# sr_latch_bank

`config.mk`:
```
export PLATFORM = sky130hd
export DESIGN_NAME = sr_latch_bank
export DESIGN_NICKNAME = d
export VERILOG_FILES = /design/src/rtl/sr_latch_pkg.sv /design/src/rtl/sr_cell.sv /design/src/rtl/sr_latch_bank.sv
export SDC_FILE = /design/constraint.sdc
export NUM_CORES = 1
export LEC_CHECK = 0
export ABC_AREA = 1
export CAP_MARGIN = 20
export CORE_ASPECT_RATIO = 0.7
export CORE_MARGIN = 8
export CORE_UTILIZATION = 50
export CTS_BUF_LIST = sky130_fd_sc_hd__clkbuf_4 sky130_fd_sc_hd__clkbuf_8 sky130_fd_sc_hd__clkbuf_16
export CTS_CLUSTER_SIZE = 16
export DETAILED_ROUTE_END_ITERATION = 8
export GPL_TIMING_DRIVEN = 0
export PLACE_DENSITY = 0.86
export SLEW_MARGIN = 15
export SYNTH_ARGS = -nofsm -noshare
export SYNTH_HDL_FRONTEND = slang
export SYNTH_SLANG_ARGS = --single-unit
```
`constraint.sdc`:
```
create_clock -name clk -period 6.1 [get_ports clk]
set_input_delay 1.83 -clock clk [delete_from_list [all_inputs] [get_ports clk]]
set_output_delay 1.83 -clock clk [all_outputs]
set_load 0.05 [all_outputs]
```
`src/rtl/sr_latch_pkg.sv`:
```
// Shared constants and helpers for the sr_latch_bank flag-storage block.
// S=R=1 policy encodings plus a popcount used to total per-edge q transitions.
package sr_latch_pkg;

  localparam int MODE_RST_DOM = 0;
  localparam int MODE_SET_DOM = 1;
  localparam int MODE_HOLD    = 2;
  localparam int MODE_TOGGLE  = 3;

  // Covers the full 1..32 channel range; callers narrow the result to their width.
  function automatic logic [5:0] popcount(input logic [31:0] v);
    logic [5:0] c;
    c = '0;
    for (int i = 0; i < 32; i++) begin
      c = c + 6'(v[i]);
    end
    return c;
  endfunction

endpackage

```
`src/rtl/sr_cell.sv`:
```
// One set/reset storage channel: next-state policy, edge pulses and sticky err flag.
// With SR_LATCH_BANK_FILTER_EN defined, s/r must be stable on two enabled edges to act.
module sr_cell
  import sr_latch_pkg::*;
#(
  parameter int MODE = MODE_RST_DOM
) (
  input  logic clk,
  input  logic rst,
  input  logic en,
  input  logic s,
  input  logic r,
  input  logic clr_err,
  output logic q,
  output logic q_rise,
  output logic q_fall,
  output logic err,
  output logic chg
);

  logic q_q, q_d;
  logic q_rise_q, q_rise_d;
  logic q_fall_q, q_fall_d;
  logic err_q, err_d;
  logic s_eff, r_eff;

`ifdef SR_LATCH_BANK_FILTER_EN
  logic s_p_q, s_p_d;
  logic r_p_q, r_p_d;
  logic stable;

  // The previous sample only advances on enabled edges, so en=0 freezes the filter.
  always_comb begin
    s_p_d  = s_p_q;
    r_p_d  = r_p_q;
    stable = (s == s_p_q) && (r == r_p_q);
    s_eff  = s & stable;
    r_eff  = r & stable;
    if (en) begin
      s_p_d = s;
      r_p_d = r;
    end
  end

  always_ff @(posedge clk or posedge rst) begin
    if (rst) begin
      s_p_q <= 1'b0;
      r_p_q <= 1'b0;
    end else begin
      s_p_q <= s_p_d;
      r_p_q <= r_p_d;
    end
  end
`else
  always_comb begin
    s_eff = s;
    r_eff = r;
  end
`endif

  always_comb begin
    q_d = q_q;
    if (en) begin
      case ({s_eff, r_eff})
        2'b10:   q_d = 1'b1;
        2'b01:   q_d = 1'b0;
        2'b11: begin
          case (MODE)
            MODE_RST_DOM: q_d = 1'b0;
            MODE_SET_DOM: q_d = 1'b1;
            MODE_TOGGLE:  q_d = ~q_q;
            default:      q_d = q_q;
          endcase
        end
        default: q_d = q_q;
      endcase
    end
    q_rise_d = q_d & ~q_q;
    q_fall_d = ~q_d & q_q;
    // A new invalid request beats a simultaneous clear.
    err_d    = (en & s_eff & r_eff) | (err_q & ~clr_err);
  end

  always_ff @(posedge clk or posedge rst) begin
    if (rst) begin
      q_q      <= 1'b0;
      q_rise_q <= 1'b0;
      q_fall_q <= 1'b0;
      err_q    <= 1'b0;
    end else begin
      q_q      <= q_d;
      q_rise_q <= q_rise_d;
      q_fall_q <= q_fall_d;
      err_q    <= err_d;
    end
  end

  assign q      = q_q;
  assign q_rise = q_rise_q;
  assign q_fall = q_fall_q;
  assign err    = err_q;
  assign chg    = q_rise_d | q_fall_d;

endmodule

```
`src/rtl/sr_latch_bank.sv`:
```
// CH clocked set/reset flag channels with a shared enable and a saturating transition counter.
// Optional input stability filter in each channel: SR_LATCH_BANK_FILTER_EN.
module sr_latch_bank
  import sr_latch_pkg::*;
#(
  parameter int CH    = 4,
  parameter int MODE  = MODE_RST_DOM,
  parameter int CNT_W = 8
) (
  input  logic             clk,
  input  logic             rst,
  input  logic             en,
  input  logic [CH-1:0]    s,
  input  logic [CH-1:0]    r,
  input  logic             clr_err,
  input  logic             clr_cnt,
  output logic [CH-1:0]    q,
  output logic [CH-1:0]    q_rise,
  output logic [CH-1:0]    q_fall,
  output logic [CH-1:0]    err,
  output logic [CNT_W-1:0] chg_cnt
);

  localparam int PC_W = $clog2(CH + 1);

  logic [CH-1:0]    chg;
  logic [PC_W-1:0]  chg_pc;
  logic [CNT_W:0]   sum;
  logic [CNT_W-1:0] chg_cnt_q, chg_cnt_d;

  for (genvar i = 0; i < CH; i++) begin : g_cell
    sr_cell #(.MODE(MODE)) u_cell (
      .clk     (clk),
      .rst     (rst),
      .en      (en),
      .s       (s[i]),
      .r       (r[i]),
      .clr_err (clr_err),
      .q       (q[i]),
      .q_rise  (q_rise[i]),
      .q_fall  (q_fall[i]),
      .err     (err[i]),
      .chg     (chg[i])
    );
  end

  // One extra bit of headroom makes the overflow test a single MSB check.
  always_comb begin
    chg_pc    = PC_W'(popcount(32'(chg)));
    sum       = (CNT_W + 1)'(chg_cnt_q) + (CNT_W + 1)'(chg_pc);
    chg_cnt_d = sum[CNT_W] ? {CNT_W{1'b1}} : sum[CNT_W-1:0];
    if (clr_cnt) begin
      chg_cnt_d = '0;
    end
  end

  always_ff @(posedge clk or posedge rst) begin
    if (rst) begin
      chg_cnt_q <= '0;
    end else begin
      chg_cnt_q <= chg_cnt_d;
    end
  end

  assign chg_cnt = chg_cnt_q;

endmodule
```
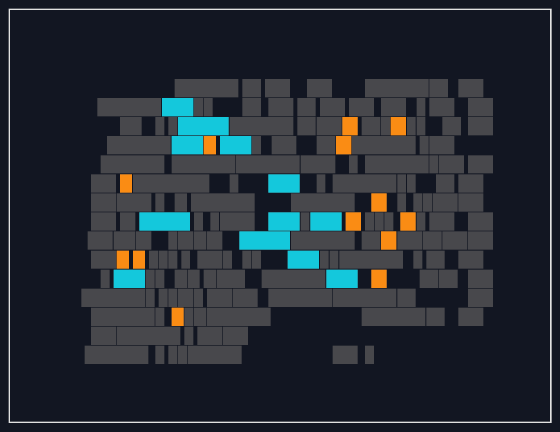
sr_latch_bank/gates.png
legend:
  cyan:
    family: fa/ha/maj cells
    cells: 12
    most_used: ha_1
    where: centre
  orange:
    family: aoi and oai cells
    cells: 13
    most_used: o22ai_1
final instance count without filler cells: 209
most common library cell in the layout ignoring fill and taps: sky130_fd_sc_hd__clkdlybuf4s50_1
multi-input gate share of total cell area: 0.256

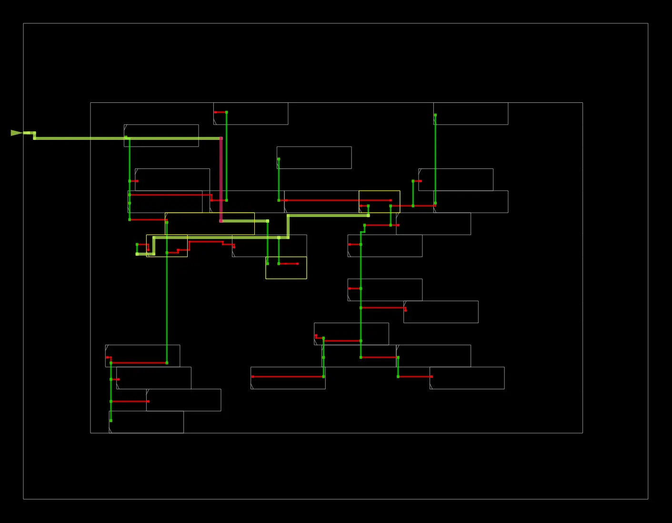
sr_latch_bank/clock_nets.png
final clock skew: 0.00120 ns
number of clock-tree buffers in the layout: 3
number of buffers inserted during clock tree synthesis: 3
total number of clock tree sinks: 24
clock network power: 0.000138 W

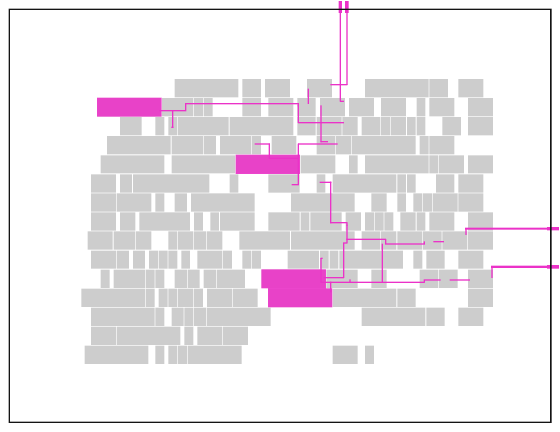
sr_latch_bank/port_trees.png
legend:
  magenta:
    port: `q`
    bits: 4
    direction: output
    end_cells: 4
    buffers: 8
    wire: 174 um

==> CHANGELOG.md <==
### Metrics

* Sequential fraction of the synthesis area at 0.460
* Aggregate global routing overflow at 0
* Chip area at 4530 um^2
* Final period util at 0.782
* Status: complete, no violations
* DIE WIDTH at 77.1 um
* Final Hold Slack at 0.538 ns
* CTS HTree Levels at 1
* GRT Overall Usage at 0.127
* Vias in the first global route at 1,002
* Number of max-slew violations in the final report at 0
* Largest cells by area after synthesis: sky130_fd_sc_hd__dfrtp_1 (46%), sky130_fd_sc_hd__buf_4 (9.2%), sky130_fd_sc_hd__inv_1 (9.2%), sky130_fd_sc_hd__ha_1 (8.6%), sky130_fd_sc_hd__fa_1 (4.6%)
* Most frequently placed logic cells in the final layout: sky130_fd_sc_hd__clkdlybuf4s50_1 (36), sky130_fd_sc_hd__inv_1 (32), sky130_fd_sc_hd__dfrtp_1 (24)
* Cell Chain, Critical Path: clkdlybuf4s50_1 > inv_1 > o22ai_1 > inv_1 > ha_1 > fa_1 > fa_1 > inv_1 > fa_1 > nand2_2 > nor3_2 > nand2_1 > nor2_1 > nor2_1
* Total of warnings raised by yosys at 0
* Area fraction in compound gates after synthesis at 0.0575
* Standard cell with the maximum stage delay on the critical path: sky130_fd_sc_hd__clkdlybuf4s50_1
* Post-synthesis instance area at 1310 um^2
* Dominant cell by count in the synthesized netlist: sky130_fd_sc_hd__inv_1
* Setup crit end kind: flop
* Ratio of cells with drive above 1 in the final layout at 0.177
* Count of multi-input combinational gates at 61
* Dominant register cell in the synthesized netlist: sky130_fd_sc_hd__dfrtp_1
-- registers in the layout (all words and copies together), names as in the netlist --
name                  flops
g_cell.u_cell.q           4
chg_cnt                   8
g_cell.u_cell.err         4
g_cell.u_cell.q_fall      4
g_cell.u_cell.q_rise      4
-- power by group --
part | switching (W) | internal (W) | total [W]
Clock | 0.0000507 | 0.0000878 | 0.000138
Combinational | 0.000164 | 0.000101 | 0.000265
Sequential | 0.0000225 | 0.000181 | 0.000203
Total | 0.000237 | 0.000370 | 0.000607

# insn_encoder

insn_encoder/gates.png
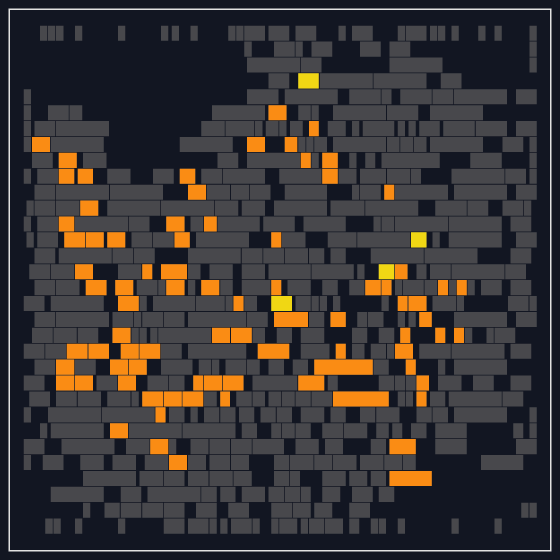
`src/rtl/insn_encoder_pkg.sv`:
```
// Shared LEGv8 encoding definitions: op enum, opcode constants (the same
// values the control decoder matches), field positions, loader FSM states
// and immediate range helpers.
package insn_encoder_pkg;

    typedef enum logic [3:0] {
        OP_ADD  = 4'd0,
        OP_SUB  = 4'd1,
        OP_AND  = 4'd2,
        OP_ORR  = 4'd3,
        OP_ADDI = 4'd4,
        OP_SUBI = 4'd5,
        OP_LDUR = 4'd6,
        OP_STUR = 4'd7,
        OP_CBZ  = 4'd8,
        OP_B    = 4'd9,
        OP_MOVZ = 4'd10
    } op_e;

    typedef enum logic [1:0] {
        ST_IDLE = 2'd0,
        ST_LOAD = 2'd1,
        ST_DONE = 2'd2,
        ST_ERR  = 2'd3
    } state_e;

    localparam logic [10:0] OPC_ADD  = 11'b10001011000;
    localparam logic [10:0] OPC_SUB  = 11'b11001011000;
    localparam logic [10:0] OPC_AND  = 11'b10001010000;
    localparam logic [10:0] OPC_ORR  = 11'b10101010000;
    localparam logic [10:0] OPC_LDUR = 11'b11111000010;
    localparam logic [10:0] OPC_STUR = 11'b11111000000;
    localparam logic [9:0]  OPC_ADDI = 10'b1001000100;
    localparam logic [9:0]  OPC_SUBI = 10'b1101000100;
    localparam logic [8:0]  OPC_MOVZ = 9'b110100101;
    localparam logic [7:0]  OPC_CBZ  = 8'b10110100;
    localparam logic [5:0]  OPC_B    = 6'b000101;

    // Field LSB positions within the 32-bit machine word.
    localparam int RD_LSB    = 0;
    localparam int RN_LSB    = 5;
    localparam int SHAMT_LSB = 10;
    localparam int RM_LSB    = 16;
    localparam int HW_LSB    = 21;

    // True when imm[25:nbits-1] are all copies of the sign bit.
    function automatic logic fits_signed(input logic [25:0] imm, input int nbits);
        logic ok;
        ok = 1'b1;
        for (int i = 0; i < 26; i++) begin
            if (i >= nbits - 1 && imm[i] != imm[nbits-1]) ok = 1'b0;
        end
        return ok;
    endfunction

    // True when imm[25:nbits] are all zero.
    function automatic logic fits_unsigned(input logic [25:0] imm, input int nbits);
        logic ok;
        ok = 1'b1;
        for (int i = 0; i < 26; i++) begin
            if (i >= nbits && imm[i]) ok = 1'b0;
        end
        return ok;
    endfunction

endpackage

```
`src/rtl/insn_encoder_pack.sv`:
```
// insn_pack: combinational LEGv8 packer.
// Ports: op/rd/rn/rm/imm/hw in -> word (machine code), legal (op known and
// immediate in range). word is zero when legal is low.
module insn_pack
    import insn_encoder_pkg::*;
(
    input  logic [3:0]  op,
    input  logic [4:0]  rd,
    input  logic [4:0]  rn,
    input  logic [4:0]  rm,
    input  logic [25:0] imm,
    input  logic [1:0]  hw,
    output logic [31:0] word,
    output logic        legal
);

    always_comb begin
        word  = '0;
        legal = 1'b1;
        case (op)
            OP_ADD:  word = {OPC_ADD, rm, 6'b0, rn, rd};
            OP_SUB:  word = {OPC_SUB, rm, 6'b0, rn, rd};
            OP_AND:  word = {OPC_AND, rm, 6'b0, rn, rd};
            OP_ORR:  word = {OPC_ORR, rm, 6'b0, rn, rd};
            OP_ADDI: begin
                legal = fits_unsigned(imm, 12);
                word  = {OPC_ADDI, imm[11:0], rn, rd};
            end
            OP_SUBI: begin
                legal = fits_unsigned(imm, 12);
                word  = {OPC_SUBI, imm[11:0], rn, rd};
            end
            OP_LDUR: begin
                legal = fits_signed(imm, 9);
                word  = {OPC_LDUR, imm[8:0], 2'b00, rn, rd};
            end
            OP_STUR: begin
                legal = fits_signed(imm, 9);
                word  = {OPC_STUR, imm[8:0], 2'b00, rn, rd};
            end
            OP_CBZ: begin
                legal = fits_signed(imm, 19);
                word  = {OPC_CBZ, imm[18:0], rd};
            end
            OP_B:    word = {OPC_B, imm};
            OP_MOVZ: begin
                legal = fits_unsigned(imm, 16);
                word  = {OPC_MOVZ, hw, imm[15:0], rd};
            end
            default: legal = 1'b0;
        endcase
        if (!legal) word = '0;
    end

endmodule

```
`src/rtl/insn_encoder.sv`:
```
// insn_encoder: streaming LEGv8 encoder and instruction-memory loader.
// Ports: CLK/resetl; start opens a session; in_* is a valid/ready stream of
// symbolic instructions; imem_* is a registered write port at
// BASE_ADDR + 4*index; busy/done/err/count report session status.
//
// state | meaning
// IDLE  | after reset, waiting for start
// LOAD  | accepting beats, one write per accepted legal beat
// DONE  | in_last written or DEPTH words written (overflow sets err)
// ERR   | illegal op or out-of-range immediate; nothing written
module insn_encoder
    import insn_encoder_pkg::*;
#(
    parameter int          DEPTH     = 64,
    parameter logic [63:0] BASE_ADDR = 64'h0
) (
    input  logic                   CLK,
    input  logic                   resetl,
    input  logic                   start,
    input  logic                   in_valid,
    output logic                   in_ready,
    input  logic [3:0]             in_op,
    input  logic [4:0]             in_rd,
    input  logic [4:0]             in_rn,
    input  logic [4:0]             in_rm,
    input  logic [25:0]            in_imm,
    input  logic [1:0]             in_hw,
    input  logic                   in_last,
    output logic                   imem_we,
    output logic [63:0]            imem_addr,
    output logic [31:0]            imem_wdata,
    output logic                   busy,
    output logic                   done,
    output logic                   err,
    output logic [$clog2(DEPTH):0] count
);

    localparam int CW = $clog2(DEPTH) + 1;

    state_e         state_q, state_d;
    logic           we_q, we_d;
    logic [63:0]    addr_q, addr_d;
    logic [31:0]    wdata_q, wdata_d;
    logic           done_q, done_d;
    logic           err_q, err_d;
    logic [CW-1:0]  count_q, count_d;

    logic [31:0]    word;
    logic           legal;
    logic           accept;
    logic           last_slot;

    insn_pack u_pack (
        .op    (in_op),
        .rd    (in_rd),
        .rn    (in_rn),
        .rm    (in_rm),
        .imm   (in_imm),
        .hw    (in_hw),
        .word  (word),
        .legal (legal)
    );

    assign accept    = in_valid && (state_q == ST_LOAD);
    // count_q counts completed writes, so this beat would be the DEPTH-th.
    assign last_slot = (count_q == CW'(DEPTH - 1));

    always_ff @(posedge CLK or negedge resetl) begin
        if (!resetl) state_q <= ST_IDLE;
        else         state_q <= state_d;
    end

    always_comb begin
        state_d = state_q;
        case (state_q)
            ST_LOAD: begin
                if (accept) begin
                    if (!legal)                    state_d = ST_ERR;
                    else if (in_last || last_slot) state_d = ST_DONE;
                end
            end
            default: if (start) state_d = ST_LOAD;
        endcase
    end

    always_comb begin
        in_ready = (state_q == ST_LOAD);
        busy     = (state_q == ST_LOAD);
        we_d     = 1'b0;
        addr_d   = addr_q;
        wdata_d  = wdata_q;
        count_d  = count_q;
        done_d   = done_q;
        err_d    = err_q;
        if (state_q != ST_LOAD && start) begin
            count_d = '0;
            done_d  = 1'b0;
            err_d   = 1'b0;
        end else if (accept) begin
            if (!legal) begin
                err_d = 1'b1;
            end else begin
                we_d    = 1'b1;
                addr_d  = BASE_ADDR + 64'({count_q, 2'b00});
                wdata_d = word;
                count_d = count_q + CW'(1);
                if (in_last) begin
                    done_d = 1'b1;
                end else if (last_slot) begin
                    done_d = 1'b1;
                    err_d  = 1'b1;
                end
            end
        end
    end

    always_ff @(posedge CLK or negedge resetl) begin
        if (!resetl) begin
            we_q    <= 1'b0;
            addr_q  <= '0;
            wdata_q <= '0;
            count_q <= '0;
            done_q  <= 1'b0;
            err_q   <= 1'b0;
        end else begin
            we_q    <= we_d;
            addr_q  <= addr_d;
            wdata_q <= wdata_d;
            count_q <= count_d;
            done_q  <= done_d;
            err_q   <= err_d;
        end
    end

    assign imem_we    = we_q;
    assign imem_addr  = addr_q;
    assign imem_wdata = wdata_q;
    assign done       = done_q;
    assign err        = err_q;
    assign count      = count_q;

endmodule

```
`config.mk`:
```
export PLATFORM = sky130hd
export DESIGN_NAME = insn_encoder
export DESIGN_NICKNAME = d
export VERILOG_FILES = /design/src/rtl/insn_encoder_pkg.sv /design/src/rtl/insn_encoder_pack.sv /design/src/rtl/insn_encoder.sv
export SDC_FILE = /design/constraint.sdc
export NUM_CORES = 1
export LEC_CHECK = 0
export CAP_MARGIN = 40
export CORE_MARGIN = 2
export CORE_UTILIZATION = 41
export DETAILED_ROUTE_END_ITERATION = 12
export PLACE_DENSITY = 0.92
export SYNTH_ARGS = -nofsm -noshare
export SYNTH_HDL_FRONTEND = slang
export SYNTH_SLANG_ARGS = --single-unit
```
`constraint.sdc`:
```
create_clock -name CLK -period 1.9 [get_ports CLK]
set_input_delay 0.19 -clock CLK [delete_from_list [all_inputs] [get_ports CLK]]
set_output_delay 0.19 -clock CLK [all_outputs]
set_load 0.01 [all_outputs]
```
==> CHANGELOG.md <==
### Metrics

* Vias post-DR at 3,187
* Clock-pin slew of the registers on the worst-case setup and hold paths at 0.10 ns
* Yosys xor share at 0.00821
* First drt pass iteration count at 7
* Routed met3 length at 762 um
* Number of tap cells added at floorplan at 102
* Number of signal-net buffers in the layout at 176
* Total Neg Setup Slack at -2.46 ns
* Post-synthesis cell count from yosys at 345
* Count of endpoints failing setup in the final report at 34
* Status: complete, but fails checks
* Root buffer cell: sky130_fd_sc_hd__clkbuf_8
* Reg-to-reg critical path endpoint: imem_addr[3]$_DFFE_PN0P_
* Final setup margin at -0.158 ns
* Area fraction in compound gates after synthesis at 0.188
* Violated checks: setup timing
* Number of inserted diodes at 0
* Vias in the first global route at 3,206
* Power share of the combinational group at 0.449
* TritonCTS clock tree: yes
## Picture notes: insn_encoder/gates.png
legend:
  yellow:
    family: non-inverting ao/oa cells
    cells: 4
    most_used: a32o_1
  orange:
    family: aoi and oai cells
    cells: 81
    most_used: a21oi_2

[state kept, by name, summed over array words and instances (netlist names)]
signal and flops:
imem_wdata 32, count 7, state_q 2, imem_addr 7, done 1, err 1
imem_we 1
[what timing repair did]
| action | 4_1_cts | 5_1_grt |
|---|---|---|
| endpoints found under the setup margin | 51 | 50 |
| endpoints found under the hold margin | 51 | 0 |
| pin swaps | 14 | 7 |
| gates cloned | 5 | 1 |
| resized | 105 | 39 |
| hold buffers | 1 | 0 |
| setup buffers | 16 | 0 |

# mem_wb_stage

--- config.mk ---
export PLATFORM = sky130hd
export DESIGN_NAME = mem_wb_stage
export DESIGN_NICKNAME = d
export VERILOG_FILES = /design/src/rtl/mem_wb_stage.sv
export SDC_FILE = /design/constraint.sdc
export NUM_CORES = 1
export LEC_CHECK = 0
export CAP_MARGIN = 15
export CORE_MARGIN = 1
export CORE_UTILIZATION = 50
export DETAILED_ROUTE_END_ITERATION = 6
export PLACE_DENSITY = 0.86
export SLEW_MARGIN = 20
export SYNTH_ARGS = -nofsm -noshare
export SYNTH_HDL_FRONTEND = slang
export SYNTH_SLANG_ARGS = --single-unit
--- constraint.sdc ---
create_clock -name clk_i -period 5 [get_ports clk_i]
set_input_delay 1 -clock clk_i [delete_from_list [all_inputs] [get_ports clk_i]]
set_output_delay 1 -clock clk_i [all_outputs]
set_load 0.005 [all_outputs]
--- src/rtl/mem_wb_stage.sv ---
// rtl/mem_wb_stage.sv - memory/write-back pipeline stage with load-wait FSM and retire counter
//
// Purpose: captures the instruction leaving EX, waits for the data-memory load
// response when needed, formats load data, and drives the register-file write port.
//
// Ports:
//   clk_i, rst_ni        clock, asynchronous active-low reset
//   ex_valid_i           instruction present on ex_* inputs
//   ex_* (*_i)           regwrite, rd_addr, wb_sel, width_select (load funct3),
//                        memread, alu_result, pc_address, csr_rdata
//   dmem_rvalid_i/rdata  data-memory load response
//   stall_o              combinational hold of all upstream pipeline registers
//   wb_*_o               registered write-back (valid, regwrite, rd, wdata)
//   instret_o            64-bit retired-instruction counter (0 when INSTRET_EN=0)
module mem_wb_stage #(
  parameter int INSTRET_EN = 1
) (
  input  logic        clk_i,
  input  logic        rst_ni,
  input  logic        ex_valid_i,
  input  logic        regwrite_i,
  input  logic [4:0]  rd_addr_i,
  input  logic [1:0]  wb_sel_i,
  input  logic [2:0]  width_select_i,
  input  logic        memread_i,
  input  logic [31:0] alu_result_i,
  input  logic [31:0] pc_address_i,
  input  logic [31:0] csr_rdata_i,
  input  logic        dmem_rvalid_i,
  input  logic [31:0] dmem_rdata_i,
  output logic        stall_o,
  output logic        wb_valid_o,
  output logic        wb_regwrite_o,
  output logic [4:0]  wb_rd_addr_o,
  output logic [31:0] wb_wdata_o,
  output logic [63:0] instret_o
);

  typedef enum logic {IDLE = 1'b0, WAIT_LOAD = 1'b1} state_t;

  state_t      state_q, state_d;

  logic        wb_valid_q, wb_valid_d;
  logic        wb_regwrite_q, wb_regwrite_d;
  logic [4:0]  wb_rd_addr_q, wb_rd_addr_d;
  logic [31:0] wb_wdata_q, wb_wdata_d;
  logic [63:0] instret_q, instret_d;

  // Fields of a load whose response has not arrived yet
  logic        ld_regwrite_q, ld_regwrite_d;
  logic [4:0]  ld_rd_q, ld_rd_d;
  logic [2:0]  ld_funct3_q, ld_funct3_d;
  logic [1:0]  ld_lane_q, ld_lane_d;

  logic        issue_miss;
  logic        retire;

  function automatic logic [31:0] format_load(input logic [31:0] data,
                                               input logic [2:0]  funct3,
                                               input logic [1:0]  lane);
    logic [7:0]  b;
    logic [15:0] h;
    case (lane)
      2'd0:    b = data[7:0];
      2'd1:    b = data[15:8];
      2'd2:    b = data[23:16];
      default: b = data[31:24];
    endcase
    h = lane[1] ? data[31:16] : data[15:0];
    case (funct3)
      3'b000:  format_load = {{24{b[7]}}, b};
      3'b100:  format_load = {24'd0, b};
      3'b001:  format_load = {{16{h[15]}}, h};
      3'b101:  format_load = {16'd0, h};
      default: format_load = data;
    endcase
  endfunction

  // A load issued in IDLE whose response is not in the same cycle
  assign issue_miss = (state_q == IDLE) & ex_valid_i & memread_i & ~dmem_rvalid_i;

  // FSM: state register
  always_ff @(posedge clk_i or negedge rst_ni) begin
    if (!rst_ni) begin
      state_q <= IDLE;
    end else begin
      state_q <= state_d;
    end
  end

  // FSM: next state
  always_comb begin
    state_d = state_q;
    case (state_q)
      IDLE:      if (issue_miss) state_d = WAIT_LOAD;
      WAIT_LOAD: if (dmem_rvalid_i) state_d = IDLE;
      default:   state_d = IDLE;
    endcase
  end

  // FSM: outputs. Gated with reset so upstream is never held while in reset.
  always_comb begin
    stall_o = 1'b0;
    if (rst_ni) begin
      case (state_q)
        IDLE:      stall_o = issue_miss;
        WAIT_LOAD: stall_o = ~dmem_rvalid_i;
        default:   stall_o = 1'b0;
      endcase
    end
  end

  // Write-back datapath
  always_comb begin
    wb_valid_d    = 1'b0;
    wb_regwrite_d = 1'b0;
    wb_rd_addr_d  = wb_rd_addr_q;
    wb_wdata_d    = wb_wdata_q;
    ld_regwrite_d = ld_regwrite_q;
    ld_rd_d       = ld_rd_q;
    ld_funct3_d   = ld_funct3_q;
    ld_lane_d     = ld_lane_q;
    retire        = 1'b0;

    if (state_q == IDLE) begin
      if (ex_valid_i && !(memread_i && !dmem_rvalid_i)) begin
        retire        = 1'b1;
        wb_valid_d    = 1'b1;
        wb_regwrite_d = regwrite_i & (rd_addr_i != 5'd0);
        wb_rd_addr_d  = rd_addr_i;
        case (wb_sel_i)
          2'b00:   wb_wdata_d = alu_result_i;
          2'b01:   wb_wdata_d = format_load(dmem_rdata_i, width_select_i, alu_result_i[1:0]);
          2'b10:   wb_wdata_d = pc_address_i + 32'd4;
          default: wb_wdata_d = csr_rdata_i;
        endcase
      end else if (issue_miss) begin
        ld_regwrite_d = regwrite_i;
        ld_rd_d       = rd_addr_i;
        ld_funct3_d   = width_select_i;
        ld_lane_d     = alu_result_i[1:0];
      end
    end else if (dmem_rvalid_i) begin
      // ex_* inputs are ignored here: upstream is holding the same load
      retire        = 1'b1;
      wb_valid_d    = 1'b1;
      wb_regwrite_d = ld_regwrite_q & (ld_rd_q != 5'd0);
      wb_rd_addr_d  = ld_rd_q;
      wb_wdata_d    = format_load(dmem_rdata_i, ld_funct3_q, ld_lane_q);
    end

    instret_d = instret_q;
    if (retire && (INSTRET_EN != 0)) begin
      instret_d = instret_q + 64'd1;
    end
  end

  always_ff @(posedge clk_i or negedge rst_ni) begin
    if (!rst_ni) begin
      wb_valid_q    <= 1'b0;
      wb_regwrite_q <= 1'b0;
      wb_rd_addr_q  <= 5'd0;
      wb_wdata_q    <= 32'd0;
      instret_q     <= 64'd0;
      ld_regwrite_q <= 1'b0;
      ld_rd_q       <= 5'd0;
      ld_funct3_q   <= 3'd0;
      ld_lane_q     <= 2'd0;
    end else begin
      wb_valid_q    <= wb_valid_d;
      wb_regwrite_q <= wb_regwrite_d;
      wb_rd_addr_q  <= wb_rd_addr_d;
      wb_wdata_q    <= wb_wdata_d;
      instret_q     <= instret_d;
      ld_regwrite_q <= ld_regwrite_d;
      ld_rd_q       <= ld_rd_d;
      ld_funct3_q   <= ld_funct3_d;
      ld_lane_q     <= ld_lane_d;
    end
  end

  assign wb_valid_o    = wb_valid_q;
  assign wb_regwrite_o = wb_regwrite_q;
  assign wb_rd_addr_o  = wb_rd_addr_q;
  assign wb_wdata_o    = wb_wdata_q;
  assign instret_o     = instret_q;

endmodule

==> CHANGELOG.md <==
### Metrics

* Vias in the first global route at 8,015
* Source of the worst hold timing path: instret_o[63]$_DFFE_PN0P_
* RSZ-0062 raised after global routing: no
* Post-synthesis cell count from yosys at 869
* Final Hold Slack at 0.463 ns
* DRT iter0 DRCs at 1,062
* Overall power consumption at 0.00323 W
* FF-to-FF Start: state_q$_DFF_PN0_
* Status: complete, no violations
* Die Y at 126 um
* Design internal power at 0.00220 W
* Number of instances resized during post-cts repair at 0
* Total of warnings raised by yosys at 0
* Clock-pin slew of the registers on the worst-case setup and hold paths at 0.06 ns
* Count of endpoints failing setup in the final report at 0
* TritonCTS clock tree: yes
* Endpoint of the worst setup timing path: stall_o
==> logic make-up (layout without fill, tap and decap cells) <==
family                     after synthesis  in the layout  share of synthesized area
muxes                                   39             39                     0.0622
adders and majority gates                2              2                    0.00327
DFF                                    115            115                      0.376
buffers and inverters                   83            322                     0.0423
and+or+nand+nor                        306            306                      0.212
xor gates and xnor gates                87             87                      0.100
AOI/OAI and AO/OA                      237            237                      0.204
==> metal layers <==
layer	routed length, um	share of wire	global-route usage
met3	2800	0.10	0.0688
met2	13100	0.47	0.590
met1	10500	0.38	0.442
met4	1200	0.043	0.157
met5	0	0	0
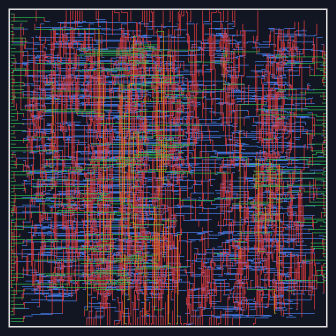
mem_wb_stage/layers.png
legend:
  blue:
    layer: M1
    wire_length: 10,500 um
  red:
    layer: M2
    wire_length: 13,100 um
  green:
    layer: M3
    wire_length: 2,800 um
  orange:
    layer: M4
    wire_length: 1,200 um

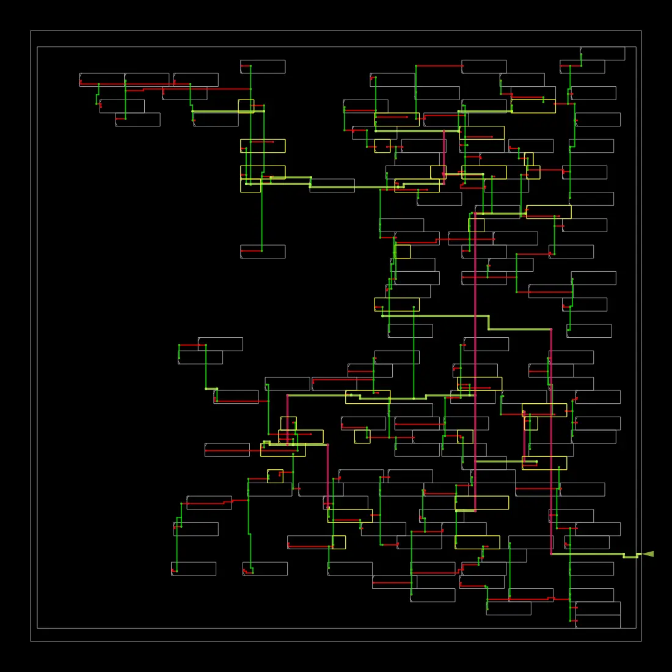
mem_wb_stage/clock_nets.png
final clock skew: 0.0130 ns
flop count: 115
clock network power: 0.00118 W
total number of clock tree sinks: 115
number of buffers inserted during clock tree synthesis: 17


# uart_rx_ovs_flat

uart_rx_ovs_flat/gates.png
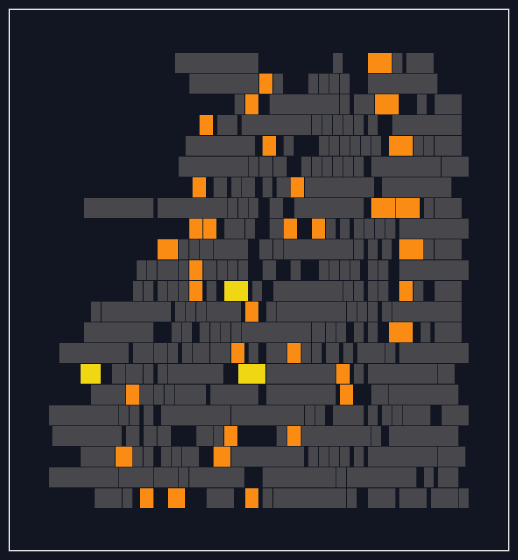
`config.mk`:
```
export PLATFORM = sky130hd
export DESIGN_NAME = uart_rx_ovs_flat
export DESIGN_NICKNAME = d
export VERILOG_FILES = /design/src/rtl/uart_rx_ovs_if.sv /design/src/rtl/uart_rx_ovs.sv /design/src/flat_wrapper.sv
export SDC_FILE = /design/constraint.sdc
export NUM_CORES = 1
export LEC_CHECK = 0
export ABC_AREA = 1
export CAP_MARGIN = 10
export CORE_ASPECT_RATIO = 1.1
export CORE_MARGIN = 5
export CORE_UTILIZATION = 61
export DETAILED_ROUTE_END_ITERATION = 8
export HOLD_SLACK_MARGIN = 0.05
export MAX_ROUTING_LAYER = met4
export PLACE_DENSITY = 0.94
export SYNTH_ARGS = -nofsm -noshare
export SYNTH_HDL_FRONTEND = slang
export SYNTH_SLANG_ARGS = --single-unit
```
`constraint.sdc`:
```
create_clock -name clk -period 2.4 [get_ports clk]
set_input_delay 0.48 -clock clk [delete_from_list [all_inputs] [get_ports clk]]
set_output_delay 0.48 -clock clk [all_outputs]
set_load 0.02 [all_outputs]
```
`src/rtl/uart_rx_ovs_if.sv`:
```
// Output-side bundle of the oversampling UART receiver: received word,
// status flags and the valid/ready handshake toward the byte consumer.
interface uart_rx_ovs_if #(
    parameter int DATA_BITS = 8
);
    logic [DATA_BITS-1:0] rx_data;
    logic                 rx_valid;
    logic                 rx_ready;
    logic                 parity_err;
    logic                 frame_err;
    logic                 break_det;
    logic                 overrun;

    modport master (
        output rx_data, rx_valid, parity_err, frame_err, break_det, overrun,
        input  rx_ready
    );

    modport slave (
        input  rx_data, rx_valid, parity_err, frame_err, break_det, overrun,
        output rx_ready
    );
endinterface

```
`src/rtl/uart_rx_ovs.sv`:
```
// Parametrised oversampling UART receiver with 3-sample majority voting,
// false-start rejection, parity/framing/break/overrun status and valid/ready output.
module uart_rx_ovs #(
    parameter int    DATA_BITS = 8,
    parameter int    OVS       = 16,
    parameter string PARITY    = "NONE",
    parameter int    STOP_BITS = 1
) (
    input  logic          clk,
    input  logic          rst,
    input  logic          os_tick,
    input  logic          rxd,
    uart_rx_ovs_if.master rx_if
);

    localparam int TW = $clog2(OVS);
    localparam int BW = $clog2(DATA_BITS);
    localparam bit PAR_ODD = (PARITY == "ODD");
    localparam bit PAR_EN  = PAR_ODD || (PARITY == "EVEN");

    localparam logic [TW-1:0] T_S0   = TW'(OVS / 2 - 1);
    localparam logic [TW-1:0] T_S1   = TW'(OVS / 2);
    localparam logic [TW-1:0] T_DEC  = TW'(OVS / 2 + 1);
    localparam logic [TW-1:0] T_LAST = TW'(OVS - 1);
    localparam logic [BW-1:0] LAST_BIT  = BW'(DATA_BITS - 1);
    localparam logic          STOP_LAST = 1'(STOP_BITS - 1);

    typedef enum logic [2:0] {S_IDLE, S_START, S_DATA, S_PARITY, S_STOP} state_t;

    state_t               state_q, state_d;
    logic                 rxd_meta, rxd_sync;
    logic                 armed;
    logic [TW-1:0]        tick_cnt;
    logic [BW-1:0]        bit_cnt;
    logic                 stop_cnt;
    logic                 smp0, smp1;
    logic [DATA_BITS-1:0] shift_reg;
    logic                 par_err_q, frm_err_q, any_one;

    logic                 majority, decide, bit_end, parity_exp;
    logic                 start_frame, complete;

    logic [DATA_BITS-1:0] data_q;
    logic                 valid_q, perr_q, ferr_q, brk_q, ovr_q;

    assign majority   = (smp0 & smp1) | (smp0 & rxd_sync) | (smp1 & rxd_sync);
    assign decide     = os_tick && (tick_cnt == T_DEC);
    assign bit_end    = os_tick && (tick_cnt == T_LAST);
    assign parity_exp = (^shift_reg) ^ PAR_ODD;

    // NOTE: every output of a combinational block gets a default first, so no path leaves it unassigned and no latch is inferred.
    always_comb begin
        state_d     = state_q;
        start_frame = 1'b0;
        complete    = 1'b0;
        case (state_q)
            S_IDLE: begin
                if (os_tick && armed && !rxd_sync) begin
                    state_d     = S_START;
                    start_frame = 1'b1;
                end
            end
            S_START: begin
                if (decide && majority)  state_d = S_IDLE;
                else if (bit_end)        state_d = S_DATA;
            end
            S_DATA: begin
                if (bit_end && bit_cnt == LAST_BIT) state_d = PAR_EN ? S_PARITY : S_STOP;
            end
            S_PARITY: begin
                if (bit_end) state_d = S_STOP;
            end
            S_STOP: begin
                // Completion on the last stop decision, not the bit end, to leave resync margin.
                if (decide && stop_cnt == STOP_LAST) begin
                    state_d  = S_IDLE;
                    complete = 1'b1;
                end
            end
            default: state_d = S_IDLE;
        endcase
    end

    // NOTE: sequential state uses non-blocking assignments so every flop samples pre-edge values regardless of statement order.
    always_ff @(posedge clk or posedge rst) begin
        if (rst) begin
            rxd_meta  <= 1'b1;
            rxd_sync  <= 1'b1;
            state_q   <= S_IDLE;
            armed     <= 1'b0;
            tick_cnt  <= '0;
            bit_cnt   <= '0;
            stop_cnt  <= 1'b0;
            smp0      <= 1'b1;
            smp1      <= 1'b1;
            shift_reg <= '0;
            par_err_q <= 1'b0;
            frm_err_q <= 1'b0;
            any_one   <= 1'b0;
        end else begin
            rxd_meta <= rxd;
            rxd_sync <= rxd_meta;
            state_q  <= state_d;
            if (os_tick) begin
                tick_cnt <= (state_q == S_IDLE || tick_cnt == T_LAST) ? '0 : tick_cnt + TW'(1);
                if (tick_cnt == T_S0) smp0 <= rxd_sync;
                if (tick_cnt == T_S1) smp1 <= rxd_sync;

                if (state_q == S_IDLE) begin
                    if (rxd_sync) armed <= 1'b1;
                    if (start_frame) begin
                        armed     <= 1'b0;
                        bit_cnt   <= '0;
                        stop_cnt  <= 1'b0;
                        par_err_q <= 1'b0;
                        frm_err_q <= 1'b0;
                        any_one   <= 1'b0;
                    end
                end

                if (tick_cnt == T_DEC) begin
                    case (state_q)
                        S_DATA: begin
                            shift_reg[bit_cnt] <= majority;
                            any_one            <= any_one | majority;
                        end
                        S_PARITY: begin
                            if (majority != parity_exp) par_err_q <= 1'b1;
                            any_one <= any_one | majority;
                        end
                        S_STOP: begin
                            if (!majority) frm_err_q <= 1'b1;
                            any_one <= any_one | majority;
                        end
                        default: ;
                    endcase
                end

                if (tick_cnt == T_LAST) begin
                    if (state_q == S_DATA) bit_cnt  <= bit_cnt + BW'(1);
                    if (state_q == S_STOP) stop_cnt <= 1'b1;
                end
            end
        end
    end

    // Output register: load on completion unless an unaccepted word is still held.
    always_ff @(posedge clk or posedge rst) begin
        if (rst) begin
            data_q  <= '0;
            valid_q <= 1'b0;
            perr_q  <= 1'b0;
            ferr_q  <= 1'b0;
            brk_q   <= 1'b0;
            ovr_q   <= 1'b0;
        end else begin
            ovr_q <= 1'b0;
            if (complete) begin
                if (!valid_q || rx_if.rx_ready) begin
                    data_q  <= shift_reg;
                    perr_q  <= par_err_q;
                    ferr_q  <= frm_err_q | ~majority;
                    brk_q   <= ~(any_one | majority);
                    valid_q <= 1'b1;
                end else begin
                    ovr_q <= 1'b1;
                end
            end else if (valid_q && rx_if.rx_ready) begin
                valid_q <= 1'b0;
            end
        end
    end

    assign rx_if.rx_data    = data_q;
    assign rx_if.rx_valid   = valid_q;
    assign rx_if.parity_err = perr_q;
    assign rx_if.frame_err  = ferr_q;
    assign rx_if.break_det  = brk_q;
    assign rx_if.overrun    = ovr_q;

endmodule

```
`src/flat_wrapper.sv`:
```
// flat-port wrapper written by rule: the top's interface ports become plain ports
module uart_rx_ovs_flat 
#(
    parameter int    DATA_BITS = 8,
    parameter int    OVS       = 16,
    parameter string PARITY    = "    ",
    parameter int    STOP_BITS = 1
)
  (clk, rst, os_tick, rxd, rx_if_rx_data, rx_if_rx_valid, rx_if_parity_err, rx_if_frame_err, rx_if_break_det, rx_if_overrun, rx_if_rx_ready);
  uart_rx_ovs_if #(.DATA_BITS(DATA_BITS)) rx_if_i ();
  input  logic clk;
  input  logic rst;
  input  logic os_tick;
  input  logic rxd;
  output wire logic [$bits(rx_if_i.rx_data)-1:0] rx_if_rx_data;
  output wire logic [$bits(rx_if_i.rx_valid)-1:0] rx_if_rx_valid;
  output wire logic [$bits(rx_if_i.parity_err)-1:0] rx_if_parity_err;
  output wire logic [$bits(rx_if_i.frame_err)-1:0] rx_if_frame_err;
  output wire logic [$bits(rx_if_i.break_det)-1:0] rx_if_break_det;
  output wire logic [$bits(rx_if_i.overrun)-1:0] rx_if_overrun;
  input wire logic [$bits(rx_if_i.rx_ready)-1:0] rx_if_rx_ready;
  assign rx_if_rx_data = rx_if_i.rx_data;
  assign rx_if_rx_valid = rx_if_i.rx_valid;
  assign rx_if_parity_err = rx_if_i.parity_err;
  assign rx_if_frame_err = rx_if_i.frame_err;
  assign rx_if_break_det = rx_if_i.break_det;
  assign rx_if_overrun = rx_if_i.overrun;
  assign rx_if_i.rx_ready = rx_if_rx_ready;
  uart_rx_ovs #(.DATA_BITS(DATA_BITS), .OVS(OVS), .PARITY(PARITY), .STOP_BITS(STOP_BITS)) u_core (.clk(clk), .rst(rst), .os_tick(os_tick), .rxd(rxd), .rx_if(rx_if_i));
endmodule
```
==> CHANGELOG.md <==
### Metrics

* Peak Freq at 550 MHz
* Post-synthesis instance area at 2050 um^2
* GRT met3 Usage at 0.0397
* Status: complete, no violations
* Number of inserted diodes at 0
* Combined buffer and inverter count along the critical path at 1
* Dominant cell by count in the synthesized netlist: sky130_fd_sc_hd__nand2_1
* GRT Overall Usage at 0.185
* Post-synth cell types at 31
* Endpoint arrival time on the critical path at 1.34 ns
* Power per cell area at 688 nW/um^2
* Worst setup path startpoint: u_core.rx_if.frame_err$_DFFE_PP0P_
* Cells after DPL at 303
* DIE WIDTH at 65.3 um
* Worst Tran Pin Value at 0.475 ns
* Family with the most delay on the worst path: buffers and inverters
* Total routed wirelength at 3750 um
* Area taken by flip-flops and latches at 1010 um^2
* Insertion delay to the later sink of the worst-skew pair at 0.34 ns
* DR top layer: met4
* Chip area at 4630 um^2
* Post-synthesis cell count from yosys at 251
* I/O pin count at 18
* Syn Area/Cell at 8.19 um^2
* Antenna violations before repair at 0
* Final setup margin at 0.582 ns
* Final critical path time including I/O delays and setup at 1.82 ns
* Dominant register cell in the synthesized netlist: sky130_fd_sc_hd__dfrtp_1
* Die Y at 70.9 um
Notes on uart_rx_ovs_flat/gates.png above:
legend:
  orange:
    family: aoi and oai cells
    cells: 34
    most_used: o21ai_0
  yellow:
    family: non-inverting ao/oa cells
    cells: 3

-- layout make-up --
class,instances,share of cell area
multi-input cells,172,0.379
flip-flops and latches,40,0.431
clock buffers,6,0.0177
repair buffers,19,0.0793
well taps,36,0.0193
clock inverters,2,0.0150
inverters,36,0.0589
-- kinds of logic after synthesis --
family / after synthesis
flops: 40
fa+ha+maj: 5
xor+xnor: 1
buf+inv: 39
simple gates: 129
compound gates: 37
-- power breakdown --
group | switching, W | internal, W | leakage [nW]
clock network | 0.000206 | 0.000218 | 0.0422
registers | 0.0000528 | 0.000743 | 0.538
logic | 0.000263 | 0.000125 | 0.568

# fetch_unit

fetch_unit/clock_wires.png
Bar = 50 um.
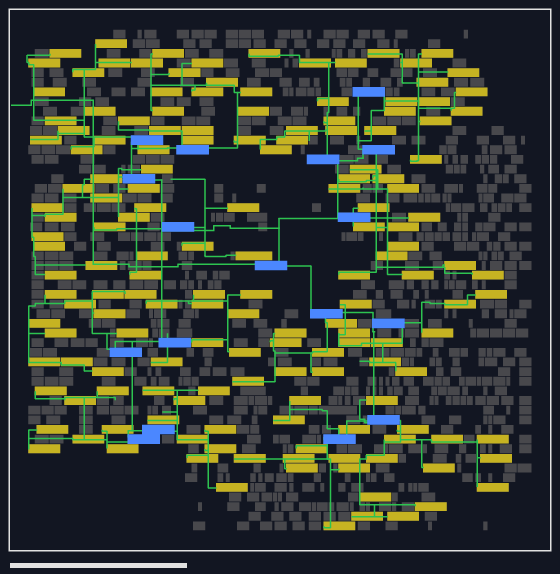
<file path="src/rtl/riscv_pkg.sv">
// Purpose: shared RV32 fetch-path widths, constants and the fetch-queue entry type.
// Latency: n/a (type and constant definitions only).
// Backpressure: n/a.
// Contents: XLEN/ILEN, INSTR_NOP, DEFAULT_RESET_PC, fq_entry_t, word_align().
package riscv_pkg;

  localparam int XLEN = 32;
  localparam int ILEN = 32;

  // addi x0, x0, 0
  localparam logic [ILEN-1:0] INSTR_NOP = 32'h0000_0013;

  localparam logic [XLEN-1:0] DEFAULT_RESET_PC = 32'h0000_0000;

  // One fetch-queue slot: the instruction and the byte address it came from.
  typedef struct packed {
    logic [XLEN-1:0] pc;
    logic [ILEN-1:0] instr;
  } fq_entry_t;

  // Force a byte address onto a 4-byte instruction boundary.
  function automatic logic [XLEN-1:0] word_align(input logic [XLEN-1:0] addr);
    return {addr[XLEN-1:2], 2'b00};
  endfunction

endpackage

</file>
<file path="src/rtl/fetch_queue.sv">
// Purpose: generic synchronous FIFO with a single-cycle flush, used as the fetch queue.
// Latency: an entry pushed at edge N is visible on rd_dat from cycle N+1 (head read is combinational).
// Backpressure: push is ignored when full unless a pop happens in the same cycle; flush wins over push/pop.
// Ports: clk, rst_n (async active-low); flush; push + wr_dat; pop; rd_dat (head), full, empty, count.
module fetch_queue #(
  parameter int DEPTH = 2,
  parameter int W     = 64
) (
  input  logic                   clk,
  input  logic                   rst_n,
  input  logic                   flush,
  input  logic                   push,
  input  logic [W-1:0]           wr_dat,
  input  logic                   pop,
  output logic [W-1:0]           rd_dat,
  output logic                   full,
  output logic                   empty,
  output logic [$clog2(DEPTH):0] count
);

  localparam int PW = $clog2(DEPTH);
  localparam logic [PW:0] DEPTH_C = (PW+1)'(DEPTH);

  logic [W-1:0]  mem [DEPTH];
  logic [PW-1:0] wr_ptr;
  logic [PW-1:0] rd_ptr;
  logic          wr_en;
  logic          rd_en;

  assign full  = (count == DEPTH_C);
  assign empty = (count == '0);

  // A push into a full queue is legal only alongside a pop: the write lands in
  // the slot being vacated, since wr_ptr == rd_ptr when full.
  assign wr_en = push && (!full || pop);
  assign rd_en = pop && !empty;

  assign rd_dat = mem[rd_ptr];

  always_ff @(posedge clk or negedge rst_n) begin
    if (!rst_n) begin
      // Storage is cleared too so the head reads zero straight out of reset.
      for (int i = 0; i < DEPTH; i++) begin
        mem[i] <= '0;
      end
      wr_ptr <= '0;
      rd_ptr <= '0;
      count  <= '0;
    end else if (flush) begin
      // Slot contents are left in place; only the bookkeeping is discarded.
      wr_ptr <= '0;
      rd_ptr <= '0;
      count  <= '0;
    end else begin
      if (wr_en) begin
        mem[wr_ptr] <= wr_dat;
        wr_ptr      <= wr_ptr + 1'b1;
      end
      if (rd_en) begin
        rd_ptr <= rd_ptr + 1'b1;
      end
      if (wr_en && !rd_en) begin
        count <= count + 1'b1;
      end else if (rd_en && !wr_en) begin
        count <= count - 1'b1;
      end
    end
  end

endmodule

</file>
<file path="src/rtl/fetch_unit.sv">
// Purpose: instruction-fetch stage; owns the PC, reads the combinational ROM, queues {pc, instr} for decode.
// Latency: an instruction fetched at edge N is offered to decode in cycle N+1; one instruction per cycle sustained.
// Backpressure: id_ready low fills the queue, then the PC holds; a redirect masks id_valid and flushes the queue.
// Ports: clk, rst_n; imem_addr/imem_instr (ROM); fetch_en; redirect_valid/redirect_pc;
//        id_valid/id_ready handshake with id_pc, id_instr, id_pc_plus4 toward decode.
module fetch_unit
  import riscv_pkg::*;
#(
  parameter logic [31:0] RESET_PC = DEFAULT_RESET_PC,
  parameter int          FQ_DEPTH = 2
) (
  input  logic        clk,
  input  logic        rst_n,
  output logic [31:0] imem_addr,
  input  logic [31:0] imem_instr,
  input  logic        fetch_en,
  input  logic        redirect_valid,
  input  logic [31:0] redirect_pc,
  output logic        id_valid,
  input  logic        id_ready,
  output logic [31:0] id_pc,
  output logic [31:0] id_instr,
  output logic [31:0] id_pc_plus4
);

  localparam int CW = $clog2(FQ_DEPTH) + 1;

  logic [XLEN-1:0] pc_q;
  logic            loaded_q;
  logic            push;
  logic            pop;
  logic            fq_full;
  logic            fq_empty;
  logic [CW-1:0]   fq_count;
  fq_entry_t       wr_entry;
  fq_entry_t       head;

  // The ROM address comes straight from the PC flop so no input reaches it
  // combinationally.
  assign imem_addr = pc_q;

  // A redirect hides the head in the same cycle so decode can never take a
  // wrong-path instruction while execute is steering elsewhere.
  assign id_valid = !fq_empty && !redirect_valid;
  assign pop      = id_valid && id_ready;

  // A full queue still accepts a fetch when the head leaves in the same cycle.
  assign push = fetch_en && !redirect_valid && (!fq_full || pop);

  assign wr_entry = '{pc: pc_q, instr: imem_instr};

  fetch_queue #(
    .DEPTH (FQ_DEPTH),
    .W     ($bits(fq_entry_t))
  ) u_fetch_queue (
    .clk    (clk),
    .rst_n  (rst_n),
    .flush  (redirect_valid),
    .push   (push),
    .wr_dat (wr_entry),
    .pop    (pop),
    .rd_dat (head),
    .full   (fq_full),
    .empty  (fq_empty),
    .count  (fq_count)
  );

  assign id_pc    = head.pc;
  assign id_instr = head.instr;

  // Before the first fetch the head slot is all zero and pc+4 must read zero
  // as well; afterwards it simply tracks the (possibly stale) head PC.
  assign id_pc_plus4 = loaded_q ? (head.pc + 32'd4) : '0;

  // Program counter: redirect beats everything, otherwise advance on each fetch.
  // Wrap-around from 0xFFFF_FFFC to 0 is the natural 32-bit overflow.
  always_ff @(posedge clk or negedge rst_n) begin
    if (!rst_n) begin
      pc_q <= RESET_PC;
    end else if (redirect_valid) begin
      pc_q <= word_align(redirect_pc);
    end else if (push) begin
      pc_q <= pc_q + 32'd4;
    end
  end

  always_ff @(posedge clk or negedge rst_n) begin
    if (!rst_n) begin
      loaded_q <= 1'b0;
    end else if (push) begin
      loaded_q <= 1'b1;
    end
  end

  // Occupancy bookkeeping inside the queue must stay self-consistent.
  a_count_bounds: assert property (@(posedge clk) disable iff (!rst_n)
    (fq_count <= CW'(FQ_DEPTH)) && ((fq_count == '0) == fq_empty));

endmodule

</file>
<file path="config.mk">
export PLATFORM = sky130hd
export DESIGN_NAME = fetch_unit
export DESIGN_NICKNAME = d
export VERILOG_FILES = /design/src/rtl/riscv_pkg.sv /design/src/rtl/fetch_queue.sv /design/src/rtl/fetch_unit.sv
export SDC_FILE = /design/constraint.sdc
export NUM_CORES = 1
export LEC_CHECK = 0
export CAP_MARGIN = 10
export CORE_MARGIN = 5
export CORE_UTILIZATION = 40
export CTS_BUF_LIST = sky130_fd_sc_hd__clkbuf_16
export DETAILED_ROUTE_END_ITERATION = 8
export PLACE_DENSITY = 0.67
export SETUP_SLACK_MARGIN = 0.2
export SYNTH_ARGS = -nofsm -noshare
export SYNTH_HDL_FRONTEND = slang
export SYNTH_SLANG_ARGS = --single-unit
</file>
<file path="constraint.sdc">
create_clock -name clk -period 6 [get_ports clk]
set_clock_uncertainty 0.2 [all_clocks]
set_input_delay 1.5 -clock clk [delete_from_list [all_inputs] [get_ports clk]]
set_output_delay 1.5 -clock clk [all_outputs]
set_load 0.005 [all_outputs]
</file>
==> CHANGELOG.md <==
### Metrics

* Status: complete, no violations
* Dominant register cell in the synthesized netlist: sky130_fd_sc_hd__dfrtp_1
* Number of max-slew violations in the final report at 0
* Synthesized registers at 159
* Buffer share of cell area at 0.183
* DRT iter0 DRCs at 276
* Global-route wire length before repair at 34,700 um
* Mux frac, synth at 0.258
* Share of cell area taken by flip-flops and latches at 0.370
* Floorplan utilization at 0.403
* Worst Tran Pin Value at 0.969 ns
* HP Class: flop to flop
* Number of warnings in the stage logs at 30
* Worst ir drop on vdd at 0.000198 V
* Number of buffers inserted during clock tree synthesis at 17
* Final setup margin at 0.533 ns
* Number of tap cells added at floorplan at 270
* Vias in the first global route at 6,329
* Count of multi-input combinational gates at 488
## Picture notes: fetch_unit/clock_wires.png
legend:
  blue:
    item: clock-net drivers
    count: 17
  yellow:
    item: flip-flops
    count: 159
  green:
    item: clock wires
    length: 2,040 um
flops lie: spread over the die
routed clock nets: 18

layer usage:
layer | up-vias | share of wire | global-route usage
li1 | 2858 | - | -
met1 | 2960 | 0.45 | 0.244
met2 | 178 | 0.45 | 0.281
met3 | 20 | 0.093 | 0.0716
met4 | 0 | 0.013 | 0.0492
met5 | - | 0 | 0
registers in the layout, summed over array words and instances, names as in the netlist:
name and cells:
u_fetch_queue.mem 124, imem_addr 30, u_fetch_queue.count 2, loaded_q 1
u_fetch_queue.rd_ptr 1, u_fetch_queue.wr_ptr 1

# fetch_queue

[config.mk]
export PLATFORM = sky130hd
export DESIGN_NAME = fetch_queue
export DESIGN_NICKNAME = d
export VERILOG_FILES = /design/src/rtl/fetch_queue.sv
export SDC_FILE = /design/constraint.sdc
export NUM_CORES = 1
export LEC_CHECK = 0
export ABC_AREA = 1
export CORE_MARGIN = 5
export CORE_UTILIZATION = 55
export DETAILED_ROUTE_END_ITERATION = 8
export PLACE_DENSITY = 0.8
export SETUP_SLACK_MARGIN = 0.1
export SYNTH_ARGS = -nofsm -noshare
export SYNTH_HDL_FRONTEND = slang
export SYNTH_SLANG_ARGS = --single-unit
[constraint.sdc]
create_clock -name clk -period 3.9 [get_ports clk]
set_clock_uncertainty 0.15 [all_clocks]
set_input_delay 0.975 -clock clk [delete_from_list [all_inputs] [get_ports clk]]
set_output_delay 0.975 -clock clk [all_outputs]
set_load 0.02 [all_outputs]
[src/rtl/fetch_queue.sv]
// fetch_queue: in-order {instruction, next_pc} buffer between fetch and decode.
// in_ready backpressures fetch (PCWrite). A flush discards everything, which
// keeps wrong-path instructions away from decode. All outputs depend only on
// registered state, with no input-to-output path.
module fetch_queue #(
    parameter  int unsigned DEPTH = 4,
    localparam int unsigned PTR_W = $clog2(DEPTH)
) (
    input  logic             clk,
    input  logic             rst,
    input  logic             in_valid,
    input  logic [15:0]      in_instr,
    input  logic [15:0]      in_pc,
    output logic             in_ready,
    output logic             out_valid,
    output logic [15:0]      out_instr,
    output logic [15:0]      out_pc,
    input  logic             out_ready,
    input  logic             flush,
    output logic [PTR_W:0]   count
);

    localparam logic [PTR_W:0] CNT_FULL  = (PTR_W+1)'(DEPTH);
    localparam logic [15:0]    NOP_INSTR = 16'h0800;

    logic [31:0]      entry [DEPTH];
    logic [PTR_W-1:0] wp;
    logic [PTR_W-1:0] rp;
    logic [PTR_W:0]   cnt;
    logic             push;
    logic             pop;

    // Handshakes and head presentation from registered state; empty shows a NOP
    always_comb begin
        in_ready  = rst & (cnt != CNT_FULL);
        out_valid = (cnt != '0);
        push      = in_valid & in_ready;
        pop       = out_valid & out_ready;
        out_instr = NOP_INSTR;
        out_pc    = '0;
        if (out_valid) begin
            out_instr = entry[rp][31:16];
            out_pc    = entry[rp][15:0];
        end
        count     = cnt;
    end

    // Pointer and occupancy update; flush overrides any push or pop that cycle
    always_ff @(posedge clk or negedge rst) begin
        if (!rst) begin
            wp  <= '0;
            rp  <= '0;
            cnt <= '0;
        end else if (flush) begin
            wp  <= '0;
            rp  <= '0;
            cnt <= '0;
        end else begin
            if (push) wp <= wp + 1'b1;
            if (pop)  rp <= rp + 1'b1;
            case ({push, pop})
                2'b10:   cnt <= cnt + 1'b1;
                2'b01:   cnt <= cnt - 1'b1;
                default: cnt <= cnt;
            endcase
        end
    end

    // Entry storage has no reset; empty slots are masked at the output instead
    always_ff @(posedge clk) begin
        if (push && !flush) entry[wp] <= {in_instr, in_pc};
    end

endmodule

==> CHANGELOG.md <==
### Metrics

* Required arrival time at the worst endpoint at 2.77 ns
* Combined buffer and inverter count along the critical path at 2
* Portion of the layout cell area used by clock cells at 0.0802
* GRT met3 Usage at 0.0524
* Global-route wire length before repair at 18,700 um
* Count of cells along the worst hold path at 1
* First drt pass iteration count at 4
* Ratio of cells with drive above 1 in the final layout at 0.106
* Source of the worst hold timing path: wp[0]$_DFFE_PN0P_
* Cell type taking the most area: registers
* Post-detail-place hpwl at 6680 um
* Vias in the first global route at 3,819
* M1 GR Usage at 0.247
* Number of signal-net buffers in the layout at 86
* Share of cell area taken by flip-flops and latches at 0.578
* CTS HTree Levels at 4
* Setup bufs post-CTS at 0
* Syn nets at 487
* Worst Tran Pin Value at 0.686 ns
* Number of instances resized during post-cts repair at 2
* Buffer share of cell area at 0.122
* Total non-filler cell area in the finished layout at 6960 um^2
* DR top layer: met4
* Status: complete, no violations
* Post-synthesis instance area at 5530 um^2
* Leakage power at 2.43 nW
[placed cells by master (no fill, tap or decap), drive strengths merged, types with 3 or more instances in the layout]
cell and n:
a21oi 33, buf 12, bufinv 3, clkbuf 21, clkdlybuf4s50 73, clkinv 8, dfrtp 7, edfxtp 128
ha 4, inv 15, nand2 17, nand3 6, nand4 4, nor2 136, o21ai 65
[power by group]
part	total [W]	internal (W)	switching, W
clock	0.00150	0.000959	0.000542
combinational	0.00146	0.000582	0.000882
sequential	0.00167	0.00164	0.0000376
total	0.00464	0.00318	0.00146
[state kept, by name (all words and copies together), names as in the netlist]
name	flops
count	3
entry	128
wp	2
rp	2
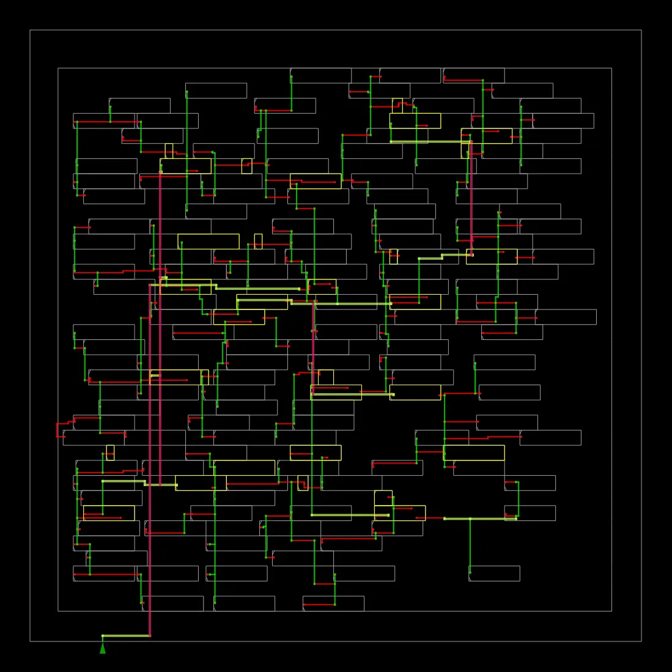
fetch_queue/clock_nets.png
insertion delay to the later sink of the worst-skew pair: 0.51 ns
total number of clock tree sinks: 135
number of buffers inserted during clock tree synthesis: 17
clock network power: 0.00150 W
flop count: 135

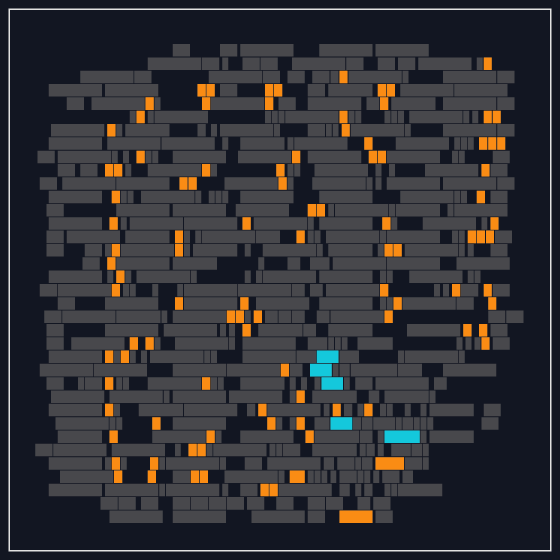
fetch_queue/gates.png
legend:
  orange:
    family: aoi and oai cells
    cells: 100
    most_used: o21ai_1
    where: spread over the die
  cyan:
    family: fa/ha/maj cells
    cells: 5
    most_used: ha_1
final instance count without filler cells: 671
multi-input gate share of total cell area: 0.188
most common library cell in the layout ignoring fill and taps: sky130_fd_sc_hd__nor2_1


# grf_wr_arbiter_flat

File: src/rtl/grf_wr_arbiter_pkg.sv
// Shared types for the GRF write-port arbiter.
// Entry bundle carried by the long-unit result FIFO and the starvation FSM states.
package grf_wr_arbiter_pkg;

  localparam int GRF_AW = 5;
  localparam int GRF_DW = 32;
  localparam int PC_W   = 32;
  localparam int NREG   = 1 << GRF_AW;

  typedef struct packed {
    logic [GRF_AW-1:0] addr;
    logic [GRF_DW-1:0] data;
    logic [PC_W-1:0]   pc;
  } entry_t;

  typedef enum logic [1:0] {
    ST_IDLE  = 2'd0,
    ST_WAIT  = 2'd1,
    ST_STALL = 2'd2
  } starve_e;

endpackage

File: src/rtl/grf_wr_arbiter_if.sv
// Long-unit result handshake into the GRF write arbiter.
// master = long unit, slave = arbiter.
interface grf_wr_arbiter_if;
  import grf_wr_arbiter_pkg::*;

  logic              l_valid;
  logic              l_ready;
  logic [GRF_AW-1:0] l_addr;
  logic [GRF_DW-1:0] l_data;
  logic [PC_W-1:0]   l_pc;

  modport master (
    output l_valid, l_addr, l_data, l_pc,
    input  l_ready
  );

  modport slave (
    input  l_valid, l_addr, l_data, l_pc,
    output l_ready
  );

endinterface

File: src/rtl/grf_wr_arbiter_fifo.sv
// Small result FIFO for long-unit writes.
// Head is visible combinationally; pointers wrap modulo DEPTH.
module grf_wr_arbiter_fifo
  import grf_wr_arbiter_pkg::*;
#(
  parameter int DEPTH = 2
) (
  input  logic   clk,
  input  logic   rst_n,
  input  logic   i_push,
  input  entry_t i_din,
  input  logic   i_pop,
  output entry_t o_head,
  output logic   o_full,
  output logic   o_empty
);

  localparam int AW = $clog2(DEPTH);
  localparam int CW = AW + 1;

  entry_t          r_mem [DEPTH];
  logic [AW-1:0]   r_wptr;
  logic [AW-1:0]   r_rptr;
  logic [CW-1:0]   r_cnt;
  logic            w_push;
  logic            w_pop;

  assign o_full  = (r_cnt == CW'(DEPTH));
  assign o_empty = (r_cnt == '0);
  assign o_head  = r_mem[r_rptr];
  assign w_push  = i_push && !o_full;
  assign w_pop   = i_pop && !o_empty;

  always_ff @(posedge clk or negedge rst_n) begin
    if (!rst_n) begin
      r_wptr <= '0;
      r_rptr <= '0;
      r_cnt  <= '0;
      for (int i = 0; i < DEPTH; i++) r_mem[i] <= '0;
    end else begin
      if (w_push) begin
        r_mem[r_wptr] <= i_din;
        r_wptr        <= r_wptr + 1'b1;
      end
      if (w_pop) r_rptr <= r_rptr + 1'b1;
      r_cnt <= r_cnt + CW'(w_push) - CW'(w_pop);
    end
  end

endmodule

File: src/rtl/grf_wr_arbiter.sv
// Shares the GRF write port between the W stage and the long unit.
// Pipeline wins; long results queue, with busy scoreboard and starvation stall.
module grf_wr_arbiter
  import grf_wr_arbiter_pkg::*;
#(
  parameter int DEPTH        = 2,
  parameter int STARVE_LIMIT = 4
) (
  input  logic              clk,
  input  logic              reset,
  input  logic              p_we,
  input  logic [GRF_AW-1:0] p_addr,
  input  logic [GRF_DW-1:0] p_data,
  input  logic [PC_W-1:0]   p_pc,
  input  logic              iss_valid,
  input  logic [GRF_AW-1:0] iss_addr,
  grf_wr_arbiter_if.slave   lu,
  output logic [GRF_AW-1:0] A3,
  output logic [GRF_DW-1:0] WD3,
  output logic              regwrite,
  output logic [PC_W-1:0]   pc_new,
  output logic [NREG-1:0]   busy,
  output logic              stall_req
);

  localparam int CNT_W = $clog2(STARVE_LIMIT) + 1;

  entry_t           w_head;
  entry_t           w_din;
  logic             w_full;
  logic             w_empty;
  logic             w_pgrant;
  logic             w_pop;
  logic             w_push;
  logic [NREG-1:0]  w_busy_nxt;
  logic [NREG-1:0]  r_busy;
  starve_e          r_st;
  logic [CNT_W-1:0] r_cnt;
  logic             r_stall;

  assign w_pgrant   = p_we && (p_addr != '0);
  assign w_pop      = !w_pgrant && !w_empty;
  assign w_push     = lu.l_valid && !w_full;
  assign lu.l_ready = !w_full;
  assign w_din      = '{addr: lu.l_addr, data: lu.l_data, pc: lu.l_pc};
  assign busy       = r_busy;
  assign stall_req  = r_stall;

  grf_wr_arbiter_fifo #(
    .DEPTH (DEPTH)
  ) u_fifo (
    .clk     (clk),
    .rst_n   (reset),
    .i_push  (w_push),
    .i_din   (w_din),
    .i_pop   (w_pop),
    .o_head  (w_head),
    .o_full  (w_full),
    .o_empty (w_empty)
  );

  // Reset gates the port so nothing half-formed reaches the GRF.
  always_comb begin
    regwrite = 1'b0;
    A3       = '0;
    WD3      = '0;
    pc_new   = '0;
    if (reset) begin
      if (w_pgrant) begin
        regwrite = 1'b1;
        A3       = p_addr;
        WD3      = p_data;
        pc_new   = p_pc;
      end else if (!w_empty) begin
        regwrite = (w_head.addr != '0);
        A3       = w_head.addr;
        WD3      = w_head.data;
        pc_new   = w_head.pc;
      end
    end
  end

  always_comb begin
    w_busy_nxt = r_busy;
    if (w_pop) w_busy_nxt[w_head.addr] = 1'b0;
    if (iss_valid) w_busy_nxt[iss_addr] = 1'b1;
    w_busy_nxt[0] = 1'b0;
  end

  always_ff @(posedge clk or negedge reset) begin
    if (!reset) r_busy <= '0;
    else        r_busy <= w_busy_nxt;
  end

  always_ff @(posedge clk or negedge reset) begin
    if (!reset) begin
      r_st    <= ST_IDLE;
      r_cnt   <= '0;
      r_stall <= 1'b0;
    end else if (w_pop) begin
      r_st    <= ST_IDLE;
      r_cnt   <= '0;
      r_stall <= 1'b0;
    end else begin
      unique case (r_st)
        ST_IDLE, ST_WAIT: begin
          if (!w_empty) begin
            if (r_cnt == CNT_W'(STARVE_LIMIT - 1)) begin
              r_st    <= ST_STALL;
              r_stall <= 1'b1;
            end else begin
              r_st  <= ST_WAIT;
              r_cnt <= r_cnt + 1'b1;
            end
          end
        end
        ST_STALL: r_stall <= 1'b1;
        default:  r_st    <= ST_IDLE;
      endcase
    end
  end

endmodule

File: src/flat_wrapper.sv
// flat-port wrapper written by rule: the top's interface ports become plain ports
module grf_wr_arbiter_flat import grf_wr_arbiter_pkg::*;
#(
  parameter int DEPTH        = 2,
  parameter int STARVE_LIMIT = 4
)
  (clk, reset, p_we, p_addr, p_data, p_pc, iss_valid, iss_addr, A3, WD3, regwrite, pc_new, busy, stall_req, lu_l_valid, lu_l_addr, lu_l_data, lu_l_pc, lu_l_ready);
  grf_wr_arbiter_if lu_i ();
  input  logic clk;
  input  logic reset;
  input  logic p_we;
  input  logic [GRF_AW-1:0] p_addr;
  input  logic [GRF_DW-1:0] p_data;
  input  logic [PC_W-1:0] p_pc;
  input  logic iss_valid;
  input  logic [GRF_AW-1:0] iss_addr;
  output logic [GRF_AW-1:0] A3;
  output logic [GRF_DW-1:0] WD3;
  output logic regwrite;
  output logic [PC_W-1:0] pc_new;
  output logic [NREG-1:0] busy;
  output logic stall_req;
  input wire logic [$bits(lu_i.l_valid)-1:0] lu_l_valid;
  input wire logic [$bits(lu_i.l_addr)-1:0] lu_l_addr;
  input wire logic [$bits(lu_i.l_data)-1:0] lu_l_data;
  input wire logic [$bits(lu_i.l_pc)-1:0] lu_l_pc;
  output wire logic [$bits(lu_i.l_ready)-1:0] lu_l_ready;
  assign lu_i.l_valid = lu_l_valid;
  assign lu_i.l_addr = lu_l_addr;
  assign lu_i.l_data = lu_l_data;
  assign lu_i.l_pc = lu_l_pc;
  assign lu_l_ready = lu_i.l_ready;
  grf_wr_arbiter #(.DEPTH(DEPTH), .STARVE_LIMIT(STARVE_LIMIT)) u_core (.clk(clk), .reset(reset), .p_we(p_we), .p_addr(p_addr), .p_data(p_data), .p_pc(p_pc), .iss_valid(iss_valid), .iss_addr(iss_addr), .lu(lu_i), .A3(A3), .WD3(WD3), .regwrite(regwrite), .pc_new(pc_new), .busy(busy), .stall_req(stall_req));
endmodule
File: config.mk
export PLATFORM = sky130hd
export DESIGN_NAME = grf_wr_arbiter_flat
export DESIGN_NICKNAME = d
export VERILOG_FILES = /design/src/rtl/grf_wr_arbiter_pkg.sv /design/src/rtl/grf_wr_arbiter_if.sv /design/src/rtl/grf_wr_arbiter_fifo.sv /design/src/rtl/grf_wr_arbiter.sv /design/src/flat_wrapper.sv
export SDC_FILE = /design/constraint.sdc
export NUM_CORES = 1
export LEC_CHECK = 0
export ABC_AREA = 1
export CAP_MARGIN = 20
export CORE_UTILIZATION = 50
export CTS_CLUSTER_DIAMETER = 80
export DETAILED_ROUTE_END_ITERATION = 12
export PLACE_DENSITY = 0.82
export SYNTH_ARGS = -nofsm -noshare
export SYNTH_HDL_FRONTEND = slang
export SYNTH_SLANG_ARGS = --single-unit
File: constraint.sdc
create_clock -name clk -period 2.8 [get_ports clk]
set_clock_uncertainty 0.1 [all_clocks]
set_input_delay 0.56 -clock clk [delete_from_list [all_inputs] [get_ports clk]]
set_output_delay 0.56 -clock clk [all_outputs]
set_load 0.02 [all_outputs]
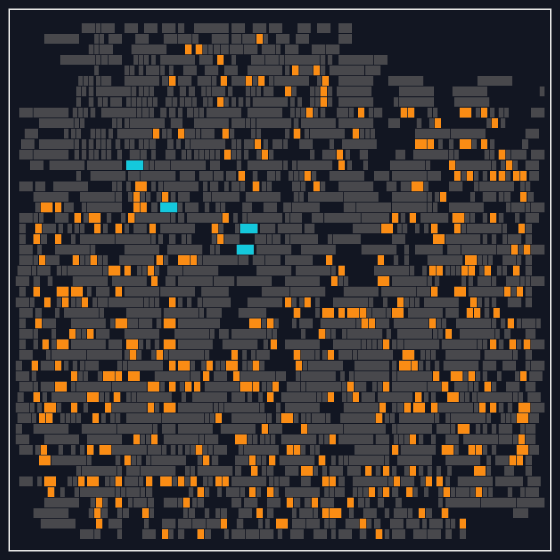
grf_wr_arbiter_flat/gates.png
legend:
  cyan:
    family: fa/ha/maj cells
    cells: 4
    most_used: ha_1
  orange:
    family: aoi and oai cells
    cells: 296
    most_used: a21oi_1
    where: spread over the die
most common library cell in the layout ignoring fill and taps: sky130_fd_sc_hd__nand2_1
multi-input gate share of total cell area: 0.326
final instance count without filler cells: 1,728

==> CHANGELOG.md <==
### Metrics

* Total cell area at the placement stage at 12,200 um^2
* Top-area cell share at 0.475
* Endpoint of the worst setup timing path: WD3[28]
* Power share of the combinational group at 0.476
* Number of enable flip-flop cells at 0
* Largest stage delay, worst path at 0.43 ns
* DRT iter0 DRCs at 655
* CTS HTree Levels at 4
* Core region area at 18,200 um^2
* Mux frac, synth at 0
* Post-placement worst setup slack at -0.471 ns
* Most frequent cells after synthesis: sky130_fd_sc_hd__nand2_1 (536), sky130_fd_sc_hd__dfrtp_1 (179), sky130_fd_sc_hd__a21oi_1 (134)
* Status: complete, no violations
* HP Class: input port to async pin
* Clock Power Share at 0.185
==> layer usage <==
metal / global-route usage / vias up
met5: 0 / -
met4: 0.140 / 0
met3: 0.0458 / 64
met2: 0.466 / 356
met1: 0.354 / 4288
li1: - / 4414
==> area by class of cell <==
cell class              count  area, um^2  area share
well taps                 229         287      0.0226
inverters                  98         385      0.0304
clock buffers              17         425      0.0336
clock inverters            15         181      0.0143
multi-input cells         897        4130       0.326
repair buffers            293        2780       0.219
flip-flops and latches    179        4480       0.354

# ooo_read_responder

===== src/rtl/ooo_read_responder.sv =====
// AXI-style read slave model. Accepts 4-bit-ID read requests into a small
// slot pool and answers each one after a fixed or LFSR-randomised delay.
// Responses for different IDs may come back out of order, while responses
// that share an ID always return in request order. Each beat's data is
// {per-ID request number, ID}, so a checker can tell exactly which request
// produced it.
module ooo_read_responder #(
    parameter int         DATA_WIDTH = 8,
    parameter int         DEPTH      = 8,
    parameter int         MIN_LAT    = 2,
    parameter int         LAT_BITS   = 3,
    parameter logic [7:0] LFSR_SEED  = 8'hA5
) (
    input  logic                  clk,
    input  logic                  rst,
    input  logic [3:0]            s_arid_i,
    input  logic                  s_arvalid_i,
    output logic                  s_arready_o,
    output logic [DATA_WIDTH-1:0] s_rdata_o,
    output logic [3:0]            s_rid_o,
    output logic                  s_rvalid_o,
    input  logic                  s_rready_i,
    input  logic                  cfg_random_i,
    output logic [4:0]            outstanding_o
);

    localparam int CNT_W = DATA_WIDTH - 4;

    // Slot pool
    logic [DEPTH-1:0]      r_valid;
    logic [3:0]            r_id    [DEPTH];
    logic [DATA_WIDTH-1:0] r_data  [DEPTH];
    logic [4:0]            r_timer [DEPTH];
    logic [3:0]            r_older [DEPTH];

    // Per-ID request counters, latency LFSR, R output register
    logic [CNT_W-1:0]      r_cnt [16];
    logic [7:0]            r_lfsr;
    logic                  r_rvalid;
    logic [DATA_WIDTH-1:0] r_rdata;
    logic [3:0]            r_rid;

    logic [DEPTH-1:0]      w_elig;
    logic [DEPTH-1:0]      w_alloc_oh;
    logic [DEPTH-1:0]      w_ret_oh;
    logic                  w_accept;
    logic                  w_load;
    logic [3:0]            w_ret_id;
    logic [DATA_WIDTH-1:0] w_ret_data;
    logic [4:0]            w_same_cnt;
    logic [4:0]            w_count;
    logic [4:0]            w_timer_init;
    logic [LAT_BITS-1:0]   w_extra;
    logic                  w_lfsr_fb;

    // A slot may answer once its delay has elapsed and no older same-ID
    // request is still waiting ahead of it.
    for (genvar gi = 0; gi < DEPTH; gi++) begin : g_elig
        assign w_elig[gi] = r_valid[gi] && (r_timer[gi] == 5'd0) && (r_older[gi] == 4'd0);
    end

    // arready looks only at registered valid bits, so a slot freed this
    // cycle becomes usable one cycle later.
    assign s_arready_o   = ~&r_valid;
    assign w_accept      = s_arvalid_i && s_arready_o;
    assign w_load        = (!r_rvalid || s_rready_i) && (|w_elig);
    assign w_extra       = cfg_random_i ? r_lfsr[LAT_BITS-1:0] : '0;
    assign w_timer_init  = 5'(MIN_LAT) + 5'(w_extra);
    assign w_lfsr_fb     = r_lfsr[7] ^ r_lfsr[5] ^ r_lfsr[4] ^ r_lfsr[3];
    assign outstanding_o = w_count;
    assign s_rvalid_o    = r_rvalid;
    assign s_rdata_o     = r_rdata;
    assign s_rid_o       = r_rid;

    // Pick the lowest free slot, the lowest eligible slot, and count slots.
    always_comb begin
        logic found_free;
        logic found_elig;
        found_free = 1'b0;
        found_elig = 1'b0;
        w_alloc_oh = '0;
        w_ret_oh   = '0;
        w_ret_id   = '0;
        w_ret_data = '0;
        w_same_cnt = '0;
        w_count    = '0;
        for (int i = 0; i < DEPTH; i++) begin
            if (!r_valid[i] && !found_free) begin
                w_alloc_oh[i] = 1'b1;
                found_free    = 1'b1;
            end
            if (w_elig[i] && w_load && !found_elig) begin
                w_ret_oh[i] = 1'b1;
                w_ret_id    = r_id[i];
                w_ret_data  = r_data[i];
                found_elig  = 1'b1;
            end
        end
        // The retiring slot is excluded so a same-cycle accept of the same ID
        // does not wait behind a request that is leaving now.
        for (int i = 0; i < DEPTH; i++) begin
            w_count = w_count + {4'd0, r_valid[i]};
            if (r_valid[i] && !w_ret_oh[i] && (r_id[i] == s_arid_i))
                w_same_cnt = w_same_cnt + 5'd1;
        end
    end

    // Slot state: allocate, retire, count down, and release same-ID followers.
    always_ff @(posedge clk) begin
        if (rst) begin
            r_valid <= '0;
            for (int i = 0; i < DEPTH; i++) begin
                r_id[i]    <= '0;
                r_data[i]  <= '0;
                r_timer[i] <= '0;
                r_older[i] <= '0;
            end
        end else begin
            for (int i = 0; i < DEPTH; i++) begin
                if (w_accept && w_alloc_oh[i]) begin
                    r_valid[i] <= 1'b1;
                    r_id[i]    <= s_arid_i;
                    r_data[i]  <= {r_cnt[s_arid_i], s_arid_i};
                    r_timer[i] <= w_timer_init;
                    r_older[i] <= w_same_cnt[3:0];
                end else begin
                    if (w_ret_oh[i])
                        r_valid[i] <= 1'b0;
                    if (r_timer[i] != 5'd0)
                        r_timer[i] <= r_timer[i] - 5'd1;
                    if (w_load && r_valid[i] && !w_ret_oh[i] &&
                        (r_id[i] == w_ret_id) && (r_older[i] != 4'd0))
                        r_older[i] <= r_older[i] - 4'd1;
                end
            end
        end
    end

    // Per-ID request numbering and LFSR stepping, both on AR handshakes only.
    always_ff @(posedge clk) begin
        if (rst) begin
            for (int i = 0; i < 16; i++)
                r_cnt[i] <= '0;
            r_lfsr <= LFSR_SEED;
        end else if (w_accept) begin
            r_cnt[s_arid_i] <= r_cnt[s_arid_i] + CNT_W'(1);
            r_lfsr          <= {r_lfsr[6:0], w_lfsr_fb};
        end
    end

    // R output register: load a new beat when free or being drained, hold otherwise.
    always_ff @(posedge clk) begin
        if (rst) begin
            r_rvalid <= 1'b0;
            r_rdata  <= '0;
            r_rid    <= '0;
        end else if (w_load) begin
            r_rvalid <= 1'b1;
            r_rdata  <= w_ret_data;
            r_rid    <= w_ret_id;
        end else if (s_rready_i) begin
            r_rvalid <= 1'b0;
        end
    end

endmodule

===== config.mk =====
export PLATFORM = sky130hd
export DESIGN_NAME = ooo_read_responder
export DESIGN_NICKNAME = d
export VERILOG_FILES = /design/src/rtl/ooo_read_responder.sv
export SDC_FILE = /design/constraint.sdc
export NUM_CORES = 1
export LEC_CHECK = 0
export CORE_ASPECT_RATIO = 0.9
export CORE_MARGIN = 2
export CORE_UTILIZATION = 63
export CTS_CLUSTER_SIZE = 10
export DETAILED_ROUTE_END_ITERATION = 8
export PLACE_DENSITY = 0.81
export SYNTH_ARGS = -nofsm -noshare
export SYNTH_HDL_FRONTEND = slang
export SYNTH_SLANG_ARGS = --single-unit

===== constraint.sdc =====
create_clock -name clk -period 8.6 [get_ports clk]
set_input_delay 1.72 -clock clk [delete_from_list [all_inputs] [get_ports clk]]
set_output_delay 1.72 -clock clk [all_outputs]
set_load 0.02 [all_outputs]

==> CHANGELOG.md <==
### Metrics

* Switching share of total power at 0.312
* Maximum number of pins on one net before global-route repair at 54
* Worst setup path startpoint: s_arid_i[3]
* DIE WIDTH at 157 um
* Post-synthesis cell count from yosys at 1,266
* Total of warnings raised by yosys at 0
* Status: complete, no violations
* Number of warnings in the stage logs at 48
* Number of max-slew violations in the final report at 0
* Insertion delay to the later sink of the worst-skew pair at 0.56 ns
* Final setup margin at 1.46 ns
* Required arrival time at the worst endpoint at 8.98 ns
* Design internal power at 0.00225 W
* Final critical path time including I/O delays and setup at 7.14 ns
* Chip area at 22,100 um^2
* Wire length per cell after detailed routing at 22.3 um
* Combined buffer and inverter count along the critical path at 2
* Ratio of cells with drive above 1 in the final layout at 0.0789
* Reg-to-reg critical path endpoint: r_older[1][14]$_SDFFCE_PP0P_
* Count of max-cap constraint violations at 0
[through the flow]
stage / total power (W) / std cells / hold WS [ns]
3_5_place_dp: 0.00226 / 1532 / 0.447
3_3_place_gp: 0.00223 / 1532 / 0.443
6_report: 0.00327 / 1579 / 0.455
4_1_cts: 0.00326 / 1579 / 0.454
2_1_floorplan: 0.00205 / 1266 / 0.437
5_1_grt: 0.00342 / 1579 / 0.503
[flip-flops by register name (all words and copies together) (netlist names)]
signal	flops
r_older	32
r_lfsr	8
r_id	18
s_rvalid_o	1
r_data	46
r_valid	8
r_timer	40
r_cnt	64
s_rdata_o	8
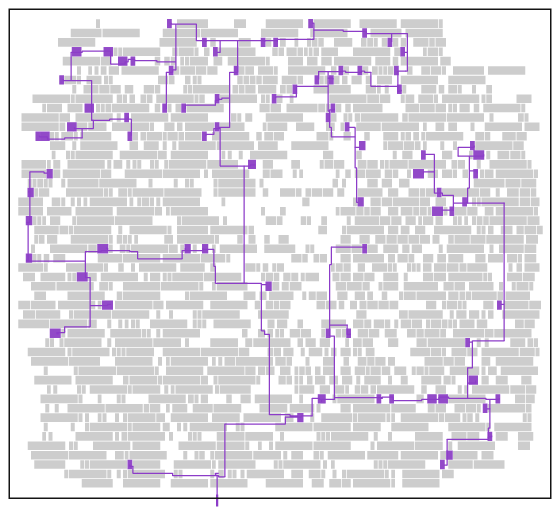
ooo_read_responder/port_trees.png
legend:
  purple:
    port: `rst`
    bits: 1
    direction: input
    end_cells: 79
    buffers: 2
    wire: 1,070 um
I/O pin count: 28
number of I/O port buffers: 26


# dmem_access_ctrl

<file path="src/rtl/dmem_access_ctrl_pkg.sv">
// Shared types and constants for the data-memory access controller.
package dmem_access_ctrl_pkg;

  typedef enum logic [1:0] {
    IDLE = 2'd0,
    BUSY = 2'd1,
    DONE = 2'd2
  } state_t;

  typedef enum logic {
    GNT_P = 1'b0,
    GNT_L = 1'b1
  } gnt_t;

  // RISC-V style load/store size encodings carried on FUNC3
  localparam logic [2:0] LB  = 3'b000;
  localparam logic [2:0] LH  = 3'b001;
  localparam logic [2:0] LW  = 3'b010;
  localparam logic [2:0] LBU = 3'b100;
  localparam logic [2:0] LHU = 3'b101;
  localparam logic [2:0] SB  = 3'b000;
  localparam logic [2:0] SH  = 3'b001;
  localparam logic [2:0] SW  = 3'b010;

  // Loader traffic is always a full word
  localparam logic [2:0] LOADER_FUNC3 = LW;

  // Half accesses need addr[0]==0, word accesses need addr[1:0]==0
  function automatic logic is_misaligned(input logic [2:0] f3, input logic [1:0] a);
    logic m;
    m = 1'b0;
    if (f3[1:0] == LH[1:0])      m = a[0];
    else if (f3[1:0] == LW[1:0]) m = (a != 2'b00);
    return m;
  endfunction

endpackage

</file>
<file path="src/rtl/dmem_rr_arb2.sv">
// Two-input round-robin arbiter: a lone requester wins, a tie goes to the
// side that was not granted last. History starts as "loader" so the first
// tie after reset goes to the pipeline.
module dmem_rr_arb2 import dmem_access_ctrl_pkg::*; (
  input  logic CLK,
  input  logic RST,
  input  logic i_req_p,
  input  logic i_req_l,
  input  logic i_update,
  output logic o_gnt
);

  gnt_t r_last;
  gnt_t w_gnt;

  // Winner selection
  always_comb begin
    w_gnt = GNT_P;
    if (i_req_p && i_req_l) w_gnt = (r_last == GNT_P) ? GNT_L : GNT_P;
    else if (i_req_l)       w_gnt = GNT_L;
  end

  // Remember who was granted last
  always_ff @(posedge CLK) begin
    if (RST)           r_last <= GNT_L;
    else if (i_update) r_last <= w_gnt;
  end

  assign o_gnt = w_gnt;

endmodule

</file>
<file path="src/rtl/dmem_access_ctrl.sv">
// Data-memory access sequencer + pipeline/loader arbiter.
// Optional build macro DMEM_MISALIGN_CHECK_EN adds misaligned-access
// detection for the pipeline port (P_MISALIGN) and word-aligns loader addresses.
module dmem_access_ctrl import dmem_access_ctrl_pkg::*; #(
  parameter int LATENCY = 2,
  parameter int ADDR_W  = 32
) (
  input  logic              CLK,
  input  logic              RST,
  input  logic              P_REQ,
  input  logic              P_WRITE,
  input  logic [ADDR_W-1:0] P_ADDR,
  input  logic [31:0]       P_WDATA,
  input  logic [2:0]        P_FUNC3,
  output logic [31:0]       P_RDATA,
  output logic              P_STALL,
`ifdef DMEM_MISALIGN_CHECK_EN
  output logic              P_MISALIGN,
`endif
  input  logic              L_REQ,
  input  logic              L_WRITE,
  input  logic [ADDR_W-1:0] L_ADDR,
  input  logic [31:0]       L_WDATA,
  output logic              L_ACK,
  output logic [31:0]       L_RDATA,
  output logic [ADDR_W-1:0] M_ADDR,
  output logic [31:0]       M_WDATA,
  output logic [2:0]        M_FUNC3,
  output logic              M_WRITE,
  output logic              M_READ,
  input  logic [31:0]       M_RDATA
);

  localparam logic [3:0] LAT_M1 = 4'(LATENCY - 1);

  state_t            r_state, w_next;
  logic [3:0]        r_count;
  logic              r_gnt;
  logic [ADDR_W-1:0] r_addr;
  logic [31:0]       r_wdata;
  logic [2:0]        r_func3;
  logic              r_write;
  logic [31:0]       r_p_rdata, r_l_rdata;

  logic              w_arb_gnt;
  logic              w_start;
  logic              w_mis;
  logic [ADDR_W-1:0] w_l_addr;

  assign w_start = (r_state == IDLE) && (P_REQ || L_REQ);

  dmem_rr_arb2 u_arb (
    .CLK      (CLK),
    .RST      (RST),
    .i_req_p  (P_REQ),
    .i_req_l  (L_REQ),
    .i_update (w_start),
    .o_gnt    (w_arb_gnt)
  );

`ifdef DMEM_MISALIGN_CHECK_EN
  logic r_misalign;
  assign w_mis    = w_start && (w_arb_gnt == GNT_P) && is_misaligned(P_FUNC3, P_ADDR[1:0]);
  assign w_l_addr = {L_ADDR[ADDR_W-1:2], 2'b00};

  // Flag is high only in the DONE cycle that follows a rejected request
  always_ff @(posedge CLK) begin
    if (RST) r_misalign <= 1'b0;
    else     r_misalign <= w_mis;
  end
  assign P_MISALIGN = r_misalign;
`else
  assign w_mis    = 1'b0;
  assign w_l_addr = L_ADDR;
`endif

  // State register
  always_ff @(posedge CLK) begin
    if (RST) r_state <= IDLE;
    else     r_state <= w_next;
  end

  // Next-state: misaligned pipeline requests skip straight to DONE
  always_comb begin
    w_next = r_state;
    case (r_state)
      IDLE:    if (w_start) w_next = w_mis ? DONE : BUSY;
      BUSY:    if (r_count == 4'd0) w_next = DONE;
      DONE:    w_next = IDLE;
      default: w_next = IDLE;
    endcase
  end

  // Latch the granted request, run the latency counter, capture read data
  always_ff @(posedge CLK) begin
    if (RST) begin
      r_count   <= 4'd0;
      r_gnt     <= GNT_P;
      r_addr    <= '0;
      r_wdata   <= '0;
      r_func3   <= 3'b000;
      r_write   <= 1'b0;
      r_p_rdata <= '0;
      r_l_rdata <= '0;
    end else begin
      if (w_start) begin
        r_gnt   <= w_arb_gnt;
        r_count <= LAT_M1;
        if (w_arb_gnt == GNT_P) begin
          r_addr  <= P_ADDR;
          r_wdata <= P_WDATA;
          r_func3 <= P_FUNC3;
          r_write <= P_WRITE;
        end else begin
          r_addr  <= w_l_addr;
          r_wdata <= L_WDATA;
          r_func3 <= LOADER_FUNC3;
          r_write <= L_WRITE;
        end
      end else if (r_state == BUSY && r_count != 4'd0) begin
        r_count <= r_count - 4'd1;
      end
      if (r_state == BUSY && r_count == 4'd0 && !r_write) begin
        if (r_gnt == GNT_P) r_p_rdata <= M_RDATA;
        else                r_l_rdata <= M_RDATA;
      end
    end
  end

  assign M_ADDR  = r_addr;
  assign M_WDATA = r_wdata;
  assign M_FUNC3 = r_func3;
  assign M_READ  = (r_state == BUSY) && !r_write;
  assign M_WRITE = (r_state == BUSY) &&  r_write;
  assign L_ACK   = (r_state == DONE) && (r_gnt == GNT_L);
  assign L_RDATA = r_l_rdata;
  assign P_RDATA = r_p_rdata;
  // Stall follows P_REQ immediately; only the pipeline's own DONE releases it
  assign P_STALL = P_REQ && !((r_state == DONE) && (r_gnt == GNT_P));

endmodule

</file>
<file path="config.mk">
export PLATFORM = sky130hd
export DESIGN_NAME = dmem_access_ctrl
export DESIGN_NICKNAME = d
export VERILOG_FILES = /design/src/rtl/dmem_access_ctrl_pkg.sv /design/src/rtl/dmem_rr_arb2.sv /design/src/rtl/dmem_access_ctrl.sv
export SDC_FILE = /design/constraint.sdc
export NUM_CORES = 1
export LEC_CHECK = 0
export ABC_AREA = 1
export CAP_MARGIN = 20
export CORE_AREA = 2 2 118 120
export CTS_BUF_LIST = sky130_fd_sc_hd__clkbuf_8
export CTS_CLUSTER_DIAMETER = 30
export DETAILED_ROUTE_END_ITERATION = 6
export DIE_AREA = 0 0 120 122
export DONT_BUFFER_PORTS = 1
export PLACE_DENSITY = 0.65
export SYNTH_ARGS = -nofsm -noshare
export SYNTH_HDL_FRONTEND = slang
export SYNTH_HIERARCHICAL = 1
export SYNTH_SLANG_ARGS = --single-unit
</file>
<file path="constraint.sdc">
create_clock -name CLK -period 2.05 [get_ports CLK]
set_input_delay 0.41 -clock CLK [delete_from_list [all_inputs] [get_ports CLK]]
set_output_delay 0.41 -clock CLK [all_outputs]
set_load 0.005 [all_outputs]
</file>
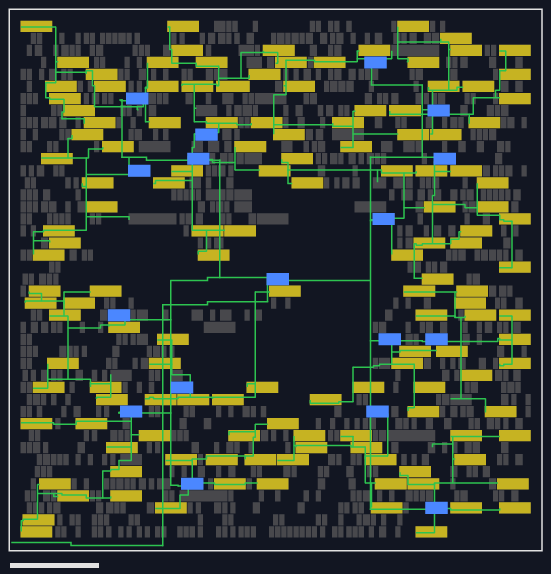
dmem_access_ctrl/clock_wires.png
Bar = 20 um.
legend:
  blue:
    item: clock-net drivers
    count: 17
  yellow:
    item: flip-flops
    count: 140
  green:
    item: clock wires
    length: 1,790 um
flops lie: spread over the die
routed clock nets: 18

==> CHANGELOG.md <==
### Metrics

* Status: complete, no violations
* Vias/cell at 5.11
* Buffers from clock root to sink, at most at 2
* Syn Area/Cell at 6.77 um^2
* Total of warnings raised by yosys at 6
* Pwr top: sequential cells
* P_sw at 0.00213 W
* Ratio of cells with drive above 1 in the final layout at 0.0641
* Clock-pin slew of the registers on the worst-case setup and hold paths at 0.08 ns
* Root buffer cell: sky130_fd_sc_hd__clkbuf_8
* Remaining DRCs at 0
* Number of max-slew violations in the final report at 0
* Number of clock-tree buffers in the layout at 21
* Final period util at 0.850
* Kind of critical path: flop to primary output
* Syn nets at 1,126
* Number of hold violations in the final report at 0
* Clock Power Share at 0.357
* Final Hold Slack at 0.0550 ns
* Wire length per cell after detailed routing at 15.3 um
* Top-area cell share at 0.433
* DRT iter0 DRCs at 353
* Combined buffer and inverter count along the critical path at 2
* Floorplan utilization at 0.480
* TritonCTS clock tree: yes
* Count of multi-input combinational gates at 697
* Chip area at 14,600 um^2
* Aggregate global routing overflow at 0
* Most repeated library cell on the critical path: sky130_fd_sc_hd__inv_1
[logic make-up after synthesis]
family	after synthesis	synth area share
compound gates	139	0.108
fa+ha+maj	1	0.00193
buf+inv	119	0.115
simple gates	557	0.342
flops	140	0.433
[worst register-to-register path: cells and delay by family (launching register included)]
| family | cells | cell delay, ns |
|---|---|---|
| buffers and inverters | 2 | 0.41 |
| and+or+nand+nor | 5 | 0.58 |
| DFF | 1 | 0.31 |
| adders and majority gates | 1 | 0.23 |

# adder_multicycle_ctrl_flat

adder_multicycle_ctrl_flat/clock_wires.png
Bar = 20 um.
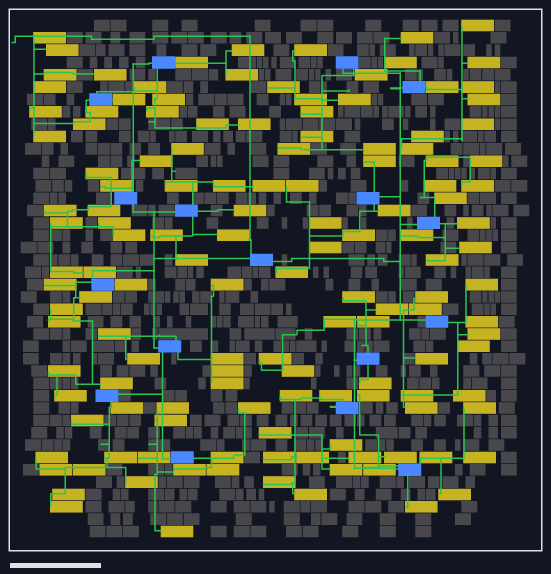
adder_multicycle_ctrl_flat/port_trees.png
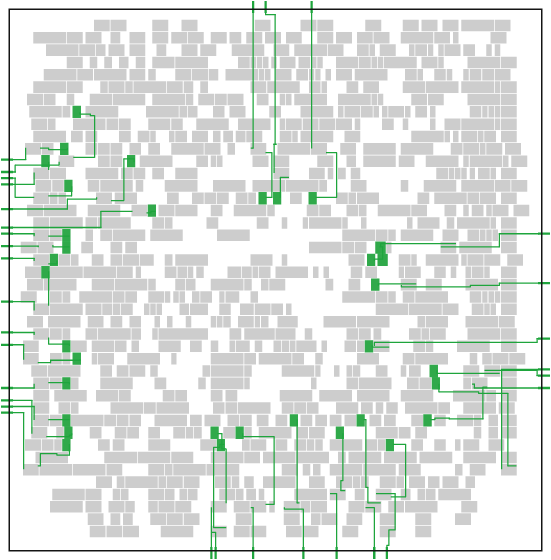
$ cat src/rtl/adder_multicycle_ctrl_if.sv
// Handshake and adder-bus signals for adder_multicycle_ctrl.
// The slave modport is the controller's view; the master modport is the environment's view.
interface adder_multicycle_ctrl_if #(
    parameter int unsigned WIDTH = 32
);
    logic             in_valid;
    logic             in_ready;
    logic [WIDTH-1:0] in_a;
    logic [WIDTH-1:0] in_b;
    logic             in_cin;
    logic             in_acc;
    logic             acc_clr;
    logic [WIDTH-1:0] add_a;
    logic [WIDTH-1:0] add_b;
    logic             add_cin;
    logic [WIDTH-1:0] add_s;
    logic             add_cout;
    logic             out_valid;
    logic             out_ready;
    logic [WIDTH-1:0] out_sum;
    logic             out_cout;
    logic             out_ovf;

    modport slave (
        input  in_valid, in_a, in_b, in_cin, in_acc, acc_clr,
        output in_ready,
        output add_a, add_b, add_cin,
        input  add_s, add_cout,
        output out_valid, out_sum, out_cout, out_ovf,
        input  out_ready
    );

    modport master (
        output in_valid, in_a, in_b, in_cin, in_acc, acc_clr,
        input  in_ready,
        input  add_a, add_b, add_cin,
        output add_s, add_cout,
        input  out_valid, out_sum, out_cout, out_ovf,
        output out_ready
    );
endinterface

$ cat src/rtl/adder_multicycle_ctrl.sv
// Sequencer around a ripple-carry adder: registers operands, holds them for
// SETTLE_CYCLES so the carry chain is a multicycle path, then captures the result.
module adder_multicycle_ctrl #(
    parameter int unsigned WIDTH         = 32,
    parameter int unsigned SETTLE_CYCLES = 2
) (
    input logic                     clk,
    input logic                     rst_n,
    adder_multicycle_ctrl_if.slave  bus
);
    typedef enum logic [1:0] {IDLE, SETTLE, DONE} state_e;

    localparam logic [3:0] CNT_INIT = 4'(SETTLE_CYCLES - 1);

    state_e           state_q, state_d;
    logic [3:0]       cnt_q, cnt_d;
    logic [WIDTH-1:0] add_a_q, add_a_d;
    logic [WIDTH-1:0] add_b_q, add_b_d;
    logic             add_cin_q, add_cin_d;
    logic [WIDTH-1:0] sum_q, sum_d;
    logic             cout_q, cout_d;
    logic             ovf_q, ovf_d;
    logic [WIDTH-1:0] acc_q, acc_d;
    logic             ovf_calc;

    always_comb begin
        state_d   = state_q;
        cnt_d     = cnt_q;
        add_a_d   = add_a_q;
        add_b_d   = add_b_q;
        add_cin_d = add_cin_q;
        sum_d     = sum_q;
        cout_d    = cout_q;
        ovf_d     = ovf_q;
        acc_d     = acc_q;
        // Sign test uses only the operands, never the carry-in
        ovf_calc  = (add_a_q[WIDTH-1] == add_b_q[WIDTH-1]) &&
                    (bus.add_s[WIDTH-1] != add_a_q[WIDTH-1]);
        case (state_q)
            IDLE: begin
                if (bus.acc_clr) acc_d = '0;
                if (bus.in_valid) begin
                    add_a_d   = bus.in_acc ? (bus.acc_clr ? '0 : acc_q) : bus.in_a;
                    add_b_d   = bus.in_b;
                    add_cin_d = bus.in_cin;
                    cnt_d     = CNT_INIT;
                    state_d   = SETTLE;
                end
            end
            SETTLE: begin
                if (cnt_q != '0) begin
                    cnt_d = cnt_q - 4'd1;
                end else begin
                    sum_d   = bus.add_s;
                    cout_d  = bus.add_cout;
                    ovf_d   = ovf_calc;
                    acc_d   = bus.add_s;
                    state_d = DONE;
                end
            end
            DONE: begin
                if (bus.acc_clr) acc_d = '0;
                if (bus.out_ready) state_d = IDLE;
            end
            default: state_d = IDLE;
        endcase
    end

    always_ff @(posedge clk) begin
        if (!rst_n) begin
            state_q   <= IDLE;
            cnt_q     <= '0;
            add_a_q   <= '0;
            add_b_q   <= '0;
            add_cin_q <= 1'b0;
            sum_q     <= '0;
            cout_q    <= 1'b0;
            ovf_q     <= 1'b0;
            acc_q     <= '0;
        end else begin
            state_q   <= state_d;
            cnt_q     <= cnt_d;
            add_a_q   <= add_a_d;
            add_b_q   <= add_b_d;
            add_cin_q <= add_cin_d;
            sum_q     <= sum_d;
            cout_q    <= cout_d;
            ovf_q     <= ovf_d;
            acc_q     <= acc_d;
        end
    end

    assign bus.in_ready  = (state_q == IDLE);
    assign bus.out_valid = (state_q == DONE);
    assign bus.add_a     = add_a_q;
    assign bus.add_b     = add_b_q;
    assign bus.add_cin   = add_cin_q;
    assign bus.out_sum   = sum_q;
    assign bus.out_cout  = cout_q;
    assign bus.out_ovf   = ovf_q;
endmodule

$ cat src/flat_wrapper.sv
// flat-port wrapper written by rule: the top's interface ports become plain ports
module adder_multicycle_ctrl_flat 
#(
    parameter int unsigned WIDTH         = 32,
    parameter int unsigned SETTLE_CYCLES = 2
)
  (clk, rst_n, bus_in_valid, bus_in_a, bus_in_b, bus_in_cin, bus_in_acc, bus_acc_clr, bus_in_ready, bus_add_a, bus_add_b, bus_add_cin, bus_add_s, bus_add_cout, bus_out_valid, bus_out_sum, bus_out_cout, bus_out_ovf, bus_out_ready);
  adder_multicycle_ctrl_if #(.WIDTH(WIDTH)) bus_i ();
  input logic clk;
  input logic rst_n;
  input wire logic [$bits(bus_i.in_valid)-1:0] bus_in_valid;
  input wire logic [$bits(bus_i.in_a)-1:0] bus_in_a;
  input wire logic [$bits(bus_i.in_b)-1:0] bus_in_b;
  input wire logic [$bits(bus_i.in_cin)-1:0] bus_in_cin;
  input wire logic [$bits(bus_i.in_acc)-1:0] bus_in_acc;
  input wire logic [$bits(bus_i.acc_clr)-1:0] bus_acc_clr;
  output wire logic [$bits(bus_i.in_ready)-1:0] bus_in_ready;
  output wire logic [$bits(bus_i.add_a)-1:0] bus_add_a;
  output wire logic [$bits(bus_i.add_b)-1:0] bus_add_b;
  output wire logic [$bits(bus_i.add_cin)-1:0] bus_add_cin;
  input wire logic [$bits(bus_i.add_s)-1:0] bus_add_s;
  input wire logic [$bits(bus_i.add_cout)-1:0] bus_add_cout;
  output wire logic [$bits(bus_i.out_valid)-1:0] bus_out_valid;
  output wire logic [$bits(bus_i.out_sum)-1:0] bus_out_sum;
  output wire logic [$bits(bus_i.out_cout)-1:0] bus_out_cout;
  output wire logic [$bits(bus_i.out_ovf)-1:0] bus_out_ovf;
  input wire logic [$bits(bus_i.out_ready)-1:0] bus_out_ready;
  assign bus_i.in_valid = bus_in_valid;
  assign bus_i.in_a = bus_in_a;
  assign bus_i.in_b = bus_in_b;
  assign bus_i.in_cin = bus_in_cin;
  assign bus_i.in_acc = bus_in_acc;
  assign bus_i.acc_clr = bus_acc_clr;
  assign bus_in_ready = bus_i.in_ready;
  assign bus_add_a = bus_i.add_a;
  assign bus_add_b = bus_i.add_b;
  assign bus_add_cin = bus_i.add_cin;
  assign bus_i.add_s = bus_add_s;
  assign bus_i.add_cout = bus_add_cout;
  assign bus_out_valid = bus_i.out_valid;
  assign bus_out_sum = bus_i.out_sum;
  assign bus_out_cout = bus_i.out_cout;
  assign bus_out_ovf = bus_i.out_ovf;
  assign bus_i.out_ready = bus_out_ready;
  adder_multicycle_ctrl #(.WIDTH(WIDTH), .SETTLE_CYCLES(SETTLE_CYCLES)) u_core (.clk(clk), .rst_n(rst_n), .bus(bus_i));
endmodule
$ cat config.mk
export PLATFORM = sky130hd
export DESIGN_NAME = adder_multicycle_ctrl_flat
export DESIGN_NICKNAME = d
export VERILOG_FILES = /design/src/rtl/adder_multicycle_ctrl_if.sv /design/src/rtl/adder_multicycle_ctrl.sv /design/src/flat_wrapper.sv
export SDC_FILE = /design/constraint.sdc
export NUM_CORES = 1
export LEC_CHECK = 0
export CAP_MARGIN = 20
export CORE_AREA = 2 2 115 117
export CTS_BUF_LIST = sky130_fd_sc_hd__clkbuf_4 sky130_fd_sc_hd__clkbuf_8
export CTS_CLUSTER_DIAMETER = 150
export CTS_CLUSTER_SIZE = 40
export DETAILED_ROUTE_END_ITERATION = 16
export DIE_AREA = 0 0 117 119
export GPL_ROUTABILITY_DRIVEN = 0
export GPL_TIMING_DRIVEN = 0
export PLACE_DENSITY_LB_ADDON = 0.1
export RECOVER_POWER = 100
export SLEW_MARGIN = 30
export SYNTH_ARGS = -nofsm -noshare
export SYNTH_HDL_FRONTEND = slang
export SYNTH_SLANG_ARGS = --single-unit
$ cat constraint.sdc
create_clock -name clk -period 2.3 [get_ports clk]
set_clock_uncertainty 0.2 [all_clocks]
set_input_delay 0.345 -clock clk [delete_from_list [all_inputs] [get_ports clk]]
set_output_delay 0.345 -clock clk [all_outputs]
set_load 0.02 [all_outputs]
==> CHANGELOG.md <==
### Metrics

* Post-synthesis instance area at 5800 um^2
* Number of hold violations in the final report at 0
* Status: complete, no violations
* Final critical path time including I/O delays and setup at 2.18 ns
* Remaining DRCs at 0
* Post-placement worst setup slack at -0.104 ns
* Final period util at 0.947
* Count of max-cap constraint violations at 0
* Max FO, Critical Path at 10
* Count of cells along the worst hold path at 2
* Cell type taking the most area: combinational gates
* DIE WIDTH at 117 um
* Kind of critical path: flop to primary output
* Post-synthesis to final-layout area growth at 44.8%
* Peak Freq at 459 MHz
* Kind of launch point of the worst setup path: flop
* Buffers from clock root to sink, at most at 2
## Picture notes: adder_multicycle_ctrl_flat/clock_wires.png
legend:
  blue:
    item: clock-net drivers
    count: 17
  yellow:
    item: flip-flops
    count: 137
  green:
    item: clock wires
    length: 1,630 um
routed clock nets: 18
flops lie: spread over the die
Clock Power Share: 0.285
insertion delay to the later sink of the worst-skew pair: 0.45 ns
clock network power: 0.00185 W

## Picture notes: adder_multicycle_ctrl_flat/port_trees.png
legend:
  green:
    port: `bus_add_s`
    bits: 32
    direction: input
    end_cells: 34
    buffers: 32
    wire: 880 um
number of I/O port buffers: 202
I/O pin count: 205

cells in the mapped netlist (all sizes together) (3+ instances only):
master / n
nand2b: 35
o211ai: 33
nand3: 68
o21ai: 34
dfxtp: 137
nor3b: 3
clkbuf: 44
nor2b: 3
nand3b: 33
a21boi: 98
inv: 3
buf: 22
o211a: 32
nand2: 67
state kept, by name (all words and copies together) (netlist names):
name	count
u_core.acc_q	32
u_core.state_q	2
u_core.bus.add_a	32
u_core.bus.add_cin	1
u_core.cnt_q	4
u_core.bus.out_sum	32
u_core.bus.out_cout	1
u_core.bus.out_ovf	1
u_core.bus.add_b	32

# spi_reg_bank

spi_reg_bank/layers.png
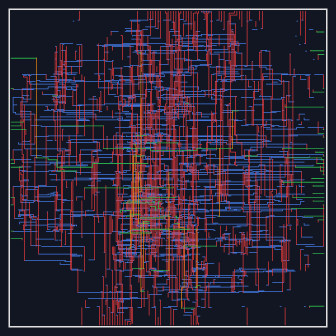
spi_reg_bank/port_trees.png
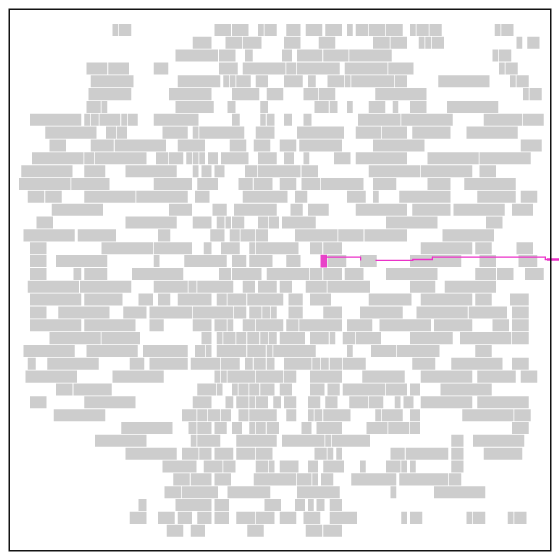
[src/rtl/spi_reg_pkg.sv]
// ----------------------------------------------------------------------------
// spi_reg_pkg
// Shared definitions for the APB-to-SPI register bank: register byte offsets,
// bit positions inside CTRL / STATUS / INTSTAT, and an address decoder helper
// that maps a decoder offset onto a register select.
// ----------------------------------------------------------------------------
package spi_reg_pkg;

    // Register byte offsets
    localparam logic [11:0] ADDR_CTRL    = 12'h000;
    localparam logic [11:0] ADDR_STATUS  = 12'h004;
    localparam logic [11:0] ADDR_CLKDIV  = 12'h008;
    localparam logic [11:0] ADDR_TXDATA  = 12'h00C;
    localparam logic [11:0] ADDR_RXDATA  = 12'h010;
    localparam logic [11:0] ADDR_INTSTAT = 12'h014;
    localparam logic [11:0] REG_LAST     = 12'h014;

    // CTRL bit positions
    localparam int CTRL_EN     = 0;
    localparam int CTRL_CPOL   = 1;
    localparam int CTRL_CPHA   = 2;
    localparam int CTRL_IE_LSB = 4;
    // Bit 3 is unimplemented and always reads 0
    localparam logic [7:0] CTRL_WMASK = 8'hF7;

    // STATUS bit positions
    localparam int STAT_TX_EMPTY  = 0;
    localparam int STAT_TX_FULL   = 1;
    localparam int STAT_RX_EMPTY  = 2;
    localparam int STAT_RX_FULL   = 3;
    localparam int STAT_BUSY      = 4;
    localparam int STAT_TXCNT_LSB = 8;
    localparam int STAT_RXCNT_LSB = 12;

    // INTSTAT bit positions (same order as the CTRL IE mask)
    localparam int INT_TXE   = 0;
    localparam int INT_RXNE  = 1;
    localparam int INT_RXOVF = 2;
    localparam int INT_TXOVF = 3;
    localparam int INT_W     = 4;

    typedef enum logic [2:0] {
        SEL_CTRL    = 3'd0,
        SEL_STATUS  = 3'd1,
        SEL_CLKDIV  = 3'd2,
        SEL_TXDATA  = 3'd3,
        SEL_RXDATA  = 3'd4,
        SEL_INTSTAT = 3'd5,
        SEL_NONE    = 3'd7
    } reg_sel_e;

    // Misaligned or out-of-range offsets decode to SEL_NONE
    function automatic reg_sel_e decode_reg(input logic [11:0] addr);
        reg_sel_e sel;
        sel = SEL_NONE;
        if (addr[1:0] == 2'b00 && addr <= REG_LAST) begin
            case (addr[4:2])
                3'd0:    sel = SEL_CTRL;
                3'd1:    sel = SEL_STATUS;
                3'd2:    sel = SEL_CLKDIV;
                3'd3:    sel = SEL_TXDATA;
                3'd4:    sel = SEL_RXDATA;
                3'd5:    sel = SEL_INTSTAT;
                default: sel = SEL_NONE;
            endcase
        end
        return sel;
    endfunction

endpackage

[src/rtl/spi_sync_fifo.sv]
// ----------------------------------------------------------------------------
// spi_sync_fifo
// Single-clock show-ahead FIFO. The head entry is always presented on o_dout.
// A push while full is rejected (even with a simultaneous pop); a pop while
// empty is ignored. i_flush empties the FIFO and zeroes both pointers.
//
// Ports
//   i_clk, i_rst_n   clock, asynchronous active-low reset
//   i_push, i_din    write request and data
//   i_pop            read request (advances head)
//   i_flush          discard all contents
//   o_dout           head entry
//   o_full, o_empty  occupancy flags
//   o_count          number of stored entries (0..DEPTH)
// ----------------------------------------------------------------------------
module spi_sync_fifo #(
    parameter int WIDTH = 8,
    parameter int DEPTH = 4
) (
    input  logic                     i_clk,
    input  logic                     i_rst_n,
    input  logic                     i_push,
    input  logic                     i_pop,
    input  logic                     i_flush,
    input  logic [WIDTH-1:0]         i_din,
    output logic [WIDTH-1:0]         o_dout,
    output logic                     o_full,
    output logic                     o_empty,
    output logic [$clog2(DEPTH):0]   o_count
);

    localparam int AW = $clog2(DEPTH);
    localparam int CW = AW + 1;

    logic [WIDTH-1:0] r_mem [DEPTH];
    logic [AW-1:0]    r_wr_ptr;
    logic [AW-1:0]    r_rd_ptr;
    logic [CW-1:0]    r_count;

    logic w_push_ok;
    logic w_pop_ok;

    assign o_full    = (r_count == CW'(DEPTH));
    assign o_empty   = (r_count == '0);
    assign w_push_ok = i_push & ~o_full;
    assign w_pop_ok  = i_pop  & ~o_empty;

    // Pointers wrap naturally because DEPTH is a power of two
    always_ff @(posedge i_clk or negedge i_rst_n) begin
        if (!i_rst_n) begin
            r_wr_ptr <= '0;
            r_rd_ptr <= '0;
            r_count  <= '0;
        end else if (i_flush) begin
            r_wr_ptr <= '0;
            r_rd_ptr <= '0;
            r_count  <= '0;
        end else begin
            if (w_push_ok) r_wr_ptr <= r_wr_ptr + 1'b1;
            if (w_pop_ok)  r_rd_ptr <= r_rd_ptr + 1'b1;
            r_count <= r_count + CW'(w_push_ok) - CW'(w_pop_ok);
        end
    end

    // Storage is not reset; only the pointers define validity
    always_ff @(posedge i_clk) begin
        if (w_push_ok && !i_flush) begin
            r_mem[r_wr_ptr] <= i_din;
        end
    end

    assign o_dout  = r_mem[r_rd_ptr];
    assign o_count = r_count;

endmodule

[src/rtl/spi_reg_bank.sv]
// ----------------------------------------------------------------------------
// spi_reg_bank
// Register bank of the APB-to-SPI bridge. Decodes the bus decoder's offset and
// strobes, holds CTRL / CLKDIV, TX and RX byte FIFOs and sticky interrupt
// flags, and feeds the SPI shift engine through a valid/ready byte stream.
//
// Ports
//   i_clk, i_rst_n             clock, asynchronous active-low reset
//   i_addr, i_wr_en, i_rd_en   decoder offset and one-cycle access strobes
//   i_wdata / o_rdata          write data / combinational read data
//   o_error                    combinational access error
//   o_spi_en, o_cpol, o_cpha   CTRL fields
//   o_clkdiv                   SCLK divider
//   o_tx_data, o_tx_valid, i_tx_ready   TX byte stream to the engine
//   i_rx_data, i_rx_valid      received bytes from the engine
//   i_busy                     engine shifting indicator
//   o_irq                      level interrupt
// ----------------------------------------------------------------------------
module spi_reg_bank
    import spi_reg_pkg::*;
#(
    parameter int          FIFO_DEPTH = 4,
    parameter logic [15:0] CLKDIV_RST = 16'd4
) (
    input  logic        i_clk,
    input  logic        i_rst_n,
    input  logic [11:0] i_addr,
    input  logic        i_wr_en,
    input  logic        i_rd_en,
    input  logic [31:0] i_wdata,
    output logic [31:0] o_rdata,
    output logic        o_error,
    output logic        o_spi_en,
    output logic        o_cpol,
    output logic        o_cpha,
    output logic [15:0] o_clkdiv,
    output logic [7:0]  o_tx_data,
    output logic        o_tx_valid,
    input  logic        i_tx_ready,
    input  logic [7:0]  i_rx_data,
    input  logic        i_rx_valid,
    input  logic        i_busy,
    output logic        o_irq
);

    localparam int CW = $clog2(FIFO_DEPTH) + 1;

    logic [7:0]        r_ctrl;
    logic [15:0]       r_clkdiv;
    logic [INT_W-1:0]  r_intstat;
    logic [INT_W-1:0]  w_intstat_next;
    logic [INT_W-1:0]  w_int_set;
    logic [INT_W-1:0]  w_int_clr;

    reg_sel_e          w_sel;
    logic              w_error;
    logic              w_wr_ok;
    logic              w_rd_ok;

    logic              w_tx_push, w_tx_pop, w_tx_flush;
    logic              w_tx_full, w_tx_empty;
    logic [CW-1:0]     w_tx_count;
    logic [7:0]        w_tx_dout;

    logic              w_rx_pop;
    logic              w_rx_full, w_rx_empty;
    logic [CW-1:0]     w_rx_count;
    logic [7:0]        w_rx_dout;

    logic [31:0]       w_status;

    // ------------------------------------------------------------------
    // Access decode and error qualification
    // ------------------------------------------------------------------
    assign w_sel = decode_reg(i_addr);

    always_comb begin
        w_error = 1'b0;
        if (w_sel == SEL_NONE)
            w_error = 1'b1;
        if (i_wr_en && (w_sel == SEL_STATUS || w_sel == SEL_RXDATA))
            w_error = 1'b1;
        if (i_wr_en && w_sel == SEL_TXDATA && w_tx_full)
            w_error = 1'b1;
        if (i_rd_en && w_sel == SEL_RXDATA && w_rx_empty)
            w_error = 1'b1;
        w_error = w_error & (i_wr_en | i_rd_en);
    end

    assign o_error = w_error;
    assign w_wr_ok = i_wr_en & ~w_error;
    assign w_rd_ok = i_rd_en & ~w_error;

    // ------------------------------------------------------------------
    // CTRL / CLKDIV
    // ------------------------------------------------------------------
    always_ff @(posedge i_clk or negedge i_rst_n) begin
        if (!i_rst_n) begin
            r_ctrl   <= '0;
            r_clkdiv <= CLKDIV_RST;
        end else if (w_wr_ok) begin
            if (w_sel == SEL_CTRL)   r_ctrl   <= i_wdata[7:0] & CTRL_WMASK;
            if (w_sel == SEL_CLKDIV) r_clkdiv <= i_wdata[15:0];
        end
    end

    assign o_spi_en = r_ctrl[CTRL_EN];
    assign o_cpol   = r_ctrl[CTRL_CPOL];
    assign o_cpha   = r_ctrl[CTRL_CPHA];
    assign o_clkdiv = r_clkdiv;

    // ------------------------------------------------------------------
    // FIFOs
    // ------------------------------------------------------------------
    assign w_tx_push  = w_wr_ok & (w_sel == SEL_TXDATA);
    assign o_tx_valid = ~w_tx_empty & r_ctrl[CTRL_EN];
    assign w_tx_pop   = o_tx_valid & i_tx_ready;
    // Disabling the bridge discards any pending TX bytes
    assign w_tx_flush = w_wr_ok & (w_sel == SEL_CTRL) & r_ctrl[CTRL_EN] & ~i_wdata[CTRL_EN];
    assign o_tx_data  = w_tx_dout;

    assign w_rx_pop   = w_rd_ok & (w_sel == SEL_RXDATA);

    spi_sync_fifo #(
        .WIDTH (8),
        .DEPTH (FIFO_DEPTH)
    ) u_tx_fifo (
        .i_clk   (i_clk),
        .i_rst_n (i_rst_n),
        .i_push  (w_tx_push),
        .i_pop   (w_tx_pop),
        .i_flush (w_tx_flush),
        .i_din   (i_wdata[7:0]),
        .o_dout  (w_tx_dout),
        .o_full  (w_tx_full),
        .o_empty (w_tx_empty),
        .o_count (w_tx_count)
    );

    spi_sync_fifo #(
        .WIDTH (8),
        .DEPTH (FIFO_DEPTH)
    ) u_rx_fifo (
        .i_clk   (i_clk),
        .i_rst_n (i_rst_n),
        .i_push  (i_rx_valid),
        .i_pop   (w_rx_pop),
        .i_flush (1'b0),
        .i_din   (i_rx_data),
        .o_dout  (w_rx_dout),
        .o_full  (w_rx_full),
        .o_empty (w_rx_empty),
        .o_count (w_rx_count)
    );

    // ------------------------------------------------------------------
    // Sticky interrupt flags
    // ------------------------------------------------------------------
    // TXE: last byte leaves without a refill, or a flush empties a non-empty FIFO
    assign w_int_set[INT_TXE]   = (w_tx_pop & (w_tx_count == CW'(1)) & ~w_tx_push)
                                | (w_tx_flush & ~w_tx_empty);
    assign w_int_set[INT_RXNE]  = i_rx_valid & w_rx_empty;
    assign w_int_set[INT_RXOVF] = i_rx_valid & w_rx_full;
    // TXOVF is raised even though the access itself is flagged as an error
    assign w_int_set[INT_TXOVF] = i_wr_en & (w_sel == SEL_TXDATA) & w_tx_full;

    assign w_int_clr = (w_wr_ok && w_sel == SEL_INTSTAT) ? i_wdata[INT_W-1:0] : '0;

    // Set has priority over a same-cycle write-1-to-clear
    generate
        for (genvar gi = 0; gi < INT_W; gi++) begin : g_intstat
            assign w_intstat_next[gi] = w_int_set[gi] | (r_intstat[gi] & ~w_int_clr[gi]);
        end
    endgenerate

    always_ff @(posedge i_clk or negedge i_rst_n) begin
        if (!i_rst_n) r_intstat <= '0;
        else          r_intstat <= w_intstat_next;
    end

    assign o_irq = |(r_intstat & r_ctrl[CTRL_IE_LSB +: INT_W]);

    // ------------------------------------------------------------------
    // Read mux
    // ------------------------------------------------------------------
    always_comb begin
        w_status = '0;
        w_status[STAT_TX_EMPTY] = w_tx_empty;
        w_status[STAT_TX_FULL]  = w_tx_full;
        w_status[STAT_RX_EMPTY] = w_rx_empty;
        w_status[STAT_RX_FULL]  = w_rx_full;
        w_status[STAT_BUSY]     = i_busy;
        w_status[STAT_TXCNT_LSB +: 3] = 3'(w_tx_count);
        w_status[STAT_RXCNT_LSB +: 3] = 3'(w_rx_count);
    end

    always_comb begin
        o_rdata = '0;
        if (w_rd_ok) begin
            case (w_sel)
                SEL_CTRL:    o_rdata = {24'b0, r_ctrl};
                SEL_STATUS:  o_rdata = w_status;
                SEL_CLKDIV:  o_rdata = {16'b0, r_clkdiv};
                SEL_RXDATA:  o_rdata = {24'b0, w_rx_dout};
                SEL_INTSTAT: o_rdata = {{(32-INT_W){1'b0}}, r_intstat};
                default:     o_rdata = '0;
            endcase
        end
    end

    // Upper write-data bits have no destination
    logic w_unused;
    assign w_unused = ^i_wdata[31:16];

endmodule
[config.mk]
export PLATFORM = sky130hd
export DESIGN_NAME = spi_reg_bank
export DESIGN_NICKNAME = d
export VERILOG_FILES = /design/src/rtl/spi_reg_pkg.sv /design/src/rtl/spi_sync_fifo.sv /design/src/rtl/spi_reg_bank.sv
export SDC_FILE = /design/constraint.sdc
export NUM_CORES = 1
export LEC_CHECK = 0
export CORE_UTILIZATION = 40
export CTS_BUF_LIST = sky130_fd_sc_hd__clkbuf_2 sky130_fd_sc_hd__clkbuf_4 sky130_fd_sc_hd__clkbuf_8
export CTS_CLUSTER_DIAMETER = 150
export DETAILED_ROUTE_END_ITERATION = 8
export GPL_TIMING_DRIVEN = 0
export PLACE_DENSITY_LB_ADDON = 0.2
export SLEW_MARGIN = 20
export SYNTH_ARGS = -nofsm -noshare
export SYNTH_HDL_FRONTEND = slang
export SYNTH_SLANG_ARGS = --single-unit
[constraint.sdc]
create_clock -name i_clk -period 2.4 [get_ports i_clk]
set_clock_uncertainty 0.15 [all_clocks]
set_input_delay 0.24 -clock i_clk [delete_from_list [all_inputs] [get_ports i_clk]]
set_output_delay 0.24 -clock i_clk [all_outputs]
set_load 0.01 [all_outputs]
==> CHANGELOG.md <==
### Metrics

* Status: complete, but fails checks
* Violated checks: setup timing
* RSZ-0062 raised after global routing: yes
* Number of signal-net buffers in the layout at 157
* Total routed wirelength at 12,300 um
* Peak Freq at 383 MHz
* Chip area at 13,100 um^2
* Number of instances resized during post-cts repair at 132
* Dominant register cell in the synthesized netlist: sky130_fd_sc_hd__edfxtp_1
* Post-detail-place hpwl at 8600 um
* # fillers at 994
* Count of endpoints failing setup in the final report at 16
* Dominant cell by count in the synthesized netlist: sky130_fd_sc_hd__edfxtp_1
* Portion of the layout cell area used by clock cells at 0.0310
* Number of placement rows at 40
* Cell Chain, Critical Path: nor3b_4 > buf_4 > nand4_1 > nand3_4 > nor4_4 > ha_1 > inv_1 > ha_2 > fa_2 > xor2_2 > xnor2_1
* Synthesized instance count at 346
* Area taken by flip-flops and latches at 2960 um^2
* Sequential fraction of the synthesis area at 0.584
* Most utilized layer in the global route result: met2
* Worst ir drop on vdd at 0.000465 V
* Overall power consumption at 0.00412 W
* Worst Tran Pin Value at 0.538 ns
* Final instance count without filler cells at 673
* Total of warnings raised by yosys at 0
* Design internal power at 0.00304 W
* Maximum number of pins on one net before global-route repair at 25
* Final setup margin at -0.209 ns
* Yosys xor share at 0.0156
## Picture notes: spi_reg_bank/layers.png
legend:
  blue:
    layer: M1
    wire_length: 5,020 um
  orange:
    layer: M4
    wire_length: 329 um
  red:
    layer: M2
    wire_length: 6,400 um
  green:
    layer: M3
    wire_length: 499 um

## Picture notes: spi_reg_bank/port_trees.png
legend:
  magenta:
    port: `o_irq`
    bits: 1
    direction: output
    end_cells: 1
    buffers: 1
    wire: 45.3 um

==> cells by family (layout without fill, tap and decap cells) <==
family / count (synthesis) / after routing
adders and majority gates: 14 / 14
xor gates and xnor gates: 9 / 9
buffers and inverters: 41 / 185
AOI/OAI and AO/OA: 34 / 34
muxes: 44 / 44
other: 1 / 16
DFF: 105 / 105
and+or+nand+nor: 98 / 98

# adc_scan_sequencer

===== config.mk =====
export PLATFORM = sky130hd
export DESIGN_NAME = adc_scan_sequencer
export DESIGN_NICKNAME = d
export VERILOG_FILES = /design/src/rtl/adc_pkg.sv /design/src/rtl/priority_next_ch.sv /design/src/rtl/adc_scan_sequencer.sv
export SDC_FILE = /design/constraint.sdc
export NUM_CORES = 1
export LEC_CHECK = 0
export CORE_MARGIN = 5
export CORE_UTILIZATION = 35
export DETAILED_ROUTE_END_ITERATION = 12
export HOLD_SLACK_MARGIN = 0.03
export PLACE_DENSITY = 0.49
export SKIP_LAST_GASP = 1
export SYNTH_ARGS = -nofsm -noshare
export SYNTH_HDL_FRONTEND = slang
export SYNTH_HIERARCHICAL = 1
export SYNTH_SLANG_ARGS = --single-unit

===== constraint.sdc =====
create_clock -name clk -period 5.4 [get_ports clk]
set_input_delay 1.08 -clock clk [delete_from_list [all_inputs] [get_ports clk]]
set_output_delay 1.08 -clock clk [all_outputs]
set_load 0.03 [all_outputs]

===== src/rtl/adc_pkg.sv =====
// Shared types and constants for the ADC scan sequencer.
package adc_pkg;

  localparam int DATA_W = 16;

  localparam logic [DATA_W-1:0] TIMEOUT_RESULT = 16'hFFFF;

  typedef enum logic [2:0] {
    IDLE    = 3'd0,
    SELECT  = 3'd1,
    SETTLE  = 3'd2,
    CONVERT = 3'd3,
    STORE   = 3'd4,
    NEXT    = 3'd5
  } scan_state_t;

endpackage


===== src/rtl/priority_next_ch.sv =====
// Finds the lowest set bit of mask at or above index 'from'.
module priority_next_ch #(
  parameter int NUM_CH = 4
) (
  input  logic [NUM_CH-1:0]         mask,
  input  logic [$clog2(NUM_CH):0]   from,
  output logic                      found,
  output logic [$clog2(NUM_CH)-1:0] ch
);

  localparam int IDX_W = $clog2(NUM_CH);

  // Scan downward so the lowest qualifying bit is the last one written.
  always_comb begin
    found = 1'b0;
    ch    = '0;
    for (int i = NUM_CH - 1; i >= 0; i--) begin
      if (mask[i] && (i >= int'(from))) begin
        found = 1'b1;
        ch    = IDX_W'(i);
      end
    end
  end

endmodule


===== src/rtl/adc_scan_sequencer.sv =====
// Steps the analog mux through the masked channels, drives the SAR converter and
// stores the per-channel average of 2^AVG_LOG2 conversions in a result bank.
module adc_scan_sequencer
  import adc_pkg::*;
#(
  parameter int NUM_CH         = 4,
  parameter int SETTLE_CYCLES  = 1000,
  parameter int TIMEOUT_CYCLES = 200_000,
  parameter int AVG_LOG2       = 2
) (
  input  logic                      clk,
  input  logic                      reset,
  input  logic                      start,
  input  logic                      continuous,
  input  logic [NUM_CH-1:0]         ch_mask,
  output logic [$clog2(NUM_CH)-1:0] mux_sel,
  output logic                      adc_rst,
  output logic                      adc_en,
  input  logic                      adc_data_ready,
  input  logic [DATA_W-1:0]         adc_data,
  output logic                      busy,
  output logic                      scan_done,
  output logic [NUM_CH-1:0]         timeout_err,
  input  logic [$clog2(NUM_CH)-1:0] rd_ch,
  output logic [DATA_W-1:0]         rd_data
);

  localparam int IDX_W  = $clog2(NUM_CH);
  localparam int ACC_W  = DATA_W + AVG_LOG2;
  localparam int SCNT_W = AVG_LOG2 + 1;
  localparam int SET_W  = $clog2(SETTLE_CYCLES + 1);
  localparam int TO_W   = $clog2(TIMEOUT_CYCLES + 1);

  localparam logic [SCNT_W-1:0] LAST_SAMPLE = SCNT_W'((1 << AVG_LOG2) - 1);
  localparam logic [SET_W-1:0]  SETTLE_LOAD = SET_W'(SETTLE_CYCLES - 1);
  localparam logic [TO_W-1:0]   TO_LOAD     = TO_W'(TIMEOUT_CYCLES - 1);

  scan_state_t state, state_nxt;

  logic [NUM_CH-1:0] mask_q;
  logic [IDX_W-1:0]  ch;
  logic [IDX_W:0]    ch_plus1;
  logic [ACC_W-1:0]  acc;
  logic [SCNT_W-1:0] sample_cnt;
  logic [SET_W-1:0]  settle_cnt;
  logic [TO_W-1:0]   tmo_cnt;
  logic [DATA_W-1:0] result [NUM_CH];

  logic             first_found, next_found;
  logic [IDX_W-1:0] first_ch, next_ch;
  logic             accept, sample_last, tmo_hit;

  assign ch_plus1    = (IDX_W + 1)'(ch) + (IDX_W + 1)'(1);
  assign accept      = (state == IDLE) && start && (ch_mask != '0);
  assign sample_last = adc_data_ready && (sample_cnt == LAST_SAMPLE);
  // A strobe arriving on the final timeout cycle still counts as a sample.
  assign tmo_hit     = (state == CONVERT) && !adc_data_ready && (tmo_cnt == '0);

  priority_next_ch #(.NUM_CH(NUM_CH)) u_first (
    .mask  (ch_mask),
    .from  ({(IDX_W + 1){1'b0}}),
    .found (first_found),
    .ch    (first_ch)
  );

  priority_next_ch #(.NUM_CH(NUM_CH)) u_next (
    .mask  (mask_q),
    .from  (ch_plus1),
    .found (next_found),
    .ch    (next_ch)
  );

  always_ff @(posedge clk) begin
    if (reset) state <= IDLE;
    else       state <= state_nxt;
  end

  always_comb begin
    state_nxt = state;
    case (state)
      IDLE:    if (accept) state_nxt = SELECT;
      SELECT:  state_nxt = SETTLE;
      SETTLE:  if (settle_cnt == '0) state_nxt = CONVERT;
      CONVERT: begin
        if (sample_last)  state_nxt = STORE;
        else if (tmo_hit) state_nxt = NEXT;
      end
      STORE:   state_nxt = NEXT;
      NEXT: begin
        if (next_found)                     state_nxt = SELECT;
        else if (continuous && first_found) state_nxt = SELECT;
        else                                state_nxt = IDLE;
      end
      default: state_nxt = IDLE;
    endcase
  end

  always_comb begin
    busy      = (state != IDLE);
    adc_rst   = (state == SELECT);
    adc_en    = (state == CONVERT);
    scan_done = (state == NEXT) && !next_found;
  end

  always_ff @(posedge clk) begin
    if (reset) begin
      mask_q      <= '0;
      ch          <= '0;
      mux_sel     <= '0;
      timeout_err <= '0;
    end else begin
      case (state)
        IDLE: begin
          if (accept) begin
            mask_q      <= ch_mask;
            ch          <= first_ch;
            timeout_err <= '0;
          end
        end
        SELECT:  mux_sel <= ch;
        CONVERT: if (tmo_hit) timeout_err[ch] <= 1'b1;
        NEXT: begin
          if (next_found) begin
            ch <= next_ch;
          end else if (continuous) begin
            mask_q <= ch_mask;
            ch     <= first_ch;
          end
        end
        default: ;
      endcase
    end
  end

  always_ff @(posedge clk) begin
    if (reset) begin
      for (int i = 0; i < NUM_CH; i++) result[i] <= '0;
    end else if (state == STORE) begin
      result[ch] <= acc[AVG_LOG2 +: DATA_W];
    end else if (tmo_hit) begin
      result[ch] <= TIMEOUT_RESULT;
    end
  end

  // Datapath counters are always initialised in SELECT/SETTLE before use.
  always_ff @(posedge clk) begin
    case (state)
      SELECT: begin
        acc        <= '0;
        sample_cnt <= '0;
        settle_cnt <= SETTLE_LOAD;
      end
      SETTLE: begin
        if (settle_cnt != '0) settle_cnt <= settle_cnt - SET_W'(1);
        else                  tmo_cnt    <= TO_LOAD;
      end
      CONVERT: begin
        if (adc_data_ready) begin
          acc        <= acc + ACC_W'(adc_data);
          sample_cnt <= sample_cnt + SCNT_W'(1);
          tmo_cnt    <= TO_LOAD;
        end else begin
          tmo_cnt    <= tmo_cnt - TO_W'(1);
        end
      end
      default: ;
    endcase
  end

  always_comb begin
    rd_data = '0;
    if (int'(rd_ch) < NUM_CH) rd_data = result[rd_ch];
  end

endmodule

==> CHANGELOG.md <==
### Metrics

* Status: complete, no violations
* Number of max-slew violations in the final report at 0
* Final critical path time including I/O delays and setup at 4.16 ns
* Ratio of cells with drive above 1 in the final layout at 0.134
* Kind of launch point of the worst setup path: flop
* Main combinational cell family by area after synthesis: simple AND/OR/NAND/NOR gates
* Area taken by flip-flops and latches at 3690 um^2
* Cell Chain, Critical Path: inv_1 > ha_1 > a21bo_1 > a21o_1 > nand2_1 > nor4bb_1 > clkdlybuf4s50_1
* Routed metal-1 wire length at 7770 um
* Count of cells along the worst hold path at 2
* Power share of the combinational group at 0.153
* Final core occ at 0.427
* Post-synth cell types at 66
* Endpoint of the worst setup timing path: scan_done
* Number of tap cells added at floorplan at 265
* HP Class: flop to flop
* Post-synthesis to final-layout area growth at 21.1%
* Buffer share of cell area at 0.0723
==> power by group through the flow <==
stage                     registers (W)  logic [W]  clock network (W)
after floorplan                 0.00118   0.000299                  0
after global placement          0.00121   0.000418                  0
after detailed placement        0.00121   0.000421                  0
after CTS                       0.00119   0.000423            0.00115
after global routing            0.00120   0.000461            0.00119
final                           0.00119   0.000418            0.00112
==> tightest hold or removal path, delay by kind of cell, from the launching register on <==
kind | cells | cell delay [ns]
DFF | 1 | 0.33
muxes | 1 | 0.07
and+or+nand+nor | 1 | 0.07
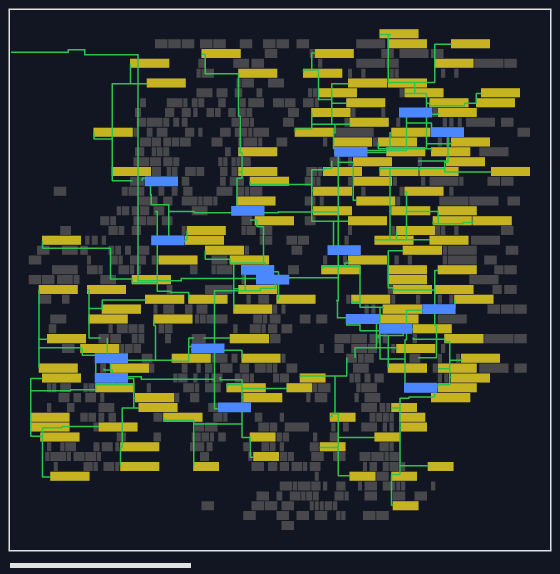
adc_scan_sequencer/clock_wires.png
Bar = 50 um.
legend:
  yellow:
    item: flip-flops
    count: 128
  green:
    item: clock wires
    length: 1,830 um
  blue:
    item: clock-net drivers
    count: 17
routed clock nets: 18
flops lie: spread over the die
final clock skew: 0.0165 ns
Clock Power Share: 0.410
insertion delay to the later sink of the worst-skew pair: 0.42 ns
clock network power: 0.00112 W

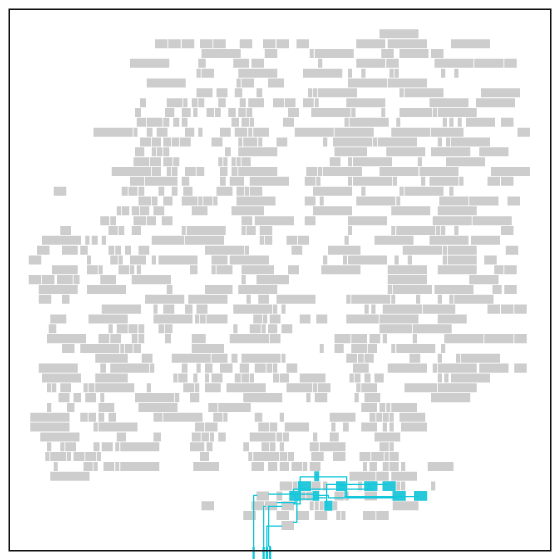
adc_scan_sequencer/port_trees.png
legend:
  cyan:
    port: `ch_mask`
    bits: 4
    direction: input
    end_cells: 10
    buffers: 4
    wire: 215 um
number of I/O port buffers: 52
I/O pin count: 53


# fns_enc_29_seq

fns_enc_29_seq/layers.png
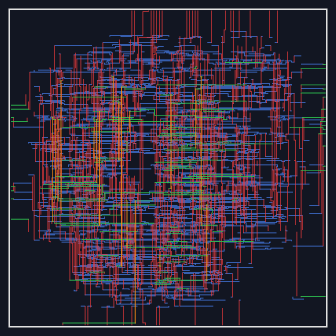
<file path="src/rtl/fns_enc_29_seq.sv">
// Sequential binary-to-FNS encoder: greedy MSB-first subtraction of Fibonacci
// weights, one codeword bit resolved per clock, valid/ready on both sides.
module fns_enc_29_seq #(
  parameter int CW = 29,
  parameter int DW = 21
) (
  input  logic          clk,
  input  logic          rst_n,
  input  logic          in_valid,
  output logic          in_ready,
  input  logic [DW-1:0] datain,
  output logic          out_valid,
  input  logic          out_ready,
  output logic [CW-1:0] codeout,
  output logic          err
);

  localparam logic [1:0] IDLE = 2'd0;
  localparam logic [1:0] RUN  = 2'd1;
  localparam logic [1:0] DONE = 2'd2;

  logic [1:0]    state;
  logic [DW-1:0] remainder;
  logic [4:0]    idx;
  logic [DW-1:0] w;
  logic          take;
  logic [DW-1:0] rem_next;

  // Weight k is Fib(k+2): 1, 2, 3, 5, 8, ...
  always_comb begin
    w = '0;
    case (idx)
      5'd0:  w = DW'(32'd1);
      5'd1:  w = DW'(32'd2);
      5'd2:  w = DW'(32'd3);
      5'd3:  w = DW'(32'd5);
      5'd4:  w = DW'(32'd8);
      5'd5:  w = DW'(32'd13);
      5'd6:  w = DW'(32'd21);
      5'd7:  w = DW'(32'd34);
      5'd8:  w = DW'(32'd55);
      5'd9:  w = DW'(32'd89);
      5'd10: w = DW'(32'd144);
      5'd11: w = DW'(32'd233);
      5'd12: w = DW'(32'd377);
      5'd13: w = DW'(32'd610);
      5'd14: w = DW'(32'd987);
      5'd15: w = DW'(32'd1597);
      5'd16: w = DW'(32'd2584);
      5'd17: w = DW'(32'd4181);
      5'd18: w = DW'(32'd6765);
      5'd19: w = DW'(32'd10946);
      5'd20: w = DW'(32'd17711);
      5'd21: w = DW'(32'd28657);
      5'd22: w = DW'(32'd46368);
      5'd23: w = DW'(32'd75025);
      5'd24: w = DW'(32'd121393);
      5'd25: w = DW'(32'd196418);
      5'd26: w = DW'(32'd317811);
      5'd27: w = DW'(32'd514229);
      5'd28: w = DW'(32'd832040);
      default: w = '0;
    endcase
  end

  always_comb begin
    take     = (remainder >= w);
    rem_next = take ? (remainder - w) : remainder;
  end

  assign in_ready  = (state == IDLE);
  assign out_valid = (state == DONE);

  always_ff @(posedge clk or negedge rst_n) begin
    if (!rst_n) begin
      state     <= IDLE;
      remainder <= '0;
      idx       <= 5'd28;
      codeout   <= '0;
      err       <= 1'b0;
    end else begin
      case (state)
        IDLE: begin
          if (in_valid) begin
            remainder <= datain;
            codeout   <= '0;
            err       <= 1'b0;
            idx       <= 5'd28;
            state     <= RUN;
          end
        end
        RUN: begin
          codeout[idx] <= take;
          remainder    <= rem_next;
          if (idx == 5'd0) begin
            err   <= (rem_next != '0);
            state <= DONE;
          end else begin
            idx <= idx - 5'd1;
          end
        end
        DONE: begin
          if (out_ready) state <= IDLE;
        end
        default: state <= IDLE;
      endcase
    end
  end

endmodule

</file>
<file path="config.mk">
export PLATFORM = sky130hd
export DESIGN_NAME = fns_enc_29_seq
export DESIGN_NICKNAME = d
export VERILOG_FILES = /design/src/rtl/fns_enc_29_seq.sv
export SDC_FILE = /design/constraint.sdc
export NUM_CORES = 1
export LEC_CHECK = 0
export CORE_MARGIN = 5
export CORE_UTILIZATION = 50
export DETAILED_ROUTE_END_ITERATION = 6
export PLACE_DENSITY = 0.79
export SYNTH_ARGS = -nofsm -noshare
export SYNTH_HDL_FRONTEND = slang
export SYNTH_SLANG_ARGS = --single-unit
</file>
<file path="constraint.sdc">
create_clock -name clk -period 6.25 [get_ports clk]
set_input_delay 1.25 -clock clk [delete_from_list [all_inputs] [get_ports clk]]
set_output_delay 1.25 -clock clk [all_outputs]
set_load 0.02 [all_outputs]
</file>
==> CHANGELOG.md <==
### Metrics

* Status: complete, no violations
* Fraction of synthesis flops using an asynchronous set or reset pin at 1.00
* Syn Area/Cell at 8.31 um^2
* Number of warnings in the stage logs at 32
* Vias/cell at 6.52
* Cell type taking the most area: combinational gates
* Number of enable flip-flop cells at 0
* Core region area at 8810 um^2
* Antenna violations before repair at 0
* Final Hold Slack at 0.497 ns
* Number of clock-tree buffers in the layout at 10
* Worst slew margin at 0.313
* Number of buffers inserted during clock tree synthesis at 9
* Flop count at 58
* Kind of launch point of the worst setup path: flop
* Adder-cell share of the synthesized area at 0.0810
* Total area of multi-input combinational cells at 2900 um^2
* Floorplan utilization at 0.519
* Total of warnings raised by yosys at 0
* Final period util at 0.829
* Worst-case reg-to-reg path depth at 16
* Required arrival time at the worst endpoint at 6.46 ns
* Buffers from clock root to sink, at most at 2
* Number of hold violations in the final report at 0
## Picture notes: fns_enc_29_seq/layers.png
legend:
  orange:
    layer: M4
    wire_length: 487 um
  red:
    layer: M2
    wire_length: 6,630 um
  green:
    layer: M3
    wire_length: 1,090 um
  blue:
    layer: M1
    wire_length: 5,980 um
total routed wirelength: 14,200 um
GRT Overall Usage: 0.256
wire length per cell after detailed routing: 20.2 um

## layer usage
layer | track usage | up-vias | part of all wire
li1 | - | 2121 | -
met2 | 0.416 | 236 | 0.47
met1 | 0.338 | 2185 | 0.42
met4 | 0.101 | 0 | 0.034
met3 | 0.0495 | 39 | 0.077
met5 | 0 | - | 0
## registers in the layout, indices dropped and copies added (netlist names)
| register | count |
|---|---|
| codeout | 29 |
| remainder | 21 |
| idx | 5 |
| state | 2 |
| err | 1 |

# bus_rr_sched_flat

$ cat config.mk
export PLATFORM = sky130hd
export DESIGN_NAME = bus_rr_sched_flat
export DESIGN_NICKNAME = d
export VERILOG_FILES = /design/src/rtl/bus_rr_sched_if.sv /design/src/rtl/bus_rr_sched.sv /design/src/flat_wrapper.sv
export SDC_FILE = /design/constraint.sdc
export NUM_CORES = 1
export LEC_CHECK = 0
export CORE_UTILIZATION = 46
export DETAILED_ROUTE_END_ITERATION = 8
export PLACE_DENSITY = 0.86
export SYNTH_ARGS = -nofsm -noshare
export SYNTH_HDL_FRONTEND = slang
export SYNTH_SLANG_ARGS = --single-unit
$ cat constraint.sdc
create_clock -name clk -period 5.75 [get_ports clk]
set_input_delay 1.15 -clock clk [delete_from_list [all_inputs] [get_ports clk]]
set_output_delay 1.15 -clock clk [all_outputs]
set_load 0.01 [all_outputs]
$ cat src/rtl/bus_rr_sched_if.sv
// Shared packet-bus signals between the per-device FIFOs and the round-robin scheduler.
// master = scheduler side, slave = device/FIFO side.
interface bus_rr_sched_if #(
  parameter int drvrs   = 4,
  parameter int pckg_sz = 16
);
  logic [drvrs-1:0]         pndng;
  logic [drvrs*pckg_sz-1:0] D_pop;
  logic [drvrs-1:0]         rx_full;
  logic [drvrs-1:0]         pop;
  logic [drvrs-1:0]         push;
  logic [pckg_sz-1:0]       D_push;
  logic [drvrs-1:0]         grant;

  modport master (
    input  pndng, D_pop, rx_full,
    output pop, push, D_push, grant
  );

  modport slave (
    output pndng, D_pop, rx_full,
    input  pop, push, D_push, grant
  );
endinterface

$ cat src/rtl/bus_rr_sched.sv
// Round-robin packet bus scheduler: grant a pending source, decode its header, wait for room, move it.
// Optional WAIT timeout (drop after max_wait cycles) enabled by defining BUS_SCHED_TIMEOUT_EN.
module bus_rr_sched #(
  parameter int         drvrs     = 4,
  parameter int         pckg_sz   = 16,
  parameter logic [7:0] broadcast = 8'hFF,
  parameter int         max_wait  = 32
) (
  input  logic           clk,
  input  logic           reset,
  bus_rr_sched_if.master bus,
  output logic           busy,
  output logic [15:0]    drop_cnt
);

  localparam int ptr_w = $clog2(drvrs);
  localparam int idx_w = ptr_w + 1;
  localparam logic [drvrs-1:0] lsb_one = {{(drvrs-1){1'b0}}, 1'b1};

  typedef enum logic [2:0] {IDLE, GRANT, WAIT, XFER, DROP} state_t;

  state_t             state_reg, state_next;
  logic [ptr_w-1:0]   src_reg, src_next;
  logic [ptr_w-1:0]   rr_ptr_reg, rr_ptr_next;
  logic [pckg_sz-1:0] pkt_reg, pkt_next;
  logic [drvrs-1:0]   mask_reg, mask_next;
  logic [15:0]        drop_cnt_reg, drop_cnt_next;

  // Per-device view of the FIFO heads
  logic [pckg_sz-1:0] head [drvrs];
  generate
    for (genvar gi = 0; gi < drvrs; gi++) begin : g_head
      assign head[gi] = bus.D_pop[gi*pckg_sz +: pckg_sz];
    end
  endgenerate

  // First pending device at or after rr_ptr, wrapping modulo drvrs
  logic [ptr_w-1:0] rr_sel;
  logic             rr_found;
  logic [idx_w-1:0] rr_idx;

  always_comb begin
    rr_sel   = '0;
    rr_found = 1'b0;
    rr_idx   = '0;
    for (int k = 0; k < drvrs; k++) begin
      rr_idx = {1'b0, rr_ptr_reg} + idx_w'(k);
      if (rr_idx >= idx_w'(drvrs)) begin
        rr_idx = rr_idx - idx_w'(drvrs);
      end
      if (!rr_found && bus.pndng[rr_idx[ptr_w-1:0]]) begin
        rr_sel   = rr_idx[ptr_w-1:0];
        rr_found = 1'b1;
      end
    end
  end

  // Header decode of the granted source's head packet
  logic [drvrs-1:0]   src_onehot;
  logic [pckg_sz-1:0] cur_pkt;
  logic [7:0]         cur_dest;
  logic [drvrs-1:0]   cur_mask;
  logic               cur_valid;

  assign src_onehot = lsb_one << src_reg;
  assign cur_pkt    = head[src_reg];
  assign cur_dest   = cur_pkt[pckg_sz-1 -: 8];

  always_comb begin
    cur_mask  = '0;
    cur_valid = 1'b0;
    if (cur_dest == broadcast) begin
      cur_mask  = ~src_onehot;
      cur_valid = 1'b1;
    end else if ((cur_dest < 8'(drvrs)) && (cur_dest != 8'(src_reg))) begin
      cur_mask  = lsb_one << cur_dest[ptr_w-1:0];
      cur_valid = 1'b1;
    end
  end

  logic [ptr_w-1:0] src_inc;
  assign src_inc = (src_reg == ptr_w'(drvrs - 1)) ? '0 : src_reg + 1'b1;

`ifdef BUS_SCHED_TIMEOUT_EN
  localparam int wait_w = $clog2(max_wait + 1);
  logic [wait_w-1:0] wait_cnt_reg;
  logic              wait_expired;

  assign wait_expired = (wait_cnt_reg == wait_w'(max_wait - 1));

  // Counts completed WAIT cycles; clears whenever WAIT is left
  always_ff @(posedge clk or negedge reset) begin
    if (!reset) begin
      wait_cnt_reg <= '0;
    end else if ((state_reg == WAIT) && (state_next == WAIT)) begin
      wait_cnt_reg <= wait_cnt_reg + 1'b1;
    end else begin
      wait_cnt_reg <= '0;
    end
  end
`endif

  always_comb begin
    state_next    = state_reg;
    src_next      = src_reg;
    rr_ptr_next   = rr_ptr_reg;
    pkt_next      = pkt_reg;
    mask_next     = mask_reg;
    drop_cnt_next = drop_cnt_reg;

    case (state_reg)
      IDLE: begin
        if (rr_found) begin
          src_next   = rr_sel;
          state_next = GRANT;
        end
      end
      GRANT: begin
        if (!bus.pndng[src_reg]) begin
          state_next = IDLE;
        end else begin
          pkt_next  = cur_pkt;
          mask_next = cur_mask;
          if (!cur_valid) begin
            state_next = DROP;
          end else if ((cur_mask & bus.rx_full) == '0) begin
            state_next = XFER;
          end else begin
            state_next = WAIT;
          end
        end
      end
      WAIT: begin
        if (!bus.pndng[src_reg]) begin
          state_next = IDLE;
        end else if ((mask_reg & bus.rx_full) == '0) begin
          state_next = XFER;
        end
`ifdef BUS_SCHED_TIMEOUT_EN
        else if (wait_expired) begin
          state_next = DROP;
        end
`endif
      end
      XFER, DROP: begin
        rr_ptr_next = src_inc;
        state_next  = IDLE;
      end
      default: state_next = IDLE;
    endcase

    // DROP lasts one cycle, so this fires once per dropped packet and is visible during DROP
    if ((state_next == DROP) && (drop_cnt_reg != 16'hFFFF)) begin
      drop_cnt_next = drop_cnt_reg + 16'd1;
    end
  end

  always_ff @(posedge clk or negedge reset) begin
    if (!reset) begin
      state_reg    <= IDLE;
      src_reg      <= '0;
      rr_ptr_reg   <= '0;
      pkt_reg      <= '0;
      mask_reg     <= '0;
      drop_cnt_reg <= '0;
    end else begin
      state_reg    <= state_next;
      src_reg      <= src_next;
      rr_ptr_reg   <= rr_ptr_next;
      pkt_reg      <= pkt_next;
      mask_reg     <= mask_next;
      drop_cnt_reg <= drop_cnt_next;
    end
  end

  // Outputs depend on registers only
  assign busy       = (state_reg != IDLE);
  assign bus.grant  = busy ? src_onehot : '0;
  assign bus.pop    = ((state_reg == XFER) || (state_reg == DROP)) ? src_onehot : '0;
  assign bus.push   = (state_reg == XFER) ? mask_reg : '0;
  assign bus.D_push = (state_reg == XFER) ? pkt_reg : '0;
  assign drop_cnt   = drop_cnt_reg;

endmodule

$ cat src/flat_wrapper.sv
// flat-port wrapper written by rule: the top's interface ports become plain ports
module bus_rr_sched_flat 
#(
  parameter int         drvrs     = 4,
  parameter int         pckg_sz   = 16,
  parameter logic [7:0] broadcast = 8'hFF,
  parameter int         max_wait  = 32
)
  (clk, reset, busy, drop_cnt, bus_pndng, bus_D_pop, bus_rx_full, bus_pop, bus_push, bus_D_push, bus_grant);
  bus_rr_sched_if #(.drvrs(drvrs), .pckg_sz(pckg_sz)) bus_i ();
  input  logic clk;
  input  logic reset;
  output logic busy;
  output logic [15:0] drop_cnt;
  input wire logic [$bits(bus_i.pndng)-1:0] bus_pndng;
  input wire logic [$bits(bus_i.D_pop)-1:0] bus_D_pop;
  input wire logic [$bits(bus_i.rx_full)-1:0] bus_rx_full;
  output wire logic [$bits(bus_i.pop)-1:0] bus_pop;
  output wire logic [$bits(bus_i.push)-1:0] bus_push;
  output wire logic [$bits(bus_i.D_push)-1:0] bus_D_push;
  output wire logic [$bits(bus_i.grant)-1:0] bus_grant;
  assign bus_i.pndng = bus_pndng;
  assign bus_i.D_pop = bus_D_pop;
  assign bus_i.rx_full = bus_rx_full;
  assign bus_pop = bus_i.pop;
  assign bus_push = bus_i.push;
  assign bus_D_push = bus_i.D_push;
  assign bus_grant = bus_i.grant;
  bus_rr_sched #(.drvrs(drvrs), .pckg_sz(pckg_sz), .broadcast(broadcast), .max_wait(max_wait)) u_core (.clk(clk), .reset(reset), .bus(bus_i), .busy(busy), .drop_cnt(drop_cnt));
endmodule
==> CHANGELOG.md <==
### Metrics

* Status: complete, no violations
* Vias in the first global route at 2,453
* Cell type taking the most area: combinational gates
* P_sw at 0.000511 W
* Final RePlAce weighted congestion at 0.853
* Max FO, Critical Path at 6
* # nets final at 441
* Number of max-slew violations in the final report at 0
* Largest cells by area after synthesis: sky130_fd_sc_hd__dfrtp_1 (40%), sky130_fd_sc_hd__mux4_2 (9.2%), sky130_fd_sc_hd__mux2_2 (6.7%), sky130_fd_sc_hd__mux4_1 (5.8%), sky130_fd_sc_hd__and2_1 (5.8%)
* TritonCTS clock tree: yes
* Worst slew margin at 0.350
* Final period util at 0.646
* Final Hold Slack at 0.490 ns
* Portion of the layout cell area used by clock cells at 0.0278
* Number of inserted diodes at 0
* Ratio of cells with drive above 1 in the final layout at 0.110
* Peak Freq at 269 MHz
* Global-route wire length before repair at 12,000 um
* Sequential fraction of the synthesis area at 0.398
* Worst Tran Pin Value at 0.976 ns
* Vias/cell at 5.54
* Family with the most delay on the worst path: AND-OR/OR-AND gates
* Number of enable flip-flop cells at 0
* Area taken by flip-flops and latches at 1080 um^2
* Clock Power Share at 0.164
* Clock network power at 0.000234 W
* Wire length per cell after detailed routing at 16.9 um
* Count of multi-input combinational gates at 182
* Sequential fraction of design power at 0.358
[routing by layer]
metal | wire [um] | up-vias | GRT usage
met3 | 374 | 14 | 0.0477
met5 | 0 | - | 0
li1 | - | 1138 | -
met1 | 3160 | 1169 | 0.319
met2 | 3680 | 90 | 0.423
met4 | 156 | 0 | 0.0907
[cell families after synthesis]
kind of cell,Yosys count
flip-flops,43
AND-OR/OR-AND,28
XOR/XNOR,14
buffers and inverters,19
adder cells (fa/ha/maj),5
AND/OR/NAND/NOR,97
multiplexers,38
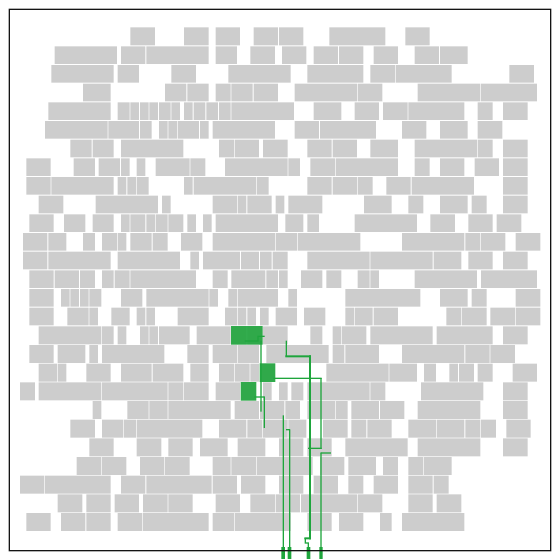
bus_rr_sched_flat/port_trees.png
legend:
  green:
    port: `bus_grant`
    bits: 4
    direction: output
    end_cells: 4
    buffers: 4
    wire: 125 um
I/O pin count: 119
number of I/O port buffers: 118



==> screenshots <==
Metal layers overlaid.
picture 1
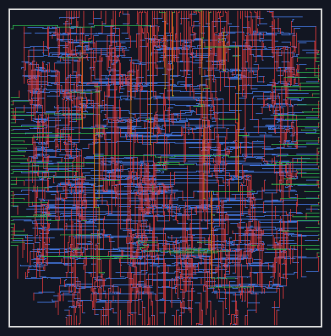
picture 2
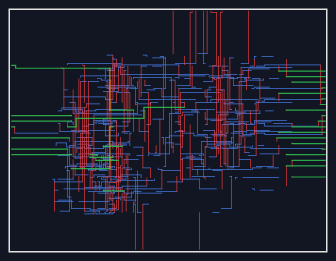
picture 3
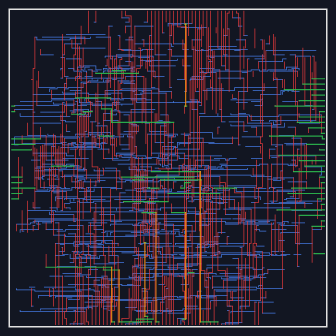
picture 4
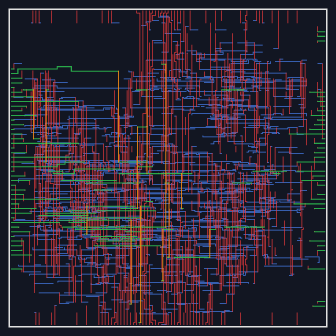
picture 5
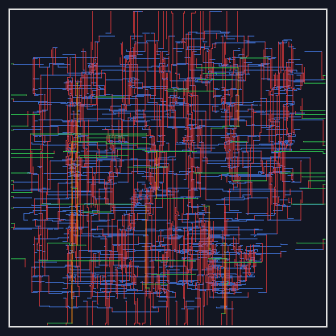
picture 6
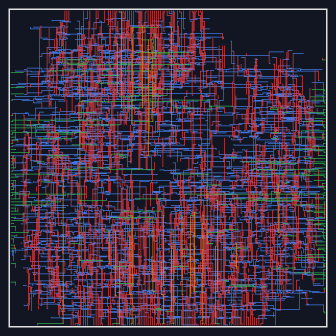
bus_rr_sched_flat -> picture 3
fetch_queue -> picture 5
insn_encoder -> picture 4
grf_wr_arbiter_flat -> picture 6
adder_multicycle_ctrl_flat -> picture 1
sr_latch_bank -> picture 2

Key to picture 3:
legend:
  blue:
    layer: M1
    wire_length: 3,160 um
  red:
    layer: M2
    wire_length: 3,680 um
  green:
    layer: M3
    wire_length: 374 um
  orange:
    layer: M4
    wire_length: 156 um


==> layout pictures side by side <==
Clock wiring as the flow saved it.
(a)
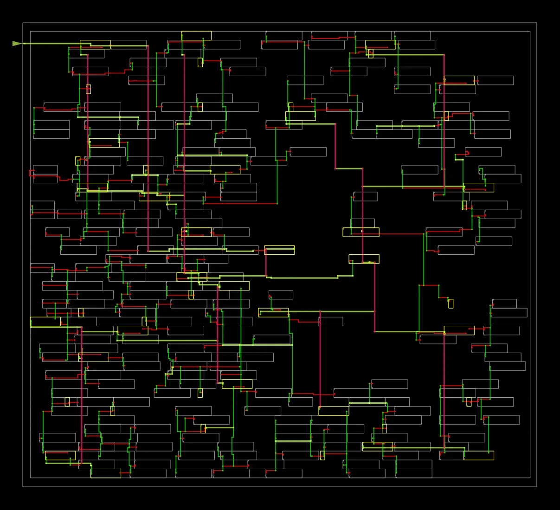
(b)
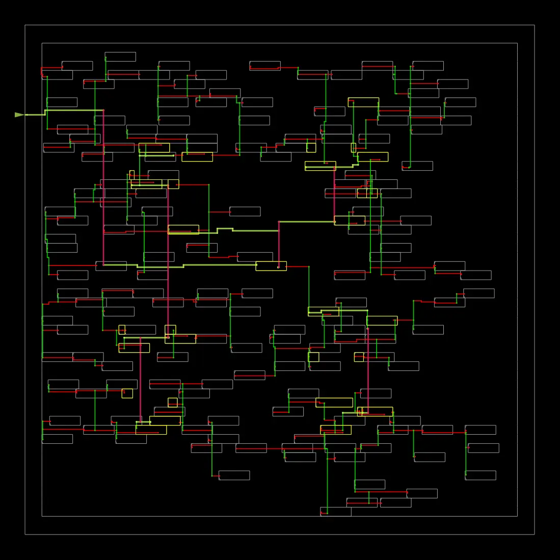
(c)
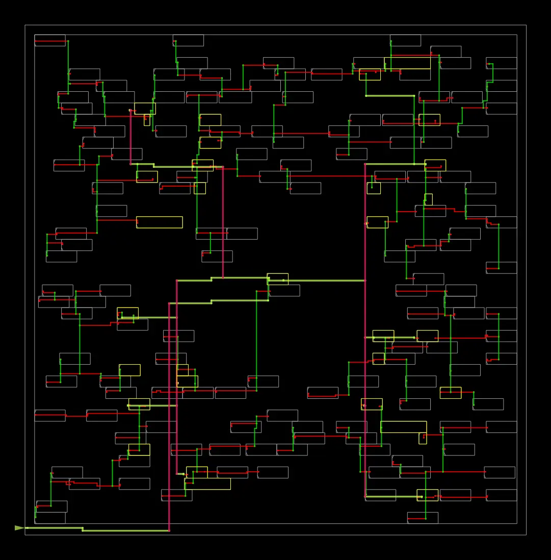
(d)
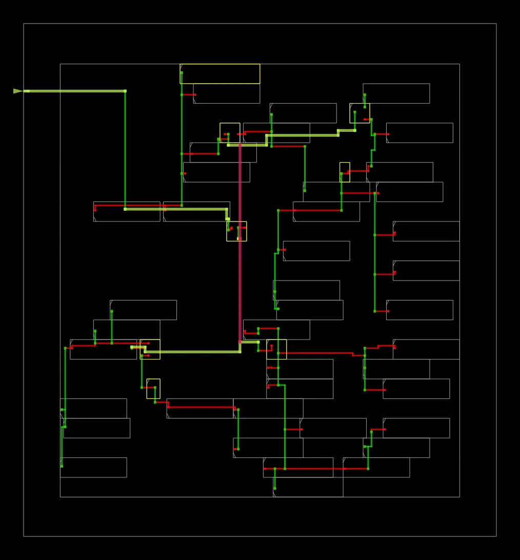
(e)
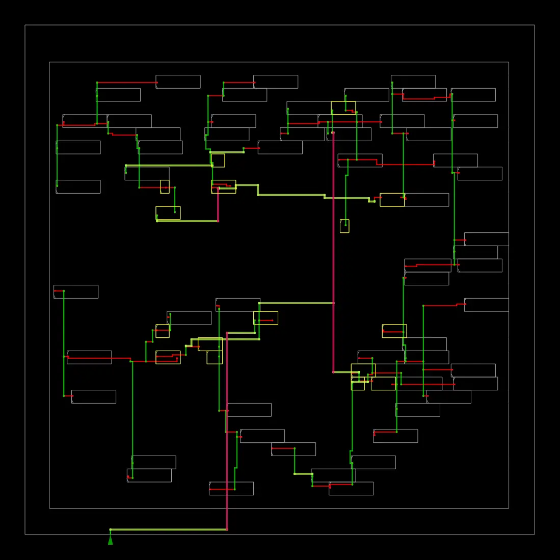
(f)
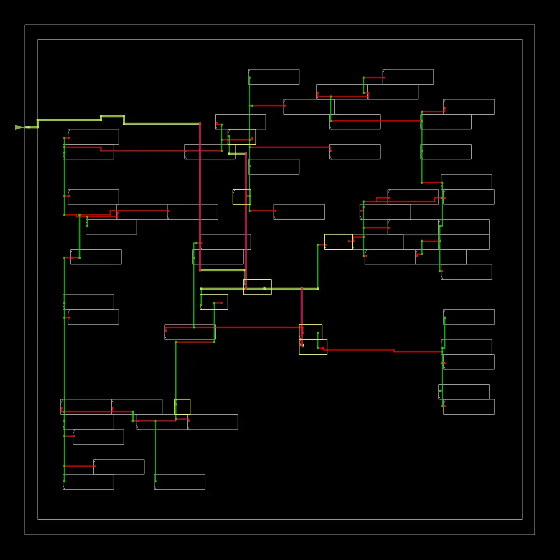
(b): fetch_unit
(a): ooo_read_responder
(f): insn_encoder
(c): dmem_access_ctrl
(e): fns_enc_29_seq
(d): uart_rx_ovs_flat
Of these, most sequential cells: (a)
Of these, most clock buffers: (a)

Power figures rest on the tool's default switching activity, not on a simulated workload.
